# ask_demodulator

==> ask_demodulator/registers.png <==
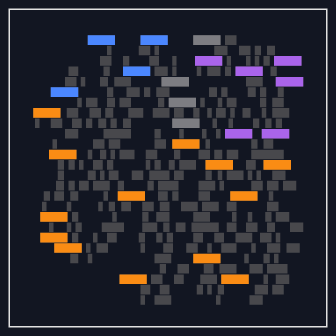

## src/rtl/ask_demodulator.sv

```systemverilog
// ---------------------------------------------------------------------------
// ask_demodulator
// Non-coherent on-off ASK receiver. Each 8-bit offset-binary sample is
// rectified about mid-scale and summed over one bit window of SAMPLES_PER_BIT
// valid samples. The sum is sliced against THRESH_AVG*SAMPLES_PER_BIT. A
// carrier-hunt FSM anchors the window grid to the first strong sample and
// drops lock after MAX_ZERO_BITS consecutive '0' decisions.
//
// Ports
//   sys_clk      in   clock, all logic on the rising edge
//   sys_rst      in   synchronous reset, active-high
//   ad_data[7:0] in   offset-binary sample, 128 = zero amplitude
//   ad_valid     in   sample qualifier
//   bit_out      out  recovered bit, holds its value between strobes
//   bit_valid    out  one-cycle strobe per completed window
//   carrier_det  out  high while locked
// ---------------------------------------------------------------------------
module ask_demodulator #(
  parameter int unsigned SAMPLES_PER_BIT = 40,
  parameter int unsigned DET_LEVEL       = 64,
  parameter int unsigned THRESH_AVG      = 40,
  parameter int unsigned MAX_ZERO_BITS   = 8
) (
  input  logic       sys_clk,
  input  logic       sys_rst,
  input  logic [7:0] ad_data,
  input  logic       ad_valid,
  output logic       bit_out,
  output logic       bit_valid,
  output logic       carrier_det
);

  localparam int unsigned ACC_W = $clog2(128 * SAMPLES_PER_BIT + 1);
  localparam int unsigned CNT_W = $clog2(SAMPLES_PER_BIT + 1);
  localparam int unsigned ZC_W  = $clog2(MAX_ZERO_BITS + 1);
  localparam int unsigned TH    = THRESH_AVG * SAMPLES_PER_BIT;

  typedef enum logic [0:0] {
    ST_HUNT = 1'b0,
    ST_RUN  = 1'b1
  } state_t;

  state_t             r_state;
  logic [ACC_W-1:0]   r_acc;
  logic [CNT_W-1:0]   r_sample_cnt;
  logic [ZC_W-1:0]    r_zero_cnt;
  logic               r_bit_out;
  logic               r_bit_valid;
  logic               r_carrier_det;

  logic [7:0]         w_rect;
  logic [ACC_W-1:0]   w_acc_next;
  logic               w_win_done;
  logic               w_bit;
  logic               w_detect;

  // |ad_data - 128|: upper half drops the offset bit, lower half is 128 - x
  assign w_rect     = ad_data[7] ? {1'b0, ad_data[6:0]} : 8'(8'd128 - ad_data);
  assign w_acc_next = r_acc + ACC_W'(w_rect);
  // Current sample is the last one of the window
  assign w_win_done = (r_sample_cnt == CNT_W'(SAMPLES_PER_BIT - 1));
  // Inclusive slice: a window sum equal to the threshold is a '1'
  assign w_bit      = (w_acc_next >= ACC_W'(TH));
  assign w_detect   = (w_rect >= 8'(DET_LEVEL));

  // Carrier-hunt FSM, integrator and slicer
  always_ff @(posedge sys_clk) begin
    if (sys_rst) begin
      r_state       <= ST_HUNT;
      r_acc         <= '0;
      r_sample_cnt  <= '0;
      r_zero_cnt    <= '0;
      r_bit_out     <= 1'b0;
      r_bit_valid   <= 1'b0;
      r_carrier_det <= 1'b0;
    end else begin
      r_bit_valid <= 1'b0;
      if (ad_valid) begin
        case (r_state)
          ST_HUNT: begin
            // Detecting sample becomes sample 0 of the first window
            if (w_detect) begin
              r_state       <= ST_RUN;
              r_carrier_det <= 1'b1;
              r_acc         <= ACC_W'(w_rect);
              r_sample_cnt  <= CNT_W'(1);
            end
          end
          ST_RUN: begin
            if (w_win_done) begin
              r_bit_out    <= w_bit;
              r_bit_valid  <= 1'b1;
              r_acc        <= '0;
              r_sample_cnt <= '0;
              if (w_bit) begin
                r_zero_cnt <= '0;
              end else if (r_zero_cnt == ZC_W'(MAX_ZERO_BITS - 1)) begin
                // Last zero of the run is still strobed, then lock is dropped
                r_zero_cnt    <= '0;
                r_state       <= ST_HUNT;
                r_carrier_det <= 1'b0;
              end else begin
                r_zero_cnt <= r_zero_cnt + ZC_W'(1);
              end
            end else begin
              r_acc        <= w_acc_next;
              r_sample_cnt <= r_sample_cnt + CNT_W'(1);
            end
          end
          default: r_state <= ST_HUNT;
        endcase
      end
    end
  end

  assign bit_out     = r_bit_out;
  assign bit_valid   = r_bit_valid;
  assign carrier_det = r_carrier_det;

endmodule
```

## config.mk

```make
export PLATFORM = sky130hd
export DESIGN_NAME = ask_demodulator
export DESIGN_NICKNAME = d
export VERILOG_FILES = /design/src/rtl/ask_demodulator.sv
export SDC_FILE = /design/constraint.sdc
export NUM_CORES = 1
export LEC_CHECK = 0
export CELL_PAD_IN_SITES_DETAIL_PLACEMENT = 1
export CELL_PAD_IN_SITES_GLOBAL_PLACEMENT = 2
export CORE_MARGIN = 5
export CORE_UTILIZATION = 37
export CTS_BUF_LIST = sky130_fd_sc_hd__clkbuf_2
export DETAILED_ROUTE_END_ITERATION = 16
export HOLD_SLACK_MARGIN = 0.1
export PLACE_DENSITY = 0.82
export SETUP_SLACK_MARGIN = 0.02
export SLEW_MARGIN = 30
export SYNTH_ARGS = -nofsm -noshare
export SYNTH_HDL_FRONTEND = slang
export SYNTH_SLANG_ARGS = --single-unit
```

## constraint.sdc

```tcl
create_clock -name sys_clk -period 4.8 [get_ports sys_clk]
set_input_delay 0.96 -clock sys_clk [delete_from_list [all_inputs] [get_ports sys_clk]]
set_output_delay 0.96 -clock sys_clk [all_outputs]
set_load 0.05 [all_outputs]
```

# partoserial

`config.mk`:
```
export PLATFORM = sky130hd
export DESIGN_NAME = partoserial
export DESIGN_NICKNAME = d
export VERILOG_FILES = /design/src/rtl/link_pkg.sv /design/src/rtl/link_phase_cnt.sv /design/src/rtl/partoserial.sv
export SDC_FILE = /design/constraint.sdc
export NUM_CORES = 1
export LEC_CHECK = 0
export ABC_AREA = 1
export CAP_MARGIN = 25
export CORE_ASPECT_RATIO = 0.5
export CORE_UTILIZATION = 45
export DETAILED_ROUTE_END_ITERATION = 8
export PLACE_DENSITY = 0.67
export SYNTH_ARGS = -nofsm -noshare
export SYNTH_HDL_FRONTEND = slang
export SYNTH_HIERARCHICAL = 1
export SYNTH_SLANG_ARGS = --single-unit
```
`constraint.sdc`:
```
create_clock -name clk_8f -period 2 [get_ports clk_8f]
set_input_delay 0.4 -clock clk_8f [delete_from_list [all_inputs] [get_ports clk_8f]]
set_output_delay 0.4 -clock clk_8f [all_outputs]
set_load 0.02 [all_outputs]
```
`src/rtl/link_pkg.sv`:
```
// Shared constants for the 8b serial link (transmitter and receiver).
package link_pkg;

    localparam int unsigned WORD_BITS = 8;

    // Comma/idle byte carried in every slot without payload.
    localparam logic [WORD_BITS-1:0] IDLE_WORD = 8'hBC;

    // Default number of idle words guaranteed after reset.
    localparam logic [7:0] PREAMBLE_WORDS_DEFAULT = 8'd8;

endpackage

```
`src/rtl/link_phase_cnt.sv`:
```
// 3-bit bit-position counter for the serial link word framing.
module link_phase_cnt (
    input  logic clk_i,
    input  logic rst_ni,
    output logic word_start_o,
    output logic wrap_o
);

    logic [2:0] phase_q;
    logic [2:0] phase_d;

    // Free-running wrap counter; 7 + 1 rolls over to 0 to start a new word.
    always_comb begin
        phase_d = phase_q + 3'd1;
    end

    // Phase register; reset parks it at 7 so the first edge loads a word.
    always_ff @(posedge clk_i or negedge rst_ni) begin
        if (!rst_ni) begin
            phase_q <= 3'd7;
        end else begin
            phase_q <= phase_d;
        end
    end

    assign word_start_o = (phase_q == 3'd0);
    assign wrap_o       = (phase_q == 3'd7);

endmodule

```
`src/rtl/partoserial.sv`:
```
// Parallel-to-serial link transmitter: MSB-first, idle-filled, with a
// guaranteed idle preamble after reset.
module partoserial
    import link_pkg::*;
#(
    parameter logic [WORD_BITS-1:0] IDLE_WORD      = link_pkg::IDLE_WORD,
    parameter logic [7:0]           PREAMBLE_WORDS = PREAMBLE_WORDS_DEFAULT
) (
    input  logic                 clk_8f,
    input  logic                 reset_L,
    input  logic [WORD_BITS-1:0] data_in,
    input  logic                 valid_in,
    output logic                 ready_out,
    output logic                 data_out,
    output logic                 word_start,
    output logic                 active_out
);

    logic [WORD_BITS-1:0] shift_q, shift_d;
    logic [WORD_BITS-1:0] hold_q, hold_d;
    logic                 hold_full_q, hold_full_d;
    logic [7:0]           pre_cnt_q, pre_cnt_d;
    logic                 active_q, active_d;
    logic                 load;
    logic                 accept;

    link_phase_cnt u_phase (
        .clk_i        (clk_8f),
        .rst_ni       (reset_L),
        .word_start_o (word_start),
        .wrap_o       (load)
    );

    assign accept = valid_in && !hold_full_q;

    // Next-state: shift or load a word, capture handshakes, count preamble.
    // The load looks at hold_full_q as it was before this edge, so a byte
    // accepted at the load edge itself waits for the following slot.
    always_comb begin
        shift_d     = {shift_q[WORD_BITS-2:0], 1'b0};
        hold_d      = hold_q;
        hold_full_d = hold_full_q;
        pre_cnt_d   = pre_cnt_q;
        if (load) begin
            if (active_q && hold_full_q) begin
                shift_d     = hold_q;
                hold_full_d = 1'b0;
            end else begin
                shift_d = IDLE_WORD;
                if (pre_cnt_q < PREAMBLE_WORDS) begin
                    pre_cnt_d = pre_cnt_q + 8'd1;
                end
            end
        end
        if (accept) begin
            hold_d      = data_in;
            hold_full_d = 1'b1;
        end
        active_d = active_q || (pre_cnt_d == PREAMBLE_WORDS);
    end

    // State registers; reset aborts any word and drops a pending byte.
    always_ff @(posedge clk_8f or negedge reset_L) begin
        if (!reset_L) begin
            shift_q     <= '0;
            hold_q      <= '0;
            hold_full_q <= 1'b0;
            pre_cnt_q   <= '0;
            active_q    <= 1'b0;
        end else begin
            shift_q     <= shift_d;
            hold_q      <= hold_d;
            hold_full_q <= hold_full_d;
            pre_cnt_q   <= pre_cnt_d;
            active_q    <= active_d;
        end
    end

    assign data_out   = shift_q[WORD_BITS-1];
    assign ready_out  = !hold_full_q;
    assign active_out = active_q;

endmodule

```
# hilo_unit_flat

### src/rtl/hilo_unit_if.sv
// Bus bundle between the issue stage and the HI/LO result stage: mul/div launch,
// move-to/move-from accesses and the status flags returned by the stage.
interface hilo_unit_if #(
  parameter int WIDTH = 32
);
  logic                 start;
  logic                 op_div;
  logic [WIDTH-1:0]     src_b;
  logic [2*WIDTH-1:0]   md_result;
  logic                 wr_hi;
  logic                 wr_lo;
  logic [WIDTH-1:0]     wr_data;
  logic                 rd_en;
  logic                 rd_sel;
  logic [WIDTH-1:0]     rd_data;
  logic                 busy;
  logic                 stall;
  logic                 done;
  logic                 div_zero;

  modport master (
    output start, op_div, src_b, md_result, wr_hi, wr_lo, wr_data, rd_en, rd_sel,
    input  rd_data, busy, stall, done, div_zero
  );

  modport slave (
    input  start, op_div, src_b, md_result, wr_hi, wr_lo, wr_data, rd_en, rd_sel,
    output rd_data, busy, stall, done, div_zero
  );
endinterface

### src/rtl/hilo_unit.sv
// HI/LO result stage: captures the mul/div result at launch, holds it for the
// fixed operation latency, then commits it to the architectural HI/LO registers.
module hilo_unit #(
  parameter int WIDTH   = 32,
  parameter int MUL_LAT = 4,
  parameter int DIV_LAT = 32
) (
  input  logic        clk,
  input  logic        reset,
  hilo_unit_if.slave  bus
);

  localparam int MAX_LAT = (MUL_LAT > DIV_LAT) ? MUL_LAT : DIV_LAT;
  localparam int CNT_W   = (MAX_LAT > 1) ? $clog2(MAX_LAT) : 1;

  typedef enum logic {IDLE, BUSY} state_e;

  state_e             state_q, state_d;
  logic [CNT_W-1:0]   cnt_q, cnt_d;
  logic [WIDTH-1:0]   hi_q, hi_d;
  logic [WIDTH-1:0]   lo_q, lo_d;
  logic [WIDTH-1:0]   pend_hi_q, pend_hi_d;
  logic [WIDTH-1:0]   pend_lo_q, pend_lo_d;
  logic               done_q, done_d;
  logic               div_zero_q, div_zero_d;

  logic               div_by_zero;
  assign div_by_zero = bus.op_div && (bus.src_b == '0);

  always_comb begin
    // NOTE: every signal gets a default first so no path leaves it unassigned (no latches).
    state_d    = state_q;
    cnt_d      = cnt_q;
    hi_d       = hi_q;
    lo_d       = lo_q;
    pend_hi_d  = pend_hi_q;
    pend_lo_d  = pend_lo_q;
    done_d     = 1'b0;
    div_zero_d = 1'b0;

    unique case (state_q)
      IDLE: begin
        // Move-to writes land now; an op launched alongside overwrites them on commit.
        if (bus.wr_hi) hi_d = bus.wr_data;
        if (bus.wr_lo) lo_d = bus.wr_data;
        if (bus.start) begin
          if (div_by_zero) begin
            div_zero_d = 1'b1;
          end else begin
            if (bus.op_div) begin
              // Divider packs {quotient, remainder}; HI takes the remainder.
              pend_hi_d = bus.md_result[WIDTH-1:0];
              pend_lo_d = bus.md_result[2*WIDTH-1:WIDTH];
              cnt_d     = CNT_W'(DIV_LAT - 1);
            end else begin
              pend_hi_d = bus.md_result[2*WIDTH-1:WIDTH];
              pend_lo_d = bus.md_result[WIDTH-1:0];
              cnt_d     = CNT_W'(MUL_LAT - 1);
            end
            state_d = BUSY;
          end
        end
      end
      BUSY: begin
        if (cnt_q != '0) begin
          cnt_d = cnt_q - CNT_W'(1);
        end else begin
          hi_d    = pend_hi_q;
          lo_d    = pend_lo_q;
          done_d  = 1'b1;
          state_d = IDLE;
        end
      end
      default: state_d = IDLE;
    endcase
  end

  always_ff @(posedge clk) begin
    // NOTE: state registers use non-blocking assignments so every flop samples pre-edge values.
    if (reset) begin
      state_q    <= IDLE;
      cnt_q      <= '0;
      hi_q       <= '0;
      lo_q       <= '0;
      pend_hi_q  <= '0;
      pend_lo_q  <= '0;
      done_q     <= 1'b0;
      div_zero_q <= 1'b0;
    end else begin
      state_q    <= state_d;
      cnt_q      <= cnt_d;
      hi_q       <= hi_d;
      lo_q       <= lo_d;
      pend_hi_q  <= pend_hi_d;
      pend_lo_q  <= pend_lo_d;
      done_q     <= done_d;
      div_zero_q <= div_zero_d;
    end
  end

  assign bus.busy     = (state_q == BUSY);
  assign bus.stall    = bus.busy && (bus.start || bus.wr_hi || bus.wr_lo || bus.rd_en);
  assign bus.rd_data  = bus.rd_sel ? hi_q : lo_q;
  assign bus.done     = done_q;
  assign bus.div_zero = div_zero_q;

endmodule

### src/flat_wrapper.sv
// flat-port wrapper written by rule: the top's interface ports become plain ports
module hilo_unit_flat 
#(
  parameter int WIDTH   = 32,
  parameter int MUL_LAT = 4,
  parameter int DIV_LAT = 32
)
  (clk, reset, bus_start, bus_op_div, bus_src_b, bus_md_result, bus_wr_hi, bus_wr_lo, bus_wr_data, bus_rd_en, bus_rd_sel, bus_rd_data, bus_busy, bus_stall, bus_done, bus_div_zero);
  hilo_unit_if #(.WIDTH(WIDTH)) bus_i ();
  input  logic clk;
  input  logic reset;
  input wire logic [$bits(bus_i.start)-1:0] bus_start;
  input wire logic [$bits(bus_i.op_div)-1:0] bus_op_div;
  input wire logic [$bits(bus_i.src_b)-1:0] bus_src_b;
  input wire logic [$bits(bus_i.md_result)-1:0] bus_md_result;
  input wire logic [$bits(bus_i.wr_hi)-1:0] bus_wr_hi;
  input wire logic [$bits(bus_i.wr_lo)-1:0] bus_wr_lo;
  input wire logic [$bits(bus_i.wr_data)-1:0] bus_wr_data;
  input wire logic [$bits(bus_i.rd_en)-1:0] bus_rd_en;
  input wire logic [$bits(bus_i.rd_sel)-1:0] bus_rd_sel;
  output wire logic [$bits(bus_i.rd_data)-1:0] bus_rd_data;
  output wire logic [$bits(bus_i.busy)-1:0] bus_busy;
  output wire logic [$bits(bus_i.stall)-1:0] bus_stall;
  output wire logic [$bits(bus_i.done)-1:0] bus_done;
  output wire logic [$bits(bus_i.div_zero)-1:0] bus_div_zero;
  assign bus_i.start = bus_start;
  assign bus_i.op_div = bus_op_div;
  assign bus_i.src_b = bus_src_b;
  assign bus_i.md_result = bus_md_result;
  assign bus_i.wr_hi = bus_wr_hi;
  assign bus_i.wr_lo = bus_wr_lo;
  assign bus_i.wr_data = bus_wr_data;
  assign bus_i.rd_en = bus_rd_en;
  assign bus_i.rd_sel = bus_rd_sel;
  assign bus_rd_data = bus_i.rd_data;
  assign bus_busy = bus_i.busy;
  assign bus_stall = bus_i.stall;
  assign bus_done = bus_i.done;
  assign bus_div_zero = bus_i.div_zero;
  hilo_unit #(.WIDTH(WIDTH), .MUL_LAT(MUL_LAT), .DIV_LAT(DIV_LAT)) u_core (.clk(clk), .reset(reset), .bus(bus_i));
endmodule
### config.mk
export PLATFORM = sky130hd
export DESIGN_NAME = hilo_unit_flat
export DESIGN_NICKNAME = d
export VERILOG_FILES = /design/src/rtl/hilo_unit_if.sv /design/src/rtl/hilo_unit.sv /design/src/flat_wrapper.sv
export SDC_FILE = /design/constraint.sdc
export NUM_CORES = 1
export LEC_CHECK = 0
export CORE_AREA = 4 4 122 171
export DETAILED_ROUTE_END_ITERATION = 16
export DIE_AREA = 0 0 126 175
export PLACE_DENSITY = 0.7
export SLEW_MARGIN = 25
export SYNTH_ARGS = -nofsm -noshare
export SYNTH_HDL_FRONTEND = slang
export SYNTH_SLANG_ARGS = --single-unit
### constraint.sdc
create_clock -name clk -period 4 [get_ports clk]
set_input_delay 0.6 -clock clk [delete_from_list [all_inputs] [get_ports clk]]
set_output_delay 0.6 -clock clk [all_outputs]
set_load 0.005 [all_outputs]
# dmem_arbiter

===== config.mk =====
export PLATFORM = sky130hd
export DESIGN_NAME = dmem_arbiter
export DESIGN_NICKNAME = d
export VERILOG_FILES = /design/src/rtl/dmem_arbiter.sv
export SDC_FILE = /design/constraint.sdc
export NUM_CORES = 1
export LEC_CHECK = 0
export CAP_MARGIN = 20
export CORE_MARGIN = 1
export CORE_UTILIZATION = 25
export CTS_CLUSTER_DIAMETER = 40
export DETAILED_ROUTE_END_ITERATION = 8
export GPL_ROUTABILITY_DRIVEN = 1
export GPL_TIMING_DRIVEN = 0
export SETUP_SLACK_MARGIN = 0.02
export SLEW_MARGIN = 15
export SYNTH_ARGS = -nofsm -noshare
export SYNTH_HDL_FRONTEND = slang
export SYNTH_SLANG_ARGS = --single-unit

===== constraint.sdc =====
create_clock -name clock -period 1.4 [get_ports clock]
set_input_delay 0.42 -clock clock [delete_from_list [all_inputs] [get_ports clock]]
set_output_delay 0.42 -clock clock [all_outputs]
set_load 0.02 [all_outputs]

===== src/rtl/dmem_arbiter.sv =====
// Two-port arbiter for the shared data-memory/IO bus: port 0 is the CPU, port 1 the debug loader.
// Contention is fixed-priority to port 0 unless DMEM_ARB_RR_EN is defined (round-robin).
module dmem_arbiter #(
  parameter int unsigned AW = 16,
  parameter int unsigned DW = 16
) (
  input  logic          clock,
  input  logic          reset,
  input  logic          req0,
  input  logic          we0,
  input  logic [AW-1:0] addr0,
  input  logic [DW-1:0] wdata0,
  output logic          ack0,
  output logic [DW-1:0] rdata0,
  input  logic          req1,
  input  logic          we1,
  input  logic [AW-1:0] addr1,
  input  logic [DW-1:0] wdata1,
  output logic          ack1,
  output logic [DW-1:0] rdata1,
  output logic [AW-1:0] draddr,
  output logic          dwrite,
  output logic          dread,
  output logic [DW-1:0] dwdata,
  input  logic [DW-1:0] drdata,
  output logic [15:0]   txn_count,
  output logic          owner
);

  typedef enum logic [1:0] {StIdle, StAccess, StAck} state_e;

  state_e        state_q;
  logic [AW-1:0] addr_q;
  logic          we_q;
  logic [DW-1:0] wdata_q;
  logic          winner;

`ifdef DMEM_ARB_RR_EN
  logic last_q;

  // Under contention the port not served last wins; a lone request always wins.
  always_comb begin
    if (req0 && req1) begin
      winner = ~last_q;
    end else begin
      winner = req1;
    end
  end
`else
  always_comb begin
    winner = ~req0;
  end
`endif

  always_ff @(posedge clock) begin
    if (!reset) begin
      state_q   <= StIdle;
      ack0      <= 1'b0;
      ack1      <= 1'b0;
      rdata0    <= '0;
      rdata1    <= '0;
      owner     <= 1'b0;
      txn_count <= '0;
      addr_q    <= '0;
      we_q      <= 1'b0;
      wdata_q   <= '0;
`ifdef DMEM_ARB_RR_EN
      last_q    <= 1'b1;
`endif
    end else begin
      unique case (state_q)
        StIdle: begin
          if (req0 || req1) begin
            owner   <= winner;
            addr_q  <= winner ? addr1 : addr0;
            we_q    <= winner ? we1 : we0;
            wdata_q <= winner ? wdata1 : wdata0;
            state_q <= StAccess;
          end
        end
        StAccess: begin
          if (owner) begin
            ack1 <= 1'b1;
            if (!we_q) rdata1 <= drdata;
          end else begin
            ack0 <= 1'b1;
            if (!we_q) rdata0 <= drdata;
          end
          txn_count <= txn_count + 16'd1;
`ifdef DMEM_ARB_RR_EN
          last_q    <= owner;
`endif
          state_q   <= StAck;
        end
        StAck: begin
          ack0    <= 1'b0;
          ack1    <= 1'b0;
          state_q <= StIdle;
        end
        default: state_q <= StIdle;
      endcase
    end
  end

  // Strobes are gated with reset so nothing commits on a reset edge, even from access.
  assign draddr = addr_q;
  assign dwdata = wdata_q;
  assign dwrite = reset && (state_q == StAccess) && we_q;
  assign dread  = reset && (state_q == StAccess) && !we_q;

endmodule


==> ask_demodulator/final_clocks.png <==
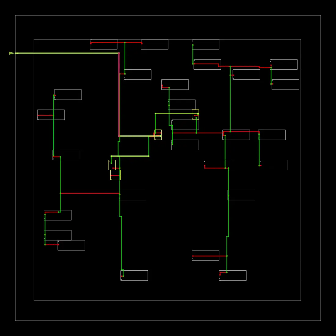
Layout Skew: 0.01159 ns
number of buffers inserted during clock tree synthesis: 3
number of flip-flops and latches: 27
clock buffer count: 3
clk ins delay skew pair: 0.39 ns

Notes on ask_demodulator/registers.png above:
orange -> `r_acc`  # placed flops 13
purple -> `r_sample_cnt`  # placed flops 6, where top right
blue -> `r_zero_cnt`  # placed flops 4
not colored = 4

==> run notes, ask_demodulator <==
The run gives 0 for the initial antenna violation count. Once placement finished, the instance area stood at 2157 um^2. Relative contribution of combinational cells to total power: 0.319. Most frequent cell after synthesis: sky130_fd_sc_hd__nor2_1. Per the detail_route report, vias per standard cell equal 5.751.

Counting both buffers and inverters, the worst setup path holds a total of 2. The number of fill cells in the layout is 656. The sum of routed wire length over all layers is 5344 um. In the layout the commonest cells are 29 x sky130_fd_sc_hd__nor2_1, 27 x sky130_fd_sc_hd__dfxtp_1, 17 x sky130_fd_sc_hd__nand2_1.

The number of register bits inferred by synthesis was 27; the delay of the slowest cell on the worst path was 0.57 ns. On the critical path the data arrives at 4.39 ns. The cell chosen for the clock root was sky130_fd_sc_hd__clkbuf_2. The maximum level of the CTS H-tree was 1. Yosys stat counts 236 cells in the synthesized netlist. The row count came out at 26. Looking at the group totals, the largest power group turns out to be registers. The chip occupies 6836 um^2. The tools report the top achievable clock speed as 0.2464 GHz. The largest area contributor in the synthesized netlist is sky130_fd_sc_hd__dfxtp_1.

The capture instance of the worst register-to-register path was r_zero_cnt[0]$_SDFFE_PP0P_. The setup check on the worst reg-to-reg path leaves a slack of 1.99 ns. Hold analysis shows the worst path with a depth of 2. The design internal power came out at 0.0003186 W. The global-route met3 utilization is 0.03254. Max fanout on the critical path was recorded as 6.

Sequential cell area fraction in the yosys report: 0.2766. The run reported a max-capacitance violation count of 0. Looking at the VDD voltage map, the peak drop is 93.37 uV. The run finished with clean final reports. Relative to the synthesized area, the layout overhead comes to 11.52%. The power report puts the net switching power at 0.0001820 W.
## ask_demodulator: cell type report
class	instances	share of cell area
timing repair buffer	16	0.07003
sequential	27	0.2480
clock inverter	1	0.003444
multi-input combinational	191	0.6160
clock buffer	3	0.006889
inverter	9	0.01550
tap	70	0.04018
## ask_demodulator: registers in the layout (all words and copies together) (netlist names)
register	cells
r_zero_cnt	4
bit_valid	1
bit_out	1
r_sample_cnt	6
r_acc	13
r_state	1
carrier_det	1
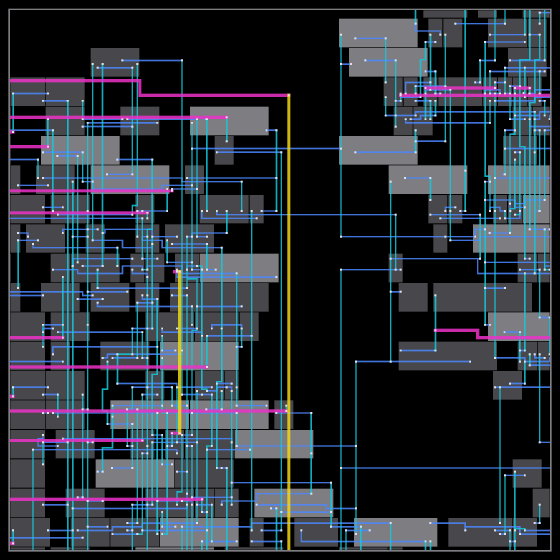
(dmem_arbiter/zoom.png)
Window x 5 to 55, y 65 to 115 um. Cells in gray, sequential cells in the stronger gray; small squares are vias.
magenta -> met3
blue -> met1
cyan -> met2
yellow -> met4
cells with their middle in the window = 113
most frequent = dfxtp_1 (18), clkdlybuf4s50_1 (16), buf_2 (15)
netlist names of flops here include = `dwdata` (11), `rdata0` (5), `rdata1` (2)
sequential cells in the window = 19

==> run notes, dmem_arbiter <==
Entering global routing, the biggest net connects 15 pins. Counting instances, the worst hold path has a depth of 2. The setup-violating endpoint count in the final report is 50. Multiplexer share of the synthesized area: 0.09466. The worst VDD IR drop from the latest analysis is 521.8 uV.

Subtracting the final worst setup slack from the clock period gives 1.571 ns. The worst setup slack after layout is -0.1705 ns. In the power breakdown, the biggest contributor is the clock network.

Once placement completed, the tool counted placed cells totaling 742. Note that the worst hold path type here is in2reg. The checks that failed: setup timing. The analysis attributes to cell leakage a power of 2.643 nW. The area share of xor/xnor cells in the synthesized design works out to 0.02510.

The fraction of area in non-clock buffers was 0.3144. Per the timing report, the most critical flop-to-flop path finishes at rdata1[15]$_SDFFE_PN0P_. The global placement routability congestion is 0.7287, and the global-route usage over all layers is 0.1586.

The delay of the slowest cell on the worst path is 0.37 ns. Summing all flip-flop and latch instances after layout gives 1752 um^2. For the area of placed instances, the log shows 5435 um^2.

The global-route wire length before repair was 17590 um. Largest area contributor in the synthesized netlist: sky130_fd_sc_hd__dfxtp_1. Setup repair after global routing could not meet its margin everywhere. In this run, synthesis inferred 0 flip-flops with an integrated enable.

The worst setup path is of the reg2out kind. For the data required time at the worst endpoint, the log shows 0.98 ns. The routed design shows a wire length per standard cell of 15.19 um.

The critical path startpoint category was a flop. The run gives 2 as the number of buffers on the longest clock path. The run finished, with violations left. The layout has 11 clock buffers. The run gives 0.34 ns as the later-pin clock latency in the skew report. Number of buffers added by the clock tree synthesis step: 9. The script logs the ratio of routed vias to standard cells as 4.682. The run gives 0.06 ns for the clock-pin transition on the worst setup and hold timing paths.
==> dmem_arbiter: state kept, by name, summed over array words and instances (netlist names) <==
name	count
txn_count	16
rdata1	16
draddr	16
ack0	1
ack1	1
dwdata	16
rdata0	16
state_q	2
we_q	1
owner	1
==> dmem_arbiter: timing repair <==
action / CTS / global route
cloned: 2 / 5
hold buffers: 0 / 0
setup buffers: 17 / 8
pin swaps: 26 / 31
gates resized: 364 / 135
setup endpoints to repair: 166 / 116
==> dmem_arbiter: metal layers <==
metal,part of all wire,global-route usage
met1,0.41,0.1795
met2,0.49,0.2712
met3,0.086,0.05989
met4,0.018,0.05391
met5,0,0
==> hilo_unit_flat/registers.png <==
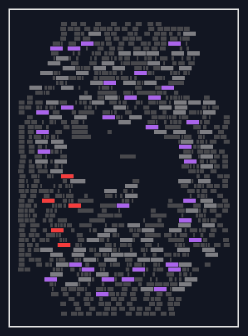
red -> `u_core.cnt_q`  # placed flops 5
purple -> `u_core.pend_lo_q`  # placed flops 32, where spread over the die
post-route core utilization: 0.4735
Reg area: 2726 um^2
sequential share of cell area: 0.2996
sequential power: 0.00159 W

==> run notes, hilo_unit_flat <==
The run finished with clean final reports. Per the cell usage report, the commonest logic cell in the layout is sky130_fd_sc_hd__clkdlybuf4s50_1. For reference, the top cells by area after synthesis are sky130_fd_sc_hd__dfxtp_1 41%, sky130_fd_sc_hd__a211oi_2 11%, sky130_fd_sc_hd__mux2i_1 9.8%.

The post-synthesis async set-or-reset flop share was 0. Timing would allow up to 0.3561 GHz. The run gives 38 as the number of distinct standard cells referenced by the synthesized netlist.

The report lists the cells along the critical path as buf_2 > mux2_1 > clkdlybuf4s50_1. With the worst reg-to-reg path cell count at 5, the share of synthesized cell area in full adder, half adder and majority cells is 0.001877. The routed layout reports a DRC error count of 0. The tools report the worst hold endpoint as u_core.lo_q[7]$_SDFFE_PP0P_.

The tools report the initial antenna violation count as 0. Per the detail_route report, routed wire per instance is 15.01 um. The logs give 0.1720 for the global-route track usage on met1 and 136 for the number of flip-flops and latches. The critical path contains buffers and inverters numbering 2 combined. With the max-capacitance violation count at 0, the floorplan die width is 126 um.
hilo_unit_flat: metrics by stage:
stage	util	instances	power (W)	hold slack (ns)	instance area, um^2
floorplan	-	712	0.002122	0.4609	6668
global placement	0.4408	1071	0.002457	0.4839	8472
detailed placement	0.4408	1071	0.002473	0.4885	8472
CTS	0.4735	1102	0.004166	0.4965	9100
global route	0.4735	1102	0.004323	0.5042	9100
finish	0.4735	1102	0.004104	0.4931	9100
hilo_unit_flat: routing by layer:
metal,wire [um],vias up
met5,0,-
met2,8314,135
met1,7015,2534
li1,-,2859
met3,793,24
met4,415,0
==> partoserial/pdn.png <==
Pins as bars on the die edge.
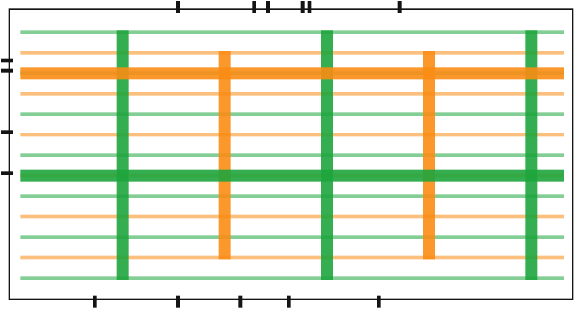
orange -> VDD
green -> VSS
met1 rails = 13
signal pins = 15
rows = 12
met4 straps = 5
met5 straps = 2
vertical die dimension: 38.32 um
die outline width: 74.65 um
core outline area: 2357 um^2
largest voltage drop on the vdd net: 501.3 uV

==> run notes, partoserial <==
The global-route met3 utilization was 0.07895; the clock network power was 0.000480 W. The top-level I/O count is 15. The most frequent cell after synthesis is sky130_fd_sc_hd__dfrtp_1. Yosys attributes the largest share of cell area to sky130_fd_sc_hd__dfrtp_1 55%, sky130_fd_sc_hd__dfstp_2 6.6%, sky130_fd_sc_hd__mux2_2 6.6%.

The critical path startpoint category was a flop. Fill cells in the final layout number 203. The logs give 0.5037 for the fraction of the core area occupied by cells at floorplan and 160 for the tally of non-filler cells in the final layout. Endpoint class of the critical path: an output pin. Largest area contributor in the synthesized netlist: sky130_fd_sc_hd__dfrtp_1.

The post-synthesis async set-or-reset flop share was 1.000. The run gives 0.1486 for the synthesized-area fraction occupied by and/or/nand/nor cells. In the final layout, the clock buffer count is 8.

The dominant kind of combinational cell is simple AND/OR/NAND/NOR gates. The logs give 106 for the instance count of the mapped netlist and 0.001134 W for the post-layout total power. As logged by OpenROAD, the buffers inserted on ports number 14. In this run, synthesis inferred 0 flip-flops with an integrated enable. The internal portion of the total power is 0.0009094 W. Per the repair_timing log after CTS, setup buffers inserted total 0. The cell group occupying the most layout area is sequential cells. The transition time recorded at the tightest slew-check pin is 0.3575 ns. The biggest slice of the total power is consumed by registers. The worst hold path passes through 0 cells. The multiplexer share of the synthesized area was 0.06639; the area of the die was 2860 um^2. The run gives 0 as the initial antenna violation count. There are 29 flip-flops and latches. The run gives 3167 um for the global-route wire length before repair. Detailed placement finished with a half-perimeter wire length of 1308 um. The number of non-clock buffers works out to 16. TritonCTS built the clock tree.

The run gives 0.04215 for the share of synthesized cell area in full adder, half adder and majority cells. The origin of the worst setup path was u_phase/phase_q[0]$_DFF_PN1_. Hold-check failures listed in the final report amount to 0. Across the routed clock network, the largest skew measured is 0.008464 ns. Final hold analysis gives a worst-case slack of 0.4011 ns. The critical path capture point is word_start. The run finished with clean final reports. Maximum level of the CTS H-tree: 2. Net switching share of the total power: 0.1981.
[partoserial: routing by layer]
| metal | part of all wire | up-vias |
|---|---|---|
| li1 | - | 367 |
| met3 | 0.045 | 0 |
| met5 | 0 | - |
| met4 | 0 | 0 |
| met2 | 0.46 | 10 |
| met1 | 0.49 | 351 |
[partoserial: worst max-delay path: cells and delay by family, from the launching register on]
family                   cells  cell delay (ns)
flip-flops                   1             0.53
AND/OR/NAND/NOR              1             0.03
buffers and inverters        3             0.42
adder cells (fa/ha/maj)      1             0.18

# count_monitor

==> count_monitor/final_clocks.png <==
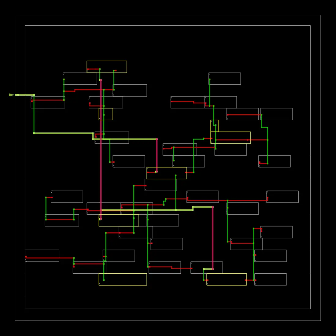

File: config.mk
export PLATFORM = sky130hd
export DESIGN_NAME = count_monitor
export DESIGN_NICKNAME = d
export VERILOG_FILES = /design/src/rtl/count_monitor_pkg.sv /design/src/rtl/count_pred.sv /design/src/rtl/count_monitor.sv
export SDC_FILE = /design/constraint.sdc
export NUM_CORES = 1
export LEC_CHECK = 0
export CORE_MARGIN = 2
export CORE_UTILIZATION = 37
export CTS_BUF_LIST = sky130_fd_sc_hd__clkbuf_16
export DETAILED_ROUTE_END_ITERATION = 10
export PLACE_DENSITY = 0.7
export SYNTH_ARGS = -nofsm -noshare
export SYNTH_HDL_FRONTEND = slang
export SYNTH_SLANG_ARGS = --single-unit
File: constraint.sdc
create_clock -name clock -period 2.41 [get_ports clock]
set_input_delay 0.241 -clock clock [delete_from_list [all_inputs] [get_ports clock]]
set_output_delay 0.241 -clock clock [all_outputs]
set_load 0.03 [all_outputs]
File: src/rtl/count_monitor_pkg.sv
// count_monitor_pkg
// Shared types and default constants for the count monitor.
//   state_t   : monitor FSM state (SYNC, TRACK)
//   N_DEF     : default modulus of the observed counter
//   WIDTH_DEF : default width of the observed count bus
//   ERRW_DEF  : default width of the saturating error counter
package count_monitor_pkg;

    typedef enum logic {
        SYNC  = 1'b0,
        TRACK = 1'b1
    } state_t;

    localparam int N_DEF     = 8;
    localparam int WIDTH_DEF = 16;
    localparam int ERRW_DEF  = 8;

endpackage

File: src/rtl/count_pred.sv
// count_pred
// Combinational prediction of the observed counter's next value.
// Ports:
//   count  (in,  WIDTH)   : current observed count
//   enable (in,  1)       : increment enable seen by the observed counter
//   pred   (out, WIDTH+1) : (count+1) mod N when enabled, else count
// The result keeps one extra bit so count = 2^WIDTH-1 does not wrap
// before the modulo is taken.
module count_pred #(
    parameter int N     = 8,
    parameter int WIDTH = 16
) (
    input  logic [WIDTH-1:0] count,
    input  logic             enable,
    output logic [WIDTH:0]   pred
);

    logic [WIDTH:0] count_x;
    logic [WIDTH:0] inc;

    assign count_x = {1'b0, count};
    assign inc     = count_x + (WIDTH+1)'(1);

    always_comb begin
        pred = count_x;
        if (enable) begin
            pred = inc % (WIDTH+1)'(N);
        end
    end

endmodule

File: src/rtl/count_monitor.sv
// count_monitor
// Watches an external modulo-N counter and checks that every sample
// matches the value predicted from the previous sample.
// Ports:
//   clock      (in)        : sole clock, rising edge
//   reset      (in)        : synchronous active-high reset
//   enable     (in)        : increment enable driven to the observed counter
//   count      (in, WIDTH) : observed counter value
//   clr_err    (in)        : clears err_sticky and err_count
//   locked     (out)       : high while tracking
//   error      (out)       : one-cycle pulse per mismatch
//   err_sticky (out)       : set on mismatch, held until clr_err/reset
//   err_count  (out, ERRW) : saturating mismatch count
//   wrap_count (out, 16)   : verified N-1 -> 0 wraps, modulo 2^16
// Build option: COUNT_MONITOR_ERRCNT_EN builds the err_count register;
// without it err_count is tied to zero.
//
// state | meaning
// SYNC  | no trusted reference; first in-range sample becomes one
// TRACK | each sample must equal the value predicted last edge
module count_monitor
    import count_monitor_pkg::*;
#(
    parameter int N     = N_DEF,
    parameter int WIDTH = WIDTH_DEF,
    parameter int ERRW  = ERRW_DEF
) (
    input  logic             clock,
    input  logic             reset,
    input  logic             enable,
    input  logic [WIDTH-1:0] count,
    input  logic             clr_err,
    output logic             locked,
    output logic             error,
    output logic             err_sticky,
    output logic [ERRW-1:0]  err_count,
    output logic [15:0]      wrap_count
);

    state_t         state, state_nxt;
    logic [WIDTH:0] expected, expected_nxt;
    logic [WIDTH:0] pred;
    logic [WIDTH:0] count_x;
    logic           mismatch;
    logic           wrap_hit;

    assign count_x = {1'b0, count};

    count_pred #(.N(N), .WIDTH(WIDTH)) u_pred (
        .count  (count),
        .enable (enable),
        .pred   (pred)
    );

    always_ff @(posedge clock) begin
        if (reset) begin
            state    <= SYNC;
            expected <= '0;
        end else begin
            state    <= state_nxt;
            expected <= expected_nxt;
        end
    end

    always_comb begin
        state_nxt    = state;
        expected_nxt = expected;
        mismatch     = 1'b0;
        wrap_hit     = 1'b0;
        case (state)
            SYNC: begin
                if (count_x < (WIDTH+1)'(N)) begin
                    expected_nxt = pred;
                    state_nxt    = TRACK;
                end
            end
            TRACK: begin
                if (count_x == expected) begin
                    expected_nxt = pred;
                    wrap_hit     = enable && (count_x == (WIDTH+1)'(N-1));
                end else begin
                    // the bad sample is dropped; SYNC picks up the next one
                    mismatch  = 1'b1;
                    state_nxt = SYNC;
                end
            end
            default: state_nxt = SYNC;
        endcase
    end

    always_ff @(posedge clock) begin
        if (reset) begin
            locked     <= 1'b0;
            error      <= 1'b0;
            err_sticky <= 1'b0;
            wrap_count <= '0;
        end else begin
            locked     <= (state_nxt == TRACK);
            error      <= mismatch;
            // clear first, then a coincident mismatch sets it again
            err_sticky <= mismatch | (err_sticky & ~clr_err);
            wrap_count <= wrap_count + 16'(wrap_hit);
        end
    end

`ifdef COUNT_MONITOR_ERRCNT_EN
    logic [ERRW-1:0] err_cnt_q;

    always_ff @(posedge clock) begin
        if (reset) begin
            err_cnt_q <= '0;
        end else if (clr_err) begin
            err_cnt_q <= mismatch ? ERRW'(1) : '0;
        end else if (mismatch && (err_cnt_q != '1)) begin
            err_cnt_q <= err_cnt_q + ERRW'(1);
        end
    end

    assign err_count = err_cnt_q;
`else
    assign err_count = '0;
`endif

endmodule
# mbist_march_gen

`src/rtl/mbist_march_gen.sv`:
```
// March C- MBIST sequencer: drives SRAM ops, supplies ExpDATA, tracks first failure.
// Optional build macro MBIST_STOP_ON_FAIL_EN aborts the test on the first qualified mismatch.
module mbist_march_gen #(
    parameter int                ADDR_W     = 4,
    parameter int                DATA_W     = 8,
    parameter logic [DATA_W-1:0] BG_PATTERN = {DATA_W{1'b0}}
) (
    input  logic              CLK,
    input  logic              nRESET,
    input  logic              START,
    input  logic              RESULT,
    output logic [ADDR_W-1:0] ADDR,
    output logic [DATA_W-1:0] WDATA,
    output logic              WEN,
    output logic              REN,
    output logic [DATA_W-1:0] ExpDATA,
    output logic              BUSY,
    output logic              DONE,
    output logic              FAIL,
    output logic [ADDR_W-1:0] FAIL_ADDR,
    output logic [2:0]        FAIL_ELEM
);

    localparam logic [DATA_W-1:0] D0 = BG_PATTERN;
    localparam logic [DATA_W-1:0] D1 = ~BG_PATTERN;

    typedef enum logic [1:0] {S_IDLE, S_RUN, S_DRAIN, S_DONE} state_t;

    state_t              state, state_nxt;
    logic [2:0]          elem, elem_nxt;
    logic                drain_cnt, drain_nxt;
    logic [ADDR_W-1:0]   addr_nxt;
    logic [DATA_W-1:0]   wdata_nxt, exp_nxt;
    logic                wen_nxt, ren_nxt;
    logic                fail_nxt;
    logic [ADDR_W-1:0]   fail_addr_nxt;
    logic [2:0]          fail_elem_nxt;
    logic                start_ok, qual_fail, abort;

    logic                vld_p1, vld_p2;
    logic [ADDR_W-1:0]   addr_p1, addr_p2;
    logic [2:0]          elem_p1, elem_p2;

    function automatic logic is_down(input logic [2:0] e);
        return (e == 3'd3) || (e == 3'd4);
    endfunction

    function automatic logic [ADDR_W-1:0] elem_first(input logic [2:0] e);
        return is_down(e) ? {ADDR_W{1'b1}} : {ADDR_W{1'b0}};
    endfunction

    function automatic logic [ADDR_W-1:0] elem_last(input logic [2:0] e);
        return is_down(e) ? {ADDR_W{1'b0}} : {ADDR_W{1'b1}};
    endfunction

    function automatic logic [DATA_W-1:0] wr_data(input logic [2:0] e);
        return ((e == 3'd1) || (e == 3'd3)) ? D1 : D0;
    endfunction

    function automatic logic [DATA_W-1:0] rd_data(input logic [2:0] e);
        return ((e == 3'd2) || (e == 3'd4)) ? D1 : D0;
    endfunction

    assign start_ok  = START && ((state == S_IDLE) || (state == S_DONE));
    assign qual_fail = vld_p2 && !RESULT;
`ifdef MBIST_STOP_ON_FAIL_EN
    assign abort = qual_fail && ((state == S_RUN) || (state == S_DRAIN));
`else
    assign abort = 1'b0;
`endif

    always_ff @(posedge CLK or negedge nRESET) begin
        if (!nRESET) state <= S_IDLE;
        else         state <= state_nxt;
    end

    // The registered WEN/REN/ADDR/elem describe the op on the bus; compute the following op.
    always_comb begin
        state_nxt     = state;
        elem_nxt      = elem;
        drain_nxt     = drain_cnt;
        addr_nxt      = ADDR;
        wen_nxt       = 1'b0;
        ren_nxt       = 1'b0;
        wdata_nxt     = WDATA;
        exp_nxt       = ExpDATA;
        fail_nxt      = FAIL;
        fail_addr_nxt = FAIL_ADDR;
        fail_elem_nxt = FAIL_ELEM;

        case (state)
            S_IDLE, S_DONE: begin
                if (START) begin
                    state_nxt = S_RUN;
                    elem_nxt  = 3'd0;
                    addr_nxt  = '0;
                    wen_nxt   = 1'b1;
                end
            end
            S_RUN: begin
                if (elem == 3'd0) begin
                    if (ADDR == elem_last(elem)) begin
                        elem_nxt = 3'd1;
                        addr_nxt = elem_first(3'd1);
                        ren_nxt  = 1'b1;
                    end else begin
                        addr_nxt = ADDR + 1'b1;
                        wen_nxt  = 1'b1;
                    end
                end else if (elem == 3'd5) begin
                    if (ADDR == elem_last(elem)) begin
                        state_nxt = S_DRAIN;
                        drain_nxt = 1'b0;
                    end else begin
                        addr_nxt = ADDR + 1'b1;
                        ren_nxt  = 1'b1;
                    end
                end else if (REN) begin
                    wen_nxt = 1'b1;
                end else if (ADDR == elem_last(elem)) begin
                    elem_nxt = elem + 3'd1;
                    addr_nxt = elem_first(elem + 3'd1);
                    ren_nxt  = 1'b1;
                end else begin
                    addr_nxt = is_down(elem) ? ADDR - 1'b1 : ADDR + 1'b1;
                    ren_nxt  = 1'b1;
                end
            end
            S_DRAIN: begin
                if (drain_cnt) state_nxt = S_DONE;
                else           drain_nxt = 1'b1;
            end
            default: state_nxt = S_IDLE;
        endcase

        if (wen_nxt) wdata_nxt = wr_data(elem_nxt);
        if (ren_nxt) exp_nxt   = rd_data(elem_nxt);

        if (abort) begin
            state_nxt = S_DONE;
            elem_nxt  = elem;
            addr_nxt  = ADDR;
            wen_nxt   = 1'b0;
            ren_nxt   = 1'b0;
            wdata_nxt = WDATA;
            exp_nxt   = ExpDATA;
        end

        // First failure wins; a restart from DONE wipes the record.
        if (start_ok) begin
            fail_nxt      = 1'b0;
            fail_addr_nxt = '0;
            fail_elem_nxt = 3'd0;
        end else if (qual_fail) begin
            fail_nxt = 1'b1;
            if (!FAIL) begin
                fail_addr_nxt = addr_p2;
                fail_elem_nxt = elem_p2;
            end
        end
    end

    always_ff @(posedge CLK or negedge nRESET) begin
        if (!nRESET) begin
            elem      <= 3'd0;
            drain_cnt <= 1'b0;
            ADDR      <= '0;
            WDATA     <= '0;
            WEN       <= 1'b0;
            REN       <= 1'b0;
            ExpDATA   <= '0;
            BUSY      <= 1'b0;
            DONE      <= 1'b0;
            FAIL      <= 1'b0;
            FAIL_ADDR <= '0;
            FAIL_ELEM <= 3'd0;
        end else begin
            elem      <= elem_nxt;
            drain_cnt <= drain_nxt;
            ADDR      <= addr_nxt;
            WDATA     <= wdata_nxt;
            WEN       <= wen_nxt;
            REN       <= ren_nxt;
            ExpDATA   <= exp_nxt;
            BUSY      <= (state_nxt == S_RUN) || (state_nxt == S_DRAIN);
            DONE      <= (state_nxt == S_DONE);
            FAIL      <= fail_nxt;
            FAIL_ADDR <= fail_addr_nxt;
            FAIL_ELEM <= fail_elem_nxt;
        end
    end

    // Read-issue tracking: stage 2 lines up with the comparator's RESULT.
    always_ff @(posedge CLK or negedge nRESET) begin
        if (!nRESET) begin
            vld_p1  <= 1'b0;
            vld_p2  <= 1'b0;
            addr_p1 <= '0;
            addr_p2 <= '0;
            elem_p1 <= 3'd0;
            elem_p2 <= 3'd0;
        end else if (abort) begin
            vld_p1  <= 1'b0;
            vld_p2  <= 1'b0;
        end else begin
            vld_p1  <= REN;
            addr_p1 <= ADDR;
            elem_p1 <= elem;
            vld_p2  <= vld_p1;
            addr_p2 <= addr_p1;
            elem_p2 <= elem_p1;
        end
    end

endmodule

```
`config.mk`:
```
export PLATFORM = sky130hd
export DESIGN_NAME = mbist_march_gen
export DESIGN_NICKNAME = d
export VERILOG_FILES = /design/src/rtl/mbist_march_gen.sv
export SDC_FILE = /design/constraint.sdc
export NUM_CORES = 1
export LEC_CHECK = 0
export CORE_MARGIN = 2
export CORE_UTILIZATION = 47
export CTS_CLUSTER_SIZE = 40
export DETAILED_ROUTE_END_ITERATION = 6
export GPL_TIMING_DRIVEN = 0
export PLACE_DENSITY_LB_ADDON = 0.1
export SYNTH_ARGS = -nofsm -noshare
export SYNTH_HDL_FRONTEND = slang
export SYNTH_SLANG_ARGS = --single-unit
```
`constraint.sdc`:
```
create_clock -name CLK -period 9.7 [get_ports CLK]
set_input_delay 2.425 -clock CLK [delete_from_list [all_inputs] [get_ports CLK]]
set_output_delay 2.425 -clock CLK [all_outputs]
set_load 0.05 [all_outputs]
```
# mux_sched

`config.mk`:
```
export PLATFORM = sky130hd
export DESIGN_NAME = mux_sched
export DESIGN_NICKNAME = d
export VERILOG_FILES = /design/src/rtl/mux_sched.sv
export SDC_FILE = /design/constraint.sdc
export NUM_CORES = 1
export LEC_CHECK = 0
export CAP_MARGIN = 25
export CORE_MARGIN = 1.5
export CORE_UTILIZATION = 50
export CTS_CLUSTER_SIZE = 20
export DETAILED_ROUTE_END_ITERATION = 7
export PLACE_DENSITY_LB_ADDON = 0.15
export SYNTH_ARGS = -nofsm -noshare
export SYNTH_HDL_FRONTEND = slang
export SYNTH_SLANG_ARGS = --single-unit
```
`constraint.sdc`:
```
create_clock -name clk -period 5.8 [get_ports clk]
set_input_delay 1.74 -clock clk [delete_from_list [all_inputs] [get_ports clk]]
set_output_delay 1.74 -clock clk [all_outputs]
set_load 0.02 [all_outputs]
```
`src/rtl/mux_sched.sv`:
```
// mux_sched: two-input token scheduler driving 4-phase mux-select and conditional-sink channels
module mux_sched #(
    parameter int CNT_W = 8,
    parameter int PAT_W = 8
) (
    input  logic             clk,
    input  logic             rst_n,
    input  logic             en,
    input  logic             mode,
    input  logic [1:0]       pend,
    output logic             sel_req,
    output logic             sel_dat,
    input  logic             sel_ack,
    output logic             snk_req,
    output logic             snk_dat,
    input  logic             snk_ack,
    input  logic [PAT_W-1:0] pattern,
    output logic [CNT_W-1:0] gcnt0,
    output logic [CNT_W-1:0] gcnt1,
    output logic             busy
);
    localparam int TW = PAT_W > 1 ? $clog2(PAT_W) : 1;

    typedef enum logic [2:0] {IDLE, SEL_UP, SEL_DN, SNK_UP, SNK_DN} state_t;

    state_t        state, state_n;
    logic          last, win_c;
    logic [TW-1:0] tok_idx;

    assign win_c = (mode && &pend) ? ~last : ~pend[0];
    assign busy  = state != IDLE;

    // next-state: IDLE decides, each handshake phase waits on its ack level
    always_comb begin
        state_n = state;
        case (state)
            IDLE:    state_n = (en && |pend) ? SEL_UP : IDLE;
            SEL_UP:  state_n = sel_ack ? SEL_DN : SEL_UP;
            SEL_DN:  state_n = sel_ack ? SEL_DN : SNK_UP;
            SNK_UP:  state_n = snk_ack ? SNK_DN : SNK_UP;
            SNK_DN:  state_n = snk_ack ? SNK_DN : IDLE;
            default: state_n = IDLE;
        endcase
    end

    // state, registered channel outputs, winner/pattern capture and completion bookkeeping
    always_ff @(posedge clk) begin
        if (!rst_n) begin
            state   <= IDLE;
            sel_req <= 1'b0;
            sel_dat <= 1'b0;
            snk_req <= 1'b0;
            snk_dat <= 1'b0;
            gcnt0   <= '0;
            gcnt1   <= '0;
            tok_idx <= '0;
            last    <= 1'b1;
        end else begin
            state   <= state_n;
            sel_req <= state_n == SEL_UP;
            snk_req <= state_n == SNK_UP;
            if (state == IDLE && state_n == SEL_UP)
                sel_dat <= win_c;
            if (state == SEL_DN && state_n == SNK_UP)
                snk_dat <= pattern[tok_idx];
            if (state == SNK_DN && state_n == IDLE) begin
                last    <= sel_dat;
                tok_idx <= tok_idx == TW'(PAT_W - 1) ? '0 : tok_idx + TW'(1);
                if (sel_dat)
                    gcnt1 <= gcnt1 + CNT_W'(1);
                else
                    gcnt0 <= gcnt0 + CNT_W'(1);
            end
        end
    end
endmodule

```
# seg7_scan_mux

<file path="config.mk">
export PLATFORM = sky130hd
export DESIGN_NAME = seg7_scan_mux
export DESIGN_NICKNAME = d
export VERILOG_FILES = /design/src/rtl/seg7_pkg.sv /design/src/rtl/seg7_font.sv /design/src/rtl/seg7_scan_mux.sv
export SDC_FILE = /design/constraint.sdc
export NUM_CORES = 1
export LEC_CHECK = 0
export CORE_ASPECT_RATIO = 0.75
export CORE_MARGIN = 8
export CORE_UTILIZATION = 60
export CTS_BUF_LIST = sky130_fd_sc_hd__clkbuf_4 sky130_fd_sc_hd__clkbuf_8 sky130_fd_sc_hd__clkbuf_16
export CTS_CLUSTER_DIAMETER = 30
export CTS_CLUSTER_SIZE = 12
export DETAILED_ROUTE_END_ITERATION = 10
export DONT_BUFFER_PORTS = 1
export PLACE_DENSITY = 0.79
export RECOVER_POWER = 25
export SYNTH_ARGS = -nofsm -noshare
export SYNTH_HDL_FRONTEND = slang
export SYNTH_SLANG_ARGS = --single-unit
</file>
<file path="constraint.sdc">
create_clock -name clk -period 3.5 [get_ports clk]
set_clock_uncertainty 0.2 [all_clocks]
set_input_delay 0.35 -clock clk [delete_from_list [all_inputs] [get_ports clk]]
set_output_delay 0.35 -clock clk [all_outputs]
set_load 0.05 [all_outputs]
</file>
<file path="src/rtl/seg7_pkg.sv">
// seg7_pkg
// Shared definitions for the two-digit seven-segment scan multiplexer:
//   - state_t    : scan FSM states, visited in fixed cyclic order
//   - SEG_OFF    : active-low pattern with every segment dark
//   - FONT_TABLE : active-low glyphs for digits 0-9, bit 0 = a ... bit 6 = g
//   - font_lookup: digit -> glyph; anything above 9 is shown dark
package seg7_pkg;

    typedef enum logic [1:0] {
        S_UNITS   = 2'd0,
        S_BLANK_U = 2'd1,
        S_TENS    = 2'd2,
        S_BLANK_T = 2'd3
    } state_t;

    localparam logic [6:0] SEG_OFF = 7'h7F;

    // Packed table, element [0] is the rightmost entry of the concatenation.
    localparam logic [9:0][6:0] FONT_TABLE = {
        7'h10,  // 9
        7'h00,  // 8
        7'h78,  // 7
        7'h02,  // 6
        7'h12,  // 5
        7'h19,  // 4
        7'h30,  // 3
        7'h24,  // 2
        7'h79,  // 1
        7'h40   // 0
    };

    function automatic logic [6:0] font_lookup(input logic [3:0] digit);
        logic [6:0] glyph;
        glyph = SEG_OFF;
        if (digit <= 4'd9) begin
            glyph = FONT_TABLE[digit];
        end
        return glyph;
    endfunction

endpackage

</file>
<file path="src/rtl/seg7_font.sv">
// seg7_font
// Combinational BCD digit to active-low seven-segment decoder.
// Ports:
//   digit : in  [3:0] digit value 0-9 (10-15 decode to all segments dark)
//   seg_n : out [6:0] active-low segments, seg_n[0]=a ... seg_n[6]=g
module seg7_font
    import seg7_pkg::*;
(
    input  logic [3:0] digit,
    output logic [6:0] seg_n
);

    always_comb begin
        seg_n = font_lookup(digit);
    end

endmodule

</file>
<file path="src/rtl/seg7_scan_mux.sv">
// seg7_scan_mux
// Time-multiplexes a 0-15 value onto a two-digit common-segment display.
// Each frame: units digit, dark gap, tens digit, dark gap. The value is
// captured only at frame start so a frame never mixes two values.
// Ports:
//   clk        : in  system clock, rising edge
//   rst_n      : in  asynchronous active-low reset
//   binary     : in  [3:0] value to show, asynchronous to clk
//   seg        : out [6:0] active-low segments, seg[0]=a ... seg[6]=g
//   uni        : out units-digit enable, active-high
//   dec        : out tens-digit enable, active-high
//   frame_tick : out one-cycle pulse in the first cycle of each frame
module seg7_scan_mux
    import seg7_pkg::*;
#(
    parameter int DIGIT_CYCLES = 27000,
    parameter int BLANK_CYCLES = 270,
    parameter int LZ_BLANK     = 1
) (
    input  logic       clk,
    input  logic       rst_n,
    input  logic [3:0] binary,
    output logic [6:0] seg,
    output logic       uni,
    output logic       dec,
    output logic       frame_tick
);

    generate
        if (DIGIT_CYCLES < 1 || BLANK_CYCLES < 1) begin : g_bad_timing
            $error("seg7_scan_mux: DIGIT_CYCLES and BLANK_CYCLES must both be >= 1");
        end
    endgenerate

    localparam int MAX_CYCLES = (DIGIT_CYCLES > BLANK_CYCLES) ? DIGIT_CYCLES : BLANK_CYCLES;
    localparam int CNT_W      = (MAX_CYCLES > 1) ? $clog2(MAX_CYCLES) : 1;
    localparam logic [CNT_W-1:0] DIGIT_LAST = CNT_W'(DIGIT_CYCLES - 1);
    localparam logic [CNT_W-1:0] BLANK_LAST = CNT_W'(BLANK_CYCLES - 1);

    state_t           state_q, state_d;
    logic [CNT_W-1:0] cnt_q, cnt_d;
    logic [3:0]       sync1_q, sync1_d;
    logic [3:0]       sync2_q, sync2_d;
    logic [3:0]       tens_q, tens_d;
    logic [3:0]       units_q, units_d;
    logic [6:0]       seg_q, seg_d;
    logic             uni_q, uni_d;
    logic             dec_q, dec_d;
    logic             tick_q, tick_d;

    logic [CNT_W-1:0] cnt_last;
    logic [3:0]       digit_sel;
    logic             blank_sel;
    logic [6:0]       font_seg;

    always_ff @(posedge clk or negedge rst_n) begin
        if (!rst_n) begin
            state_q <= S_BLANK_T;
            cnt_q   <= '0;
            sync1_q <= '0;
            sync2_q <= '0;
            tens_q  <= '0;
            units_q <= '0;
            seg_q   <= SEG_OFF;
            uni_q   <= 1'b0;
            dec_q   <= 1'b0;
            tick_q  <= 1'b0;
        end else begin
            state_q <= state_d;
            cnt_q   <= cnt_d;
            sync1_q <= sync1_d;
            sync2_q <= sync2_d;
            tens_q  <= tens_d;
            units_q <= units_d;
            seg_q   <= seg_d;
            uni_q   <= uni_d;
            dec_q   <= dec_d;
            tick_q  <= tick_d;
        end
    end

    // Next-state, counter and display-register update.
    always_comb begin
        sync1_d = binary;
        sync2_d = sync1_q;
        state_d = state_q;
        cnt_d   = cnt_q + 1'b1;
        tens_d  = tens_q;
        units_d = units_q;
        tick_d  = 1'b0;

        if (state_q == S_UNITS || state_q == S_TENS) begin
            cnt_last = DIGIT_LAST;
        end else begin
            cnt_last = BLANK_LAST;
        end

        if (cnt_q == cnt_last) begin
            cnt_d = '0;
            case (state_q)
                S_UNITS:   state_d = S_BLANK_U;
                S_BLANK_U: state_d = S_TENS;
                S_TENS:    state_d = S_BLANK_T;
                S_BLANK_T: begin
                    // Only point where the shown value changes.
                    state_d = S_UNITS;
                    tick_d  = 1'b1;
                    if (sync2_q >= 4'd10) begin
                        tens_d  = 4'd1;
                        units_d = sync2_q - 4'd10;
                    end else begin
                        tens_d  = 4'd0;
                        units_d = sync2_q;
                    end
                end
                default:   state_d = S_BLANK_T;
            endcase
        end
    end

    // Output stage. The digit mux looks at the state and display value the
    // registers are about to take, so the glyph and its enable land in their
    // output flops on the same edge as the state change.
    always_comb begin
        digit_sel = units_d;
        blank_sel = 1'b1;
        uni_d     = 1'b0;
        dec_d     = 1'b0;
        case (state_d)
            S_UNITS: begin
                digit_sel = units_d;
                blank_sel = 1'b0;
                uni_d     = 1'b1;
            end
            S_TENS: begin
                digit_sel = tens_d;
                if (!((LZ_BLANK != 0) && (tens_d == 4'd0))) begin
                    blank_sel = 1'b0;
                    dec_d     = 1'b1;
                end
            end
            default: begin
                blank_sel = 1'b1;
            end
        endcase
        seg_d = blank_sel ? SEG_OFF : font_seg;
    end

    seg7_font u_font (
        .digit (digit_sel),
        .seg_n (font_seg)
    );

    assign seg        = seg_q;
    assign uni        = uni_q;
    assign dec        = dec_q;
    assign frame_tick = tick_q;

endmodule

</file>

==> notes/layouts.md <==
Pictures saved along the way, in no particular order.

Gate-type map.
panel A
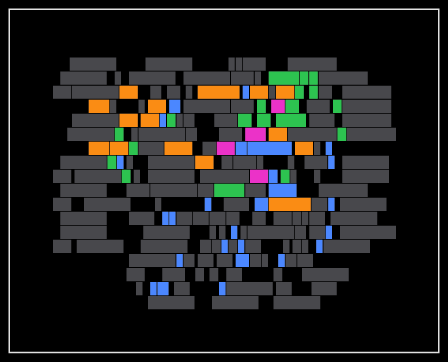
panel B
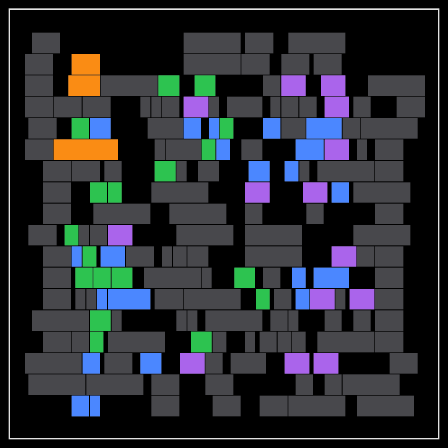
panel C
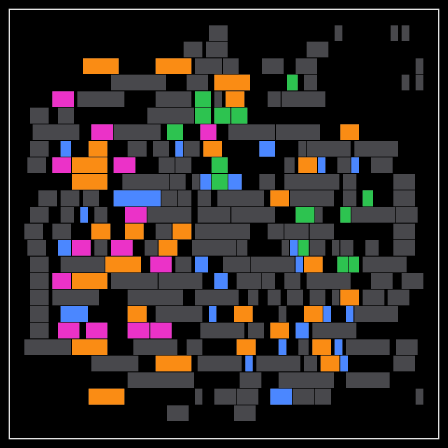
panel D
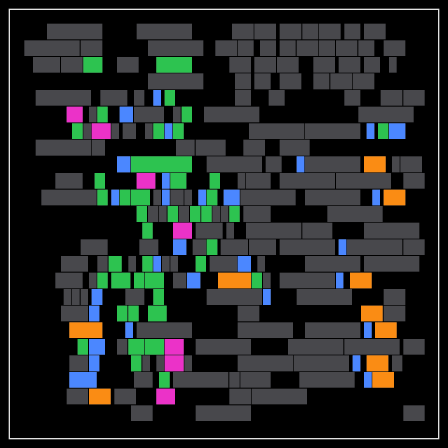
count_monitor: panel C
seg7_scan_mux: panel A
mbist_march_gen: panel D
mux_sched: panel B

==> seg7_scan_mux/cell_classes.png <==
The bar under the picture is 20 um long. Fill, decap, tap and diode cells in gray.
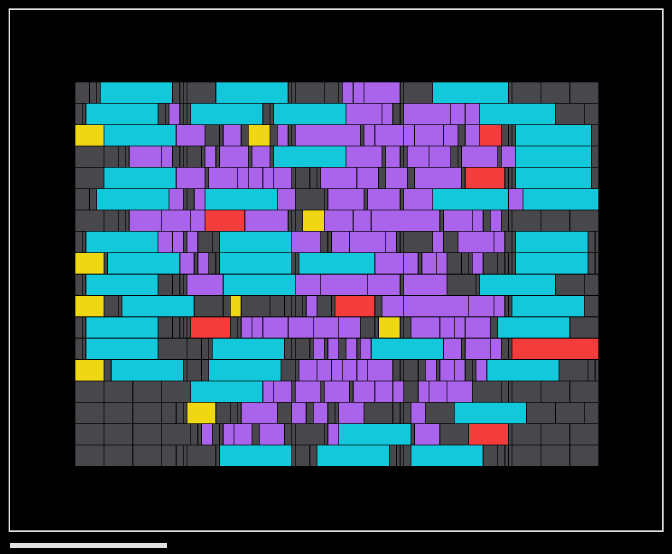
yellow -> other buffers and delay cells  # cells 9, share of their area 3.4%
cyan -> flops  # cells 43, share of their area 49%
purple -> all other logic  # cells 132, share of their area 43%
red -> clock drivers and dummy loads  # cells 7, share of their area 4.8%

==> run notes, seg7_scan_mux <==
With the setup-violating endpoint count in the final report at 0, the register-to-register setup slack is 0.12 ns. The post-layout total power is 0.0008955 W. The flow reports an fmax of 0.2961 GHz. The delay of the slowest cell on the worst path was 0.60 ns; the top-level I/O count was 16. The origin of the worst setup path was state_q[0]$_DFF_PN1_. 0 antenna diodes ended up in the layout. Net switching share of the total power: 0.1906. The share of post-route cells with drive strength above 1 is 0.1623. The flow ran to the end, but the final reports show violations. Per the TritonCTS log, the buffer count is 5. Cell internal power was estimated by the tool at 0.0007248 W. The max-capacitance violation count is 1, and the clock-pin transition on the worst setup and hold timing paths is 0.08 ns. The number of cells on the worst hold path is listed as 0.

The tools report the global placement routability congestion as 0.7964. Number of logic gates: 116. According to the floorplan report, the die width is 83.03 um. TritonCTS built the clock tree. Highest metal layer with signal wires: met4. The final reports fail on capacitance limit, slew limit.

The tools report the origin of the critical flop-to-flop path as state_q[0]$_DFF_PN1_. The routing usage on met2 is 0.2033, and the sum of routed wire length over all layers is 3508 um. The total power density per cell area is 392.0 nW/um^2, and the die height is 66.28 um.

The fraction of area in clock buffers and inverters is 0.04655, and the final number of max-transition violations is 44. In the setup report, the worst path falls into the class reg2reg. The run gives 0.3959 for the combinational share of cell area.

Entering global routing, the biggest net connects 44 pins. Worst setup slack after layout: 0.1227 ns. The logs give 6 for the clock buffer count in the final layout and 0 for the post-cts resize count.

Once detailed placement completed, the half-perimeter wirelength came to 2492 um. The run gives 6 for the number of hold buffers added after CTS.
## seg7_scan_mux: flip-flops by register name, summed over array words and instances (netlist names)
register and cells:
state_q 2, seg 7, tens_q 4, dec 1, cnt_q 15, sync1_q 4
units_q 4, sync2_q 4, uni 1, frame_tick 1
## seg7_scan_mux: cell families after synthesis
group / after synthesis / synth area share
flip-flops: 43 / 0.5378
AND/OR/NAND/NOR: 55 / 0.1436
adder cells (fa/ha/maj): 10 / 0.06188
multiplexers: 15 / 0.07797
XOR/XNOR: 13 / 0.05631
buffers and inverters: 19 / 0.03960
AND-OR/OR-AND: 23 / 0.08293
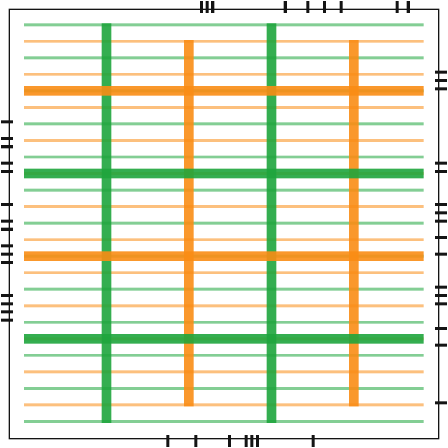
(count_monitor/pdn.png)
Pins as bars on the die edge.
orange -> VDD
green -> VSS
signal pins = 47
met4 straps = 4
met1 rails = 25
met5 straps = 4
largest voltage drop on the vdd net: 345.4 uV
core outline area: 4294 um^2
vertical die dimension: 70.43 um
die outline width: 70.43 um

==> count_monitor/cell_classes.png <==
The bar under the picture is 20 um long. Fill, decap, tap and diode cells in gray.
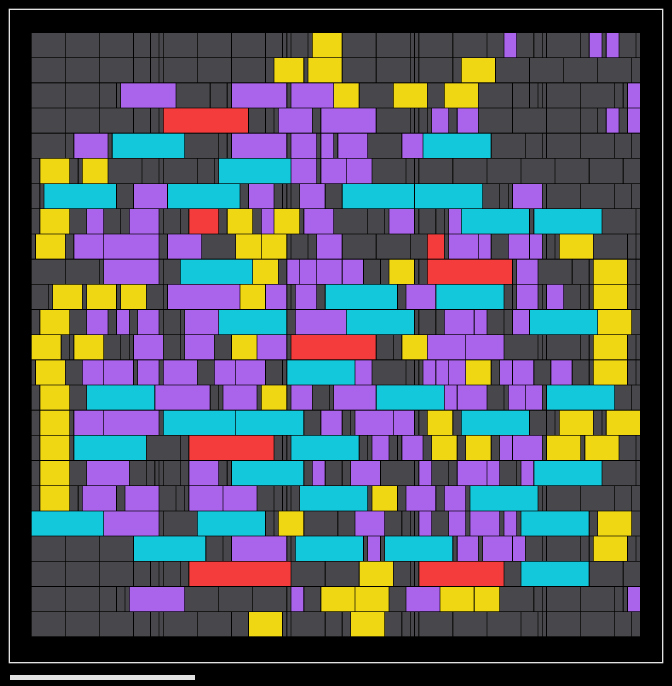
cyan -> flops  # cells 35, share of their area 30%
red -> clock drivers and dummy loads  # cells 8, share of their area 7.1%
yellow -> other buffers and delay cells  # cells 58, share of their area 22%
purple -> all other logic  # cells 124, share of their area 41%

Notes on count_monitor/final_clocks.png above:
clk ins delay skew pair: 0.28 ns
CTS sink cnt: 35

==> run notes, count_monitor <==
Number of non-clock inverters in the layout: 1. For reference, the final report shows the hold violation count at 0. The first global-routing pass estimated 5485 um of wire. The number of cells on the worst reg-to-reg path is 10.

With the share of post-route cells with drive strength above 1 at 0.3156, the post-synthesis async set-or-reset flop share is 0. Across all layers, the routed design uses 1390 vias. The final reports fail on setup timing. The run finished, with violations left. 47 I/O pins were placed.

Sequential cells placed in the final layout were counted as 35. The fraction of the cycle the final worst path needs was 1.045. The run gives 580.5 nW/um^2 for the total power density per cell area. The synthesized-area fraction occupied by and/or/nand/nor cells works out to 0.1862. TritonCTS built the clock tree. For this run, the final setup violation count is recorded as 4. Combinational cells consume a total of 0.000100 W. The worst setup slack after layout came out at -0.1087 ns.

The biggest slice of the area belongs to multi-input combinational cells. Type of the tightest min-delay check: in2reg. The leakage component of the power was reported as 0.9525 nW. The sequential cells in the finished layout cover a total of 715.7 um^2. Once synthesis finished, the tally of register bits stood at 35. The initial antenna violation count came out at 0. The largest area contributor in the synthesized netlist is sky130_fd_sc_hd__dfxtp_1. Grouping non-sequential cells by family puts the most area in simple AND/OR/NAND/NOR gates. Entering global routing, the biggest net connects 23 pins. The run gives 4 for the count of buffers added by post-CTS timing repair for setup.

The largest registers in the layout are expected: 16 flops, wrap_count: 16 flops. Leaving out fill and tap cells, the most frequent cell in the layout is sky130_fd_sc_hd__dfxtp_1. With the data required time at the worst endpoint at 2.63 ns, the count of routing violations after the opening detailed-route iteration is 72.
-- count_monitor: critical path: stages (launching register included) --
cell and delay [ns]:
sky130_fd_sc_hd__dfxtp_2 0.33, sky130_fd_sc_hd__xnor2_2 0.14, sky130_fd_sc_hd__nand4_1 0.16, sky130_fd_sc_hd__nor4_4 0.31
sky130_fd_sc_hd__and2_1 0.16, sky130_fd_sc_hd__ha_2 0.19, sky130_fd_sc_hd__and4_4 0.23, sky130_fd_sc_hd__nand2_2 0.07
sky130_fd_sc_hd__or3_4 0.42, sky130_fd_sc_hd__or3_4 0.34, sky130_fd_sc_hd__a21oi_2 0.11
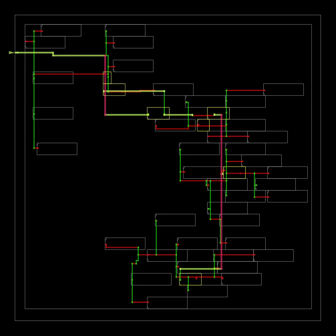
(mbist_march_gen/final_clocks.png)
Layout Skew: 0.005685 ns
CTS sink cnt: 40
number of buffers inserted during clock tree synthesis: 5
clock buffer count: 5

==> mbist_march_gen/pdn.png <==
Pins as bars on the die edge.
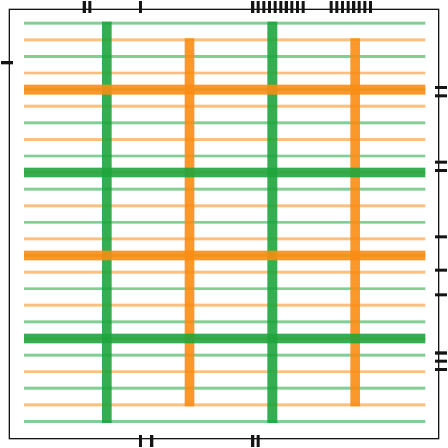
green -> VSS
orange -> VDD
met1 rails = 25
rows = 24

==> run notes, mbist_march_gen <==
The flow ran to the end, and the final reports show no timing, DRC or antenna violations. The area of the die is 4925 um^2. The heaviest power group was registers. The highest-utilization routing layer at the global route stage was met2.

The run gives 0.01702 for the area share of xor/xnor cells in the synthesized design. For the sequential fraction of design power, the log shows 0.600. The largest fanout on the critical path was 9; the design internal power was 0.0002196 W.

The clock tree synthesis step divided the H-tree into 2 levels. After synthesis, the cell types taking the most area are sky130_fd_sc_hd__dfrtp_1 49%, sky130_fd_sc_hd__ha_1 7.3%, sky130_fd_sc_hd__buf_4 5.1%. Leaving out fill and tap cells, the most frequent cells in the layout are 40 x sky130_fd_sc_hd__dfrtp_1, 34 x sky130_fd_sc_hd__clkdlybuf4s50_1, 17 x sky130_fd_sc_hd__nor2_1.

The worst register-to-register path begins at elem[0]$_DFF_PN0_. Yosys mapped a number of flops with a built-in enable equal to 0. The via count of the first global-routing pass was 1446.

The tools report the critical path capture point as ExpDATA[6]. TritonCTS built the clock tree. Detailed placement finished with a half-perimeter wire length of 2967 um. The number of hold buffers added after CTS was 0.

The tools report the post-cts resize count as 0.
-- mbist_march_gen: cell type report --
type | count | area, um^2 | area share
well taps | 52 | 65.06 | 0.02552
flip-flops and latches | 40 | 1001 | 0.3925
clock buffers | 5 | 68.82 | 0.02699
clock inverters | 2 | 12.51 | 0.004907
inverters | 12 | 50.05 | 0.01963
repair buffers | 35 | 345.3 | 0.1354
plain buffers | 20 | 136.4 | 0.05348
multi-input cells | 124 | 870.8 | 0.3415
-- mbist_march_gen: critical path: cells and delay by family, from the launching register on --
kind	cells	cell delay, ns
buffers and inverters	2	0.95
DFF	1	0.50
==> mux_sched/registers.png <==
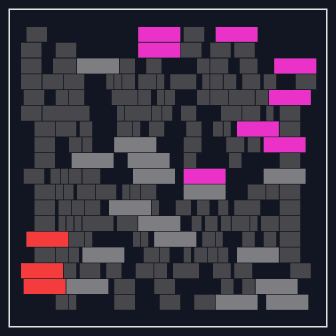
magenta -> `gcnt0`  # placed flops 8
red -> `state`  # placed flops 3
not colored = 16

==> mux_sched/pdn.png <==
Pins as bars on the die edge.
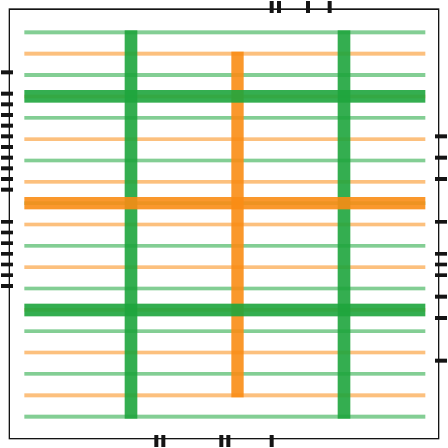
green -> VSS
orange -> VDD
rows = 18
met1 rails = 19
signal pins = 37
met4 straps = 3
met5 straps = 3

==> run notes, mux_sched <==
Critical path start-end classification: reg2out. With the area taken by flip-flops and latches at 540.5 um^2, the pin slew with the least headroom to its limit is 0.7585 ns. The finished design was reported to have a net count of 195.

Area of placed instances: 1673 um^2. The top-level I/O count came out at 37. Area of the die: 2973 um^2. With the combinational group power at 0.0000356 W, the number of buffers added by the clock tree synthesis step is 3. The wire-length estimate of the detail-placed layout is 1846 um.

The origin of the worst setup path was state[0]$_SDFF_PN0_. For the later-pin clock latency in the skew report, the log shows 0.31 ns. The register-to-register setup slack was 3.85 ns; the met1 layer wirelength in the final routing was 1124 um. The run finished with clean final reports.

Counting the fill cells in the layout gives 219. The chip area estimate from yosys synthesis is 1328 um^2. The worst hold path was traced through 2 stages. With the proportion of power drawn by the clock network at 0.257, the post-synthesis async set-or-reset flop share is 0. The data required time at the worst endpoint is 4.06 ns, and the average detailed-routed wire length per instance is 11.68 um. The hold path startpoint was last$_SDFFE_PN1P_.

With the clock buffer count in the final layout at 4, the setup-violating endpoint count in the final report is 0. Wires add up to 2383 um. Setup slack closes at 2.372 ns.

Once the clock tree was built, the setup fixing pass inserted 0 buffers. Per report_power, the Sequential row totals 0.000195 W. Heaviest power group: registers. After layout, the design draws a total of 0.0003101 W.

The number of non-clock inverters in the layout works out to 1. The synthesis run identifies the leading combinational cell family as simple AND/OR/NAND/NOR gates. The total area inside the core boundary comes to 2500 um^2. The run gives 0.0002367 W for the design internal power.

Number of diodes added for antenna fixing: 0. The class occupying the most area after layout is reported as multi-input combinational cells. The run gives 0.2349 as the global-route track usage on met1.
mux_sched: sequential cells by signal (all words and copies together) (netlist names):
name and cells:
gcnt0 8, gcnt1 8, state 3, tok_idx 3, last 1, sel_dat 1, sel_req 1, snk_dat 1
snk_req 1
mux_sched: worst max-delay path, stage by stage (launching register included):
cell	delay [ns]
sky130_fd_sc_hd__dfxtp_1	0.43
sky130_fd_sc_hd__or3_1	0.40
sky130_fd_sc_hd__clkdlybuf4s50_1	0.55

# sadd_rr_arbiter_flat

==> sadd_rr_arbiter_flat/registers.png <==
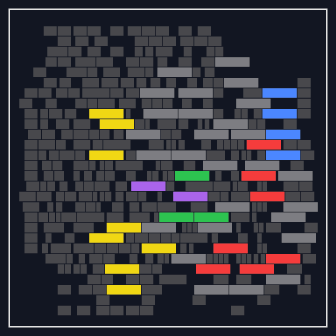

$ cat src/rtl/sadd_rr_arbiter_if.sv
// Bundle between the four requesters and the serial-adder arbiter.
// Optional signed-overflow flag is present when SADD_ARB_OVF_EN is defined.
interface sadd_rr_arbiter_if #(
    parameter int unsigned W = 8
);
    logic [3:0]     req;
    logic [4*W-1:0] op_a;
    logic [4*W-1:0] op_b;
    logic [3:0]     gnt;
    logic           busy;
    logic [W-1:0]   sum;
    logic           cout;
    logic [3:0]     done;
`ifdef SADD_ARB_OVF_EN
    logic           ovf;

    modport master (
        output req, op_a, op_b,
        input  gnt, busy, sum, cout, done, ovf
    );
    modport slave (
        input  req, op_a, op_b,
        output gnt, busy, sum, cout, done, ovf
    );
`else
    modport master (
        output req, op_a, op_b,
        input  gnt, busy, sum, cout, done
    );
    modport slave (
        input  req, op_a, op_b,
        output gnt, busy, sum, cout, done
    );
`endif
endinterface

$ cat src/rtl/sadd_rr_arbiter.sv
// Round-robin arbiter time-sharing one bit-serial full adder among 4 requesters.
// Define SADD_ARB_OVF_EN to add the registered two's-complement overflow flag.
module sadd_rr_arbiter #(
    parameter int unsigned W = 8
) (
    input  logic              clk,
    input  logic              rst_n,
    sadd_rr_arbiter_if.slave  bus
);

    localparam int unsigned N  = 4;
    localparam int unsigned CW = (W > 1) ? $clog2(W) : 1;

    typedef enum logic [1:0] {
        IDLE = 2'd0,
        ADD  = 2'd1,
        DONE = 2'd2
    } state_t;

    state_t          state_q;
    logic [1:0]      ptr_q;
    logic [1:0]      win_q;
    logic [CW-1:0]   cnt_q;
    logic            carry_q;
    logic [W-1:0]    a_q;
    logic [W-1:0]    b_q;
    logic [W-1:0]    res_q;
    logic [N-1:0]    gnt_q;
    logic            busy_q;
    logic [W-1:0]    sum_q;
    logic            cout_q;
    logic [N-1:0]    done_q;
`ifdef SADD_ARB_OVF_EN
    logic            ovf_q;
`endif

    logic [1:0]      win_c;
    logic            found_c;
    logic [1:0]      idx_c;
    logic [W-1:0]    opa_c;
    logic [W-1:0]    opb_c;
    logic            s_c;
    logic            c_c;
    logic [W-1:0]    res_d;

    // Rotating priority search: descending scan so the lowest offset from ptr wins.
    always_comb begin
        win_c   = ptr_q;
        found_c = 1'b0;
        idx_c   = '0;
        for (int k = 3; k >= 0; k--) begin
            idx_c = ptr_q + 2'(k);
            if (bus.req[idx_c]) begin
                win_c   = idx_c;
                found_c = 1'b1;
            end
        end
    end

    // Operand slice of the current winner.
    always_comb begin
        opa_c = '0;
        opb_c = '0;
        for (int i = 0; i < 4; i++) begin
            if (win_c == 2'(i)) begin
                opa_c = bus.op_a[i*W +: W];
                opb_c = bus.op_b[i*W +: W];
            end
        end
    end

    // Shared 1-bit full adder and the result register's next value.
    always_comb begin
        s_c   = a_q[0] ^ b_q[0] ^ carry_q;
        c_c   = (a_q[0] & b_q[0]) | (b_q[0] & carry_q) | (carry_q & a_q[0]);
        res_d = {s_c, res_q[W-1:1]};
    end

    always_ff @(posedge clk or negedge rst_n) begin
        if (!rst_n) begin
            state_q <= IDLE;
            ptr_q   <= '0;
            win_q   <= '0;
            cnt_q   <= '0;
            carry_q <= 1'b0;
            a_q     <= '0;
            b_q     <= '0;
            res_q   <= '0;
            gnt_q   <= '0;
            busy_q  <= 1'b0;
            sum_q   <= '0;
            cout_q  <= 1'b0;
            done_q  <= '0;
`ifdef SADD_ARB_OVF_EN
            ovf_q   <= 1'b0;
`endif
        end else begin
            done_q <= '0;
            case (state_q)
                IDLE: begin
                    if (found_c) begin
                        gnt_q   <= N'(1) << win_c;
                        busy_q  <= 1'b1;
                        win_q   <= win_c;
                        a_q     <= opa_c;
                        b_q     <= opb_c;
                        carry_q <= 1'b0;
                        cnt_q   <= '0;
                        state_q <= ADD;
                    end
                end
                ADD: begin
                    carry_q <= c_c;
                    a_q     <= a_q >> 1;
                    b_q     <= b_q >> 1;
                    res_q   <= res_d;
                    cnt_q   <= cnt_q + CW'(1);
                    if (cnt_q == CW'(W - 1)) begin
                        // carry_q here is the carry into the MSB.
                        sum_q   <= res_d;
                        cout_q  <= c_c;
`ifdef SADD_ARB_OVF_EN
                        ovf_q   <= carry_q ^ c_c;
`endif
                        done_q  <= gnt_q;
                        state_q <= DONE;
                    end
                end
                DONE: begin
                    gnt_q   <= '0;
                    busy_q  <= 1'b0;
                    ptr_q   <= win_q + 2'd1;
                    state_q <= IDLE;
                end
                default: begin
                    state_q <= IDLE;
                end
            endcase
        end
    end

    assign bus.gnt  = gnt_q;
    assign bus.busy = busy_q;
    assign bus.sum  = sum_q;
    assign bus.cout = cout_q;
    assign bus.done = done_q;
`ifdef SADD_ARB_OVF_EN
    assign bus.ovf  = ovf_q;
`endif

endmodule

$ cat src/flat_wrapper.sv
// flat-port wrapper written by rule: the top's interface ports become plain ports
module sadd_rr_arbiter_flat 
#(
    parameter int unsigned W = 8
)
  (clk, rst_n, bus_req, bus_op_a, bus_op_b, bus_gnt, bus_busy, bus_sum, bus_cout, bus_done);
  sadd_rr_arbiter_if #(.W(W)) bus_i ();
  input  logic clk;
  input  logic rst_n;
  input wire logic [$bits(bus_i.req)-1:0] bus_req;
  input wire logic [$bits(bus_i.op_a)-1:0] bus_op_a;
  input wire logic [$bits(bus_i.op_b)-1:0] bus_op_b;
  output wire logic [$bits(bus_i.gnt)-1:0] bus_gnt;
  output wire logic [$bits(bus_i.busy)-1:0] bus_busy;
  output wire logic [$bits(bus_i.sum)-1:0] bus_sum;
  output wire logic [$bits(bus_i.cout)-1:0] bus_cout;
  output wire logic [$bits(bus_i.done)-1:0] bus_done;
  assign bus_i.req = bus_req;
  assign bus_i.op_a = bus_op_a;
  assign bus_i.op_b = bus_op_b;
  assign bus_gnt = bus_i.gnt;
  assign bus_busy = bus_i.busy;
  assign bus_sum = bus_i.sum;
  assign bus_cout = bus_i.cout;
  assign bus_done = bus_i.done;
  sadd_rr_arbiter #(.W(W)) u_core (.clk(clk), .rst_n(rst_n), .bus(bus_i));
endmodule
$ cat config.mk
export PLATFORM = sky130hd
export DESIGN_NAME = sadd_rr_arbiter_flat
export DESIGN_NICKNAME = d
export VERILOG_FILES = /design/src/rtl/sadd_rr_arbiter_if.sv /design/src/rtl/sadd_rr_arbiter.sv /design/src/flat_wrapper.sv
export SDC_FILE = /design/constraint.sdc
export NUM_CORES = 1
export LEC_CHECK = 0
export CAP_MARGIN = 20
export CORE_MARGIN = 2
export CORE_UTILIZATION = 43
export CTS_BUF_LIST = sky130_fd_sc_hd__clkbuf_8
export DETAILED_ROUTE_END_ITERATION = 12
export PLACE_DENSITY = 0.77
export SETUP_SLACK_MARGIN = 0.1
export SLEW_MARGIN = 20
export SYNTH_ARGS = -nofsm -noshare
export SYNTH_HDL_FRONTEND = slang
export SYNTH_SLANG_ARGS = --single-unit
$ cat constraint.sdc
create_clock -name clk -period 2.1 [get_ports clk]
set_input_delay 0.42 -clock clk [delete_from_list [all_inputs] [get_ports clk]]
set_output_delay 0.42 -clock clk [all_outputs]
set_load 0.05 [all_outputs]
# rr_arbiter8_flat

[config.mk]
export PLATFORM = sky130hd
export DESIGN_NAME = rr_arbiter8_flat
export DESIGN_NICKNAME = d
export VERILOG_FILES = /design/src/rtl/rr_arbiter8_pkg.sv /design/src/rtl/rr_arbiter8_if.sv /design/src/rtl/rr_pick8.sv /design/src/rtl/rr_arbiter8.sv /design/src/flat_wrapper.sv
export SDC_FILE = /design/constraint.sdc
export NUM_CORES = 1
export LEC_CHECK = 0
export CORE_ASPECT_RATIO = 0.5
export CORE_UTILIZATION = 50
export CTS_BUF_LIST = sky130_fd_sc_hd__clkbuf_8
export DETAILED_ROUTE_END_ITERATION = 10
export PLACE_DENSITY_LB_ADDON = 0.3
export SLEW_MARGIN = 0
export SYNTH_ARGS = -nofsm -noshare
export SYNTH_HDL_FRONTEND = slang
export SYNTH_SLANG_ARGS = --single-unit
[constraint.sdc]
create_clock -name clk -period 7.9 [get_ports clk]
set_input_delay 1.58 -clock clk [delete_from_list [all_inputs] [get_ports clk]]
set_output_delay 1.58 -clock clk [all_outputs]
set_load 0.02 [all_outputs]
[src/rtl/rr_arbiter8_pkg.sv]
`default_nettype none
// +--------------------------------------------------------------------+
// | rr_arb_pkg : shared types/constants for the 8-way RR arbiter. r1.0 |
// +--------------------------------------------------------------------+
package rr_arb_pkg;

  localparam int N     = 8;
  localparam int IDX_W = 3;

  typedef enum logic {
    IDLE  = 1'b0,
    GRANT = 1'b1
  } state_e;

  function automatic logic [N-1:0] onehot(input logic [IDX_W-1:0] idx);
    logic [N-1:0] r;
    r      = '0;
    r[idx] = 1'b1;
    return r;
  endfunction

endpackage
`default_nettype wire

[src/rtl/rr_arbiter8_if.sv]
`default_nettype none
// +--------------------------------------------------------------------+
// | rr_arbiter8_if : request/grant bundle of the arbiter.         r1.0 |
// +--------------------------------------------------------------------+
interface rr_arbiter8_if;
  import rr_arb_pkg::*;

  logic [N-1:0]     req;
  logic [N-1:0]     gnt;
  logic [IDX_W-1:0] gnt_idx;
  logic             gnt_valid;
  logic             timeout;

  modport master (output req, input gnt, gnt_idx, gnt_valid, timeout);
  modport slave  (input req, output gnt, gnt_idx, gnt_valid, timeout);
endinterface
`default_nettype wire

[src/rtl/rr_pick8.sv]
`default_nettype none
// +--------------------------------------------------------------------+
// | rr_pick8 : rotating-priority 8:3 winner select (combinational). r1.0|
// +--------------------------------------------------------------------+
module rr_pick8
  import rr_arb_pkg::*;
(
  input  logic [N-1:0]     req_i,
  input  logic [IDX_W-1:0] ptr_i,
  output logic [IDX_W-1:0] win_idx_o,
  output logic             any_req_o
);

  logic [2*N-1:0]   w_dbl;
  logic [N-1:0]     w_rot;
  logic [IDX_W-1:0] w_off;

  // Doubling the vector turns the rotate into a plain right shift.
  assign w_dbl = {req_i, req_i} >> ptr_i;
  assign w_rot = w_dbl[N-1:0];

  always_comb begin
    w_off = '0;
    for (int k = N - 1; k >= 0; k--) begin
      if (w_rot[k]) w_off = IDX_W'(k);
    end
  end

  assign win_idx_o = w_off + ptr_i;
  assign any_req_o = |req_i;

endmodule
`default_nettype wire

[src/rtl/rr_arbiter8.sv]
`default_nettype none
// +--------------------------------------------------------------------+
// | rr_arbiter8 : 8-requester round-robin arbiter with hold timeout.r1.0|
// +--------------------------------------------------------------------+
module rr_arbiter8
  import rr_arb_pkg::*;
#(
  parameter int MAX_HOLD = 16,
  parameter int CNT_W    = 5
) (
  input  logic         clk,
  input  logic         rst,
  rr_arbiter8_if.slave arb_io
);

  localparam logic [CNT_W-1:0] C_MAX_HOLD = CNT_W'(MAX_HOLD);

  state_e           state_q;
  logic [N-1:0]     gnt_q;
  logic [IDX_W-1:0] gnt_idx_q;
  logic             gnt_valid_q;
  logic             timeout_q;
  logic [IDX_W-1:0] ptr_q;
  logic [CNT_W-1:0] hold_cnt_q;

  logic [IDX_W-1:0] w_win_idx;
  logic             w_any_req;
  logic             w_owner_req;
  logic             w_timed_out;

  rr_pick8 u_pick (
    .req_i     (arb_io.req),
    .ptr_i     (ptr_q),
    .win_idx_o (w_win_idx),
    .any_req_o (w_any_req)
  );

  assign w_owner_req = arb_io.req[gnt_idx_q];
  assign w_timed_out = (MAX_HOLD != 0) && (hold_cnt_q == C_MAX_HOLD);

  always_ff @(posedge clk or posedge rst) begin
    if (rst) begin
      state_q     <= IDLE;
      gnt_q       <= '0;
      gnt_idx_q   <= '0;
      gnt_valid_q <= 1'b0;
      timeout_q   <= 1'b0;
      ptr_q       <= '0;
      hold_cnt_q  <= '0;
    end else begin
      timeout_q <= 1'b0;
      case (state_q)
        IDLE: begin
          if (w_any_req) begin
            state_q     <= GRANT;
            gnt_q       <= onehot(w_win_idx);
            gnt_idx_q   <= w_win_idx;
            gnt_valid_q <= 1'b1;
            hold_cnt_q  <= CNT_W'(1);
          end
        end
        GRANT: begin
          // gnt_idx is kept on release; only gnt/gnt_valid drop.
          if (!w_owner_req || w_timed_out) begin
            state_q     <= IDLE;
            gnt_q       <= '0;
            gnt_valid_q <= 1'b0;
            ptr_q       <= gnt_idx_q + IDX_W'(1);
            hold_cnt_q  <= '0;
            timeout_q   <= w_owner_req;
          end else if (hold_cnt_q != '1) begin
            hold_cnt_q  <= hold_cnt_q + CNT_W'(1);
          end
        end
      endcase
    end
  end

  assign arb_io.gnt       = gnt_q;
  assign arb_io.gnt_idx   = gnt_idx_q;
  assign arb_io.gnt_valid = gnt_valid_q;
  assign arb_io.timeout   = timeout_q;

endmodule
`default_nettype wire

[src/flat_wrapper.sv]
// flat-port wrapper written by rule: the top's interface ports become plain ports
module rr_arbiter8_flat import rr_arb_pkg::*;
#(
  parameter int MAX_HOLD = 16,
  parameter int CNT_W    = 5
)
  (clk, rst, arb_io_req, arb_io_gnt, arb_io_gnt_idx, arb_io_gnt_valid, arb_io_timeout);
  rr_arbiter8_if arb_io_i ();
  input  logic clk;
  input  logic rst;
  input wire logic [$bits(arb_io_i.req)-1:0] arb_io_req;
  output wire logic [$bits(arb_io_i.gnt)-1:0] arb_io_gnt;
  output wire logic [$bits(arb_io_i.gnt_idx)-1:0] arb_io_gnt_idx;
  output wire logic [$bits(arb_io_i.gnt_valid)-1:0] arb_io_gnt_valid;
  output wire logic [$bits(arb_io_i.timeout)-1:0] arb_io_timeout;
  assign arb_io_i.req = arb_io_req;
  assign arb_io_gnt = arb_io_i.gnt;
  assign arb_io_gnt_idx = arb_io_i.gnt_idx;
  assign arb_io_gnt_valid = arb_io_i.gnt_valid;
  assign arb_io_timeout = arb_io_i.timeout;
  rr_arbiter8 #(.MAX_HOLD(MAX_HOLD), .CNT_W(CNT_W)) u_core (.clk(clk), .rst(rst), .arb_io(arb_io_i));
endmodule
# add_arbiter

--- src/rtl/add_arbiter_pkg.sv ---
// Shared definitions for the add_arbiter slice: FSM state encodings and size limits.
package add_arbiter_pkg;

  typedef enum logic [1:0] {
    ST_IDLE = 2'd0,
    ST_CALC = 2'd1,
    ST_RESP = 2'd2
  } state_e;

  localparam int PKG_DATA_W = 8;
  localparam int MAX_NREQ   = 4;

endpackage

--- src/rtl/Full_Adder_8bit.sv ---
// 8-bit ripple-carry adder shared by all requesters of add_arbiter.
module Full_Adder_8bit
  import add_arbiter_pkg::*;
(
  input  logic [PKG_DATA_W-1:0] a,
  input  logic [PKG_DATA_W-1:0] b,
  input  logic                  cin,
  output logic [PKG_DATA_W-1:0] sum,
  output logic                  cout
);

  logic [PKG_DATA_W:0] carry;

  assign carry[0] = cin;

  genvar gi;
  generate
    for (gi = 0; gi < PKG_DATA_W; gi++) begin : g_bit
      assign sum[gi]       = a[gi] ^ b[gi] ^ carry[gi];
      assign carry[gi + 1] = (a[gi] & b[gi]) | (carry[gi] & (a[gi] ^ b[gi]));
    end
  endgenerate

  assign cout = carry[PKG_DATA_W];

endmodule

--- src/rtl/add_arbiter.sv ---
// Round-robin arbiter sharing one Full_Adder_8bit among NREQ requesters (IDLE->CALC->RESP).
// Define ADD_ARBITER_CHAIN_EN to keep a per-requester carry flag selectable through req_chain.
module add_arbiter
  import add_arbiter_pkg::*;
#(
  parameter int NREQ   = 2,
  parameter int DATA_W = 8
) (
  input  logic                     clk,
  input  logic                     rst_n,
  input  logic [NREQ-1:0]          req_valid,
  output logic [NREQ-1:0]          req_ready,
  input  logic [NREQ*DATA_W-1:0]   req_a,
  input  logic [NREQ*DATA_W-1:0]   req_b,
  input  logic [NREQ-1:0]          req_cin,
  input  logic [NREQ-1:0]          req_chain,
  output logic                     rsp_valid,
  input  logic                     rsp_ready,
  output logic [1:0]               rsp_id,
  output logic [DATA_W-1:0]        rsp_sum,
  output logic                     rsp_cout
);

  // Requester inputs padded to MAX_NREQ so a 2-bit index is always in range.
  logic [MAX_NREQ-1:0] valid_pad;
  logic [MAX_NREQ-1:0] cin_pad;
  logic [DATA_W-1:0]   a_arr [MAX_NREQ];
  logic [DATA_W-1:0]   b_arr [MAX_NREQ];

  genvar gi;
  generate
    for (gi = 0; gi < MAX_NREQ; gi++) begin : g_pad
      if (gi < NREQ) begin : g_used
        assign valid_pad[gi] = req_valid[gi];
        assign cin_pad[gi]   = req_cin[gi];
        assign a_arr[gi]     = req_a[gi*DATA_W +: DATA_W];
        assign b_arr[gi]     = req_b[gi*DATA_W +: DATA_W];
      end else begin : g_absent
        assign valid_pad[gi] = 1'b0;
        assign cin_pad[gi]   = 1'b0;
        assign a_arr[gi]     = '0;
        assign b_arr[gi]     = '0;
      end
    end
  endgenerate

  state_e              state_q, state_d;
  logic [1:0]          rr_q, rr_d;
  logic [DATA_W-1:0]   a_q, a_d;
  logic [DATA_W-1:0]   b_q, b_d;
  logic                cin_q, cin_d;
  logic [1:0]          id_q, id_d;
  logic                rsp_valid_q, rsp_valid_d;
  logic [DATA_W-1:0]   rsp_sum_q, rsp_sum_d;
  logic                rsp_cout_q, rsp_cout_d;
  logic [1:0]          rsp_id_q, rsp_id_d;

  logic [DATA_W-1:0]   add_sum;
  logic                add_cout;

  logic                win_found;
  logic [1:0]          win_idx;
  logic [2:0]          scan_idx;
  logic [2:0]          next_ptr;
  logic                cin_eff;
  logic [MAX_NREQ-1:0] grant;

`ifdef ADD_ARBITER_CHAIN_EN
  logic [MAX_NREQ-1:0] chain_pad;
  logic [MAX_NREQ-1:0] carry_q, carry_d;

  assign chain_pad = MAX_NREQ'(req_chain);
`else
  logic unused_chain;

  assign unused_chain = ^req_chain;
`endif

  Full_Adder_8bit u_adder (
    .a    (a_q),
    .b    (b_q),
    .cin  (cin_q),
    .sum  (add_sum),
    .cout (add_cout)
  );

  // Round-robin scan starting at rr_q; first valid requester wins.
  always_comb begin
    win_found = 1'b0;
    win_idx   = '0;
    scan_idx  = '0;
    for (int k = 0; k < NREQ; k++) begin
      scan_idx = {1'b0, rr_q} + 3'(k);
      if (scan_idx >= 3'(NREQ)) begin
        scan_idx = scan_idx - 3'(NREQ);
      end
      if (!win_found && valid_pad[scan_idx[1:0]]) begin
        win_found = 1'b1;
        win_idx   = scan_idx[1:0];
      end
    end

    next_ptr = {1'b0, win_idx} + 3'd1;
    if (next_ptr >= 3'(NREQ)) begin
      next_ptr = '0;
    end

`ifdef ADD_ARBITER_CHAIN_EN
    cin_eff = chain_pad[win_idx] ? carry_q[win_idx] : cin_pad[win_idx];
`else
    cin_eff = cin_pad[win_idx];
`endif
  end

  always_comb begin
    state_d     = state_q;
    rr_d        = rr_q;
    a_d         = a_q;
    b_d         = b_q;
    cin_d       = cin_q;
    id_d        = id_q;
    rsp_valid_d = rsp_valid_q;
    rsp_sum_d   = rsp_sum_q;
    rsp_cout_d  = rsp_cout_q;
    rsp_id_d    = rsp_id_q;
    grant       = '0;
`ifdef ADD_ARBITER_CHAIN_EN
    carry_d     = carry_q;
`endif

    case (state_q)
      ST_IDLE: begin
        if (win_found) begin
          grant[win_idx] = 1'b1;
          state_d        = ST_CALC;
          a_d            = a_arr[win_idx];
          b_d            = b_arr[win_idx];
          cin_d          = cin_eff;
          id_d           = win_idx;
          rr_d           = next_ptr[1:0];
        end
      end
      ST_CALC: begin
        state_d     = ST_RESP;
        rsp_valid_d = 1'b1;
        rsp_sum_d   = add_sum;
        rsp_cout_d  = add_cout;
        rsp_id_d    = id_q;
`ifdef ADD_ARBITER_CHAIN_EN
        carry_d[id_q] = add_cout;
`endif
      end
      ST_RESP: begin
        if (rsp_ready) begin
          state_d     = ST_IDLE;
          rsp_valid_d = 1'b0;
        end
      end
      default: begin
        state_d     = ST_IDLE;
        rsp_valid_d = 1'b0;
      end
    endcase
  end

  always_ff @(posedge clk or negedge rst_n) begin
    if (!rst_n) begin
      state_q     <= ST_IDLE;
      rr_q        <= '0;
      a_q         <= '0;
      b_q         <= '0;
      cin_q       <= 1'b0;
      id_q        <= '0;
      rsp_valid_q <= 1'b0;
      rsp_sum_q   <= '0;
      rsp_cout_q  <= 1'b0;
      rsp_id_q    <= '0;
`ifdef ADD_ARBITER_CHAIN_EN
      carry_q     <= '0;
`endif
    end else begin
      state_q     <= state_d;
      rr_q        <= rr_d;
      a_q         <= a_d;
      b_q         <= b_d;
      cin_q       <= cin_d;
      id_q        <= id_d;
      rsp_valid_q <= rsp_valid_d;
      rsp_sum_q   <= rsp_sum_d;
      rsp_cout_q  <= rsp_cout_d;
      rsp_id_q    <= rsp_id_d;
`ifdef ADD_ARBITER_CHAIN_EN
      carry_q     <= carry_d;
`endif
    end
  end

  // Grants are combinational so a requester that drops valid before the edge is never charged.
  assign req_ready = rst_n ? grant[NREQ-1:0] : '0;
  assign rsp_valid = rsp_valid_q;
  assign rsp_sum   = rsp_sum_q;
  assign rsp_cout  = rsp_cout_q;
  assign rsp_id    = rsp_id_q;

endmodule
--- config.mk ---
export PLATFORM = sky130hd
export DESIGN_NAME = add_arbiter
export DESIGN_NICKNAME = d
export VERILOG_FILES = /design/src/rtl/add_arbiter_pkg.sv /design/src/rtl/Full_Adder_8bit.sv /design/src/rtl/add_arbiter.sv
export SDC_FILE = /design/constraint.sdc
export NUM_CORES = 1
export LEC_CHECK = 0
export CAP_MARGIN = 30
export CORE_AREA = 2 2 65 67
export DETAILED_ROUTE_END_ITERATION = 7
export DIE_AREA = 0 0 67 69
export PLACE_DENSITY_LB_ADDON = 0.15
export SYNTH_ARGS = -nofsm -noshare
export SYNTH_HDL_FRONTEND = slang
export SYNTH_SLANG_ARGS = --single-unit
export TNS_END_PERCENT = 30
--- constraint.sdc ---
create_clock -name clk -period 4.93 [get_ports clk]
set_input_delay 0.986 -clock clk [delete_from_list [all_inputs] [get_ports clk]]
set_output_delay 0.986 -clock clk [all_outputs]
set_load 0.02 [all_outputs]
==> rr_arbiter8_flat/gate_families.png <==
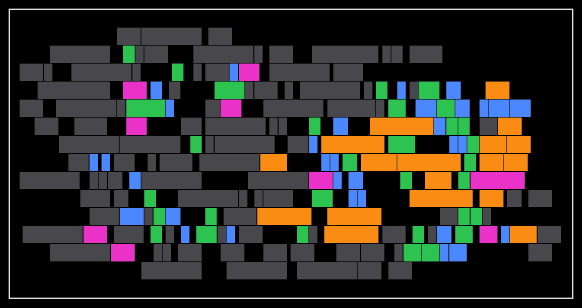
orange -> multiplexers  # cells 18, most used mux2i_1, where right middle
magenta -> AND-OR and OR-AND gates  # cells 9
blue -> NOR gates  # cells 32, most used nor2_1
green -> inverting AOI/OAI gates  # cells 31, most used o21ai_0
fraction of area in multi-input gates: 0.5353
final cell count without fillers: 227

==> run notes, rr_arbiter8_flat <==
Setup repair after global routing left no endpoint under its margin. The fraction of the core area occupied by cells at floorplan was 0.5471; the number of input and output port buffers inserted was 22. The synthesized area per cell was 9.916 um^2. The run reported a max-capacitance violation count of 0. The instance count along the most critical hold path was 2; the worst reg-to-reg path cell count was 9. The design draws 0.0008049 W. In this run the critical register-to-register path is launched from u_core.ptr_q[0]$_DFFE_PP0P_. The floorplan die width is 84.84 um, and the data required time at the worst endpoint is 8.06 ns. The class occupying the most area after layout is reported as multi-input combinational cells.

Per the finish-stage timing summary, setup violations number 0. Before any placement, the netlist area is recorded as 1715 um^2. The routed design shows a via density per instance of 5.815.

Detailed placement finished with a half-perimeter wire length of 2415 um. The run gives 0 as the number of diodes added for antenna fixing. The run gives 0.3209 as the sequential cell area fraction in the yosys report.

Area of the die: 3683 um^2. The tools report the global placement routability congestion as 0.8654. The clock network power is 0.000104 W, and the proportion of power drawn by the clock network is 0.129. Sorting the synthesized cells by area gives the leading types as sky130_fd_sc_hd__dfrtp_1 32%, sky130_fd_sc_hd__mux4_1 6.1%, sky130_fd_sc_hd__nand2_1 5.0%. Per the OpenROAD floorplan log, the height of the die is 43.42 um. The run finished with clean final reports.

For the row count, the log shows 14. In the finished design the tool counted flip-flops and latches totalling 22. Note that the worst hold path type here is reg2reg. With the initial antenna violation count at 0, the AND-OR/OR-AND share of the synthesized area is 0.1758. The minimum clock period came out at 4.375 ns. The detailed router used layers up to and including met4. With the number of flops mapped to enable cells by yosys at 0, the number of buffers on the longest clock path is 2. The cell chosen for the clock root is sky130_fd_sc_hd__clkbuf_8. In the synthesis report, Yosys lists the chip area as 1715 um^2.

Per the OpenROAD power report, switching power amounts to 0.0003621 W.
-- rr_arbiter8_flat: through the flow --
step / setup WS, ns / hold WS [ns] / util / cells
after floorplan: 3.954 / 0.4852 / - / 173
after global placement: 3.313 / 0.4588 / 0.6049 / 223
after detailed placement: 3.254 / 0.4636 / 0.6049 / 223
after CTS: 3.536 / 0.4835 / 0.6277 / 227
after global routing: 3.333 / 0.5261 / 0.6277 / 227
final: 3.525 / 0.4788 / 0.6277 / 227
-- rr_arbiter8_flat: routing by layer --
metal  up-vias  global-route usage
li1        657                   -
met1       634              0.2857
met5         -                   0
met4         0             0.05424
met3         4             0.03048
met2        25              0.3106
==> sadd_rr_arbiter_flat/zoom.png <==
Window x 0 to 50, y 33 to 83 um. Cells in gray, sequential cells in the stronger gray; small squares are vias.
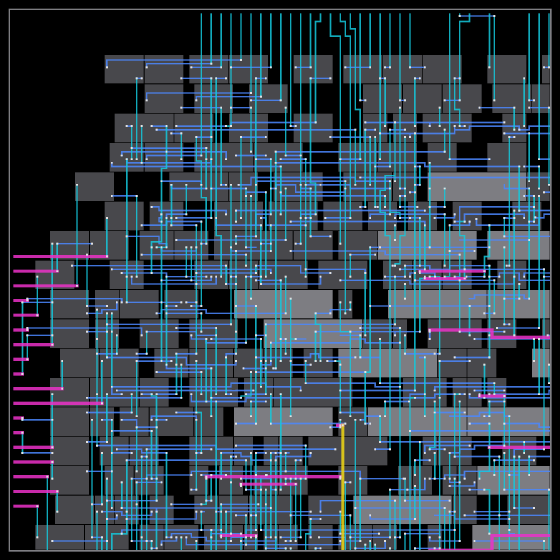
yellow -> met4
cyan -> met2
blue -> met1
magenta -> met3
most frequent = clkdlybuf4s50_1 (42), dfrtp_1 (14), buf_4 (11)
sequential cells in the window = 14
cells with their middle in the window = 163
netlist names of flops here include = `u_core.a_q` (6), `u_core.b_q` (3), `u_core.ptr_q` (2)

==> sadd_rr_arbiter_flat/gate_families.png <==
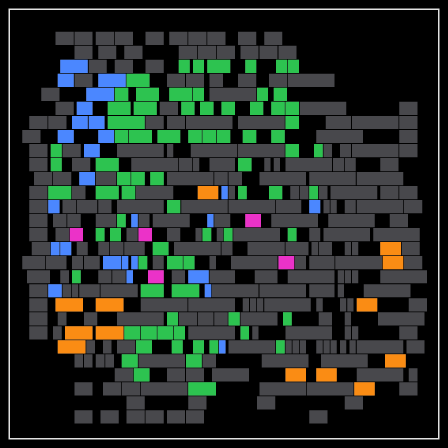
magenta -> AND-OR and OR-AND gates  # cells 5
orange -> multiplexers  # cells 13, most used mux2_2
blue -> NOR gates  # cells 26
green -> inverting AOI/OAI gates  # cells 77, most used o22ai_1
fraction of area in multi-input gates: 0.3435
final cell count without fillers: 440
most frequent logic cell in the layout: sky130_fd_sc_hd__clkdlybuf4s50_1

Notes on sadd_rr_arbiter_flat/registers.png above:
blue -> `u_core.bus.done`  # placed flops 4
yellow -> `u_core.b_q`  # placed flops 8
green -> `u_core.cnt_q`  # placed flops 3
purple -> `u_core.ptr_q`  # placed flops 2
red -> `u_core.res_q`  # placed flops 7

==> run notes, sadd_rr_arbiter_flat <==
The number of fill cells in the layout is 464. Per the post-synthesis report, the number of cells in the design is 263. The timing report gives the biggest stage delay along the critical path as 0.54 ns. After clock tree synthesis, the clock-pin slew on the worst setup and hold paths is 0.09 ns. The tools report the count of buffers added by post-CTS timing repair for setup as 0. According to the I/O placement log, the pin count is 88. Yosys attributes the largest share of cell area to sky130_fd_sc_hd__dfrtp_1 48%, sky130_fd_sc_hd__nand2_1 4.2%, sky130_fd_sc_hd__o22ai_1 4.2%. Per STA, the startpoint of the critical path is bus_req[3]. Wire segments on met2 add up to 3432 um in the final route. The flow ran to the end, and the final reports show no timing, DRC or antenna violations.

The largest fanout on the critical path was 13; the number of diodes added for antenna fixing was 0. STA classifies the critical path startpoint as a primary input. Per the timing report, the most critical flop-to-flop path finishes at u_core.b_q[5]$_DFFE_PN0P_. Pin slew with the least headroom to its limit: 0.5954 ns. The global placement routability congestion is 0.7895, and the length of the first detailed-routing pass in iterations is 4.

Sequential cells placed in the final layout were counted as 51. The met1 layer wirelength in the final routing is 3073 um, and the synthesized area per cell is 10.21 um^2. The timing report lists the critical path depth as 8 cells. The global-route track usage on met1 was 0.2671. The later pin in the worst-skew pair is clocked with a latency of 0.30 ns. The post-synthesis async set-or-reset flop share is 1.000. The worst hold path belongs to the class in2async. Total buffers and inverters traversed by the critical path: 3.
## sadd_rr_arbiter_flat: power by group
part | internal [W] | switching [W] | leakage, nW
logic | 0.00116 | 0.00142 | 1.02
clock network | 0.000269 | 0.000319 | 0.0474
registers | 0.00139 | 0.000281 | 0.640
total | 0.00282 | 0.00202 | 1.71
## sadd_rr_arbiter_flat: cell families after synthesis
kind of cell               synth area share
and+or+nand+nor                      0.1715
AOI/OAI and AO/OA                    0.2255
DFF                                  0.4753
buffers and inverters               0.04613
muxes                               0.06151
adders and majority gates           0.01677
xor gates and xnor gates           0.003262
==> add_arbiter/final_clocks.png <==
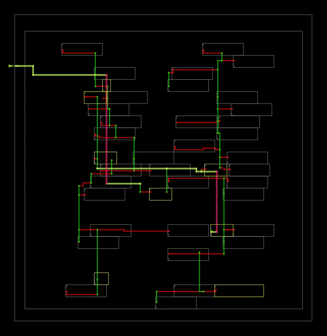
number of flip-flops and latches: 35
clock network power consumption: 0.000252 W

==> add_arbiter/cell_classes.png <==
The bar under the picture is 20 um long. Fill, decap, tap and diode cells in gray.
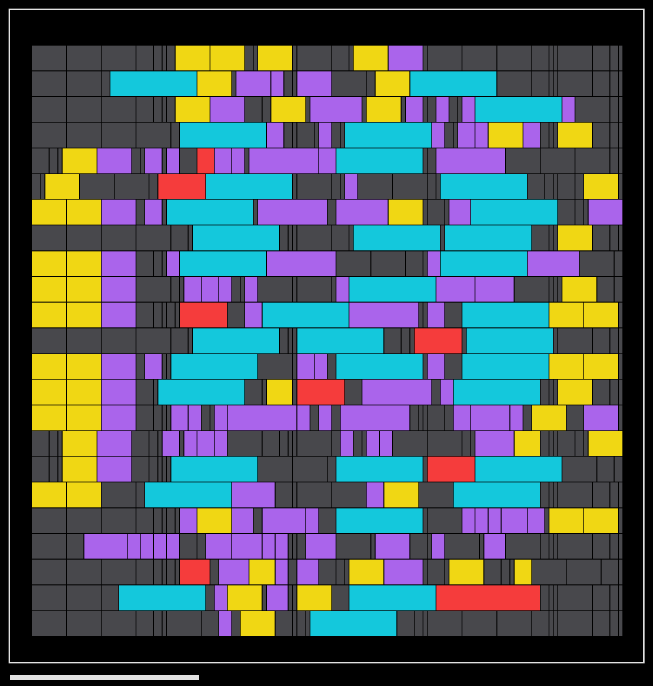
red -> clock drivers and dummy loads  # cells 8, share of their area 4.8%
purple -> all other logic  # cells 109, share of their area 35%
yellow -> other buffers and delay cells  # cells 55, share of their area 23%
cyan -> flops  # cells 35, share of their area 38%
post-layout instance area: 2395 um^2
sequential share of cell area: 0.3657

==> run notes, add_arbiter <==
The synthesized-area fraction occupied by and/or/nand/nor cells is 0.07819, and the tally of non-filler cells in the final layout is 257. Buffers added to address setup during post-CTS repair amount to 0. The worst path in the final design needs a cycle of 3.845 ns, including I/O delays and setup.

For the yosys stat cell total, the log shows 150. For this run the detailed placement stage logged an HPWL of 2391 um. The timing report gives the clock slew at the launch and capture registers of the worst setup and hold paths as 0.07 ns.

The completed layout was analyzed and its total power is 0.001380 W. The synthesis report lists the most area-consuming cells as sky130_fd_sc_hd__dfrtp_1 50%, sky130_fd_sc_hd__mux2i_1 9.8%, sky130_fd_sc_hd__fa_1 9.2%. The run gives 0.1159 for the share of post-route cells with drive strength above 1. With the instance count along the most critical hold path at 2, the chip area estimate from yosys synthesis is 1744 um^2. For the largest net degree at the start of global routing, the log shows 40. With the number of vias in the routed layout at 1181, the multiplexer share of the synthesized area is 0.1557.

The worst-case IR drop observed on VDD is 222.8 uV. The run finished with clean final reports. Of all nets on the critical path, the largest fanout is 6. For the core region area, the log shows 3914 um^2.

The timing report notes that buffer and inverter cells on the critical path total 3. The power report lists cell-internal power as 0.0008832 W. The slowest stage cell on the critical path was sky130_fd_sc_hd__clkdlybuf4s50_1. Per the detail_route report, vias per standard cell equal 4.595.

Hold repair after CTS inserted 0 buffers.
## add_arbiter: area by class of cell
type	count	area, um^2	share of cell area
inverter	10	37.54	0.01567
clock inverter	3	43.79	0.01829
clock buffer	5	68.82	0.02874
multi-input combinational	99	768.2	0.3208
sequential	35	875.8	0.3657
tap	50	62.56	0.02612
timing repair buffer	55	538.0	0.2247
## add_arbiter: metal layers
layer  GRT usage  wire length, um  vias to the layer above
li1            -                -                      603
met1      0.2116             1416                      533
met2      0.2123             1330                       41
met3     0.04078              220                        4
met4     0.06122               38                        0
met5           0                0                        -

# instr_fetch_unit

==> instr_fetch_unit/final_clocks.png <==
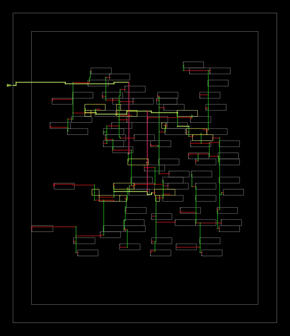

**config.mk**
```make
export PLATFORM = sky130hd
export DESIGN_NAME = instr_fetch_unit
export DESIGN_NICKNAME = d
export VERILOG_FILES = /design/src/rtl/instr_fetch_unit.sv
export SDC_FILE = /design/constraint.sdc
export NUM_CORES = 1
export LEC_CHECK = 0
export CAP_MARGIN = 20
export CORE_ASPECT_RATIO = 1.2
export CORE_MARGIN = 8
export CORE_UTILIZATION = 29
export CTS_CLUSTER_SIZE = 40
export DETAILED_ROUTE_END_ITERATION = 10
export PLACE_DENSITY = 0.62
export SLEW_MARGIN = 15
export SYNTH_ARGS = -nofsm -noshare
export SYNTH_HDL_FRONTEND = slang
export SYNTH_SLANG_ARGS = --single-unit
```
**constraint.sdc**
```tcl
create_clock -name clk -period 1.4 [get_ports clk]
set_input_delay 0.21 -clock clk [delete_from_list [all_inputs] [get_ports clk]]
set_output_delay 0.21 -clock clk [all_outputs]
set_load 0.02 [all_outputs]
```
**src/rtl/instr_fetch_unit.sv**
```systemverilog
`timescale 1ns/1ps
// ---------------------------------------------------------------------------
// instr_fetch_unit
//   Fetch stage of the control unit. Reads 16-bit instructions as two bytes
//   (low byte at PC, high byte at PC+1) from a byte-wide asynchronous RAM,
//   tags each one with its start address and queues it in a small circular
//   buffer. The decoder takes instructions over a valid/ready handshake.
//   The RAM port is yielded whenever the execute stage claims it, and a taken
//   branch flushes the buffer and restarts fetching at the branch target.
//
// Ports
//   clk, rst_n          clock, asynchronous active-low reset
//   mem_addr            RAM byte address (always the PC register)
//   mem_cs              RAM chip select, active low
//   mem_wr              RAM write enable, tied low (read only)
//   mem_rdata           RAM read data, valid in the same cycle as the address
//   mem_busy            execute stage owns the RAM this cycle
//   instr, instr_pc     head-of-buffer instruction and its start address
//   instr_valid         buffer is non-empty
//   instr_ready         decoder consumes the head this cycle
//   redirect            branch taken: flush and restart fetch
//   redirect_addr       branch target
// ---------------------------------------------------------------------------
module instr_fetch_unit #(
  parameter int                  ADDR_W   = 8,
  parameter int                  DEPTH    = 2,
  parameter logic [ADDR_W-1:0]   RESET_PC = {ADDR_W{1'b0}}
) (
  input  logic              clk,
  input  logic              rst_n,
  output logic [ADDR_W-1:0] mem_addr,
  output logic              mem_cs,
  output logic              mem_wr,
  input  logic [7:0]        mem_rdata,
  input  logic              mem_busy,
  output logic [15:0]       instr,
  output logic [ADDR_W-1:0] instr_pc,
  output logic              instr_valid,
  input  logic              instr_ready,
  input  logic              redirect,
  input  logic [ADDR_W-1:0] redirect_addr
);

  localparam int PTR_W = $clog2(DEPTH);
  localparam int CNT_W = PTR_W + 1;

  typedef enum logic [0:0] {
    ST_LO = 1'b0,
    ST_HI = 1'b1
  } state_t;

  state_t            state_q, state_d;
  logic [ADDR_W-1:0] pc_q, pc_d;
  logic [ADDR_W-1:0] start_pc_q, start_pc_d;
  logic [7:0]        lo_byte_q, lo_byte_d;
  logic [PTR_W-1:0]  head_q, head_d;
  logic [PTR_W-1:0]  tail_q, tail_d;
  logic [CNT_W-1:0]  count_q, count_d;
  logic [15:0]       buf_instr_q [DEPTH];
  logic [15:0]       buf_instr_d [DEPTH];
  logic [ADDR_W-1:0] buf_pc_q    [DEPTH];
  logic [ADDR_W-1:0] buf_pc_d    [DEPTH];

  logic access_s;
  logic push_s;
  logic pop_s;
  logic valid_s;

  assign valid_s = (count_q != {CNT_W{1'b0}});
  assign pop_s   = valid_s & instr_ready;

  // Fetch FSM next state, RAM access decision and buffer bookkeeping.
  always_comb begin
    state_d     = state_q;
    pc_d        = pc_q;
    start_pc_d  = start_pc_q;
    lo_byte_d   = lo_byte_q;
    head_d      = head_q;
    tail_d      = tail_q;
    count_d     = count_q;
    buf_instr_d = buf_instr_q;
    buf_pc_d    = buf_pc_q;
    access_s    = 1'b0;
    push_s      = 1'b0;

    if (!rst_n) begin
      // Outputs must show the idle RAM port while reset is held.
      access_s = 1'b0;
    end else if (redirect) begin
      // Flush wins over everything, including a same-cycle pop.
      pc_d    = redirect_addr;
      state_d = ST_LO;
      head_d  = {PTR_W{1'b0}};
      tail_d  = {PTR_W{1'b0}};
      count_d = {CNT_W{1'b0}};
    end else begin
      case (state_q)
        ST_LO: begin
          // Only start an instruction if a buffer slot is (or is becoming) free,
          // so the HI write can never overflow.
          if (!mem_busy && ((count_q < CNT_W'(DEPTH)) || pop_s)) begin
            access_s   = 1'b1;
            lo_byte_d  = mem_rdata;
            start_pc_d = pc_q;
            pc_d       = pc_q + ADDR_W'(1);
            state_d    = ST_HI;
          end else begin
            access_s = 1'b0;
          end
        end
        ST_HI: begin
          if (!mem_busy) begin
            access_s              = 1'b1;
            push_s                = 1'b1;
            buf_instr_d[tail_q]   = {mem_rdata, lo_byte_q};
            buf_pc_d[tail_q]      = start_pc_q;
            pc_d                  = pc_q + ADDR_W'(1);
            state_d               = ST_LO;
          end else begin
            access_s = 1'b0;
          end
        end
        default: begin
          state_d = ST_LO;
        end
      endcase

      if (push_s) begin
        tail_d = tail_q + PTR_W'(1);
      end else begin
        tail_d = tail_q;
      end

      if (pop_s) begin
        head_d = head_q + PTR_W'(1);
      end else begin
        head_d = head_q;
      end

      case ({push_s, pop_s})
        2'b10:   count_d = count_q + CNT_W'(1);
        2'b01:   count_d = count_q - CNT_W'(1);
        default: count_d = count_q;
      endcase
    end
  end

  // State, PC, partial-instruction and buffer registers.
  always_ff @(posedge clk or negedge rst_n) begin
    if (!rst_n) begin
      state_q    <= ST_LO;
      pc_q       <= RESET_PC;
      start_pc_q <= {ADDR_W{1'b0}};
      lo_byte_q  <= 8'h00;
      head_q     <= {PTR_W{1'b0}};
      tail_q     <= {PTR_W{1'b0}};
      count_q    <= {CNT_W{1'b0}};
      for (int i = 0; i < DEPTH; i++) begin
        buf_instr_q[i] <= 16'h0000;
        buf_pc_q[i]    <= {ADDR_W{1'b0}};
      end
    end else begin
      state_q     <= state_d;
      pc_q        <= pc_d;
      start_pc_q  <= start_pc_d;
      lo_byte_q   <= lo_byte_d;
      head_q      <= head_d;
      tail_q      <= tail_d;
      count_q     <= count_d;
      buf_instr_q <= buf_instr_d;
      buf_pc_q    <= buf_pc_d;
    end
  end

  assign mem_addr    = pc_q;
  assign mem_cs      = ~access_s;
  assign mem_wr      = 1'b0;
  assign instr_valid = valid_s;
  assign instr       = valid_s ? buf_instr_q[head_q] : 16'h0000;
  assign instr_pc    = valid_s ? buf_pc_q[head_q]    : {ADDR_W{1'b0}};

endmodule

```
# branch_resolve_unit

## config.mk

```make
export PLATFORM = sky130hd
export DESIGN_NAME = branch_resolve_unit
export DESIGN_NICKNAME = d
export VERILOG_FILES = /design/src/rtl/bru_pkg.sv /design/src/rtl/bht_sat_counter_array.sv /design/src/rtl/branch_resolve_unit.sv
export SDC_FILE = /design/constraint.sdc
export NUM_CORES = 1
export LEC_CHECK = 0
export CELL_PAD_IN_SITES_DETAIL_PLACEMENT = 1
export CELL_PAD_IN_SITES_GLOBAL_PLACEMENT = 1
export CORE_MARGIN = 2
export CORE_UTILIZATION = 42
export DETAILED_ROUTE_END_ITERATION = 12
export GPL_ROUTABILITY_DRIVEN = 0
export PLACE_DENSITY = 0.89
export SYNTH_ARGS = -nofsm -noshare
export SYNTH_HDL_FRONTEND = slang
export SYNTH_HIERARCHICAL = 1
export SYNTH_SLANG_ARGS = --single-unit
```

## constraint.sdc

```tcl
create_clock -name clk -period 4.3 [get_ports clk]
set_input_delay 0.43 -clock clk [delete_from_list [all_inputs] [get_ports clk]]
set_output_delay 0.43 -clock clk [all_outputs]
set_load 0.03 [all_outputs]
```

## src/rtl/bru_pkg.sv

```systemverilog
// bru_pkg: shared funct3 encoding and sizing helpers for the branch resolve unit
package bru_pkg;

    typedef enum logic [2:0] {
        BEQ  = 3'b000,
        BNE  = 3'b001,
        BLT  = 3'b100,
        BGE  = 3'b101,
        BLTU = 3'b110,
        BGEU = 3'b111
    } funct3_e;

    // Index width for a table of n entries; never below one bit.
    function automatic int idx_w(input int n);
        return (n < 2) ? 1 : $clog2(n);
    endfunction

    // Weakly-not-taken start value for a counter of the given width.
    function automatic int cnt_init(input int cnt_bits);
        return (1 << (cnt_bits - 1)) - 1;
    endfunction

endpackage

```

## src/rtl/bht_sat_counter_array.sv

```systemverilog
// bht_sat_counter_array: saturating counter table with combinational read and one update port
module bht_sat_counter_array
    import bru_pkg::*;
#(
    parameter int ENTRIES  = 64,
    parameter int CNT_BITS = 2,
    parameter int IDX_W    = idx_w(ENTRIES)
) (
    input  logic             clk,
    input  logic             rst_n,
    input  logic [IDX_W-1:0] rd_idx,
    output logic             rd_msb,
    input  logic             upd_en,
    input  logic [IDX_W-1:0] upd_idx,
    input  logic             upd_inc
);

    localparam logic [CNT_BITS-1:0] INIT = CNT_BITS'(cnt_init(CNT_BITS));
    localparam logic [CNT_BITS-1:0] MAX  = '1;

    logic [CNT_BITS-1:0] cnt [ENTRIES];
    logic [CNT_BITS-1:0] cur;
    logic [CNT_BITS-1:0] nxt;

    assign rd_msb = cnt[rd_idx][CNT_BITS-1];
    assign cur    = cnt[upd_idx];

    // Saturating step toward taken or not-taken.
    always_comb begin
        nxt = upd_inc ? ((cur == MAX) ? MAX : cur + 1'b1)
                      : ((cur == '0) ? '0 : cur - 1'b1);
    end

    // Counter storage; reset returns every entry to weakly-not-taken.
    always_ff @(posedge clk or negedge rst_n) begin
        if (!rst_n) begin
            for (int i = 0; i < ENTRIES; i++) cnt[i] <= INIT;
        end else if (upd_en) begin
            cnt[upd_idx] <= nxt;
        end
    end

endmodule

```

## src/rtl/branch_resolve_unit.sv

```systemverilog
// branch_resolve_unit: branch condition evaluation, bimodal prediction and registered resolution (optional perf counters via BRU_PERF_CNT_EN)
module branch_resolve_unit
    import bru_pkg::*;
#(
    parameter int XLEN        = 32,
    parameter int BHT_ENTRIES = 64,
    parameter int CNT_BITS    = 2
) (
    input  logic            clk,
    input  logic            rst_n,
    input  logic [XLEN-1:0] lk_pc,
    output logic            lk_pred_taken,
    input  logic            res_valid,
    input  logic [2:0]      res_funct3,
    input  logic            res_z,
    input  logic            res_n,
    input  logic            res_v,
    input  logic            res_carry,
    input  logic [XLEN-1:0] res_pc,
    input  logic [XLEN-1:0] res_target,
    input  logic            res_pred_taken,
    output logic            out_valid,
    output logic            out_taken,
    output logic            out_mispredict,
    output logic [XLEN-1:0] out_redirect_pc,
`ifdef BRU_PERF_CNT_EN
    output logic [31:0]     perf_branches,
    output logic [31:0]     perf_taken,
    output logic [31:0]     perf_mispredicts,
`endif
    output logic            out_illegal
);

    localparam int IDX_W = idx_w(BHT_ENTRIES);

    logic taken;
    logic illegal;

    assign illegal = (res_funct3[2:1] == 2'b01);

    // Branch condition from the subtract flags; illegal encodings never take.
    always_comb begin
        taken = 1'b0;
        case (funct3_e'(res_funct3))
            BEQ:     taken = res_z;
            BNE:     taken = ~res_z;
            BLT:     taken = res_n ^ res_v;
            BGE:     taken = ~(res_n ^ res_v);
            BLTU:    taken = ~res_carry;
            BGEU:    taken = res_carry;
            default: taken = 1'b0;
        endcase
    end

    bht_sat_counter_array #(
        .ENTRIES  (BHT_ENTRIES),
        .CNT_BITS (CNT_BITS),
        .IDX_W    (IDX_W)
    ) u_bht (
        .clk     (clk),
        .rst_n   (rst_n),
        .rd_idx  (lk_pc[IDX_W+1:2]),
        .rd_msb  (lk_pred_taken),
        .upd_en  (res_valid & ~illegal),
        .upd_idx (res_pc[IDX_W+1:2]),
        .upd_inc (taken)
    );

    // Resolution register feeding the flush logic; qualifiers gated by res_valid.
    always_ff @(posedge clk or negedge rst_n) begin
        if (!rst_n) begin
            out_valid       <= 1'b0;
            out_taken       <= 1'b0;
            out_mispredict  <= 1'b0;
            out_illegal     <= 1'b0;
            out_redirect_pc <= '0;
        end else begin
            out_valid       <= res_valid;
            out_taken       <= taken;
            out_mispredict  <= res_valid & ~illegal & (taken != res_pred_taken);
            out_illegal     <= res_valid & illegal;
            out_redirect_pc <= taken ? res_target : res_pc + XLEN'(4);
        end
    end

`ifdef BRU_PERF_CNT_EN
    // Event counters over registered results, illegal resolves excluded.
    always_ff @(posedge clk or negedge rst_n) begin
        if (!rst_n) begin
            perf_branches    <= '0;
            perf_taken       <= '0;
            perf_mispredicts <= '0;
        end else begin
            perf_branches    <= perf_branches + 32'(out_valid & ~out_illegal);
            perf_taken       <= perf_taken + 32'(out_valid & out_taken & ~out_illegal);
            perf_mispredicts <= perf_mispredicts + 32'(out_mispredict);
        end
    end
`endif

endmodule

```

==> instr_fetch_unit/registers.png <==
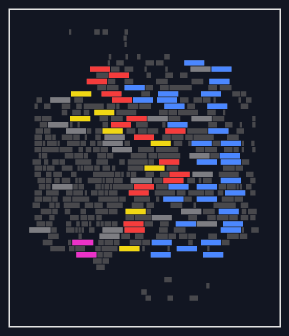
yellow -> `start_pc_q`  # placed flops 8
blue -> `buf_instr_q`  # placed flops 32
red -> `buf_pc_q`  # placed flops 16
magenta -> `count_q`  # placed flops 2

About instr_fetch_unit/final_clocks.png:
clock buffer count: 9
clk ins delay skew pair: 0.32 ns
Layout Skew: 0.007422 ns
number of flip-flops and latches: 77
number of buffers inserted during clock tree synthesis: 9

==> run notes, instr_fetch_unit <==
CTS saw 77 sinks. The fraction of area in registers is 0.3474, and the setup-violating endpoint count in the final report is 98. After detailed routing, the average wire length per cell comes to 17.20 um. With the AND-OR/OR-AND share of the synthesized area at 0.05729, the HPWL reported at the end of detailed placement is 6039 um.

The run gives 582.1 uV as the worst voltage drop across the vdd grid. The critical path is of the reg2out type. Counting every instance in the synthesized netlist gives 292. The run gives 16440 um^2 as the area of the die.

Origin of the critical flop-to-flop path: count_q[1]$_DFFE_PN0P_. The flow ran to the end, but the final reports show violations. The tools report the number of buffers on the longest clock path as 2. Derived from the worst setup path, the maximum achievable clock frequency is 0.6254 GHz. Of all power groups, the one with the highest power is registers. For the worst setup slack after layout, the log shows -0.1990 ns. The synthesized area per cell works out to 12.49 um^2. The run gives 1869 um^2 as the area of combinational cells with multiple inputs. The number of nets handed over by synthesis was 314.

Per the post-CTS timing run, clock transition at the registers of the reported paths is 0.06 ns. The run gives 0.2635 for the multiplexer share of the synthesized area. Chip area estimate from yosys synthesis: 3647 um^2.

The synthesis run shows the most used standard cells to be 77 x sky130_fd_sc_hd__dfrtp_1, 63 x sky130_fd_sc_hd__mux2_2, 33 x sky130_fd_sc_hd__nor2_1. The run gives 6 for the largest fanout on the critical path. On the worst path, the slowest cell contributes a delay of 0.44 ns. The most critical setup path has its startpoint at head_q$_DFFE_PN0P_. Number of non-clock inverters in the layout: 6. The final report gives the standard cell area, fillers excluded, as 5557 um^2. Post-cts resize count: 184. The run gives 7 for the worst reg-to-reg path cell count. Per the detail_route report, vias per standard cell equal 4.777. Looking at the clock tree report, the H-tree level count equals 3. After detailed placement, the total cell area comes to 4654 um^2. The final reports fail on setup timing. Total power normalized to cell area comes to 1399 nW/um^2. The fraction of area in non-clock buffers works out to 0.2274. Summed over all sequential cells, the power is 0.00337 W. The critical path capture point was instr_pc[0]. The max-capacitance violation count is 0.

Entering global routing, the biggest net connects 42 pins. The netlist area before placement is 3647 um^2, and the post-synthesis async set-or-reset flop share is 1.000. After synthesis the netlist holds a flip-flop and latch count of 77. The endpoint class of the critical path was an output pin.
[instr_fetch_unit: worst max-delay path, delay by kind of cell, from the launching register on]
family / cells / cell delay, ns
buf+inv: 3 / 0.41
flops: 1 / 0.44
simple gates: 1 / 0.11
mux: 1 / 0.11
[instr_fetch_unit: routing by layer]
| metal | wire length (um) | GRT usage | up-vias |
|---|---|---|---|
| met5 | 0 | 0 | - |
| met3 | 441 | 0.03544 | 7 |
| met4 | 107 | 0.02668 | 0 |
| met1 | 4483 | 0.1542 | 1394 |
| li1 | - | - | 1285 |
| met2 | 4860 | 0.2041 | 61 |
==> branch_resolve_unit/registers.png <==
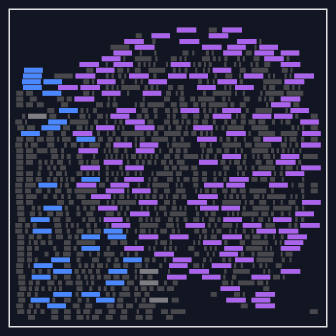
purple -> `u_bht/cnt`  # placed flops 128
blue -> `out_redirect_pc`  # placed flops 32
not colored = 4
sequential power: 0.00191 W
post-route core utilization: 0.5255

==> branch_resolve_unit/zoom.png <==
Window x 12 to 62, y 87 to 137 um. Cells in gray, sequential cells in the stronger gray; small squares are vias.
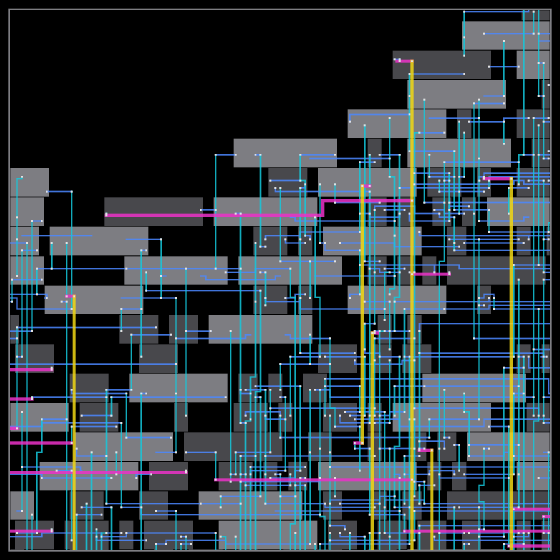
cyan -> met2
blue -> met1
magenta -> met3
yellow -> met4
cells with their middle in the window = 97
most frequent = nand2_1 (24), dfrtp_1 (14), dfstp_2 (11)
sequential cells in the window = 25
netlist names of flops here include = `u_bht/cnt` (18), `out_redirect_pc` (6)

==> run notes, branch_resolve_unit <==
The run gives 275 for the count of inserted tapcells. The logs give 7956 for the number of vias in the routed layout and 0 for the number of diodes added for antenna fixing. The area share of xor/xnor cells in the synthesized design is 0.01534. The register-to-register setup slack is 1.34 ns.

Critical path startpoint category: a primary input. The combinational share of cell area works out to 0.3943. Heaviest power group: registers. The share of post-route cells with drive strength above 1 was 0.2101.

The highest metal layer carrying signal wires in the routed design is met4. Dividing the synthesized area by the synthesized cell count gives 9.847 um^2. The origin of the critical flop-to-flop path is u_bht/cnt[116]$_DFFE_PN1P_. The sequential cells in the finished layout cover a total of 4184 um^2.

The later-pin clock latency in the skew report was 0.44 ns. The origin of the worst setup path was lk_pc[2]. The most common cell in the synthesized netlist is sky130_fd_sc_hd__nand2_1.

The design internal power came out at 0.003064 W. The flow ran to the end, and the final reports show no timing, DRC or antenna violations. The run gives 3.722 ns for the minimum clock period. In this run, post-CTS hold repair placed 0 buffers.

The analysis attributes to net switching a power of 0.001291 W. No sink is reached through more buffers than the 2 on the longest clock path. After detailed placement, the design holds a cell count of 1276. Summed over all cells, the static leakage comes to 4.239 nW. Entering global routing, the biggest net connects 94 pins.

Prior to clock tree synthesis, the placed netlist has a worst setup slack of 0.5857 ns. The sequential cell area fraction in the yosys report is 0.4705. The maximum level of the CTS H-tree was 4. In the per-layer breakdown of the detailed-route log, met1 shows 11850 um. The count of nets left with antenna violations once routing finished came out at 0. Summing every instance area after synthesis gives 8892 um^2.

Leaving out filler cells and counting taps, the final layout contains 1308. The area added between synthesis and finish works out to 23.44%.
-- branch_resolve_unit: worst max-delay path, cell delays in order --
cell and delay (ns):
sky130_fd_sc_hd__clkdlybuf4s50_1 0.50, sky130_fd_sc_hd__buf_12 0.20, sky130_fd_sc_hd__mux4_2 0.54, sky130_fd_sc_hd__mux4_2 0.52, sky130_fd_sc_hd__mux4_2 0.48, sky130_fd_sc_hd__clkdlybuf4s50_1 0.60
-- branch_resolve_unit: per-layer routing --
layer  vias to the layer above  global-route usage
met5                         -                   0
met4                         0              0.1233
met3                        86             0.06829
met2                       292              0.4711
met1                      4076              0.3319
li1                       3502                   -

# clk_bringup_seq_flat

==> clk_bringup_seq_flat/registers.png <==
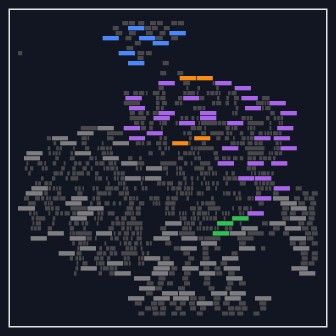

--- src/rtl/clk_bringup_seq_if.sv ---
// Control/status and AD9545 datapath bundle for the clock bring-up sequencer.
// Master drives the inputs; the sequencer (slave) drives the outputs.
interface clk_bringup_seq_if;
  logic        i_start;
  logic        i_sw_ad9545_rst;
  logic        o_ad9545_rst;
  logic        o_clk_chk_en;
  logic        i_clk_chk_in_tolerance;
  logic [31:0] i_clk_chk_count;
  logic [6:0]  i_ad9545_mode_pins;
  logic [6:0]  o_mode_pins;
  logic [31:0] o_last_count;
  logic [2:0]  o_state;
  logic [3:0]  o_attempt;
  logic        o_busy;
  logic        o_locked;
  logic        o_fail;
  logic        o_lock_lost;

  modport master (
    output i_start,
    output i_sw_ad9545_rst,
    output i_clk_chk_in_tolerance,
    output i_clk_chk_count,
    output i_ad9545_mode_pins,
    input  o_ad9545_rst,
    input  o_clk_chk_en,
    input  o_mode_pins,
    input  o_last_count,
    input  o_state,
    input  o_attempt,
    input  o_busy,
    input  o_locked,
    input  o_fail,
    input  o_lock_lost
  );

  modport slave (
    input  i_start,
    input  i_sw_ad9545_rst,
    input  i_clk_chk_in_tolerance,
    input  i_clk_chk_count,
    input  i_ad9545_mode_pins,
    output o_ad9545_rst,
    output o_clk_chk_en,
    output o_mode_pins,
    output o_last_count,
    output o_state,
    output o_attempt,
    output o_busy,
    output o_locked,
    output o_fail,
    output o_lock_lost
  );
endinterface

--- src/rtl/clk_bringup_seq.sv ---
// AD9545 bring-up sequencer: reset pulse, strap capture, clock check with
// bounded retries, and lock monitoring with automatic re-run on loss.
module clk_bringup_seq #(
  parameter int unsigned RST_ASSERT_CYC  = 1000,
  parameter int unsigned RST_WAIT_CYC    = 100000,
  parameter int unsigned CHK_TIMEOUT_CYC = 1000000,
  parameter int unsigned GOOD_CYC        = 16,
  parameter int unsigned LOSS_CYC        = 16,
  parameter int unsigned MAX_RETRY       = 3
) (
  input  logic              i_apb_clk,
  input  logic              i_apb_rst_n,
  clk_bringup_seq_if.slave  bus
);

  typedef enum logic [2:0] {
    S_IDLE   = 3'd0,
    S_RA     = 3'd1,
    S_RW     = 3'd2,
    S_CHK    = 3'd3,
    S_LOCKED = 3'd4,
    S_FAIL   = 3'd5
  } state_e;

  localparam logic [31:0] RA_LD   = 32'(RST_ASSERT_CYC - 1);
  localparam logic [31:0] RW_LD   = 32'(RST_WAIT_CYC - 1);
  localparam logic [31:0] TO_LD   = 32'(CHK_TIMEOUT_CYC - 1);
  localparam logic [31:0] GOOD_N  = 32'(GOOD_CYC);
  localparam logic [31:0] LOSS_N  = 32'(LOSS_CYC);
  localparam logic [3:0]  MAX_ATT = 4'(MAX_RETRY);

  state_e      state_q, state_d;
  logic [31:0] cnt_q, cnt_d;
  logic [31:0] run_q, run_d;
  logic [6:0]  pins_q, pins_d;
  logic [31:0] last_q, last_d;
  logic [3:0]  att_q, att_d;
  logic        lost_q, lost_d;
  logic        start_q;
  logic        rst_q, en_q, busy_q, lock_q, fail_q;

  logic        rise;
  logic        tol;
  logic [31:0] run_inc;

  assign rise    = bus.i_start & ~start_q;
  assign tol     = bus.i_clk_chk_in_tolerance;
  assign run_inc = run_q + 32'd1;

  always_comb begin
    state_d = state_q;
    cnt_d   = cnt_q;
    run_d   = run_q;
    pins_d  = pins_q;
    last_d  = last_q;
    att_d   = att_q;
    lost_d  = lost_q;
    // Dropping the enable aborts from any active state
    if (state_q != S_IDLE && !bus.i_start) begin
      state_d = S_IDLE;
    end else begin
      unique case (state_q)
        S_IDLE: begin
          if (rise) begin
            state_d = S_RA;
            cnt_d   = RA_LD;
            att_d   = 4'd1;
            lost_d  = 1'b0;
          end
        end
        S_RA: begin
          cnt_d = cnt_q - 32'd1;
          if (cnt_q == 32'd0) begin
            pins_d  = bus.i_ad9545_mode_pins;
            state_d = S_RW;
            cnt_d   = RW_LD;
          end
        end
        S_RW: begin
          cnt_d = cnt_q - 32'd1;
          if (cnt_q == 32'd0) begin
            state_d = S_CHK;
            cnt_d   = TO_LD;
            run_d   = 32'd0;
          end
        end
        S_CHK: begin
          cnt_d = cnt_q - 32'd1;
          run_d = tol ? run_inc : 32'd0;
          // A pass on the final timeout cycle wins
          if (tol && run_inc == GOOD_N) begin
            state_d = S_LOCKED;
            run_d   = 32'd0;
            last_d  = bus.i_clk_chk_count;
          end else if (cnt_q == 32'd0) begin
            last_d = bus.i_clk_chk_count;
            if (att_q == MAX_ATT) begin
              state_d = S_FAIL;
            end else begin
              att_d   = att_q + 4'd1;
              state_d = S_RA;
              cnt_d   = RA_LD;
            end
          end
        end
        S_LOCKED: begin
          run_d = tol ? 32'd0 : run_inc;
          if (!tol && run_inc == LOSS_N) begin
            lost_d  = 1'b1;
            att_d   = 4'd1;
            state_d = S_RA;
            cnt_d   = RA_LD;
            run_d   = 32'd0;
          end
        end
        S_FAIL: begin
          state_d = S_FAIL;
        end
        default: state_d = S_IDLE;
      endcase
    end
  end

  always_ff @(posedge i_apb_clk or negedge i_apb_rst_n) begin
    if (!i_apb_rst_n) begin
      state_q <= S_IDLE;
      cnt_q   <= '0;
      run_q   <= '0;
      pins_q  <= '0;
      last_q  <= '0;
      att_q   <= '0;
      lost_q  <= 1'b0;
      start_q <= 1'b0;
      rst_q   <= 1'b0;
      en_q    <= 1'b0;
      busy_q  <= 1'b0;
      lock_q  <= 1'b0;
      fail_q  <= 1'b0;
    end else begin
      state_q <= state_d;
      cnt_q   <= cnt_d;
      run_q   <= run_d;
      pins_q  <= pins_d;
      last_q  <= last_d;
      att_q   <= att_d;
      lost_q  <= lost_d;
      start_q <= bus.i_start;
      rst_q   <= (state_d == S_RA);
      en_q    <= (state_d == S_CHK) || (state_d == S_LOCKED);
      busy_q  <= (state_d == S_RA) || (state_d == S_RW) ||
                 (state_d == S_CHK);
      lock_q  <= (state_d == S_LOCKED);
      fail_q  <= (state_d == S_FAIL);
    end
  end

  assign bus.o_ad9545_rst = rst_q | bus.i_sw_ad9545_rst;
  assign bus.o_clk_chk_en = en_q;
  assign bus.o_mode_pins  = pins_q;
  assign bus.o_last_count = last_q;
  assign bus.o_state      = state_q;
  assign bus.o_attempt    = att_q;
  assign bus.o_busy       = busy_q;
  assign bus.o_locked     = lock_q;
  assign bus.o_fail       = fail_q;
  assign bus.o_lock_lost  = lost_q;

endmodule
--- src/flat_wrapper.sv ---
// flat-port wrapper written by rule: the top's interface ports become plain ports
module clk_bringup_seq_flat 
#(
  parameter int unsigned RST_ASSERT_CYC  = 1000,
  parameter int unsigned RST_WAIT_CYC    = 100000,
  parameter int unsigned CHK_TIMEOUT_CYC = 1000000,
  parameter int unsigned GOOD_CYC        = 16,
  parameter int unsigned LOSS_CYC        = 16,
  parameter int unsigned MAX_RETRY       = 3
)
  (i_apb_clk, i_apb_rst_n, bus_i_start, bus_i_sw_ad9545_rst, bus_i_clk_chk_in_tolerance, bus_i_clk_chk_count, bus_i_ad9545_mode_pins, bus_o_ad9545_rst, bus_o_clk_chk_en, bus_o_mode_pins, bus_o_last_count, bus_o_state, bus_o_attempt, bus_o_busy, bus_o_locked, bus_o_fail, bus_o_lock_lost);
  clk_bringup_seq_if bus_i ();
  input  logic i_apb_clk;
  input  logic i_apb_rst_n;
  input wire logic [$bits(bus_i.i_start)-1:0] bus_i_start;
  input wire logic [$bits(bus_i.i_sw_ad9545_rst)-1:0] bus_i_sw_ad9545_rst;
  input wire logic [$bits(bus_i.i_clk_chk_in_tolerance)-1:0] bus_i_clk_chk_in_tolerance;
  input wire logic [$bits(bus_i.i_clk_chk_count)-1:0] bus_i_clk_chk_count;
  input wire logic [$bits(bus_i.i_ad9545_mode_pins)-1:0] bus_i_ad9545_mode_pins;
  output wire logic [$bits(bus_i.o_ad9545_rst)-1:0] bus_o_ad9545_rst;
  output wire logic [$bits(bus_i.o_clk_chk_en)-1:0] bus_o_clk_chk_en;
  output wire logic [$bits(bus_i.o_mode_pins)-1:0] bus_o_mode_pins;
  output wire logic [$bits(bus_i.o_last_count)-1:0] bus_o_last_count;
  output wire logic [$bits(bus_i.o_state)-1:0] bus_o_state;
  output wire logic [$bits(bus_i.o_attempt)-1:0] bus_o_attempt;
  output wire logic [$bits(bus_i.o_busy)-1:0] bus_o_busy;
  output wire logic [$bits(bus_i.o_locked)-1:0] bus_o_locked;
  output wire logic [$bits(bus_i.o_fail)-1:0] bus_o_fail;
  output wire logic [$bits(bus_i.o_lock_lost)-1:0] bus_o_lock_lost;
  assign bus_i.i_start = bus_i_start;
  assign bus_i.i_sw_ad9545_rst = bus_i_sw_ad9545_rst;
  assign bus_i.i_clk_chk_in_tolerance = bus_i_clk_chk_in_tolerance;
  assign bus_i.i_clk_chk_count = bus_i_clk_chk_count;
  assign bus_i.i_ad9545_mode_pins = bus_i_ad9545_mode_pins;
  assign bus_o_ad9545_rst = bus_i.o_ad9545_rst;
  assign bus_o_clk_chk_en = bus_i.o_clk_chk_en;
  assign bus_o_mode_pins = bus_i.o_mode_pins;
  assign bus_o_last_count = bus_i.o_last_count;
  assign bus_o_state = bus_i.o_state;
  assign bus_o_attempt = bus_i.o_attempt;
  assign bus_o_busy = bus_i.o_busy;
  assign bus_o_locked = bus_i.o_locked;
  assign bus_o_fail = bus_i.o_fail;
  assign bus_o_lock_lost = bus_i.o_lock_lost;
  clk_bringup_seq #(.RST_ASSERT_CYC(RST_ASSERT_CYC), .RST_WAIT_CYC(RST_WAIT_CYC), .CHK_TIMEOUT_CYC(CHK_TIMEOUT_CYC), .GOOD_CYC(GOOD_CYC), .LOSS_CYC(LOSS_CYC), .MAX_RETRY(MAX_RETRY)) u_core (.i_apb_clk(i_apb_clk), .i_apb_rst_n(i_apb_rst_n), .bus(bus_i));
endmodule
--- config.mk ---
export PLATFORM = sky130hd
export DESIGN_NAME = clk_bringup_seq_flat
export DESIGN_NICKNAME = d
export VERILOG_FILES = /design/src/rtl/clk_bringup_seq_if.sv /design/src/rtl/clk_bringup_seq.sv /design/src/flat_wrapper.sv
export SDC_FILE = /design/constraint.sdc
export NUM_CORES = 1
export LEC_CHECK = 0
export ABC_CLOCK_PERIOD_IN_PS = 4310
export CORE_MARGIN = 4
export CORE_UTILIZATION = 25
export CTS_BUF_LIST = sky130_fd_sc_hd__clkbuf_16
export DETAILED_ROUTE_END_ITERATION = 8
export PLACE_DENSITY = 0.52
export SETUP_SLACK_MARGIN = 0.2
export SLEW_MARGIN = 5
export SYNTH_ARGS = -nofsm -noshare
export SYNTH_HDL_FRONTEND = slang
export SYNTH_SLANG_ARGS = --single-unit
--- constraint.sdc ---
create_clock -name i_apb_clk -period 4.31 [get_ports i_apb_clk]
set_input_delay 0.862 -clock i_apb_clk [delete_from_list [all_inputs] [get_ports i_apb_clk]]
set_output_delay 0.862 -clock i_apb_clk [all_outputs]
set_load 0.01 [all_outputs]
# if_fetch_stage_flat

File: src/rtl/if_fetch_stage_pkg.sv
// Shared types and constants for the RV32I instruction-fetch stage and the
// IF/ID pipeline register that consumes its output.
package if_fetch_stage_pkg;

    // addi x0, x0, 0: harmless filler when a fetch faults
    localparam logic [31:0] DEFAULT_NOP_INST = 32'h0000_0013;

    // Sequential fetch stride (one 32-bit instruction word)
    localparam logic [31:0] PC_STEP = 32'h0000_0004;

    // Fetched instruction as presented to IF/ID
    typedef struct packed {
        logic        valid;
        logic        fault;
        logic [31:0] pc;
        logic [31:0] pc_plus4;
        logic [31:0] inst;
    } if_id_bus_t;

    // Instruction trace record, valid exactly when if_id_bus_t.valid is
    typedef struct packed {
        logic        valid;
        logic [31:0] pc;
        logic [31:0] inst;
    } tracer_bus_t;

    // Faulting fetches never deliver memory data downstream
    function automatic logic [31:0] sel_inst(input logic [31:0] data,
                                             input logic        err,
                                             input logic [31:0] nop_inst);
        logic [31:0] res;
        if (err) begin
            res = nop_inst;
        end else begin
            res = data;
        end
        return res;
    endfunction

endpackage

File: src/rtl/if_fetch_stage_if.sv
// Instruction-memory port: valid/ready request channel, valid-only response
// channel. master = fetch stage, slave = instruction memory.
interface if_fetch_stage_if;

    logic        imem_req_valid;
    logic        imem_req_ready;
    logic [31:0] imem_req_addr;
    logic        imem_rsp_valid;
    logic [31:0] imem_rsp_data;
    logic        imem_rsp_err;

    modport master (
        output imem_req_valid,
        output imem_req_addr,
        input  imem_req_ready,
        input  imem_rsp_valid,
        input  imem_rsp_data,
        input  imem_rsp_err
    );

    modport slave (
        input  imem_req_valid,
        input  imem_req_addr,
        output imem_req_ready,
        output imem_rsp_valid,
        output imem_rsp_data,
        output imem_rsp_err
    );

endinterface

File: src/rtl/if_fetch_stage_pc_reg.sv
// Program counter of the fetch stage. Redirect beats sequential increment;
// redirect targets are forced word-aligned.
module if_fetch_stage_pc_reg
    import if_fetch_stage_pkg::*;
#(
    parameter logic [31:0] RESET_PC = 32'h0000_0000
) (
    input  logic        ACLK,
    input  logic        ARESETn,
    input  logic        redirect_en_i,
    input  logic [31:0] redirect_pc_i,
    input  logic        incr_i,
    output logic [31:0] pc_o
);

    logic [31:0] pc_q;
    logic [31:0] pc_d;

    // Next PC: redirect target, sequential step (wraps mod 2^32) or hold
    always_comb begin
        pc_d = pc_q;
        if (redirect_en_i) begin
            pc_d = {redirect_pc_i[31:2], 2'b00};
        end else if (incr_i) begin
            pc_d = pc_q + PC_STEP;
        end else begin
            pc_d = pc_q;
        end
    end

    // PC register with asynchronous reset to the boot address
    always_ff @(posedge ACLK or negedge ARESETn) begin
        if (!ARESETn) begin
            pc_q <= RESET_PC;
        end else begin
            pc_q <= pc_d;
        end
    end

    assign pc_o = pc_q;

endmodule

File: src/rtl/if_fetch_stage.sv
// IF stage of the 5-stage RV32I pipeline. Keeps at most one fetch in flight,
// buffers a response that lands while IF/ID is stalled, and swallows the one
// stale response owed after a redirect so no wrong-path instruction reaches ID.
module if_fetch_stage
    import if_fetch_stage_pkg::*;
#(
    parameter logic [31:0] RESET_PC = 32'h0000_0000,
    parameter logic [31:0] NOP_INST = DEFAULT_NOP_INST
) (
    input  logic                    ACLK,
    input  logic                    ARESETn,
    input  logic                    stall_en,
    input  logic                    redirect_en,
    input  logic [31:0]             redirect_pc,
    if_fetch_stage_if.master        imem,
    output if_id_bus_t              if_id_bus
`ifdef TRACE
    ,
    output tracer_bus_t             tracer_bus
`endif
);

    typedef enum logic [1:0] {
        REQ  = 2'd0,
        WAIT = 2'd1,
        HOLD = 2'd2,
        DROP = 2'd3
    } fetch_state_t;

    fetch_state_t state_q;
    fetch_state_t state_d;
    logic [31:0]  hold_inst_q;
    logic [31:0]  hold_inst_d;
    logic         hold_fault_q;
    logic         hold_fault_d;
    logic [31:0]  pc_s;
    logic [31:0]  pc_plus4_s;
    logic         req_valid_s;
    logic         consume_s;
    if_id_bus_t   bus_s;

    if_fetch_stage_pc_reg #(
        .RESET_PC (RESET_PC)
    ) u_pc_reg (
        .ACLK          (ACLK),
        .ARESETn       (ARESETn),
        .redirect_en_i (redirect_en),
        .redirect_pc_i (redirect_pc),
        .incr_i        (consume_s),
        .pc_o          (pc_s)
    );

    assign pc_plus4_s = pc_s + PC_STEP;

    // Request channel: depends only on state and redirect, never on imem_rsp_*
    always_comb begin
        if (ARESETn && (state_q == REQ) && !redirect_en) begin
            req_valid_s = 1'b1;
        end else begin
            req_valid_s = 1'b0;
        end
        imem.imem_req_valid = req_valid_s;
        if (ARESETn) begin
            imem.imem_req_addr = pc_s;
        end else begin
            imem.imem_req_addr = 32'h0000_0000;
        end
    end

    // IF/ID bus: live response in WAIT, buffered one in HOLD, zeros otherwise
    always_comb begin
        bus_s = {$bits(if_id_bus_t){1'b0}};
        case (state_q)
            WAIT: begin
                if (imem.imem_rsp_valid && !redirect_en) begin
                    bus_s.valid    = 1'b1;
                    bus_s.fault    = imem.imem_rsp_err;
                    bus_s.pc       = pc_s;
                    bus_s.pc_plus4 = pc_plus4_s;
                    bus_s.inst     = sel_inst(imem.imem_rsp_data, imem.imem_rsp_err, NOP_INST);
                end else begin
                    bus_s = {$bits(if_id_bus_t){1'b0}};
                end
            end
            HOLD: begin
                if (!redirect_en) begin
                    bus_s.valid    = 1'b1;
                    bus_s.fault    = hold_fault_q;
                    bus_s.pc       = pc_s;
                    bus_s.pc_plus4 = pc_plus4_s;
                    bus_s.inst     = hold_inst_q;
                end else begin
                    bus_s = {$bits(if_id_bus_t){1'b0}};
                end
            end
            default: begin
                bus_s = {$bits(if_id_bus_t){1'b0}};
            end
        endcase
        consume_s = bus_s.valid & ~stall_en;
    end

    // Next state: redirect first, then response/consume, then stall
    always_comb begin
        state_d      = state_q;
        hold_inst_d  = hold_inst_q;
        hold_fault_d = hold_fault_q;
        if (redirect_en) begin
            hold_inst_d  = 32'h0000_0000;
            hold_fault_d = 1'b0;
            case (state_q)
                REQ:     state_d = REQ;
                HOLD:    state_d = REQ;
                // A response still in flight must be swallowed later
                WAIT: begin
                    if (imem.imem_rsp_valid) begin
                        state_d = REQ;
                    end else begin
                        state_d = DROP;
                    end
                end
                DROP:    state_d = DROP;
                default: state_d = REQ;
            endcase
        end else begin
            case (state_q)
                REQ: begin
                    if (req_valid_s && imem.imem_req_ready) begin
                        state_d = WAIT;
                    end else begin
                        state_d = REQ;
                    end
                end
                WAIT: begin
                    if (imem.imem_rsp_valid) begin
                        if (stall_en) begin
                            state_d      = HOLD;
                            hold_inst_d  = sel_inst(imem.imem_rsp_data, imem.imem_rsp_err, NOP_INST);
                            hold_fault_d = imem.imem_rsp_err;
                        end else begin
                            state_d = REQ;
                        end
                    end else begin
                        state_d = WAIT;
                    end
                end
                HOLD: begin
                    if (stall_en) begin
                        state_d = HOLD;
                    end else begin
                        state_d      = REQ;
                        hold_inst_d  = 32'h0000_0000;
                        hold_fault_d = 1'b0;
                    end
                end
                DROP: begin
                    if (imem.imem_rsp_valid) begin
                        state_d = REQ;
                    end else begin
                        state_d = DROP;
                    end
                end
                default: state_d = REQ;
            endcase
        end
    end

    // State and hold-buffer registers
    always_ff @(posedge ACLK or negedge ARESETn) begin
        if (!ARESETn) begin
            state_q      <= REQ;
            hold_inst_q  <= 32'h0000_0000;
            hold_fault_q <= 1'b0;
        end else begin
            state_q      <= state_d;
            hold_inst_q  <= hold_inst_d;
            hold_fault_q <= hold_fault_d;
        end
    end

    assign if_id_bus = bus_s;

`ifdef TRACE
    assign tracer_bus = '{valid: bus_s.valid, pc: bus_s.pc, inst: bus_s.inst};
`endif

endmodule
File: src/flat_wrapper.sv
// flat-port wrapper written by rule: the top's interface ports become plain ports
module if_fetch_stage_flat import if_fetch_stage_pkg::*;
#(
    parameter logic [31:0] RESET_PC = 32'h0000_0000,
    parameter logic [31:0] NOP_INST = DEFAULT_NOP_INST
)
  (ACLK, ARESETn, stall_en, redirect_en, redirect_pc, if_id_bus, imem_imem_req_valid, imem_imem_req_addr, imem_imem_req_ready, imem_imem_rsp_valid, imem_imem_rsp_data, imem_imem_rsp_err);
  if_fetch_stage_if imem_i ();
  input  logic ACLK;
  input  logic ARESETn;
  input  logic stall_en;
  input  logic redirect_en;
  input  logic [31:0] redirect_pc;
  output if_id_bus_t if_id_bus;
  output wire logic [$bits(imem_i.imem_req_valid)-1:0] imem_imem_req_valid;
  output wire logic [$bits(imem_i.imem_req_addr)-1:0] imem_imem_req_addr;
  input wire logic [$bits(imem_i.imem_req_ready)-1:0] imem_imem_req_ready;
  input wire logic [$bits(imem_i.imem_rsp_valid)-1:0] imem_imem_rsp_valid;
  input wire logic [$bits(imem_i.imem_rsp_data)-1:0] imem_imem_rsp_data;
  input wire logic [$bits(imem_i.imem_rsp_err)-1:0] imem_imem_rsp_err;
  assign imem_imem_req_valid = imem_i.imem_req_valid;
  assign imem_imem_req_addr = imem_i.imem_req_addr;
  assign imem_i.imem_req_ready = imem_imem_req_ready;
  assign imem_i.imem_rsp_valid = imem_imem_rsp_valid;
  assign imem_i.imem_rsp_data = imem_imem_rsp_data;
  assign imem_i.imem_rsp_err = imem_imem_rsp_err;
  if_fetch_stage #(.RESET_PC(RESET_PC), .NOP_INST(NOP_INST)) u_core (.ACLK(ACLK), .ARESETn(ARESETn), .stall_en(stall_en), .redirect_en(redirect_en), .redirect_pc(redirect_pc), .imem(imem_i), .if_id_bus(if_id_bus));
endmodule
File: config.mk
export PLATFORM = sky130hd
export DESIGN_NAME = if_fetch_stage_flat
export DESIGN_NICKNAME = d
export VERILOG_FILES = /design/src/rtl/if_fetch_stage_pkg.sv /design/src/rtl/if_fetch_stage_if.sv /design/src/rtl/if_fetch_stage_pc_reg.sv /design/src/rtl/if_fetch_stage.sv /design/src/flat_wrapper.sv
export SDC_FILE = /design/constraint.sdc
export NUM_CORES = 1
export LEC_CHECK = 0
export ABC_AREA = 1
export CAP_MARGIN = 20
export CELL_PAD_IN_SITES_DETAIL_PLACEMENT = 2
export CELL_PAD_IN_SITES_GLOBAL_PLACEMENT = 2
export CORE_MARGIN = 4
export CORE_UTILIZATION = 25
export CTS_CLUSTER_SIZE = 28
export DETAILED_ROUTE_END_ITERATION = 7
export GPL_TIMING_DRIVEN = 0
export HOLD_SLACK_MARGIN = 0.15
export PLACE_DENSITY = 0.93
export SLEW_MARGIN = 20
export SYNTH_ARGS = -nofsm -noshare
export SYNTH_HDL_FRONTEND = slang
export SYNTH_HIERARCHICAL = 1
export SYNTH_SLANG_ARGS = --single-unit
File: constraint.sdc
create_clock -name ACLK -period 2.8 [get_ports ACLK]
set_clock_uncertainty 0.05 [all_clocks]
set_input_delay 0.28 -clock ACLK [delete_from_list [all_inputs] [get_ports ACLK]]
set_output_delay 0.28 -clock ACLK [all_outputs]
set_load 0.05 [all_outputs]
# stack_rpn_engine

<file path="src/rtl/stack_rpn_engine.sv">
// RPN command engine over an external pushdown stack; MUL (op 111) exists only with RPN_MUL_EN.
// Latency: 2 + stack accesses cycles per command (illegal commands: 2 cycles), no overlap.
// Backpressure: CmdReady is high only in IDLE; the upstream holds its command until it is accepted.
module stack_rpn_engine (
    input  logic       CLK,
    input  logic       Reset,
    input  logic       CmdValid,
    output logic       CmdReady,
    input  logic [2:0] CmdOp,
    input  logic [7:0] CmdData,
    output logic       ResValid,
    output logic [7:0] Result,
    output logic       Error,
    output logic [7:0] StkI,
    input  logic [7:0] StkO,
    output logic       StkPushPop,
    output logic       StkEnable,
    input  logic       StkEmpty,
    input  logic       StkFull,
    output logic [9:0] Depth
);
    localparam logic [2:0] OP_PUSH = 3'b000;
    localparam logic [2:0] OP_POP  = 3'b001;
    localparam logic [2:0] OP_ADD  = 3'b010;
    localparam logic [2:0] OP_SUB  = 3'b011;
    localparam logic [2:0] OP_AND  = 3'b100;
    localparam logic [2:0] OP_XOR  = 3'b101;
    localparam logic [2:0] OP_DUP  = 3'b110;
    localparam logic [2:0] OP_MUL  = 3'b111;

    typedef enum logic [2:0] {IDLE, POPA, POPB, PUSH1, PUSH2, DONE} state_t;

    state_t     r_state;
    logic [2:0] r_op;
    logic [7:0] r_a;
    logic [7:0] r_b;
    logic [7:0] r_stki;
    logic [7:0] r_result;
    logic [9:0] r_depth;
    logic       r_res_vld;
    logic       r_err;
    logic       r_stk_en;
    logic       r_stk_pp;
    logic       w_illegal;
    logic       w_bin_illegal;
    logic       w_op_bin;
    logic [7:0] w_stk_i;

    function automatic logic [7:0] f_alu(input logic [2:0] op, input logic [7:0] b, input logic [7:0] a);
        case (op)
            OP_ADD:  f_alu = b + a;
            OP_SUB:  f_alu = b - a;
            OP_AND:  f_alu = b & a;
            OP_XOR:  f_alu = b ^ a;
`ifdef RPN_MUL_EN
            OP_MUL:  f_alu = b * a;
`endif
            default: f_alu = 8'h00;
        endcase
    endfunction

    // Binary ops pop two and push one, so both stack flags disqualify them.
    assign w_bin_illegal = (r_depth < 10'd2) || StkEmpty || StkFull;

    always_comb begin
        w_illegal = 1'b0;
        case (CmdOp)
            OP_PUSH: w_illegal = (r_depth == 10'd1023) || StkFull;
            OP_POP:  w_illegal = (r_depth == 10'd0) || StkEmpty;
            OP_DUP:  w_illegal = (r_depth == 10'd0) || (r_depth >= 10'd1022) || StkEmpty || StkFull;
`ifdef RPN_MUL_EN
            OP_MUL:  w_illegal = w_bin_illegal;
`else
            OP_MUL:  w_illegal = 1'b1;
`endif
            default: w_illegal = w_bin_illegal;
        endcase
    end

    // Binary results come straight from the captured operands during PUSH1.
    assign w_op_bin = (r_op != OP_PUSH) && (r_op != OP_POP) && (r_op != OP_DUP);
    assign w_stk_i  = w_op_bin ? f_alu(r_op, r_b, r_a) : r_stki;

    always_ff @(posedge CLK or negedge Reset) begin
        if (!Reset) begin
            r_state   <= IDLE;
            r_op      <= OP_PUSH;
            r_a       <= 8'h00;
            r_b       <= 8'h00;
            r_stki    <= 8'h00;
            r_result  <= 8'h00;
            r_depth   <= 10'd0;
            r_res_vld <= 1'b0;
            r_err     <= 1'b0;
            r_stk_en  <= 1'b0;
            r_stk_pp  <= 1'b0;
        end else begin
            case (r_state)
                IDLE: begin
                    if (CmdValid) begin
                        r_op   <= CmdOp;
                        r_stki <= CmdData;
                        if (w_illegal) begin
                            r_state <= DONE;
                            r_err   <= 1'b1;
                        end else if (CmdOp == OP_PUSH) begin
                            r_state  <= PUSH1;
                            r_stk_en <= 1'b1;
                            r_stk_pp <= 1'b0;
                        end else begin
                            r_state  <= POPA;
                            r_stk_en <= 1'b1;
                            r_stk_pp <= 1'b1;
                        end
                    end
                end
                POPA: begin
                    r_a     <= StkO;
                    r_depth <= r_depth - 10'd1;
                    case (r_op)
                        OP_POP: begin
                            r_state   <= DONE;
                            r_stk_en  <= 1'b0;
                            r_stk_pp  <= 1'b0;
                            r_res_vld <= 1'b1;
                            r_result  <= StkO;
                        end
                        OP_DUP: begin
                            r_state  <= PUSH1;
                            r_stk_pp <= 1'b0;
                            r_stki   <= StkO;
                        end
                        default: r_state <= POPB;
                    endcase
                end
                POPB: begin
                    r_b      <= StkO;
                    r_depth  <= r_depth - 10'd1;
                    r_state  <= PUSH1;
                    r_stk_pp <= 1'b0;
                end
                PUSH1: begin
                    r_depth <= r_depth + 10'd1;
                    if (r_op == OP_DUP) begin
                        r_state <= PUSH2;
                    end else begin
                        r_state   <= DONE;
                        r_stk_en  <= 1'b0;
                        r_res_vld <= 1'b1;
                        r_result  <= w_stk_i;
                    end
                end
                PUSH2: begin
                    r_depth   <= r_depth + 10'd1;
                    r_state   <= DONE;
                    r_stk_en  <= 1'b0;
                    r_res_vld <= 1'b1;
                    r_result  <= w_stk_i;
                end
                DONE: begin
                    r_state   <= IDLE;
                    r_res_vld <= 1'b0;
                    r_err     <= 1'b0;
                end
                default: r_state <= IDLE;
            endcase
        end
    end

    assign CmdReady   = (r_state == IDLE);
    assign ResValid   = r_res_vld;
    assign Result     = r_result;
    assign Error      = r_err;
    assign StkI       = w_stk_i;
    assign StkPushPop = r_stk_pp;
    assign StkEnable  = r_stk_en;
    assign Depth      = r_depth;
endmodule

</file>
<file path="config.mk">
export PLATFORM = sky130hd
export DESIGN_NAME = stack_rpn_engine
export DESIGN_NICKNAME = d
export VERILOG_FILES = /design/src/rtl/stack_rpn_engine.sv
export SDC_FILE = /design/constraint.sdc
export NUM_CORES = 1
export LEC_CHECK = 0
export CORE_AREA = 2 2 98 100
export CTS_CLUSTER_SIZE = 24
export DETAILED_ROUTE_END_ITERATION = 10
export DIE_AREA = 0 0 100 102
export HOLD_SLACK_MARGIN = 0.08
export PLACE_DENSITY = 0.64
export SYNTH_ARGS = -nofsm -noshare
export SYNTH_HDL_FRONTEND = slang
export SYNTH_SLANG_ARGS = --single-unit
</file>
<file path="constraint.sdc">
create_clock -name CLK -period 5.8 [get_ports CLK]
set_input_delay 1.45 -clock CLK [delete_from_list [all_inputs] [get_ports CLK]]
set_output_delay 1.45 -clock CLK [all_outputs]
set_load 0.05 [all_outputs]
</file>

==> screenshots <==
Gate-type map.
(a)
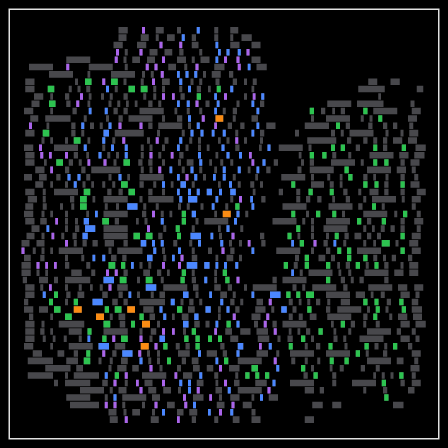
(b)
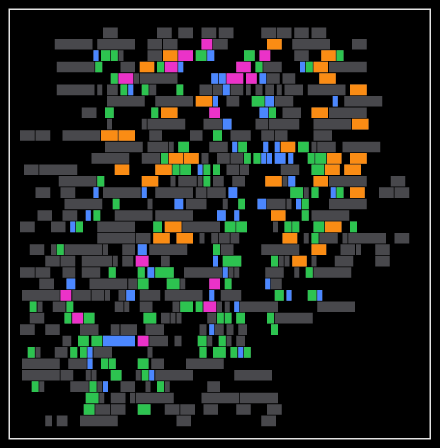
(c)
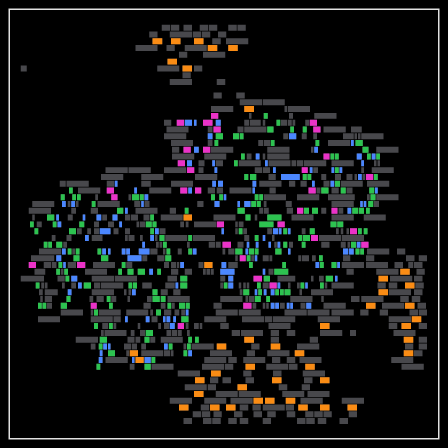
if_fetch_stage_flat is (a).
clk_bringup_seq_flat is (c).
stack_rpn_engine is (b).

Key to (b):
orange -> multiplexers  # cells 34
blue -> NOR gates  # cells 52, most used nor2_1
green -> inverting AOI/OAI gates  # cells 97, most used o21ai_0
magenta -> AND-OR and OR-AND gates  # cells 15, most used o21a_1

==> clk_bringup_seq_flat/pdn.png <==
Pins as bars on the die edge.
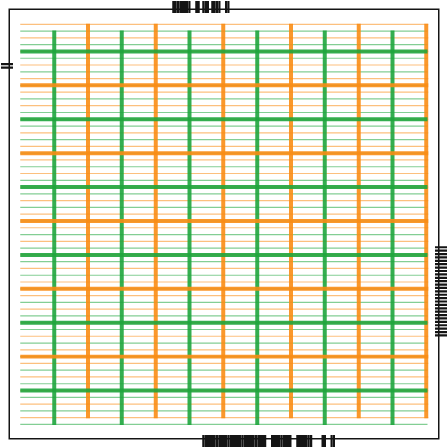
orange -> VDD
green -> VSS
met1 rails = 60
met5 straps = 11
rows = 59
signal pins = 96

## Picture notes: clk_bringup_seq_flat/registers.png
blue -> `u_core.bus.o_mode_pins`  # placed flops 7, where top middle
green -> `u_core.bus.o_state`  # placed flops 3
purple -> `u_core.cnt_q`  # placed flops 32
orange -> `u_core.bus.o_attempt`  # placed flops 4
Reg area: 2930 um^2
post-route core utilization: 0.3302
sequential share of cell area: 0.3387

==> run notes, clk_bringup_seq_flat <==
The flow ran to the end, and the final reports show no timing, DRC or antenna violations. The total buffers and inverters traversed by the critical path came out at 1. The tool warning count for the run is 28.

After technology mapping, the gate count stands at 728. The number of flops mapped to enable cells by yosys was 0. The run gives 0.1359 for the global-route usage over all layers. The report puts the hold buffer count at CTS at 0. Once the clock tree was built, the setup fixing pass inserted 0 buffers. With the average detailed-routed wire length per instance at 16.71 um, the cell total after placement is 1134.

The floorplan die width was 171.7 um. The synthesized area per cell works out to 9.198 um^2. After global routing, the most crowded layer is met2.

The sum of negative setup slack was 0 ns; the number of register bits inferred by synthesis was 117. During tapcell insertion the tool placed 335 well taps. The worst slack at placement is 0.2852 ns. The library cells used most frequently in the layout, excluding fill and tap cells, are 115 x sky130_fd_sc_hd__dfrtp_1, 94 x sky130_fd_sc_hd__clkdlybuf4s50_1, 62 x sky130_fd_sc_hd__nand2_1.

Summed over all instances, the cell type with the most area after synthesis is sky130_fd_sc_hd__dfrtp_1. Per the synthesis report, the number of distinct cell types is 71. At the later pin of the worst-skew pair, clock insertion delay measures 0.42 ns. Number of flip-flops and latches: 117. Endpoint class of the critical path: a flop.
-- clk_bringup_seq_flat: cell families (layout without fill, tap and decap cells) --
group,count (synthesis),count (layout),synth area share
mux,44,44,0.07324
buf+inv,65,171,0.04260
flops,117,117,0.4372
xor+xnor,16,16,0.02093
compound gates,197,197,0.1921
fa+ha+maj,5,5,0.009342
simple gates,284,284,0.2246
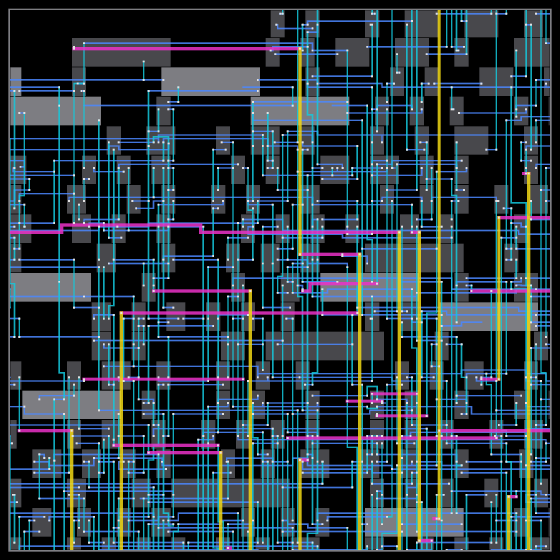
(if_fetch_stage_flat/zoom.png)
Window x 15 to 65, y 94 to 144 um. Cells in gray, sequential cells in the stronger gray; small squares are vias.
magenta -> met3
cyan -> met2
blue -> met1
yellow -> met4
most frequent = nand2_1 (58), inv_1 (25)
netlist names of flops here include = `u_core/u_pc_reg/pc_o` (8)
cells with their middle in the window = 160
sequential cells in the window = 8

==> run notes, if_fetch_stage_flat <==
The logs give 7589 for the number of vias in the routed layout and 0.3712 GHz for the top achievable clock speed. No sink is reached through more buffers than the 2 on the longest clock path. The run finished with clean final reports. Entering global routing, the biggest net connects 47 pins. The area share of xor/xnor cells in the synthesized design was 0.01083; the netlist area before placement was 5660 um^2. The run gives 202 for the top-level I/O count. The design received a total of 280 well taps at floorplan.

The run gives 193 for the number of input and output port buffers inserted. Once layout is done, the placed cells without fillers occupy 8168 um^2. The synthesized area per cell was 5.977 um^2.

Across the run, the number of max-cap violations was 0. The combinational share of cell area was 0.4191; the number of nets in the finished design was 1243. The critical path capture point was if_id_bus[96]. Clock latency on the worst-skew pair, taken at its later pin, is 0.36 ns. STA classifies the critical path startpoint as a flop. The floorplan die width was 158.5 um. The critical path is of the reg2out type. Looking at the max-slew report, the worst-margin pin has a slew of 1.019 ns. The H-tree was split into 3 levels.

The worst setup slack after layout was 0.1058 ns; the AND-OR/OR-AND share of the synthesized area was 0.1311. For reference, the clock transition at the flip-flops on the worst setup and hold paths is 0.06 ns. The worst reg-to-reg path cell count was 12; the instance count along the most critical hold path was 3. The first global-routing pass estimated 48040 um of wire.

The type of the tightest min-delay check is in2reg. According to the floorplan report, the total die area is 25110 um^2. The run gives 0.18 ns for the register-to-register setup slack. Number of buffers added by the clock tree synthesis step: 9. Worst hold endpoint: u_core/u_pc_reg/pc_o[11]$_DFFE_PN0N_. The area of combinational cells with multiple inputs came out at 3423 um^2. In this run, synthesis inferred 0 flip-flops with an integrated enable.

The yosys stat cell total was 947. Data on the critical path is required at its endpoint by 2.47 ns.

With the final number of hold-violating endpoints at 0, the HPWL reported at the end of detailed placement is 23260 um.
## if_fetch_stage_flat: stage by stage
stage           TNS, ns  std cells
5_1_grt        -0.02314       1451
6_report              0       1451
3_5_place_dp     -40.02       1422
4_1_cts               0       1441
3_3_place_gp    -180.31       1421
2_1_floorplan         0        948
## if_fetch_stage_flat: layer usage
layer,track usage,vias to the layer above,routed length [um]
met3,0.04458,55,1730
met4,0.09951,0,930
met2,0.4446,251,16050
li1,-,3446,-
met5,0,-,0
met1,0.2952,3837,12980
==> stack_rpn_engine/zoom.png <==
Window x 0 to 50, y 52 to 102 um. Cells in gray, sequential cells in the stronger gray; small squares are vias.
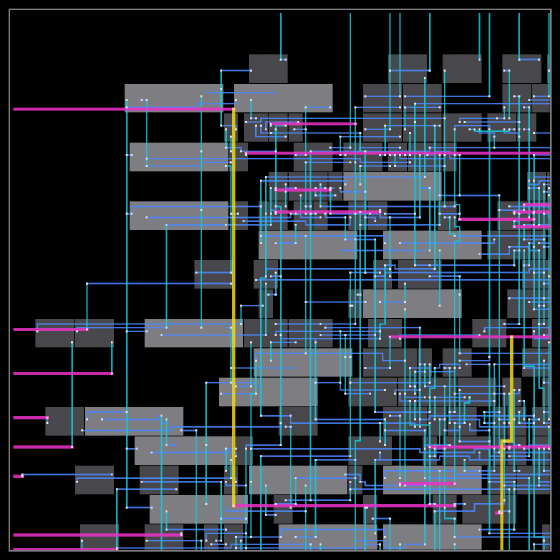
magenta -> met3
yellow -> met4
blue -> met1
cyan -> met2
cells with their middle in the window = 108
netlist names of flops here include = `Result` (8), `r_a` (3), `r_b` (3)
sequential cells in the window = 18
most frequent = dfrtp_1 (18), clkdlybuf4s50_1 (16), o21ai_0 (9)

==> run notes, stack_rpn_engine <==
Synthesized-area fraction occupied by and/or/nand/nor cells: 0.1634. Global route summary, busiest routing layer listed as met2. After layout, the minimum clock period comes to 5.347 ns.

In the layout the commonest cells are 53 x sky130_fd_sc_hd__clkdlybuf4s50_1, 52 x sky130_fd_sc_hd__dfrtp_1, 38 x sky130_fd_sc_hd__o21ai_0. Port buffering added 54 buffers. Summing every instance area after synthesis gives 3576 um^2.

The worst register-to-register path has a depth of 11. The run gives 199 as the count of routing violations after the opening detailed-route iteration. The floorplan step set the die width to 100 um. The flow ran to the end, and the final reports show no timing, DRC or antenna violations. The number of cells reported by Yosys stat comes to 390. The number of hold buffers added after CTS came out at 0. The fraction of area in non-clock buffers is 0.1310, and the average detailed-routed wire length per instance is 17.32 um. For the worst slew slack as a fraction of its limit, the log shows 0.3760. In the final report, the number of hold violations comes to 0.

According to the I/O placement log, the pin count is 55. Die height: 102 um. Ranked by total area, the top cell class in this layout is multi-input combinational cells.

Looking at the clock tree report, the H-tree level count equals 2. The worst setup path is of the reg2out kind. The worst setup path is captured at an output pin.

The run gives 0.1870 GHz for the top achievable clock speed. The met1 layer wirelength in the final routing is 4554 um. Across all hold checks on the routed design, the worst slack comes to 0.5475 ns. OpenSTA lists the critical path endpoint as StkI[5]. The area share of the largest cell type after synthesis was 0.3639; the OpenROAD warning count was 27. The logic depth of the worst path, buffers included came out at 10. There are 52 flip-flops and latches.

The run gives 7080 um for the HPWL reported at the end of detailed placement. The slowest stage of the critical path is the sky130_fd_sc_hd__clkdlybuf4s50_1 cell. The initial antenna violation count is 0, and the area added between synthesis and finish is 20.75%. Wire segments on met3 add up to 451 um in the final route. The run gives 9.169 um^2 for the synthesized area per cell. The hold path startpoint was ResValid$_DFFE_PN0P_. In the routed layout, each cell is associated on average with a via count of 5.566.
stack_rpn_engine: stage by stage:
step,instances,cell area [um^2]
2_1_floorplan,390,3576
3_3_place_gp,545,4223
3_5_place_dp,545,4223
4_1_cts,553,4318
5_1_grt,553,4318
6_report,553,4318

# mem_arbiter

==> mem_arbiter/registers.png <==
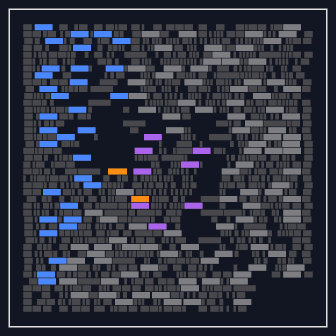

--- src/rtl/mem_arbiter.sv ---
// Two-requester (I/D) arbiter and sequencer for one slow ack-handshake memory port.
// Optional ARB_ROUND_ROBIN_EN: alternate priority on simultaneous requests.
module mem_arbiter #(
  parameter int ADDR_WIDTH     = 32,
  parameter int DATA_WIDTH     = 32,
  parameter int TIMEOUT_CYCLES = 64
) (
  input  logic                  clk,
  input  logic                  rst,
  input  logic [ADDR_WIDTH-1:0] i_addr,
  input  logic                  i_ren,
  output logic [DATA_WIDTH-1:0] i_dout,
  output logic                  i_stall,
  output logic                  i_ack,
  input  logic [ADDR_WIDTH-1:0] d_addr,
  input  logic                  d_ren,
  input  logic                  d_wen,
  input  logic [DATA_WIDTH-1:0] d_din,
  output logic [DATA_WIDTH-1:0] d_dout,
  output logic                  d_stall,
  output logic                  d_ack,
  output logic [ADDR_WIDTH-1:0] m_addr,
  output logic                  m_ren,
  output logic                  m_wen,
  output logic                  m_cs,
  output logic [DATA_WIDTH-1:0] m_din,
  input  logic [DATA_WIDTH-1:0] m_dout,
  input  logic                  m_ack,
  output logic                  err
);

  typedef enum logic [1:0] {
    IDLE = 2'd0,
    BUSY = 2'd1,
    DONE = 2'd2
  } state_t;

  localparam logic [7:0] CNT_LAST = 8'(TIMEOUT_CYCLES - 1);

  state_t                state_q, state_d;
  logic                  owner_q, owner_d;
  logic                  op_wr_q, op_wr_d;
  logic [ADDR_WIDTH-1:0] addr_q, addr_d;
  logic [DATA_WIDTH-1:0] din_q, din_d;
  logic [DATA_WIDTH-1:0] i_dout_q, i_dout_d;
  logic [DATA_WIDTH-1:0] d_dout_q, d_dout_d;
  logic [7:0]            cnt_q, cnt_d;

  logic d_req;
  logic grant_d;
  logic timeout;

  assign d_req   = d_ren | d_wen;
  assign timeout = (state_q == BUSY) & ~m_ack & (cnt_q == CNT_LAST);

`ifdef ARB_ROUND_ROBIN_EN
  // owner encoding: 1 = D. Reset to D so that I wins the first tie.
  logic last_grant_q, last_grant_d;

  // Winner selection: a lone requester wins, a tie goes to the other side
  always_comb begin
    grant_d      = d_req & (~i_ren | ~last_grant_q);
    last_grant_d = last_grant_q;
    if ((state_q == IDLE) & (d_req | i_ren))
      last_grant_d = grant_d;
  end

  // Remember the side granted last
  always_ff @(posedge clk) begin
    if (rst) last_grant_q <= 1'b1;
    else     last_grant_q <= last_grant_d;
  end
`else
  // Fixed priority, D over I
  assign grant_d = d_req;
`endif

  // State and transaction registers
  always_ff @(posedge clk) begin
    if (rst) begin
      state_q  <= IDLE;
      owner_q  <= 1'b0;
      op_wr_q  <= 1'b0;
      addr_q   <= '0;
      din_q    <= '0;
      i_dout_q <= '0;
      d_dout_q <= '0;
      cnt_q    <= '0;
    end else begin
      state_q  <= state_d;
      owner_q  <= owner_d;
      op_wr_q  <= op_wr_d;
      addr_q   <= addr_d;
      din_q    <= din_d;
      i_dout_q <= i_dout_d;
      d_dout_q <= d_dout_d;
      cnt_q    <= cnt_d;
    end
  end

  // Next state: grant in IDLE, wait for ack or timeout in BUSY, one DONE cycle
  always_comb begin
    state_d  = state_q;
    owner_d  = owner_q;
    op_wr_d  = op_wr_q;
    addr_d   = addr_q;
    din_d    = din_q;
    i_dout_d = i_dout_q;
    d_dout_d = d_dout_q;
    cnt_d    = cnt_q;
    unique case (state_q)
      IDLE: begin
        if (d_req | i_ren) begin
          state_d = BUSY;
          owner_d = grant_d;
          op_wr_d = grant_d & d_wen;
          addr_d  = grant_d ? d_addr : i_addr;
          din_d   = grant_d ? d_din : din_q;
          cnt_d   = '0;
        end
      end
      BUSY: begin
        if (m_ack) begin
          state_d = DONE;
          if (owner_q) d_dout_d = m_dout;
          else         i_dout_d = m_dout;
        end else if (timeout) begin
          state_d = DONE;
          if (owner_q) d_dout_d = '0;
          else         i_dout_d = '0;
        end else begin
          cnt_d = cnt_q + 8'd1;
        end
      end
      DONE:    state_d = IDLE;
      default: state_d = IDLE;
    endcase
  end

  // Outputs: strobes drop with m_ack so the memory does not restart
  always_comb begin
    m_cs  = (state_q == BUSY);
    m_ren = m_cs & ~op_wr_q & ~m_ack;
    m_wen = m_cs & op_wr_q & ~m_ack;
    err   = timeout;
    i_ack = (state_q == DONE) & ~owner_q & i_ren;
    d_ack = (state_q == DONE) & owner_q & d_req;
  end

  assign i_stall = i_ren & ~i_ack;
  assign d_stall = d_req & ~d_ack;
  assign m_addr  = addr_q;
  assign m_din   = din_q;
  assign i_dout  = i_dout_q;
  assign d_dout  = d_dout_q;

endmodule

--- config.mk ---
export PLATFORM = sky130hd
export DESIGN_NAME = mem_arbiter
export DESIGN_NICKNAME = d
export VERILOG_FILES = /design/src/rtl/mem_arbiter.sv
export SDC_FILE = /design/constraint.sdc
export NUM_CORES = 1
export LEC_CHECK = 0
export ABC_AREA = 1
export CAP_MARGIN = 20
export CORE_MARGIN = 5
export CORE_UTILIZATION = 46
export CTS_CLUSTER_SIZE = 20
export DETAILED_ROUTE_END_ITERATION = 10
export PLACE_DENSITY = 0.88
export SETUP_SLACK_MARGIN = 0.2
export SLEW_MARGIN = 20
export SYNTH_ARGS = -nofsm -noshare
export SYNTH_HDL_FRONTEND = slang
export SYNTH_SLANG_ARGS = --single-unit
--- constraint.sdc ---
create_clock -name clk -period 2.4 [get_ports clk]
set_input_delay 0.48 -clock clk [delete_from_list [all_inputs] [get_ports clk]]
set_output_delay 0.48 -clock clk [all_outputs]
set_load 0.01 [all_outputs]
# ex_muldiv

<file path="src/rtl/ex_muldiv.sv">
// EX-stage iterative multiply/divide unit owning the HI/LO registers.
// One result bit per cycle; the pipeline is frozen through stall_o while it runs.
module ex_muldiv #(
  parameter int XLEN  = 32,
  parameter int CNT_W = 5
) (
  input  logic            clk_i,
  input  logic            rst_i,
  input  logic            start_i,
  input  logic [2:0]      op_i,
  input  logic [XLEN-1:0] rs_data_i,
  input  logic [XLEN-1:0] rt_data_i,
  output logic [XLEN-1:0] hi_o,
  output logic [XLEN-1:0] lo_o,
  output logic            busy_o,
  output logic            stall_o,
  output logic            done_o
);

  localparam logic [2:0] OP_MULT  = 3'd1;
  localparam logic [2:0] OP_MULTU = 3'd2;
  localparam logic [2:0] OP_DIV   = 3'd3;
  localparam logic [2:0] OP_DIVU  = 3'd4;
  localparam logic [2:0] OP_MTHI  = 3'd5;
  localparam logic [2:0] OP_MTLO  = 3'd6;
  localparam logic [CNT_W-1:0] CNT_LAST = CNT_W'(XLEN - 1);

  typedef enum logic [1:0] {IDLE, CALC, FIX} state_t;

  state_t            state, state_nxt;
  logic [CNT_W-1:0]  cnt;
  logic              is_div, neg_res, neg_rem, div_zero;
  logic [XLEN-1:0]   opa, rs_raw;
  logic [2*XLEN-1:0] acc;

  // operand decode at the start edge
  logic            md_start, signed_op, op_is_div;
  logic [XLEN-1:0] rs_mag, rt_mag;

  assign md_start  = start_i && (op_i >= OP_MULT) && (op_i <= OP_DIVU);
  assign signed_op = (op_i == OP_MULT) || (op_i == OP_DIV);
  assign op_is_div = (op_i == OP_DIV) || (op_i == OP_DIVU);
  assign rs_mag    = (signed_op && rs_data_i[XLEN-1]) ? (XLEN'(0) - rs_data_i) : rs_data_i;
  assign rt_mag    = (signed_op && rt_data_i[XLEN-1]) ? (XLEN'(0) - rt_data_i) : rt_data_i;

  // multiply step: add multiplicand into upper half when LSB set, then shift right
  logic [XLEN:0]     mul_sum;
  logic [2*XLEN-1:0] mul_next;
  assign mul_sum  = {1'b0, acc[2*XLEN-1:XLEN]} + (acc[0] ? {1'b0, opa} : '0);
  assign mul_next = {mul_sum, acc[XLEN-1:1]};

  // restoring divide step: acc holds {remainder, dividend/quotient bits}
  logic [XLEN:0]     div_sh, div_diff;
  logic [2*XLEN-1:0] div_next;
  assign div_sh   = acc[2*XLEN-1:XLEN-1];
  assign div_diff = div_sh - {1'b0, opa};
  assign div_next = div_diff[XLEN] ? {div_sh[XLEN-1:0], acc[XLEN-2:0], 1'b0}
                                   : {div_diff[XLEN-1:0], acc[XLEN-2:0], 1'b1};

  // sign fix-up applied in FIX
  logic [2*XLEN-1:0] prod_fix;
  logic [XLEN-1:0]   quot_fix, rem_fix;
  assign prod_fix = neg_res ? ((2*XLEN)'(0) - acc) : acc;
  assign quot_fix = neg_res ? (XLEN'(0) - acc[XLEN-1:0]) : acc[XLEN-1:0];
  assign rem_fix  = neg_rem ? (XLEN'(0) - acc[2*XLEN-1:XLEN]) : acc[2*XLEN-1:XLEN];

  always_ff @(posedge clk_i or negedge rst_i) begin
    if (!rst_i) state <= IDLE;
    else        state <= state_nxt;
  end

  always_comb begin
    state_nxt = state;
    case (state)
      IDLE:    if (md_start) state_nxt = CALC;
      CALC:    if (cnt == CNT_LAST) state_nxt = FIX;
      FIX:     state_nxt = IDLE;
      default: state_nxt = IDLE;
    endcase
  end

  always_ff @(posedge clk_i or negedge rst_i) begin
    if (!rst_i) begin
      hi_o     <= '0;
      lo_o     <= '0;
      busy_o   <= 1'b0;
      done_o   <= 1'b0;
      cnt      <= '0;
      acc      <= '0;
      opa      <= '0;
      rs_raw   <= '0;
      is_div   <= 1'b0;
      neg_res  <= 1'b0;
      neg_rem  <= 1'b0;
      div_zero <= 1'b0;
    end else begin
      busy_o <= (state_nxt != IDLE);
      done_o <= (state == FIX);
      case (state)
        IDLE: begin
          if (md_start) begin
            cnt      <= '0;
            is_div   <= op_is_div;
            neg_res  <= signed_op && (rs_data_i[XLEN-1] ^ rt_data_i[XLEN-1]);
            neg_rem  <= signed_op && rs_data_i[XLEN-1];
            div_zero <= (rt_data_i == '0);
            rs_raw   <= rs_data_i;
            opa      <= op_is_div ? rt_mag : rs_mag;
            acc      <= {{XLEN{1'b0}}, (op_is_div ? rs_mag : rt_mag)};
          end else if (start_i && op_i == OP_MTHI) begin
            hi_o <= rs_data_i;
          end else if (start_i && op_i == OP_MTLO) begin
            lo_o <= rs_data_i;
          end
        end
        CALC: begin
          acc <= is_div ? div_next : mul_next;
          cnt <= cnt + 1'b1;
        end
        FIX: begin
          if (!is_div) begin
            hi_o <= prod_fix[2*XLEN-1:XLEN];
            lo_o <= prod_fix[XLEN-1:0];
          end else if (div_zero) begin
            hi_o <= rs_raw;
            lo_o <= '1;
          end else begin
            hi_o <= rem_fix;
            lo_o <= quot_fix;
          end
        end
        default: ;
      endcase
    end
  end

  assign stall_o = busy_o || (state == IDLE && md_start);

endmodule

</file>
<file path="config.mk">
export PLATFORM = sky130hd
export DESIGN_NAME = ex_muldiv
export DESIGN_NICKNAME = d
export VERILOG_FILES = /design/src/rtl/ex_muldiv.sv
export SDC_FILE = /design/constraint.sdc
export NUM_CORES = 1
export LEC_CHECK = 0
export ABC_AREA = 1
export CELL_PAD_IN_SITES_DETAIL_PLACEMENT = 1
export CELL_PAD_IN_SITES_GLOBAL_PLACEMENT = 2
export CORE_ASPECT_RATIO = 1.5
export CORE_MARGIN = 4
export CORE_UTILIZATION = 29
export DETAILED_ROUTE_END_ITERATION = 7
export HOLD_SLACK_MARGIN = 0.15
export PLACE_DENSITY_LB_ADDON = 0.1
export SETUP_SLACK_MARGIN = 0.3
export SYNTH_ARGS = -nofsm -noshare
export SYNTH_HDL_FRONTEND = slang
export SYNTH_SLANG_ARGS = --single-unit
</file>
<file path="constraint.sdc">
create_clock -name clk_i -period 2.7 [get_ports clk_i]
set_input_delay 0.27 -clock clk_i [delete_from_list [all_inputs] [get_ports clk_i]]
set_output_delay 0.27 -clock clk_i [all_outputs]
set_load 0.1 [all_outputs]
</file>
# mcb_cmd_arbiter_flat

$ cat src/rtl/mcb_arb_pkg.sv
// Shared encodings for the MCB command-port arbiter: FSM states, MCB
// instruction codes, burst limit and the owner tag.
package mcb_arb_pkg;

  localparam logic [1:0] ST_IDLE  = 2'd0;
  localparam logic [1:0] ST_GRANT = 2'd1;
  localparam logic [1:0] ST_ISSUE = 2'd2;
  localparam logic [1:0] ST_DONE  = 2'd3;

  localparam logic [2:0] INSTR_WR = 3'b000;
  localparam logic [2:0] INSTR_RD = 3'b001;

  localparam int MAX_BL = 64;

  typedef enum logic {
    OWNER_WR = 1'b0,
    OWNER_RD = 1'b1
  } owner_e;

  // Round-robin pick: on a tie the client that did not own the port last wins.
  function automatic owner_e pick_owner(logic wr_req, logic rd_req, owner_e last_owner);
    if (wr_req && rd_req) return (last_owner == OWNER_WR) ? OWNER_RD : OWNER_WR;
    return wr_req ? OWNER_WR : OWNER_RD;
  endfunction

endpackage

$ cat src/rtl/mcb_cmd_arbiter_if.sv
// Client request/grant signals, MCB command-port signals and status for the
// arbiter; master is the arbiter side, slave is the surrounding design.
interface mcb_cmd_arbiter_if #(
    parameter int ADDR_W = 30,
    parameter int LEN_W  = 7
);
    logic              wr_req;
    logic [ADDR_W-1:0] wr_addr;
    logic [LEN_W-1:0]  wr_len;
    logic              wr_gnt;
    logic              wr_done;

    logic              rd_req;
    logic [ADDR_W-1:0] rd_addr;
    logic [LEN_W-1:0]  rd_len;
    logic              rd_gnt;
    logic              rd_done;

    logic [6:0]        mcb_wr_count;
    logic              mcb_cmd_full;
    logic              mcb_cmd_en;
    logic [2:0]        mcb_cmd_instr;
    logic [ADDR_W-1:0] mcb_cmd_addr;
    logic [5:0]        mcb_cmd_bl;

    logic              timeout_err;
    logic              len_err;
    logic [15:0]       wr_cmds;
    logic [15:0]       rd_cmds;

    modport master (
        input  wr_req, wr_addr, wr_len, rd_req, rd_addr, rd_len,
        input  mcb_wr_count, mcb_cmd_full,
        output wr_gnt, wr_done, rd_gnt, rd_done,
        output mcb_cmd_en, mcb_cmd_instr, mcb_cmd_addr, mcb_cmd_bl,
        output timeout_err, len_err, wr_cmds, rd_cmds
    );

    modport slave (
        output wr_req, wr_addr, wr_len, rd_req, rd_addr, rd_len,
        output mcb_wr_count, mcb_cmd_full,
        input  wr_gnt, wr_done, rd_gnt, rd_done,
        input  mcb_cmd_en, mcb_cmd_instr, mcb_cmd_addr, mcb_cmd_bl,
        input  timeout_err, len_err, wr_cmds, rd_cmds
    );
endinterface

$ cat src/rtl/mcb_wait_timer.sv
// GRANT wait counter: counts enabled cycles from zero and flags expire once
// TIMEOUT is reached; holds there until cleared.
module mcb_wait_timer #(
    parameter int TIMEOUT = 1023
) (
    input  logic clk,
    input  logic rst_n,
    input  logic clr,
    input  logic en,
    output logic expire
);
    localparam int W = (TIMEOUT < 2) ? 1 : $clog2(TIMEOUT + 1);
    localparam logic [W-1:0] LIMIT = W'(TIMEOUT);

    logic [W-1:0] count;

    always_ff @(posedge clk) begin
        if (!rst_n || clr)
            count <= '0;
        else if (en && !expire)
            count <= count + W'(1);
    end

    assign expire = (count == LIMIT);
endmodule

$ cat src/rtl/mcb_cmd_arbiter.sv
// Round-robin arbiter sharing the MCB user command port between one write and
// one read client; one command per grant, done pulse back to the owner.
module mcb_cmd_arbiter
    import mcb_arb_pkg::*;
#(
    parameter int ADDR_W  = 30,
    parameter int LEN_W   = 7,
    parameter int TIMEOUT = 1023
) (
    input logic              clk,
    input logic              rst_n,
    mcb_cmd_arbiter_if.master bus
);
    logic [1:0]        state;
    owner_e            owner;
    owner_e            last_owner;
    owner_e            sel_owner;
    logic [ADDR_W-3:0] lat_addr_hi;
    logic [LEN_W-1:0]  lat_len;

    logic              cmd_en;
    logic [2:0]        cmd_instr;
    logic [ADDR_W-1:0] cmd_addr;
    logic [5:0]        cmd_bl;
    logic              timeout_err;
    logic              len_err;
    logic [15:0]       wr_cmds;
    logic [15:0]       rd_cmds;

    logic              len_bad;
    logic              ready;
    logic              expire;

    assign sel_owner = pick_owner(bus.wr_req, bus.rd_req, last_owner);
    assign len_bad   = (lat_len == '0) || (32'(lat_len) > MAX_BL);
    // Reads never wait; a write waits until its whole burst sits in the write FIFO.
    assign ready     = (owner == OWNER_RD) || (32'(bus.mcb_wr_count) >= 32'(lat_len));

    mcb_wait_timer #(.TIMEOUT(TIMEOUT)) u_wait_timer (
        .clk    (clk),
        .rst_n  (rst_n),
        .clr    (state == ST_DONE),
        .en     (state == ST_GRANT),
        .expire (expire)
    );

    // NOTE: non-blocking (<=) for every register so each one samples pre-edge values.
    always_ff @(posedge clk) begin
        if (!rst_n) begin
            state       <= ST_IDLE;
            owner       <= OWNER_WR;
            last_owner  <= OWNER_RD;
            lat_addr_hi <= '0;
            lat_len     <= '0;
            cmd_en      <= 1'b0;
            cmd_instr   <= '0;
            cmd_addr    <= '0;
            cmd_bl      <= '0;
            timeout_err <= 1'b0;
            len_err     <= 1'b0;
            wr_cmds     <= '0;
            rd_cmds     <= '0;
        end else begin
            case (state)
                ST_IDLE: begin
                    if (bus.wr_req || bus.rd_req) begin
                        owner       <= sel_owner;
                        last_owner  <= sel_owner;
                        lat_addr_hi <= (sel_owner == OWNER_WR) ? bus.wr_addr[ADDR_W-1:2]
                                                               : bus.rd_addr[ADDR_W-1:2];
                        lat_len     <= (sel_owner == OWNER_WR) ? bus.wr_len : bus.rd_len;
                        state       <= ST_GRANT;
                    end
                end
                ST_GRANT: begin
                    if (len_bad) begin
                        len_err <= 1'b1;
                        state   <= ST_DONE;
                    end else if (ready && !bus.mcb_cmd_full) begin
                        cmd_en    <= 1'b1;
                        cmd_instr <= (owner == OWNER_WR) ? INSTR_WR : INSTR_RD;
                        cmd_addr  <= {lat_addr_hi, 2'b00};
                        cmd_bl    <= 6'(lat_len - LEN_W'(1));
                        state     <= ST_ISSUE;
                    end else if (expire) begin
                        timeout_err <= 1'b1;
                        state       <= ST_DONE;
                    end
                end
                ST_ISSUE: begin
                    cmd_en <= 1'b0;
                    if (owner == OWNER_WR) wr_cmds <= wr_cmds + 16'd1;
                    else                   rd_cmds <= rd_cmds + 16'd1;
                    state <= ST_DONE;
                end
                default: state <= ST_IDLE;
            endcase
        end
    end

    assign bus.wr_gnt        = (state != ST_IDLE) && (owner == OWNER_WR);
    assign bus.rd_gnt        = (state != ST_IDLE) && (owner == OWNER_RD);
    assign bus.wr_done       = (state == ST_DONE) && (owner == OWNER_WR);
    assign bus.rd_done       = (state == ST_DONE) && (owner == OWNER_RD);
    assign bus.mcb_cmd_en    = cmd_en;
    assign bus.mcb_cmd_instr = cmd_instr;
    assign bus.mcb_cmd_addr  = cmd_addr;
    assign bus.mcb_cmd_bl    = cmd_bl;
    assign bus.timeout_err   = timeout_err;
    assign bus.len_err       = len_err;
    assign bus.wr_cmds       = wr_cmds;
    assign bus.rd_cmds       = rd_cmds;
endmodule
$ cat src/flat_wrapper.sv
// flat-port wrapper written by rule: the top's interface ports become plain ports
module mcb_cmd_arbiter_flat import mcb_arb_pkg::*;
#(
    parameter int ADDR_W  = 30,
    parameter int LEN_W   = 7,
    parameter int TIMEOUT = 1023
)
  (clk, rst_n, bus_wr_req, bus_wr_addr, bus_wr_len, bus_rd_req, bus_rd_addr, bus_rd_len, bus_mcb_wr_count, bus_mcb_cmd_full, bus_wr_gnt, bus_wr_done, bus_rd_gnt, bus_rd_done, bus_mcb_cmd_en, bus_mcb_cmd_instr, bus_mcb_cmd_addr, bus_mcb_cmd_bl, bus_timeout_err, bus_len_err, bus_wr_cmds, bus_rd_cmds);
  mcb_cmd_arbiter_if #(.ADDR_W(ADDR_W), .LEN_W(LEN_W)) bus_i ();
  input logic clk;
  input logic rst_n;
  input wire logic [$bits(bus_i.wr_req)-1:0] bus_wr_req;
  input wire logic [$bits(bus_i.wr_addr)-1:0] bus_wr_addr;
  input wire logic [$bits(bus_i.wr_len)-1:0] bus_wr_len;
  input wire logic [$bits(bus_i.rd_req)-1:0] bus_rd_req;
  input wire logic [$bits(bus_i.rd_addr)-1:0] bus_rd_addr;
  input wire logic [$bits(bus_i.rd_len)-1:0] bus_rd_len;
  input wire logic [$bits(bus_i.mcb_wr_count)-1:0] bus_mcb_wr_count;
  input wire logic [$bits(bus_i.mcb_cmd_full)-1:0] bus_mcb_cmd_full;
  output wire logic [$bits(bus_i.wr_gnt)-1:0] bus_wr_gnt;
  output wire logic [$bits(bus_i.wr_done)-1:0] bus_wr_done;
  output wire logic [$bits(bus_i.rd_gnt)-1:0] bus_rd_gnt;
  output wire logic [$bits(bus_i.rd_done)-1:0] bus_rd_done;
  output wire logic [$bits(bus_i.mcb_cmd_en)-1:0] bus_mcb_cmd_en;
  output wire logic [$bits(bus_i.mcb_cmd_instr)-1:0] bus_mcb_cmd_instr;
  output wire logic [$bits(bus_i.mcb_cmd_addr)-1:0] bus_mcb_cmd_addr;
  output wire logic [$bits(bus_i.mcb_cmd_bl)-1:0] bus_mcb_cmd_bl;
  output wire logic [$bits(bus_i.timeout_err)-1:0] bus_timeout_err;
  output wire logic [$bits(bus_i.len_err)-1:0] bus_len_err;
  output wire logic [$bits(bus_i.wr_cmds)-1:0] bus_wr_cmds;
  output wire logic [$bits(bus_i.rd_cmds)-1:0] bus_rd_cmds;
  assign bus_i.wr_req = bus_wr_req;
  assign bus_i.wr_addr = bus_wr_addr;
  assign bus_i.wr_len = bus_wr_len;
  assign bus_i.rd_req = bus_rd_req;
  assign bus_i.rd_addr = bus_rd_addr;
  assign bus_i.rd_len = bus_rd_len;
  assign bus_i.mcb_wr_count = bus_mcb_wr_count;
  assign bus_i.mcb_cmd_full = bus_mcb_cmd_full;
  assign bus_wr_gnt = bus_i.wr_gnt;
  assign bus_wr_done = bus_i.wr_done;
  assign bus_rd_gnt = bus_i.rd_gnt;
  assign bus_rd_done = bus_i.rd_done;
  assign bus_mcb_cmd_en = bus_i.mcb_cmd_en;
  assign bus_mcb_cmd_instr = bus_i.mcb_cmd_instr;
  assign bus_mcb_cmd_addr = bus_i.mcb_cmd_addr;
  assign bus_mcb_cmd_bl = bus_i.mcb_cmd_bl;
  assign bus_timeout_err = bus_i.timeout_err;
  assign bus_len_err = bus_i.len_err;
  assign bus_wr_cmds = bus_i.wr_cmds;
  assign bus_rd_cmds = bus_i.rd_cmds;
  mcb_cmd_arbiter #(.ADDR_W(ADDR_W), .LEN_W(LEN_W), .TIMEOUT(TIMEOUT)) u_core (.clk(clk), .rst_n(rst_n), .bus(bus_i));
endmodule
$ cat config.mk
export PLATFORM = sky130hd
export DESIGN_NAME = mcb_cmd_arbiter_flat
export DESIGN_NICKNAME = d
export VERILOG_FILES = /design/src/rtl/mcb_arb_pkg.sv /design/src/rtl/mcb_cmd_arbiter_if.sv /design/src/rtl/mcb_wait_timer.sv /design/src/rtl/mcb_cmd_arbiter.sv /design/src/flat_wrapper.sv
export SDC_FILE = /design/constraint.sdc
export NUM_CORES = 1
export LEC_CHECK = 0
export ABC_CLOCK_PERIOD_IN_PS = 2530
export CELL_PAD_IN_SITES_DETAIL_PLACEMENT = 1
export CELL_PAD_IN_SITES_GLOBAL_PLACEMENT = 2
export CORE_MARGIN = 2
export CORE_UTILIZATION = 28
export CTS_BUF_LIST = sky130_fd_sc_hd__clkbuf_8
export DETAILED_ROUTE_END_ITERATION = 10
export PLACE_DENSITY = 0.91
export SLEW_MARGIN = 20
export SYNTH_ARGS = -nofsm -noshare
export SYNTH_HDL_FRONTEND = slang
export SYNTH_SLANG_ARGS = --single-unit
$ cat constraint.sdc
create_clock -name clk -period 2.53 [get_ports clk]
set_input_delay 0.253 -clock clk [delete_from_list [all_inputs] [get_ports clk]]
set_output_delay 0.253 -clock clk [all_outputs]
set_load 0.005 [all_outputs]
# reg_shift_sequencer_flat

[src/rtl/arm_shift_pkg.sv]
// Shared constants for the ARM register-specified shift sequencer.
// Shift-type and FSM encodings plus the LSL/LSR step cap.
package arm_shift_pkg;

    typedef enum logic [1:0] {
        SH_LSL = 2'b00,
        SH_LSR = 2'b01,
        SH_ASR = 2'b10,
        SH_ROR = 2'b11
    } shift_t;

    typedef enum logic [1:0] {
        ST_IDLE  = 2'b00,
        ST_SHIFT = 2'b01,
        ST_DONE  = 2'b10
    } state_t;

    // LSL/LSR by more than 32 needs one extra step to shift a zero into the carry.
    localparam int MAX_LSx_STEPS = 33;

endpackage

[src/rtl/reg_shift_sequencer_if.sv]
// Control-unit <-> shift sequencer bundle: request fields in, operand/carry/status out.
// master = control unit side, slave = sequencer side.
interface reg_shift_sequencer_if #(
    parameter int WIDTH = 32
);
    logic             start;
    logic             flush;
    logic [31:0]      ir;
    logic [WIDTH-1:0] rm;
    logic [WIDTH-1:0] rs;
    logic             c_in;
    logic             busy;
    logic             done;
    logic [WIDTH-1:0] result;
    logic             shift_cout;
    logic             illegal;

    modport master (
        output start, flush, ir, rm, rs, c_in,
        input  busy, done, result, shift_cout, illegal
    );

    modport slave (
        input  start, flush, ir, rm, rs, c_in,
        output busy, done, result, shift_cout, illegal
    );
endinterface

[src/rtl/shift_step_unit.sv]
// One-bit ARM shift step (LSL/LSR/ASR/ROR) with carry-out; purely combinational, 0 cycles.
// No flow control: the sequencer decides when a step is committed.
module shift_step_unit
    import arm_shift_pkg::*;
#(
    parameter int WIDTH = 32
) (
    input  logic [WIDTH-1:0] value,
    input  logic             carry_in,
    input  shift_t           typ,
    output logic [WIDTH-1:0] value_next,
    output logic             carry_next
);

    always_comb begin
        value_next = value;
        carry_next = carry_in;
        case (typ)
            SH_LSL: begin
                carry_next = value[WIDTH-1];
                value_next = {value[WIDTH-2:0], 1'b0};
            end
            SH_LSR: begin
                carry_next = value[0];
                value_next = {1'b0, value[WIDTH-1:1]};
            end
            SH_ASR: begin
                carry_next = value[0];
                value_next = {value[WIDTH-1], value[WIDTH-1:1]};
            end
            SH_ROR: begin
                carry_next = value[0];
                value_next = {value[0], value[WIDTH-1:1]};
            end
            default: ;
        endcase
    end

endmodule

[src/rtl/reg_shift_sequencer.sv]
// Register-specified shift sequencer: one bit per clock, done at start+N+1 (1..34 cycles).
// No backpressure: start is taken only in IDLE, ignored while busy; flush aborts without done.
module reg_shift_sequencer
    import arm_shift_pkg::*;
#(
    parameter int WIDTH    = 32,
    parameter int AMT_BITS = 8,
    parameter int CNT_BITS = 6
) (
    input  logic                  clk,
    input  logic                  reset_n,
    reg_shift_sequencer_if.slave  bus
);

    localparam int ROT_BITS = $clog2(WIDTH);

    state_t              state;
    shift_t              typ_q;
    logic [WIDTH-1:0]    val_q;
    logic                car_q;
    logic [CNT_BITS-1:0] cnt_q;
    logic                busy_q;
    logic                done_q;
    logic                illegal_q;
    logic [WIDTH-1:0]    result_q;
    logic                cout_q;

    logic [AMT_BITS-1:0] amt;
    shift_t              typ_in;
    logic                ill;
    logic                ror_wrap;
    logic [CNT_BITS-1:0] n_start;
    logic                car_start;
    logic [WIDTH-1:0]    step_val;
    logic                step_car;
    logic                unused_bits;

    assign unused_bits = ^{bus.ir[31:28], bus.ir[24:7], bus.ir[3:0], bus.rs[WIDTH-1:AMT_BITS]};

    assign amt    = bus.rs[AMT_BITS-1:0];
    assign typ_in = shift_t'(bus.ir[6:5]);
    assign ill    = (bus.ir[27:25] != 3'b000) || !bus.ir[4];

    always_comb begin
        n_start  = '0;
        ror_wrap = 1'b0;
        if (amt != '0) begin
            case (typ_in)
                SH_LSL, SH_LSR:
                    n_start = (amt > AMT_BITS'(MAX_LSx_STEPS)) ? CNT_BITS'(MAX_LSx_STEPS)
                                                              : CNT_BITS'(amt);
                SH_ASR:
                    n_start = (amt > AMT_BITS'(WIDTH)) ? CNT_BITS'(WIDTH) : CNT_BITS'(amt);
                SH_ROR: begin
                    n_start  = CNT_BITS'(amt[ROT_BITS-1:0]);
                    ror_wrap = (amt[ROT_BITS-1:0] == '0);
                end
                default: ;
            endcase
        end
    end

    // A rotate by a non-zero multiple of the width leaves the value alone but reports its MSB as carry.
    assign car_start = (ror_wrap && !ill) ? bus.rm[WIDTH-1] : bus.c_in;

    shift_step_unit #(.WIDTH(WIDTH)) u_step (
        .value      (val_q),
        .carry_in   (car_q),
        .typ        (typ_q),
        .value_next (step_val),
        .carry_next (step_car)
    );

    always_ff @(posedge clk or negedge reset_n) begin
        if (!reset_n) begin
            state     <= ST_IDLE;
            typ_q     <= SH_LSL;
            val_q     <= '0;
            car_q     <= 1'b0;
            cnt_q     <= '0;
            busy_q    <= 1'b0;
            done_q    <= 1'b0;
            illegal_q <= 1'b0;
            result_q  <= '0;
            cout_q    <= 1'b0;
        end else if (bus.flush) begin
            state  <= ST_IDLE;
            busy_q <= 1'b0;
            done_q <= 1'b0;
        end else begin
            case (state)
                ST_IDLE: begin
                    done_q <= 1'b0;
                    if (bus.start) begin
                        val_q  <= bus.rm;
                        car_q  <= car_start;
                        typ_q  <= typ_in;
                        busy_q <= 1'b1;
                        if (ill || n_start == '0) begin
                            cnt_q     <= '0;
                            state     <= ST_DONE;
                            done_q    <= 1'b1;
                            illegal_q <= ill;
                            result_q  <= bus.rm;
                            cout_q    <= car_start;
                        end else begin
                            cnt_q <= n_start;
                            state <= ST_SHIFT;
                        end
                    end
                end
                ST_SHIFT: begin
                    val_q <= step_val;
                    car_q <= step_car;
                    cnt_q <= cnt_q - CNT_BITS'(1);
                    if (cnt_q == CNT_BITS'(1)) begin
                        state     <= ST_DONE;
                        done_q    <= 1'b1;
                        illegal_q <= 1'b0;
                        result_q  <= step_val;
                        cout_q    <= step_car;
                    end
                end
                ST_DONE: begin
                    state  <= ST_IDLE;
                    done_q <= 1'b0;
                    busy_q <= 1'b0;
                end
                default: begin
                    state  <= ST_IDLE;
                    done_q <= 1'b0;
                    busy_q <= 1'b0;
                end
            endcase
        end
    end

    assign bus.busy       = busy_q;
    assign bus.done       = done_q;
    assign bus.illegal    = illegal_q;
    assign bus.result     = result_q;
    assign bus.shift_cout = cout_q;

endmodule

[src/flat_wrapper.sv]
// flat-port wrapper written by rule: the top's interface ports become plain ports
module reg_shift_sequencer_flat import arm_shift_pkg::*;
#(
    parameter int WIDTH    = 32,
    parameter int AMT_BITS = 8,
    parameter int CNT_BITS = 6
)
  (clk, reset_n, bus_start, bus_flush, bus_ir, bus_rm, bus_rs, bus_c_in, bus_busy, bus_done, bus_result, bus_shift_cout, bus_illegal);
  reg_shift_sequencer_if #(.WIDTH(WIDTH)) bus_i ();
  input  logic clk;
  input  logic reset_n;
  input wire logic [$bits(bus_i.start)-1:0] bus_start;
  input wire logic [$bits(bus_i.flush)-1:0] bus_flush;
  input wire logic [$bits(bus_i.ir)-1:0] bus_ir;
  input wire logic [$bits(bus_i.rm)-1:0] bus_rm;
  input wire logic [$bits(bus_i.rs)-1:0] bus_rs;
  input wire logic [$bits(bus_i.c_in)-1:0] bus_c_in;
  output wire logic [$bits(bus_i.busy)-1:0] bus_busy;
  output wire logic [$bits(bus_i.done)-1:0] bus_done;
  output wire logic [$bits(bus_i.result)-1:0] bus_result;
  output wire logic [$bits(bus_i.shift_cout)-1:0] bus_shift_cout;
  output wire logic [$bits(bus_i.illegal)-1:0] bus_illegal;
  assign bus_i.start = bus_start;
  assign bus_i.flush = bus_flush;
  assign bus_i.ir = bus_ir;
  assign bus_i.rm = bus_rm;
  assign bus_i.rs = bus_rs;
  assign bus_i.c_in = bus_c_in;
  assign bus_busy = bus_i.busy;
  assign bus_done = bus_i.done;
  assign bus_result = bus_i.result;
  assign bus_shift_cout = bus_i.shift_cout;
  assign bus_illegal = bus_i.illegal;
  reg_shift_sequencer #(.WIDTH(WIDTH), .AMT_BITS(AMT_BITS), .CNT_BITS(CNT_BITS)) u_core (.clk(clk), .reset_n(reset_n), .bus(bus_i));
endmodule
[config.mk]
export PLATFORM = sky130hd
export DESIGN_NAME = reg_shift_sequencer_flat
export DESIGN_NICKNAME = d
export VERILOG_FILES = /design/src/rtl/arm_shift_pkg.sv /design/src/rtl/reg_shift_sequencer_if.sv /design/src/rtl/shift_step_unit.sv /design/src/rtl/reg_shift_sequencer.sv /design/src/flat_wrapper.sv
export SDC_FILE = /design/constraint.sdc
export NUM_CORES = 1
export LEC_CHECK = 0
export CORE_MARGIN = 3
export CORE_UTILIZATION = 40
export DETAILED_ROUTE_END_ITERATION = 8
export PLACE_DENSITY = 0.77
export SLEW_MARGIN = 20
export SYNTH_ARGS = -nofsm -noshare
export SYNTH_HDL_FRONTEND = slang
export SYNTH_SLANG_ARGS = --single-unit
[constraint.sdc]
create_clock -name clk -period 4.1 [get_ports clk]
set_clock_uncertainty 0.15 [all_clocks]
set_input_delay 0.82 -clock clk [delete_from_list [all_inputs] [get_ports clk]]
set_output_delay 0.82 -clock clk [all_outputs]
set_load 0.005 [all_outputs]
==> mcb_cmd_arbiter_flat/final_clocks.png <==
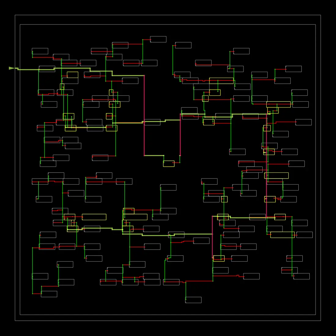
clock buffer count: 18
number of buffers inserted during clock tree synthesis: 17
Layout Skew: 0.01347 ns

==> mcb_cmd_arbiter_flat/gate_families.png <==
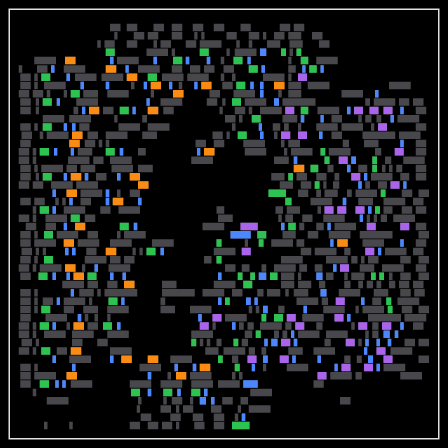
purple -> XOR/XNOR gates  # cells 38, most used xnor2_1
orange -> multiplexers  # cells 32, most used mux2i_1
green -> inverting AOI/OAI gates  # cells 73, most used a311oi_1, where spread over the die
blue -> NOR gates  # cells 128, most used nor2_1, where spread over the die

==> run notes, mcb_cmd_arbiter_flat <==
The average detailed-routed wire length per instance was 14.94 um. The cell group occupying the most layout area was multi-input combinational cells. The first global-routing pass estimated 24090 um of wire. For this run, the detailed router's first-pass iteration total came to 4. The post-route report lists met1 wire length as 6506 um. With the fraction of area in clock buffers and inverters at 0.06377, the clock-pin transition on the worst setup and hold timing paths is 0.08 ns. By startpoint and endpoint, the worst setup path is classified as reg2reg. The tree is rooted in a sky130_fd_sc_hd__clkbuf_8. For the sum of routed wire length over all layers, the log shows 14910 um. Capture instance of the worst register-to-register path: u_core.bus.mcb_cmd_addr[2]$_SDFFE_PN0P_. Each instance of the synthesized netlist takes up on average 8.634 um^2. With the global placement routability congestion at 0.7122, the delay of the slowest cell on the worst path is 0.37 ns. The number of remaining DRC errors is 0, and the netlist area before placement is 5206 um^2. For reference, the critical path is captured by u_core.bus.mcb_cmd_addr[2]$_SDFFE_PN0P_. The endpoint class of the critical path was a flop. For this block, the initial DRC count from the detailed router was 114. The number of non-clock inverters in the layout was 13. For the global-route track usage on met1, the log shows 0.1862.

Among logic cells in the layout, the one with the most instances is sky130_fd_sc_hd__clkdlybuf4s50_1. The area share of the largest cell type after synthesis is 0.4576. The run gives 0.7297 ns for the pin slew with the least headroom to its limit.

For the later-pin clock latency in the skew report, the log shows 0.44 ns. The run finished with clean final reports. The top-level I/O count came out at 164.

Synthesis inferred 119 register bits. The clock tree synthesis step divided the H-tree into 4 levels. The plain and repair buffers instantiated in the layout total 167.

The multiplexer share of the synthesized area came out at 0.06152. Once detail routing completed, the nets flagged for antenna violations numbered 0. The primary flip-flop cell chosen by synthesis mapping is sky130_fd_sc_hd__dfxtp_1. After floorplanning, the core was divided into 49 placement rows.

The number of cells on the worst reg-to-reg path is 9. The highest layer touched by signal routing is met4. The report gives the cell count of the worst hold path as 3. The warning tally printed by Yosys for this design is 0. The die is 140.4 um wide. The HPWL reported at the end of detailed placement is 10480 um, and the post-layout total power is 0.006434 W. Fraction of area in non-clock buffers: 0.2224. For reference, the final report shows the hold violation count at 0. The worst VDD IR drop from the latest analysis is 396.9 uV.

After clock tree synthesis, the flow added hold-fix buffers numbering 0. The max-capacitance violation count was 0; the top achievable clock speed was 0.4573 GHz. The run gives 0.5128 as the worst slew slack as a fraction of its limit. The synthesized-area fraction occupied by and/or/nand/nor cells came out at 0.2293. Dominant kind of combinational cell: simple AND/OR/NAND/NOR gates.
mcb_cmd_arbiter_flat: power by group:
group | switching, W | total (W) | internal [W]
Sequential | 0.000201 | 0.00239 | 0.00219
Combinational | 0.00102 | 0.00195 | 0.000926
Clock | 0.000807 | 0.00210 | 0.00129
mcb_cmd_arbiter_flat: per-stage QoR:
step,TNS [ns],worst slack (ns)
4_1_cts,0,0.2812
3_3_place_gp,0,0.03649
3_5_place_dp,-0.006009,-0.006009
5_1_grt,0,0.1224
2_1_floorplan,0,0.5230
6_report,0,0.3431
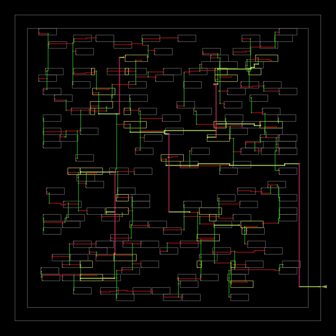
(mem_arbiter/final_clocks.png)
clock network power consumption: 0.00241 W
number of flip-flops and latches: 140

About mem_arbiter/registers.png:
blue -> `m_addr`  # placed flops 32, where a column on the left
orange -> `state_q`  # placed flops 2
purple -> `cnt_q`  # placed flops 8, where middle
sequential power: 0.00265 W
post-route core utilization: 0.7200
Reg area: 2804 um^2
sequential share of cell area: 0.2964

==> run notes, mem_arbiter <==
The run finished with clean final reports. The net switching share of the total power is 0.2723. Per the detail_route log, the uppermost layer with routed signals is met4. With the AND-OR/OR-AND share of the synthesized area at 0.1401, the number of nets in the finished design is 1245. The cell area that synthesis handed to floorplanning was 6101 um^2. Relative contribution of combinational cells to total power: 0.230. The combinational share of cell area was 0.2857.

The run gives 18960 um as the sum of routed wire length over all layers. Broken down by cell family, the worst path's largest delay share belongs to flip-flops. The origin of the critical flop-to-flop path was cnt_q[0]$_SDFFE_PP0P_. The run gives 0.2362 as the global-route usage over all layers.

For the register-to-register setup slack, the log shows 0.59 ns. In the Yosys report the total cell count is 863. The run gives 0.37 ns for the delay of the slowest cell on the worst path. The synthesized-area fraction occupied by and/or/nand/nor cells was 0.2990; the floorplan die width was 125.2 um.

The origin of the worst setup path was cnt_q[0]$_SDFFE_PP0P_. Dividing total power by cell area gives a power density of 694.4 nW/um^2. The global-route track usage on met1 is 0.2563. The final weighted congestion recorded by global placement is 0.8429. The slowest stage cell on the critical path was sky130_fd_sc_hd__dfxtp_1.
-- mem_arbiter: Yosys cell counts, drive strengths merged, types with 22 or more instances --
library cell / count / area share
a21oi: 47 / 0.051
a31oi: 32 / 0.033
buf: 37 / 0.042
clkbuf: 22 / 0.014
dfxtp: 140 / 0.46
inv: 69 / 0.042
nand2: 225 / 0.14
nand3: 48 / 0.044
nor2: 171 / 0.11
o21ai: 66 / 0.054
-- mem_arbiter: timing repair --
action | 4_1_cts | 5_1_grt
pin swaps | 0 | 0
gates resized | 5 | 6
buffers inserted | 0 | 0
gates cloned | 0 | 0
setup endpoints to repair | 5 | 5
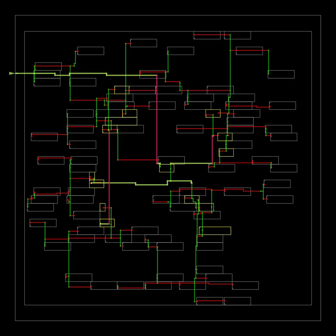
(reg_shift_sequencer_flat/final_clocks.png)
CTS sink cnt: 78
clock network power consumption: 0.000642 W
number of buffers inserted during clock tree synthesis: 9
number of flip-flops and latches: 78
clock buffer count: 11

==> run notes, reg_shift_sequencer_flat <==
In this run, placement finished with an instance count of 604. The number of distinct standard cells referenced by the synthesized netlist was 40; the share of post-route cells with drive strength above 1 was 0.1527. The tools report the critical path capture point as u_core.bus.result[0]$_DFFE_PN0P_. The run gives 0.0006060 W as the switching component of the power.

The run gives 0 as the setup-violating endpoint count in the final report. The run gives 86 for the number of input and output port buffers inserted. The net switching share of the total power was 0.2661. Most common cell after layout, fill and taps aside: sky130_fd_sc_hd__nand2_1. Warnings raised by the tools during the run amount to 77.

For the worst min-delay path, the startpoint reported by OpenROAD is u_core.bus.done$_DFFE_PN0P_. In this run the horizontal extent of the chip is 106.2 um. The most used flip-flop cell after synthesis is sky130_fd_sc_hd__dfrtp_1. The logs give 0.001671 W for the design internal power and 0.3450 for the worst slew slack as a fraction of its limit. Number of register bits inferred by synthesis: 78. For this block, the routed nets add up to 9006 um of wire. Endpoints failing hold in the final report were tallied at 0.

Pin slew with the least headroom to its limit: 0.9825 ns. Fraction of area in registers: 0.3728. Per the detail_route report, the via count comes to 3146.

Setup repair after global routing left no endpoint under its margin. The type of the tightest min-delay check is reg2reg. The flow ran to the end, and the final reports show no timing, DRC or antenna violations. The run gives 0.4490 ns for the worst slack at placement.
==> reg_shift_sequencer_flat: worst min-delay path: stages (launching register included) <==
cell and delay [ns]:
sky130_fd_sc_hd__dfrtp_1 0.35, sky130_fd_sc_hd__nand2_1 0.06, sky130_fd_sc_hd__nand2_1 0.06
==> reg_shift_sequencer_flat: kinds of logic (layout without fill, tap and decap cells) <==
kind of cell             Yosys count  count (layout)  synth area share
AND/OR/NAND/NOR                  163             163            0.1651
flip-flops                        78              78            0.4858
buffers and inverters             29             114           0.03706
adder cells (fa/ha/maj)            2               2          0.006228
AND-OR/OR-AND                     65              65            0.1043
multiplexers                      69              69            0.2015
==> ex_muldiv/zoom.png <==
Window x 31 to 81, y 224 to 274 um. Cells in gray, sequential cells in the stronger gray; small squares are vias.
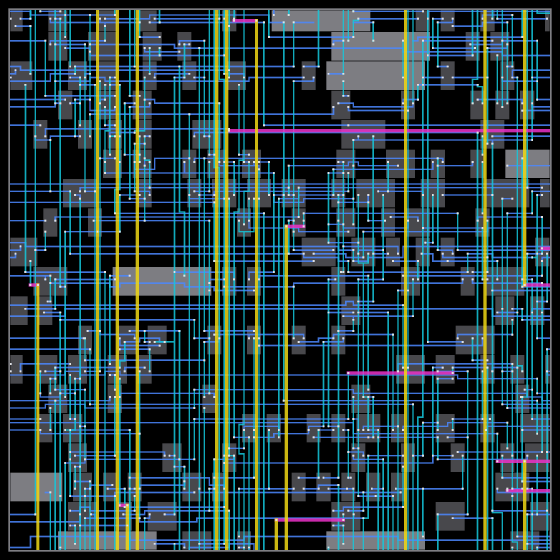
blue -> met1
magenta -> met3
cyan -> met2
yellow -> met4
sequential cells in the window = 7
most frequent = nor2_1 (36), nand2_1 (28), inv_1 (14)
netlist names of flops here include = `acc` (4), `rs_raw` (3)
cells with their middle in the window = 152

==> run notes, ex_muldiv <==
The worst reg-to-reg path cell count is 19. Per the timing report, the most critical flop-to-flop path finishes at acc[62]$_DFFE_PN0P_. The row count was 118; the logic depth of the worst path, buffers included was 19. The kind of cell with the highest combined delay on the critical path is buffers and inverters.

The most common cell after layout, fill and taps aside was sky130_fd_sc_hd__nand2_1. Entering global routing, the biggest net connects 73 pins. OpenSTA lists the critical path endpoint as acc[62]$_DFFE_PN0P_. The run gives 41.87% for the area added between synthesis and finish.

More flip-flops sit in one register than any other, and that register is acc. Static timing analysis puts the maximum clock frequency at 0.3770 GHz. The global-route usage over all layers is 0.3323. There are 205 flip-flops and latches. After detailed routing, the met2 layer carries 65240 um of wire.

The run finished with clean final reports. The largest cell class by area is multi-input combinational cells.
## ex_muldiv: stage by stage
stage / hold WS, ns / worst slack (ns) / utilization
after floorplan: -0.02559 / 0.3218 / -
after global placement: 0.2669 / -0.2930 / 0.3649
after detailed placement: 0.2632 / -0.3106 / 0.3649
after CTS: 0.2701 / 0.02581 / 0.3981
after global routing: 0.3107 / -0.1187 / 0.4153
final: 0.2613 / 0.04766 / 0.4153
## ex_muldiv: repair_timing
item                       4_1_cts  5_1_grt
hold endpoints to repair       147        0
hold buffers                     1        0
setup endpoints to repair       67       77
resized                        221      255
setup buffers                   45       28
pin swaps                       29       59
cloned                           4        0

# montgomery_reduce_pipe

==> montgomery_reduce_pipe/pdn.png <==
Pins as bars on the die edge.
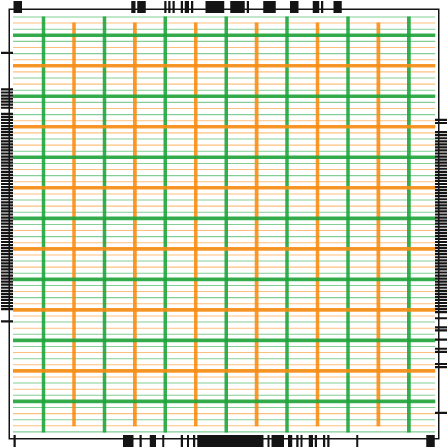

<file path="src/rtl/montgomery_reduce_pipe_pkg.sv">
// montgomery_pkg: shared state encoding and sizing helpers for the Montgomery reducer.
package montgomery_pkg;

    typedef enum logic [1:0] {IDLE, REDUCE, CORRECT, DONE} mont_state_t;

    function automatic int steps(input int r_log2, input int radix_log2);
        return r_log2 / radix_log2;
    endfunction

    // Room for x plus one radix digit of q*m plus the carry, so no step ever truncates.
    function automatic int acc_width(input int data_w, input int radix_log2);
        return 2 * data_w + radix_log2 + 1;
    endfunction

endpackage

</file>
<file path="src/rtl/montgomery_reduce_pipe_radix_step.sv">
// montgomery_radix_step: one combinational Montgomery step, acc -> (acc + q*m) >> K.
module montgomery_radix_step
    import montgomery_pkg::*;
#(
    parameter int DATA_W     = 64,
    parameter int RADIX_LOG2 = 1
) (
    input  logic [acc_width(DATA_W, RADIX_LOG2)-1:0] acc,
    input  logic [DATA_W-1:0]                        m,
    input  logic [RADIX_LOG2-1:0]                    mprime,
    output logic [acc_width(DATA_W, RADIX_LOG2)-1:0] acc_next
);
    localparam int K  = RADIX_LOG2;
    localparam int AW = acc_width(DATA_W, RADIX_LOG2);

    logic [K-1:0]  q;
    logic [AW-1:0] sum;

    // For K = 1, -m^-1 mod 2 is always 1, so q is just the low bit.
    assign q        = (K == 1) ? acc[K-1:0] : acc[K-1:0] * mprime;
    assign sum      = acc + AW'(q) * AW'(m);
    assign acc_next = sum >> K;

endmodule

</file>
<file path="src/rtl/montgomery_reduce_pipe.sv">
// montgomery_reduce_pipe: iterative Montgomery reduction x*R^-1 mod m with valid/ready handshakes.
module montgomery_reduce_pipe
    import montgomery_pkg::*;
#(
    parameter int DATA_W     = 64,
    parameter int R_LOG2     = 64,
    parameter int RADIX_LOG2 = 1
) (
    input  logic                  clk_i,
    input  logic                  rst_ni,
    input  logic                  in_valid_i,
    output logic                  in_ready_o,
    input  logic [2*DATA_W-1:0]   x_i,
    input  logic [DATA_W-1:0]     m_i,
    input  logic [RADIX_LOG2-1:0] mprime_i,
    output logic                  out_valid_o,
    input  logic                  out_ready_i,
    output logic [DATA_W-1:0]     result_o,
    output logic                  err_o
);
    localparam int STEPS = steps(R_LOG2, RADIX_LOG2);
    localparam int AW    = acc_width(DATA_W, RADIX_LOG2);
    localparam int CW    = $clog2(STEPS) + 1;

    mont_state_t           state, state_nxt;
    logic [AW-1:0]         acc, acc_nxt;
    logic [DATA_W-1:0]     m_q, res_q;
    logic [RADIX_LOG2-1:0] mp_q;
    logic [CW-1:0]         cnt;
    logic                  err_q;
    logic                  last;

    assign last = (cnt == CW'(STEPS - 1));

    montgomery_radix_step #(
        .DATA_W    (DATA_W),
        .RADIX_LOG2(RADIX_LOG2)
    ) u_step (
        .acc     (acc),
        .m       (m_q),
        .mprime  (mp_q),
        .acc_next(acc_nxt)
    );

    always_ff @(posedge clk_i or negedge rst_ni) begin
        if (!rst_ni) state <= IDLE;
        else         state <= state_nxt;
    end

    always_comb begin
        state_nxt = state;
        case (state)
            IDLE:    state_nxt = in_valid_i ? (m_i[0] ? REDUCE : DONE) : IDLE;
            REDUCE:  state_nxt = last ? CORRECT : REDUCE;
            CORRECT: state_nxt = DONE;
            DONE:    state_nxt = out_ready_i ? IDLE : DONE;
            default: state_nxt = IDLE;
        endcase
    end

    always_comb begin
        in_ready_o  = (state == IDLE);
        out_valid_o = (state == DONE);
        result_o    = out_valid_o ? res_q : '0;
        err_o       = out_valid_o & err_q;
    end

    always_ff @(posedge clk_i or negedge rst_ni) begin
        if (!rst_ni) begin
            acc   <= '0;
            m_q   <= '0;
            mp_q  <= '0;
            cnt   <= '0;
            res_q <= '0;
            err_q <= 1'b0;
        end else begin
            case (state)
                IDLE: if (in_valid_i) begin
                    acc   <= AW'(x_i);
                    m_q   <= m_i;
                    mp_q  <= mprime_i;
                    cnt   <= '0;
                    res_q <= '0;
                    err_q <= ~m_i[0];
                end
                REDUCE: begin
                    acc <= acc_nxt;
                    cnt <= cnt + CW'(1);
                end
                // acc < 2m here, so a single conditional subtraction lands in [0, m).
                CORRECT: res_q <= (acc >= AW'(m_q)) ? DATA_W'(acc - AW'(m_q)) : DATA_W'(acc);
                default: ;
            endcase
        end
    end

endmodule

</file>
<file path="config.mk">
export PLATFORM = sky130hd
export DESIGN_NAME = montgomery_reduce_pipe
export DESIGN_NICKNAME = d
export VERILOG_FILES = /design/src/rtl/montgomery_reduce_pipe_pkg.sv /design/src/rtl/montgomery_reduce_pipe_radix_step.sv /design/src/rtl/montgomery_reduce_pipe.sv
export SDC_FILE = /design/constraint.sdc
export NUM_CORES = 1
export LEC_CHECK = 0
export ABC_CLOCK_PERIOD_IN_PS = 12000
export CORE_UTILIZATION = 59
export DETAILED_ROUTE_END_ITERATION = 7
export PLACE_DENSITY = 0.95
export SLEW_MARGIN = 0
export SYNTH_ARGS = -nofsm -noshare
export SYNTH_HDL_FRONTEND = slang
export SYNTH_SLANG_ARGS = --single-unit
export TNS_END_PERCENT = 10
</file>
<file path="constraint.sdc">
create_clock -name clk_i -period 12 [get_ports clk_i]
set_input_delay 3.6 -clock clk_i [delete_from_list [all_inputs] [get_ports clk_i]]
set_output_delay 3.6 -clock clk_i [all_outputs]
set_load 0.02 [all_outputs]
</file>
# fx3_stream_writer

--- src/rtl/fx3_stream_writer.sv ---
// fx3_stream_writer
//   Write-side engine for the FX3 synchronous slave FIFO, bound to one fixed
//   socket. It turns a 32-bit valid/ready word stream into FX3 write cycles.
//   It throttles on the partial-full flag, marks packet ends with PKEND, and
//   flushes a partially filled FX3 buffer after a period of idle time.
//
//   Ports
//     CLK, RESET         : clock and synchronous active-high reset
//     S_DATA/S_VALID/
//     S_LAST/S_READY     : upstream word stream; S_LAST ends a packet (PKEND)
//     DQ_OUT, DQ_OE      : FX3 data bus value and drive enable
//     ADDR               : FX3 socket address (constant ADDR_SEL)
//     SLCS_N, SLWR_N,
//     SLOE_N, PKEND_N    : FX3 strobes, active low (SLOE_N is held high)
//     FLAGA, FLAGB       : FX3 full / partial-full flags, active low
//     WORD_CNT           : running count of words written, wraps
//     ERR_FULL           : sticky, set if a write went out while full
module fx3_stream_writer #(
    parameter logic [1:0] ADDR_SEL      = 2'b00,
    parameter int          FLAG_LAT      = 3,
    parameter int          BUF_WORDS     = 1024,
    parameter int          FLUSH_TIMEOUT = 256
) (
    input  logic        CLK,
    input  logic        RESET,
    input  logic [31:0] S_DATA,
    input  logic        S_VALID,
    input  logic        S_LAST,
    output logic        S_READY,
    output logic [31:0] DQ_OUT,
    output logic        DQ_OE,
    output logic [1:0]  ADDR,
    output logic        SLCS_N,
    output logic        SLWR_N,
    output logic        SLOE_N,
    output logic        PKEND_N,
    input  logic        FLAGA,
    input  logic        FLAGB,
    output logic [31:0] WORD_CNT,
    output logic        ERR_FULL
);

    localparam int SW = (FLAG_LAT > 1) ? $clog2(FLAG_LAT + 1) : 1;
    localparam int UW = $clog2(BUF_WORDS + 1);
    localparam int IW = (FLUSH_TIMEOUT > 0) ? $clog2(FLUSH_TIMEOUT + 1) : 1;

    // Idle timer fires on the cycle it would reach FLUSH_TIMEOUT and then
    // saturates, so an already-committed buffer never re-triggers a flush.
    localparam logic [IW-1:0] IDLE_LAST = IW'(FLUSH_TIMEOUT - 1);
    localparam logic [IW-1:0] IDLE_MAX  = IW'(FLUSH_TIMEOUT);
    localparam logic [UW-1:0] UCNT_LAST = UW'(BUF_WORDS - 1);

    typedef enum logic [1:0] {SETTLE, STREAM, PAUSE, FLUSH} state_t;

    state_t        state_q;
    logic          fa_q, fb_q;
    logic [SW-1:0] settle_q;
    logic [UW-1:0] ucnt_q;
    logic [IW-1:0] idle_q;
    logic [31:0]   dq_q, wcnt_q;
    logic          slwr_n_q, pkend_n_q, slcs_n_q, dq_oe_q, err_q;

    logic hs, idle_hit;

    assign S_READY  = (state_q == STREAM) && fb_q;
    assign hs       = S_VALID && S_READY;
    assign idle_hit = (FLUSH_TIMEOUT != 0) && !hs && (idle_q == IDLE_LAST)
                      && (ucnt_q != '0);

    assign DQ_OUT   = dq_q;
    assign DQ_OE    = dq_oe_q;
    assign ADDR     = ADDR_SEL;
    assign SLCS_N   = slcs_n_q;
    assign SLWR_N   = slwr_n_q;
    assign SLOE_N   = 1'b1;
    assign PKEND_N  = pkend_n_q;
    assign WORD_CNT = wcnt_q;
    assign ERR_FULL = err_q;

    always_ff @(posedge CLK) begin
        if (RESET) begin
            state_q   <= SETTLE;
            fa_q      <= 1'b0;
            fb_q      <= 1'b0;
            settle_q  <= '0;
            ucnt_q    <= '0;
            idle_q    <= '0;
            dq_q      <= '0;
            wcnt_q    <= '0;
            slwr_n_q  <= 1'b1;
            pkend_n_q <= 1'b1;
            slcs_n_q  <= 1'b1;
            dq_oe_q   <= 1'b0;
            err_q     <= 1'b0;
        end else begin
            fa_q      <= FLAGA;
            fb_q      <= FLAGB;
            slcs_n_q  <= 1'b0;
            dq_oe_q   <= 1'b1;
            slwr_n_q  <= 1'b1;
            pkend_n_q <= 1'b1;
            idle_q    <= '0;

            case (state_q)
                SETTLE: begin
                    if (int'(settle_q) + 1 >= FLAG_LAT)
                        state_q <= fb_q ? STREAM : PAUSE;
                    else
                        settle_q <= settle_q + SW'(1);
                end
                STREAM: begin
                    if (hs) begin
                        dq_q      <= S_DATA;
                        slwr_n_q  <= 1'b0;
                        pkend_n_q <= ~S_LAST;
                        wcnt_q    <= wcnt_q + 32'd1;
                        // PKEND or the FX3's own auto-commit at BUF_WORDS
                        // both leave nothing pending.
                        ucnt_q    <= (S_LAST || ucnt_q == UCNT_LAST) ? '0
                                                                    : ucnt_q + UW'(1);
                        if (!fa_q)
                            err_q <= 1'b1;
                    end else if (idle_q != IDLE_MAX) begin
                        idle_q <= idle_q + IW'(1);
                    end else begin
                        idle_q <= idle_q;
                    end

                    if (!fb_q) begin
                        state_q <= PAUSE;
                        idle_q  <= '0;
                    end else if (idle_hit) begin
                        state_q <= FLUSH;
                        idle_q  <= '0;
                    end
                end
                PAUSE: begin
                    if (fb_q)
                        state_q <= STREAM;
                end
                FLUSH: begin
                    // Zero-length commit of whatever the FX3 is holding.
                    pkend_n_q <= 1'b0;
                    ucnt_q    <= '0;
                    state_q   <= STREAM;
                end
                default: state_q <= SETTLE;
            endcase
        end
    end

endmodule
--- config.mk ---
export PLATFORM = sky130hd
export DESIGN_NAME = fx3_stream_writer
export DESIGN_NICKNAME = d
export VERILOG_FILES = /design/src/rtl/fx3_stream_writer.sv
export SDC_FILE = /design/constraint.sdc
export NUM_CORES = 1
export LEC_CHECK = 0
export CORE_UTILIZATION = 50
export DETAILED_ROUTE_END_ITERATION = 6
export GPL_ROUTABILITY_DRIVEN = 0
export PLACE_DENSITY = 0.88
export SYNTH_ARGS = -nofsm -noshare
export SYNTH_HDL_FRONTEND = slang
export SYNTH_SLANG_ARGS = --single-unit
--- constraint.sdc ---
create_clock -name CLK -period 7.04 [get_ports CLK]
set_clock_uncertainty 0.05 [all_clocks]
set_input_delay 2.112 -clock CLK [delete_from_list [all_inputs] [get_ports CLK]]
set_output_delay 2.112 -clock CLK [all_outputs]
set_load 0.05 [all_outputs]
# mem_access_unit

### src/rtl/mem_access_unit.sv
// rtl/mem_access_unit.sv - MEM-stage load/store responder on the req/ack data bus (optional timeout: MEM_TIMEOUT_EN)
module mem_access_unit #(
   parameter int unsigned TIMEOUT = 255
) (
   input  logic        clk,
   input  logic        rst,
   input  logic [31:0] mem_is,
   input  logic [31:0] mem_addr,
   input  logic [31:0] mem_wdata,
   input  logic        mem_wb_wen,
   input  logic        bus_ack,
   input  logic [31:0] bus_rdata,
   output logic        mem_stall,
   output logic        bus_req,
   output logic        bus_we,
   output logic [31:0] bus_addr,
   output logic [3:0]  bus_wstrb,
   output logic [31:0] bus_wdata,
   output logic [31:0] load_data,
   output logic [3:0]  err
);

   localparam logic [1:0] ST_IDLE = 2'd0;
   localparam logic [1:0] ST_REQ  = 2'd1;
   localparam logic [1:0] ST_DONE = 2'd2;

   logic [1:0]  state;
   logic [2:0]  acc_f3;
   logic [1:0]  acc_ofs;
   logic        acc_load;

   logic [6:0]  opcode;
   logic [2:0]  f3;
   logic        is_load;
   logic        is_store;
   logic        pending;
   logic        misaligned;
   logic [3:0]  st_strb;
   logic [31:0] st_data;
   logic [7:0]  byte_v;
   logic [15:0] half_v;
   logic [31:0] ext_data;
   logic        timed_out;

   assign opcode = mem_is[6:0];
   assign f3     = mem_is[14:12];

   // Decode the MEM instruction into a legal load/store and its alignment fault
   always_comb begin
      is_load    = 1'b0;
      is_store   = 1'b0;
      misaligned = 1'b0;
      if (opcode == 7'b0000011)
         is_load = (f3 == 3'b000) || (f3 == 3'b001) || (f3 == 3'b010) ||
                   (f3 == 3'b100) || (f3 == 3'b101);
      if (opcode == 7'b0100011)
         is_store = (f3 == 3'b000) || (f3 == 3'b001) || (f3 == 3'b010);
      if (f3[1:0] == 2'b01)
         misaligned = mem_addr[0];
      else if (f3[1:0] == 2'b10)
         misaligned = (mem_addr[1:0] != 2'b00);
   end

   assign pending   = is_load || is_store;
   assign mem_stall = ((state == ST_IDLE) && pending) || (state == ST_REQ);

   // Store lane strobes and lane-replicated data; loads drive no lanes
   always_comb begin
      st_strb = 4'b0000;
      st_data = 32'h0;
      if (is_store) begin
         case (f3[1:0])
            2'b00: begin
               st_strb = 4'b0001 << mem_addr[1:0];
               st_data = {4{mem_wdata[7:0]}};
            end
            2'b01: begin
               st_strb = mem_addr[1] ? 4'b1100 : 4'b0011;
               st_data = {2{mem_wdata[15:0]}};
            end
            default: begin
               st_strb = 4'b1111;
               st_data = mem_wdata;
            end
         endcase
      end
   end

   // Select and extend the loaded byte/halfword from the acked word
   always_comb begin
      case (acc_ofs)
         2'd0:    byte_v = bus_rdata[7:0];
         2'd1:    byte_v = bus_rdata[15:8];
         2'd2:    byte_v = bus_rdata[23:16];
         default: byte_v = bus_rdata[31:24];
      endcase
      half_v = acc_ofs[1] ? bus_rdata[31:16] : bus_rdata[15:0];
      case (acc_f3)
         3'b000:  ext_data = {{24{byte_v[7]}}, byte_v};
         3'b001:  ext_data = {{16{half_v[15]}}, half_v};
         3'b100:  ext_data = {24'h0, byte_v};
         3'b101:  ext_data = {16'h0, half_v};
         default: ext_data = bus_rdata;
      endcase
   end

`ifdef MEM_TIMEOUT_EN
   localparam logic [7:0] TMO_LAST = 8'(TIMEOUT - 1);
   logic [7:0] tmo_cnt;
   logic       unused_bits;

   assign unused_bits = ^{mem_is[31:15], mem_is[11:7]};
   assign timed_out   = (state == ST_REQ) && !bus_ack && (tmo_cnt >= TMO_LAST);

   // Count cycles spent in REQ, cleared on entry and saturating at all-ones
   always_ff @(posedge clk) begin
      if (rst)
         tmo_cnt <= 8'h0;
      else if (state == ST_IDLE)
         tmo_cnt <= 8'h0;
      else if ((state == ST_REQ) && (tmo_cnt != 8'hFF))
         tmo_cnt <= tmo_cnt + 8'h1;
   end
`else
   logic unused_bits;

   assign unused_bits = ^{mem_is[31:15], mem_is[11:7], 32'(TIMEOUT)};
   assign timed_out   = 1'b0;
`endif

   // Transaction FSM: launch the bus access, capture the result, hold until writeback
   always_ff @(posedge clk) begin
      if (rst) begin
         state     <= ST_IDLE;
         bus_req   <= 1'b0;
         bus_we    <= 1'b0;
         bus_addr  <= 32'h0;
         bus_wstrb <= 4'h0;
         bus_wdata <= 32'h0;
         load_data <= 32'h0;
         err       <= 4'h0;
         acc_f3    <= 3'h0;
         acc_ofs   <= 2'h0;
         acc_load  <= 1'b0;
      end else begin
         case (state)
            ST_IDLE: begin
               if (pending) begin
                  if (misaligned) begin
                     state     <= ST_DONE;
                     err       <= is_load ? 4'd1 : 4'd2;
                     load_data <= 32'h0;
                  end else begin
                     state     <= ST_REQ;
                     bus_req   <= 1'b1;
                     bus_we    <= is_store;
                     bus_addr  <= {mem_addr[31:2], 2'b00};
                     bus_wstrb <= st_strb;
                     bus_wdata <= st_data;
                     acc_f3    <= f3;
                     acc_ofs   <= mem_addr[1:0];
                     acc_load  <= is_load;
                  end
               end
            end
            ST_REQ: begin
               if (bus_ack) begin
                  state   <= ST_DONE;
                  bus_req <= 1'b0;
                  if (acc_load)
                     load_data <= ext_data;
               end else if (timed_out) begin
                  state     <= ST_DONE;
                  bus_req   <= 1'b0;
                  err       <= 4'd3;
                  load_data <= 32'h0;
               end
            end
            ST_DONE: begin
               if (mem_wb_wen) begin
                  state <= ST_IDLE;
                  err   <= 4'd0;
               end
            end
            default: state <= ST_IDLE;
         endcase
      end
   end

endmodule

### config.mk
export PLATFORM = sky130hd
export DESIGN_NAME = mem_access_unit
export DESIGN_NICKNAME = d
export VERILOG_FILES = /design/src/rtl/mem_access_unit.sv
export SDC_FILE = /design/constraint.sdc
export NUM_CORES = 1
export LEC_CHECK = 0
export ABC_AREA = 1
export CORE_MARGIN = 2
export CORE_UTILIZATION = 46
export CTS_CLUSTER_SIZE = 30
export DETAILED_ROUTE_END_ITERATION = 12
export HOLD_SLACK_MARGIN = 0.12
export PLACE_DENSITY = 0.87
export SLEW_MARGIN = 20
export SYNTH_ARGS = -nofsm -noshare
export SYNTH_HDL_FRONTEND = slang
export SYNTH_SLANG_ARGS = --single-unit
### constraint.sdc
create_clock -name clk -period 2.5 [get_ports clk]
set_clock_uncertainty 0.05 [all_clocks]
set_input_delay 0.5 -clock clk [delete_from_list [all_inputs] [get_ports clk]]
set_output_delay 0.5 -clock clk [all_outputs]
set_load 0.02 [all_outputs]
# deserializador_bc_flat

[config.mk]
export PLATFORM = sky130hd
export DESIGN_NAME = deserializador_bc_flat
export DESIGN_NICKNAME = d
export VERILOG_FILES = /design/src/rtl/deserializador_bc_if.sv /design/src/rtl/deserializador_bc.sv /design/src/flat_wrapper.sv
export SDC_FILE = /design/constraint.sdc
export NUM_CORES = 1
export LEC_CHECK = 0
export CORE_ASPECT_RATIO = 1.2
export CORE_MARGIN = 10
export CORE_UTILIZATION = 39
export DETAILED_ROUTE_END_ITERATION = 8
export PLACE_DENSITY_LB_ADDON = 0.25
export SLEW_MARGIN = 40
export SYNTH_ARGS = -nofsm -noshare
export SYNTH_HDL_FRONTEND = slang
export SYNTH_SLANG_ARGS = --single-unit
export TNS_END_PERCENT = 20
[constraint.sdc]
create_clock -name clk8f -period 2.3 [get_ports clk8f]
set_clock_uncertainty 0.15 [all_clocks]
set_input_delay 0.46 -clock clk8f [delete_from_list [all_inputs] [get_ports clk8f]]
set_output_delay 0.46 -clock clk8f [all_outputs]
set_load 0.01 [all_outputs]
[src/rtl/deserializador_bc_if.sv]
// Serial link bundle for the comma-framed receiver: one serial input bit in,
// the 9-bit {valid, data} word, the byte strobe and the link status out.
`timescale 1ns/1ps
interface deserializador_bc_if;
   logic       serial;
   logic [8:0] out_paralelo;
   logic       byte_stb;
   logic       active;

   modport master (output serial, input out_paralelo, input byte_stb, input active);
   modport slave  (input serial, output out_paralelo, output byte_stb, output active);
endinterface

[src/rtl/deserializador_bc.sv]
// Serial-to-parallel receiver: hunts for the comma byte, confirms N_COMMA
// aligned commas, then emits one {valid, data} word per received byte.
`timescale 1ns/1ps
module deserializador_bc #(
   parameter logic [7:0]  COMMA   = 8'hBC,
   parameter int unsigned N_COMMA = 4
) (
   input logic              clk8f,
   input logic              reset,
   deserializador_bc_if.slave link
);

   typedef enum logic [1:0] {HUNT, SYNC, ACTIVE} state_t;

   localparam logic [3:0] N_COMMA_L = 4'(N_COMMA);

   state_t     state, state_nx;
   logic [7:0] shreg;
   logic [7:0] byte_next;
   logic [2:0] bit_cnt, bit_cnt_nx;
   logic [3:0] comma_cnt, comma_cnt_nx;
   logic [3:0] comma_inc;
   logic [8:0] out_reg, out_nx;
   logic       stb_reg, stb_nx;
   logic       is_comma;

   assign byte_next = {shreg[6:0], link.serial};
   assign is_comma  = (byte_next == COMMA);
   assign comma_inc = comma_cnt + 4'd1;

   always_ff @(posedge clk8f or posedge reset) begin
      if (reset) begin
         state     <= HUNT;
         shreg     <= 8'h00;
         bit_cnt   <= 3'd0;
         comma_cnt <= 4'd0;
         out_reg   <= 9'h000;
         stb_reg   <= 1'b0;
      end else begin
         state     <= state_nx;
         shreg     <= byte_next;
         bit_cnt   <= bit_cnt_nx;
         comma_cnt <= comma_cnt_nx;
         out_reg   <= out_nx;
         stb_reg   <= stb_nx;
      end
   end

   // The byte boundary is the edge where bit_cnt is 7, since the match edge
   // itself resets bit_cnt to 0 and eight more bits complete the next byte.
   always_comb begin
      state_nx     = state;
      bit_cnt_nx   = bit_cnt + 3'd1;
      comma_cnt_nx = comma_cnt;
      out_nx       = out_reg;
      stb_nx       = 1'b0;
      case (state)
         HUNT: begin
            bit_cnt_nx = 3'd0;
            if (is_comma) begin
               comma_cnt_nx = 4'd1;
               state_nx     = (N_COMMA_L == 4'd1) ? ACTIVE : SYNC;
            end
         end
         SYNC: begin
            if (bit_cnt == 3'd7) begin
               if (is_comma) begin
                  comma_cnt_nx = comma_inc;
                  if (comma_inc >= N_COMMA_L) begin
                     state_nx = ACTIVE;
                  end
               end else begin
                  comma_cnt_nx = 4'd0;
                  state_nx     = HUNT;
               end
            end
         end
         ACTIVE: begin
            if (bit_cnt == 3'd7) begin
               stb_nx = 1'b1;
               out_nx = is_comma ? {1'b0, out_reg[7:0]} : {1'b1, byte_next};
            end
         end
         default: begin
            state_nx = HUNT;
         end
      endcase
   end

   assign link.out_paralelo = out_reg;
   assign link.byte_stb     = stb_reg;
   assign link.active       = (state == ACTIVE);

endmodule

[src/flat_wrapper.sv]
// flat-port wrapper written by rule: the top's interface ports become plain ports
module deserializador_bc_flat 
#(
   parameter logic [7:0]  COMMA   = 8'hBC,
   parameter int unsigned N_COMMA = 4
)
  (clk8f, reset, link_serial, link_out_paralelo, link_byte_stb, link_active);
  deserializador_bc_if link_i ();
  input logic clk8f;
  input logic reset;
  input wire logic [$bits(link_i.serial)-1:0] link_serial;
  output wire logic [$bits(link_i.out_paralelo)-1:0] link_out_paralelo;
  output wire logic [$bits(link_i.byte_stb)-1:0] link_byte_stb;
  output wire logic [$bits(link_i.active)-1:0] link_active;
  assign link_i.serial = link_serial;
  assign link_out_paralelo = link_i.out_paralelo;
  assign link_byte_stb = link_i.byte_stb;
  assign link_active = link_i.active;
  deserializador_bc #(.COMMA(COMMA), .N_COMMA(N_COMMA)) u_core (.clk8f(clk8f), .reset(reset), .link(link_i));
endmodule

==> screenshots <==
A small window of the routed layout.
image #1
Window x 0 to 50, y 41 to 91 um. Cells in gray, sequential cells in the stronger gray; small squares are vias.
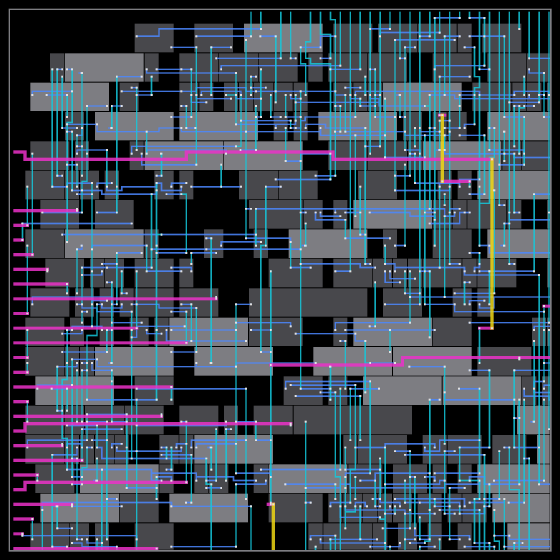
image #2
Window x 3 to 53, y 59 to 109 um. Cells in gray, sequential cells in the stronger gray; small squares are vias.
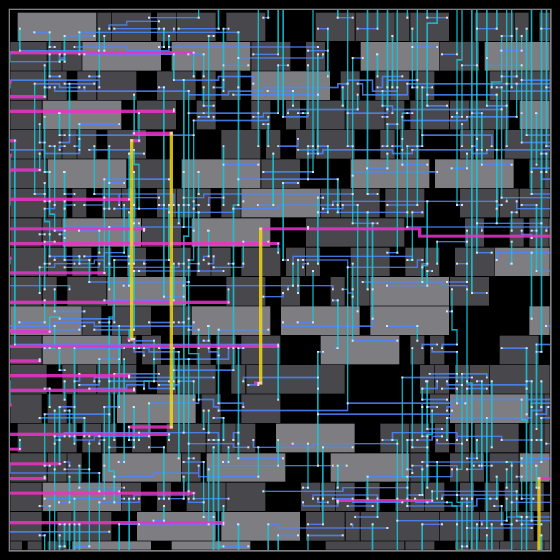
image #3
Window x 23 to 73, y 118 to 168 um. Cells in gray, sequential cells in the stronger gray; small squares are vias.
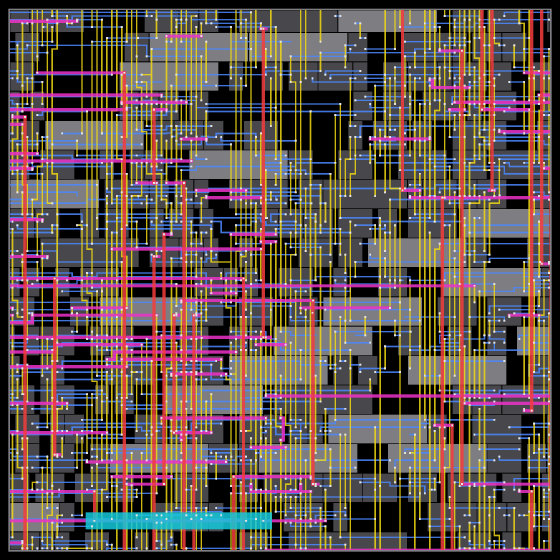
mem_access_unit is image #2.
fx3_stream_writer is image #1.
montgomery_reduce_pipe is image #3.

==> montgomery_reduce_pipe/final_clocks.png <==
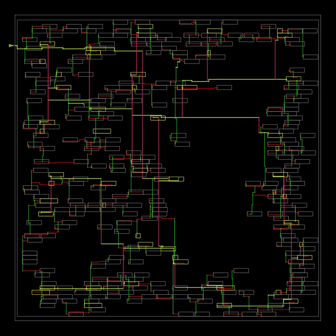
number of flip-flops and latches: 267
Layout Skew: 0.02410 ns
number of buffers inserted during clock tree synthesis: 29

About montgomery_reduce_pipe/pdn.png:
green -> VSS
orange -> VDD
met4 straps = 13
signal pins = 264
core outline area: 34800 um^2
die outline width: 190.8 um
largest voltage drop on the vdd net: 182.5 uV
vertical die dimension: 190.8 um

==> run notes, montgomery_reduce_pipe <==
Counting the warning lines in the Yosys log gives 0. The global route stage reports its total congestion overflow as 0. The run reported a max-capacitance violation count of 0. In the final layout, excluding clock inverters the inverter count is 100. Chip area estimate from yosys synthesis: 21030 um^2. The synthesized netlist occupies a cell area of 21030 um^2.

After detailed routing, the met2 layer carries 33140 um of wire. For the design internal power, the log shows 0.004214 W. The data required time at the worst endpoint is 8.40 ns, and the count of buffers added by post-CTS timing repair for setup is 0. The tools report the origin of the worst setup path as state[0]$_DFF_PN0_.

Across the placement rows, the number of tap cells is 455. For the cell total after placement, the log shows 3224. The tools report the worst slack at placement as 5.982 ns. The detailed router placed 21880 vias in this run.

Slowest stage cell on the critical path: sky130_fd_sc_hd__dfrtp_2. The run gives 0.3177 for the area share of the largest cell type after synthesis. The run finished with clean final reports. The cell sequence reported for the critical path is and3_1 > clkdlybuf4s50_1. With the row count at 68, the global-route wire length before repair is 113700 um.

Walking the critical path from launch to capture passes 2 cell instances. Summed over all layers, the routed wires come to 72750 um. For the area of placed instances, the log shows 23670 um^2. The tightest hold margin is 0.4823 ns. Looking at the gate-level netlist, the highest instance count belongs to sky130_fd_sc_hd__o21ai_0. The report lists the number of cells resized after CTS as 0. In this run the worst hold path is classified as reg2reg. The final layout contains 3128 nets. The run gives 1 for the total buffers and inverters traversed by the critical path. The run gives 6684 um^2 as the area taken by flip-flops and latches. TritonCTS built the clock tree.
## montgomery_reduce_pipe: placed cells by master, fill, tap and decap left out, types with 99 or more instances in the layout
cell                                n
sky130_fd_sc_hd__o21ai_0          315
sky130_fd_sc_hd__xnor2_1          106
sky130_fd_sc_hd__ha_1             129
sky130_fd_sc_hd__a22oi_1          115
sky130_fd_sc_hd__clkdlybuf4s50_1  261
sky130_fd_sc_hd__nor2_1           215
sky130_fd_sc_hd__nand3_1          101
sky130_fd_sc_hd__inv_1             99
sky130_fd_sc_hd__dfrtp_1          265
sky130_fd_sc_hd__a21oi_1          201
sky130_fd_sc_hd__nand2_1          254
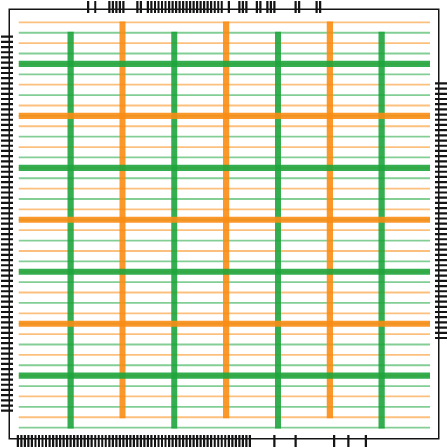
(mem_access_unit/pdn.png)
Pins as bars on the die edge.
green -> VSS
orange -> VDD
met1 rails = 40
met4 straps = 7
signal pins = 239
core outline area: 11420 um^2
vertical die dimension: 112.0 um

==> mem_access_unit/registers.png <==
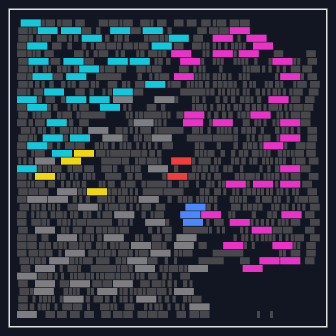
yellow -> `bus_wstrb`  # placed flops 4, where left middle
cyan -> `bus_addr`  # placed flops 30, where top left
red -> `acc_ofs`  # placed flops 2
blue -> `acc_f3`  # placed flops 3
magenta -> `load_data`  # placed flops 32

==> run notes, mem_access_unit <==
The OpenROAD warning count was 48; the switching component of the power was 0.0008692 W. Per the detail_route log, the uppermost layer with routed signals is met4. The area share of xor/xnor cells in the synthesized design is 0. Using the TritonRoute via totals, the vias-per-cell ratio works out to 5.066.

The fraction of area in registers works out to 0.2780. The arrival time of data at the worst endpoint is listed as 1.77 ns. The max-capacitance violation count is 0. For hold timing, the worst endpoint is bus_req$_SDFFE_PP0P_. Ranking logic cells in the layout by count gives the top entries 211 x sky130_fd_sc_hd__clkdlybuf4s50_1, 185 x sky130_fd_sc_hd__nand2_1, 126 x sky130_fd_sc_hd__a21oi_1. The pin slew with the least headroom to its limit is 0.5816 ns, and the number of register bits inferred by synthesis is 110. The HPWL after detailed placement is 11680 um. The logs give 0.396 for the proportion of power drawn by the clock network and 110 for the number of clock sinks. The relative contribution of combinational cells to total power is 0.123. The tools report the number of nets in the finished design as 1135. Combinational group power: 0.000452 W.

The area share of the largest cell type after synthesis came out at 0.4102. The final layout report lists a non-clock inverter count of 80. The power report puts the leakage power at 3.264 nW.

The global-route track usage on met1 is 0.3119, and the synthesized-area fraction occupied by and/or/nand/nor cells is 0.2822. The run gives 0.1793 ns for the worst setup slack after layout. The clock passes through at most 2 buffers. After clock tree synthesis, the setup repair step added 0 buffers.

The largest registers in the layout are bus_wdata: 32 flops, load_data: 32 flops, bus_addr: 30 flops. The final number of hold-violating endpoints is 0. The routing usage on met2 was 0.4065.

With the tightest hold margin at 0.4041 ns, the number of distinct standard cells referenced by the synthesized netlist is 32. The run finished with clean final reports. The biggest slice of the area belongs to multi-input combinational cells. The run gives 0.6108 for the worst slew slack as a fraction of its limit. In this design, the largest share of critical-path delay is due to buffers and inverters. According to the cell report, flip-flops and latches in the layout number 110. The share of synthesized cell area in full adder, half adder and majority cells works out to 0.

The instance count along the most critical hold path was 2; the length of the first detailed-routing pass in iterations was 5. Critical path start-end classification: in2out. The combinational share of cell area came out at 0.3274. The instance count of the mapped netlist is 807. The tools report the hold path startpoint as bus_req$_SDFFE_PP0P_. The total overflow left after global routing is 0. Per report_power, the top consumer among the power groups is registers. The final report lists a non-filler cell total of 1151. The final non-filler cell area was 7921 um^2. Walking the worst path, the cells encountered are clkdlybuf4s50_1 > nor2_1 > nand2_1 > nor2_1 > nand2_2 > a31oi_1 > clkbuf_2.
==> mem_access_unit: Yosys cell counts (all sizes together) <==
master / count
clkbuf: 23
o21ai: 71
or2: 9
nand3: 31
buf: 29
dfxtp: 110
a21oi: 126
clkinv: 3
inv: 77
nor3: 2
a31oi: 1
conb: 1
o21a: 5
nand3b: 3
o22ai: 3
o211ai: 2
nand4: 3
nor2: 119
nand2: 189
==> mem_access_unit: what timing repair did <==
| item | in CTS | in global routing |
|---|---|---|
| resized | 1 | 3 |
| pin swaps | 0 | 0 |
| setup endpoints to repair | 1 | 1 |
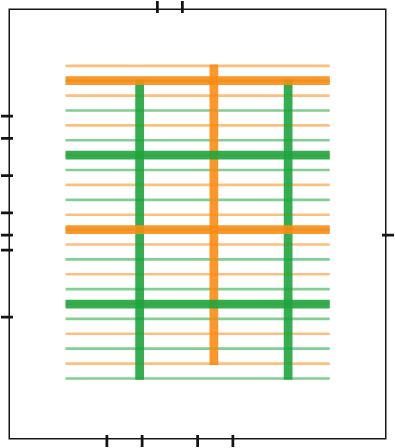
(deserializador_bc_flat/pdn.png)
Pins as bars on the die edge.
green -> VSS
orange -> VDD
met1 rails = 22
rows = 21
met5 straps = 4
signal pins = 14
met4 straps = 3
die outline width: 68.51 um
core outline area: 2759 um^2
largest voltage drop on the vdd net: 414.4 uV
vertical die dimension: 78.21 um

==> deserializador_bc_flat/final_clocks.png <==
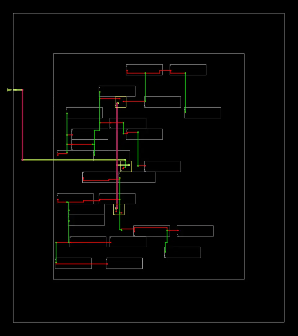
clock buffer count: 3
CTS sink cnt: 26

==> run notes, deserializador_bc_flat <==
The run gives 4 for the number of non-clock inverters in the layout. The warning tally printed by Yosys for this design is 0. In the post-route analysis, the smallest setup slack over all paths is 0.1130 ns. Wire length on met2: 883 um. With the routing usage on met2 at 0.1248, the top-level I/O count is 14. The number of buffers added by the clock tree synthesis step is 3, and the utilization after layout is 0.4721. For the pin with the worst max-slew slack, the measured transition is 0.4413 ns. The via count of the first global-routing pass was 769; the total power density per cell area was 662.8 nW/um^2. For the global placement routability congestion, the log shows 0.8572.

The slowest stage cell on the critical path is sky130_fd_sc_hd__clkdlybuf4s50_1. The flow reports power dissipated in the clock network as 0.000184 W. Standby leakage power: 0.6189 nW. The register-to-register setup slack came out at 0.34 ns.

Looking at hold timing, the worst path starts from u_core.shreg[5]$_DFF_PP0_. The layout report lists the combined flip-flop and latch area as 650.6 um^2. The OpenROAD warning count was 26. Highest-utilization routing layer at the global route stage: met2. Per the finish-stage timing summary, setup violations number 0. Synthesis produced a netlist whose cell count is 87. The number of diodes added for antenna fixing was 0.

Per the timing report, the most critical flop-to-flop path finishes at u_core.comma_cnt[3]$_DFFE_PP0P_. For the global-route wire length before repair, the log shows 3415 um. Per STA, the startpoint of the critical path is u_core.state[1]$_DFFE_PP0P_. The relative contribution of combinational cells to total power is 0.175, and the largest fanout on the critical path is 9.

The sequential cell area fraction in the yosys report is 0.5909. The worst setup path is launched from a flop. The run gives 1280 um^2 as the area of placed instances. The run finished with clean final reports. On the final layout, the worst hold slack is 0.2660 ns. The synthesized design contains 0 enable-type register cells.

With the global-route track usage on met1 at 0.09322, the total buffers and inverters traversed by the critical path is 1.
==> deserializador_bc_flat: cell families (layout without fill, tap and decap cells) <==
logic type	Yosys count	count (layout)	share of synthesized area
simple gates	29	29	0.1773
flops	26	26	0.5909
compound gates	16	16	0.09774
mux	7	7	0.07159
buf+inv	6	23	0.02840
fa+ha+maj	3	3	0.03409
==> deserializador_bc_flat: state kept, by name (all words and copies together), names as in the netlist <==
signal                    cells
u_core.link.out_paralelo      9
u_core.shreg                  7
u_core.comma_cnt              4
u_core.bit_cnt                3
u_core.state                  2
u_core.link.byte_stb          1
==> fx3_stream_writer/registers.png <==
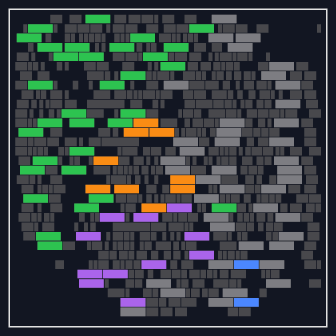
purple -> `ucnt_q`  # placed flops 11
green -> `DQ_OUT`  # placed flops 32
orange -> `idle_q`  # placed flops 9, where middle
blue -> `settle_q`  # placed flops 2
Reg area: 1902 um^2
post-route core utilization: 0.6934

==> run notes, fx3_stream_writer <==
The flow ran to the end, and the final reports show no timing, DRC or antenna violations. For the HPWL reported at the end of detailed placement, the log shows 6593 um. The logs give 0 for the initial antenna violation count and 7.27 ns for the data required time at the worst endpoint. In this run the tools logged warnings totalling 29.

Tightest hold margin: 0.4066 ns. The ratio of routed vias to standard cells came out at 5.318. The area share of the largest cell type after synthesis is 0.4803.

The number of logic gates came out at 342. The worst register-to-register path has a depth of 5. Checking hold timing, the worst path is listed with class reg2reg. The register-to-register setup slack was 4.31 ns; the number of register bits inferred by synthesis was 95. The run gives 3960 um^2 as the chip area estimate from yosys synthesis. The pin slew with the least headroom to its limit works out to 1.200 ns.

The number of buffers on the longest clock path is 2, and the number of diodes added for antenna fixing is 0. The final global-route overflow total is 0. With the sequential fraction of design power at 0.522, the largest fanout on the critical path is 39. The worst slew slack as a fraction of its limit was 0.1965. The combinational share of cell area came out at 0.3606. The worst setup path is of the in2reg kind.

STA classifies the critical path startpoint as a primary input. The synthesized-area fraction occupied by and/or/nand/nor cells was 0.2771. Buffers inserted to repair hold after CTS numbered 0. Total power normalized to cell area comes to 201.1 nW/um^2. With the synthesized area per cell at 8.408 um^2, the clock network power is 0.000429 W. The vertical die dimension reported for this design is 91.00 um. The run gives 0.000560 W as the reported sequential group power.

The global-route wire length before repair was 15530 um. Per the CTS log, the maximum H-tree level is 3. For the combinational group power, the log shows 0.0000835 W. The run gives 0.4803 for the sequential cell area fraction in the yosys report. The proportion of power drawn by the clock network is 0.400, and the count of inserted tapcells is 102. The net count of the finished layout is 616. The count of routing violations after the opening detailed-route iteration was 183.

The detailed router reported a total wirelength of 9260 um.
## fx3_stream_writer: sequential cells by signal, summed over array words and instances, names as in the netlist
| name | flops |
|---|---|
| fa_q | 1 |
| SLWR_N | 1 |
| PKEND_N | 1 |
| fb_q | 1 |
| WORD_CNT | 32 |
| state_q | 2 |
| idle_q | 9 |
| ERR_FULL | 1 |
| DQ_OUT | 32 |
| ucnt_q | 11 |
| settle_q | 2 |
| SLCS_N | 1 |
| DQ_OE | 1 |
## fx3_stream_writer: metal layers
layer	global-route usage	wire length, um
met4	0.08069	116
met1	0.2848	3872
met2	0.3977	4561
met3	0.05444	710
met5	0	0


==> screenshots <==
Clock routing.
picture 1
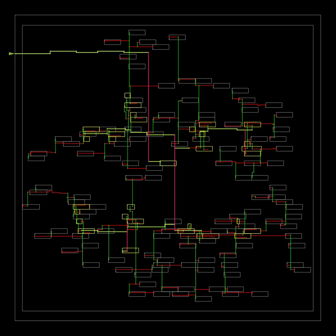
picture 2
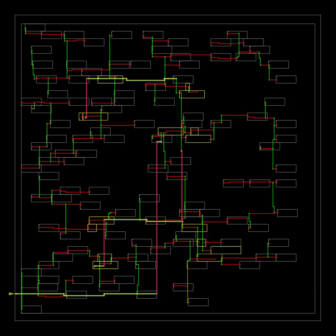
picture 3
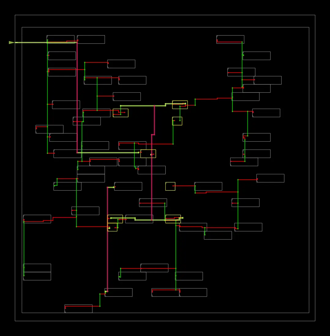
picture 4
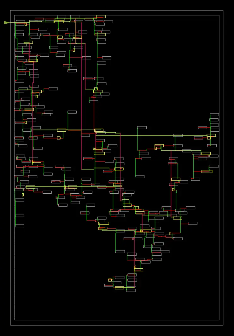
picture 5
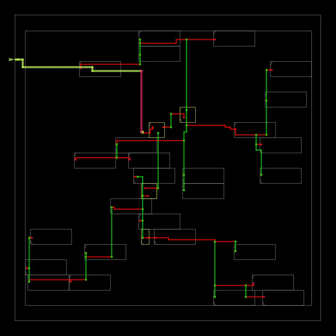
picture 6
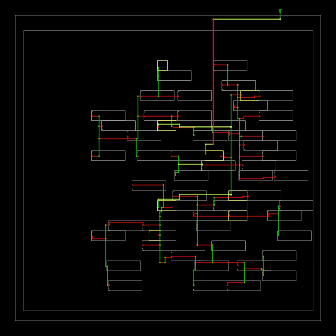
Of these, fewest sequential cells: picture 5
clk_bringup_seq_flat -> picture 1
mux_sched -> picture 5
stack_rpn_engine -> picture 3
sadd_rr_arbiter_flat -> picture 6
mem_access_unit -> picture 2
ex_muldiv -> picture 4


==> screenshots <==
Power grid.
Pins as bars on the die edge.
Plate I
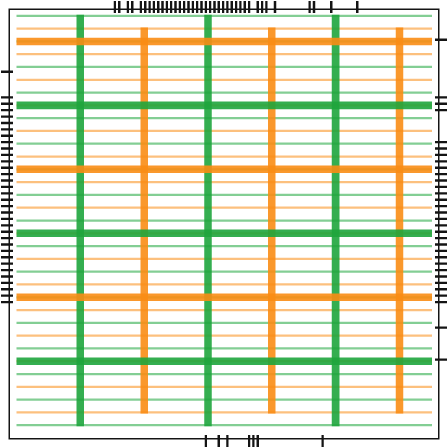
Plate II
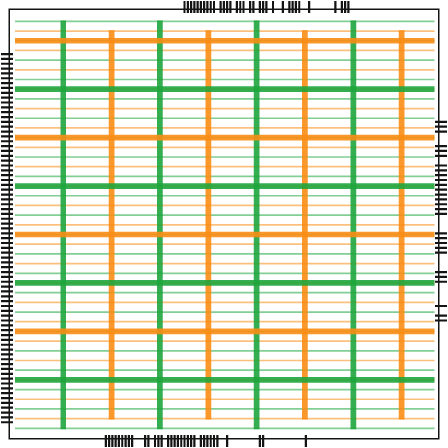
Plate III
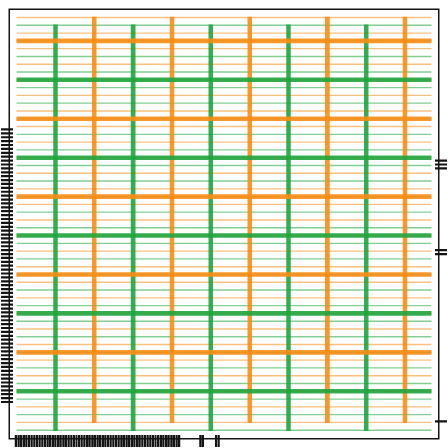
Plate IV
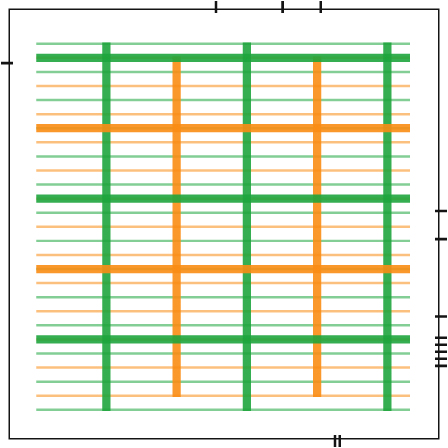
Plate V
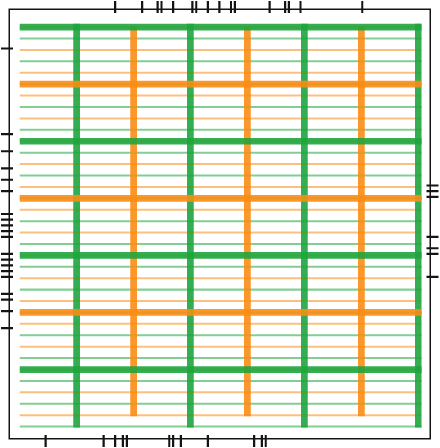
Plate VI
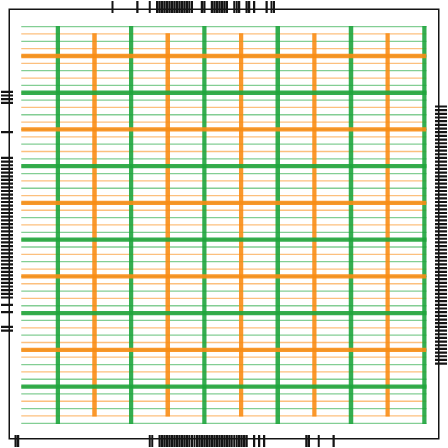
| from | picture |
|---|---|
| if_fetch_stage_flat | Plate VI |
| stack_rpn_engine | Plate V |
| ask_demodulator | Plate IV |
| branch_resolve_unit | Plate III |
| dmem_arbiter | Plate II |
| fx3_stream_writer | Plate I |

Power and IR drop assume default switching activity.
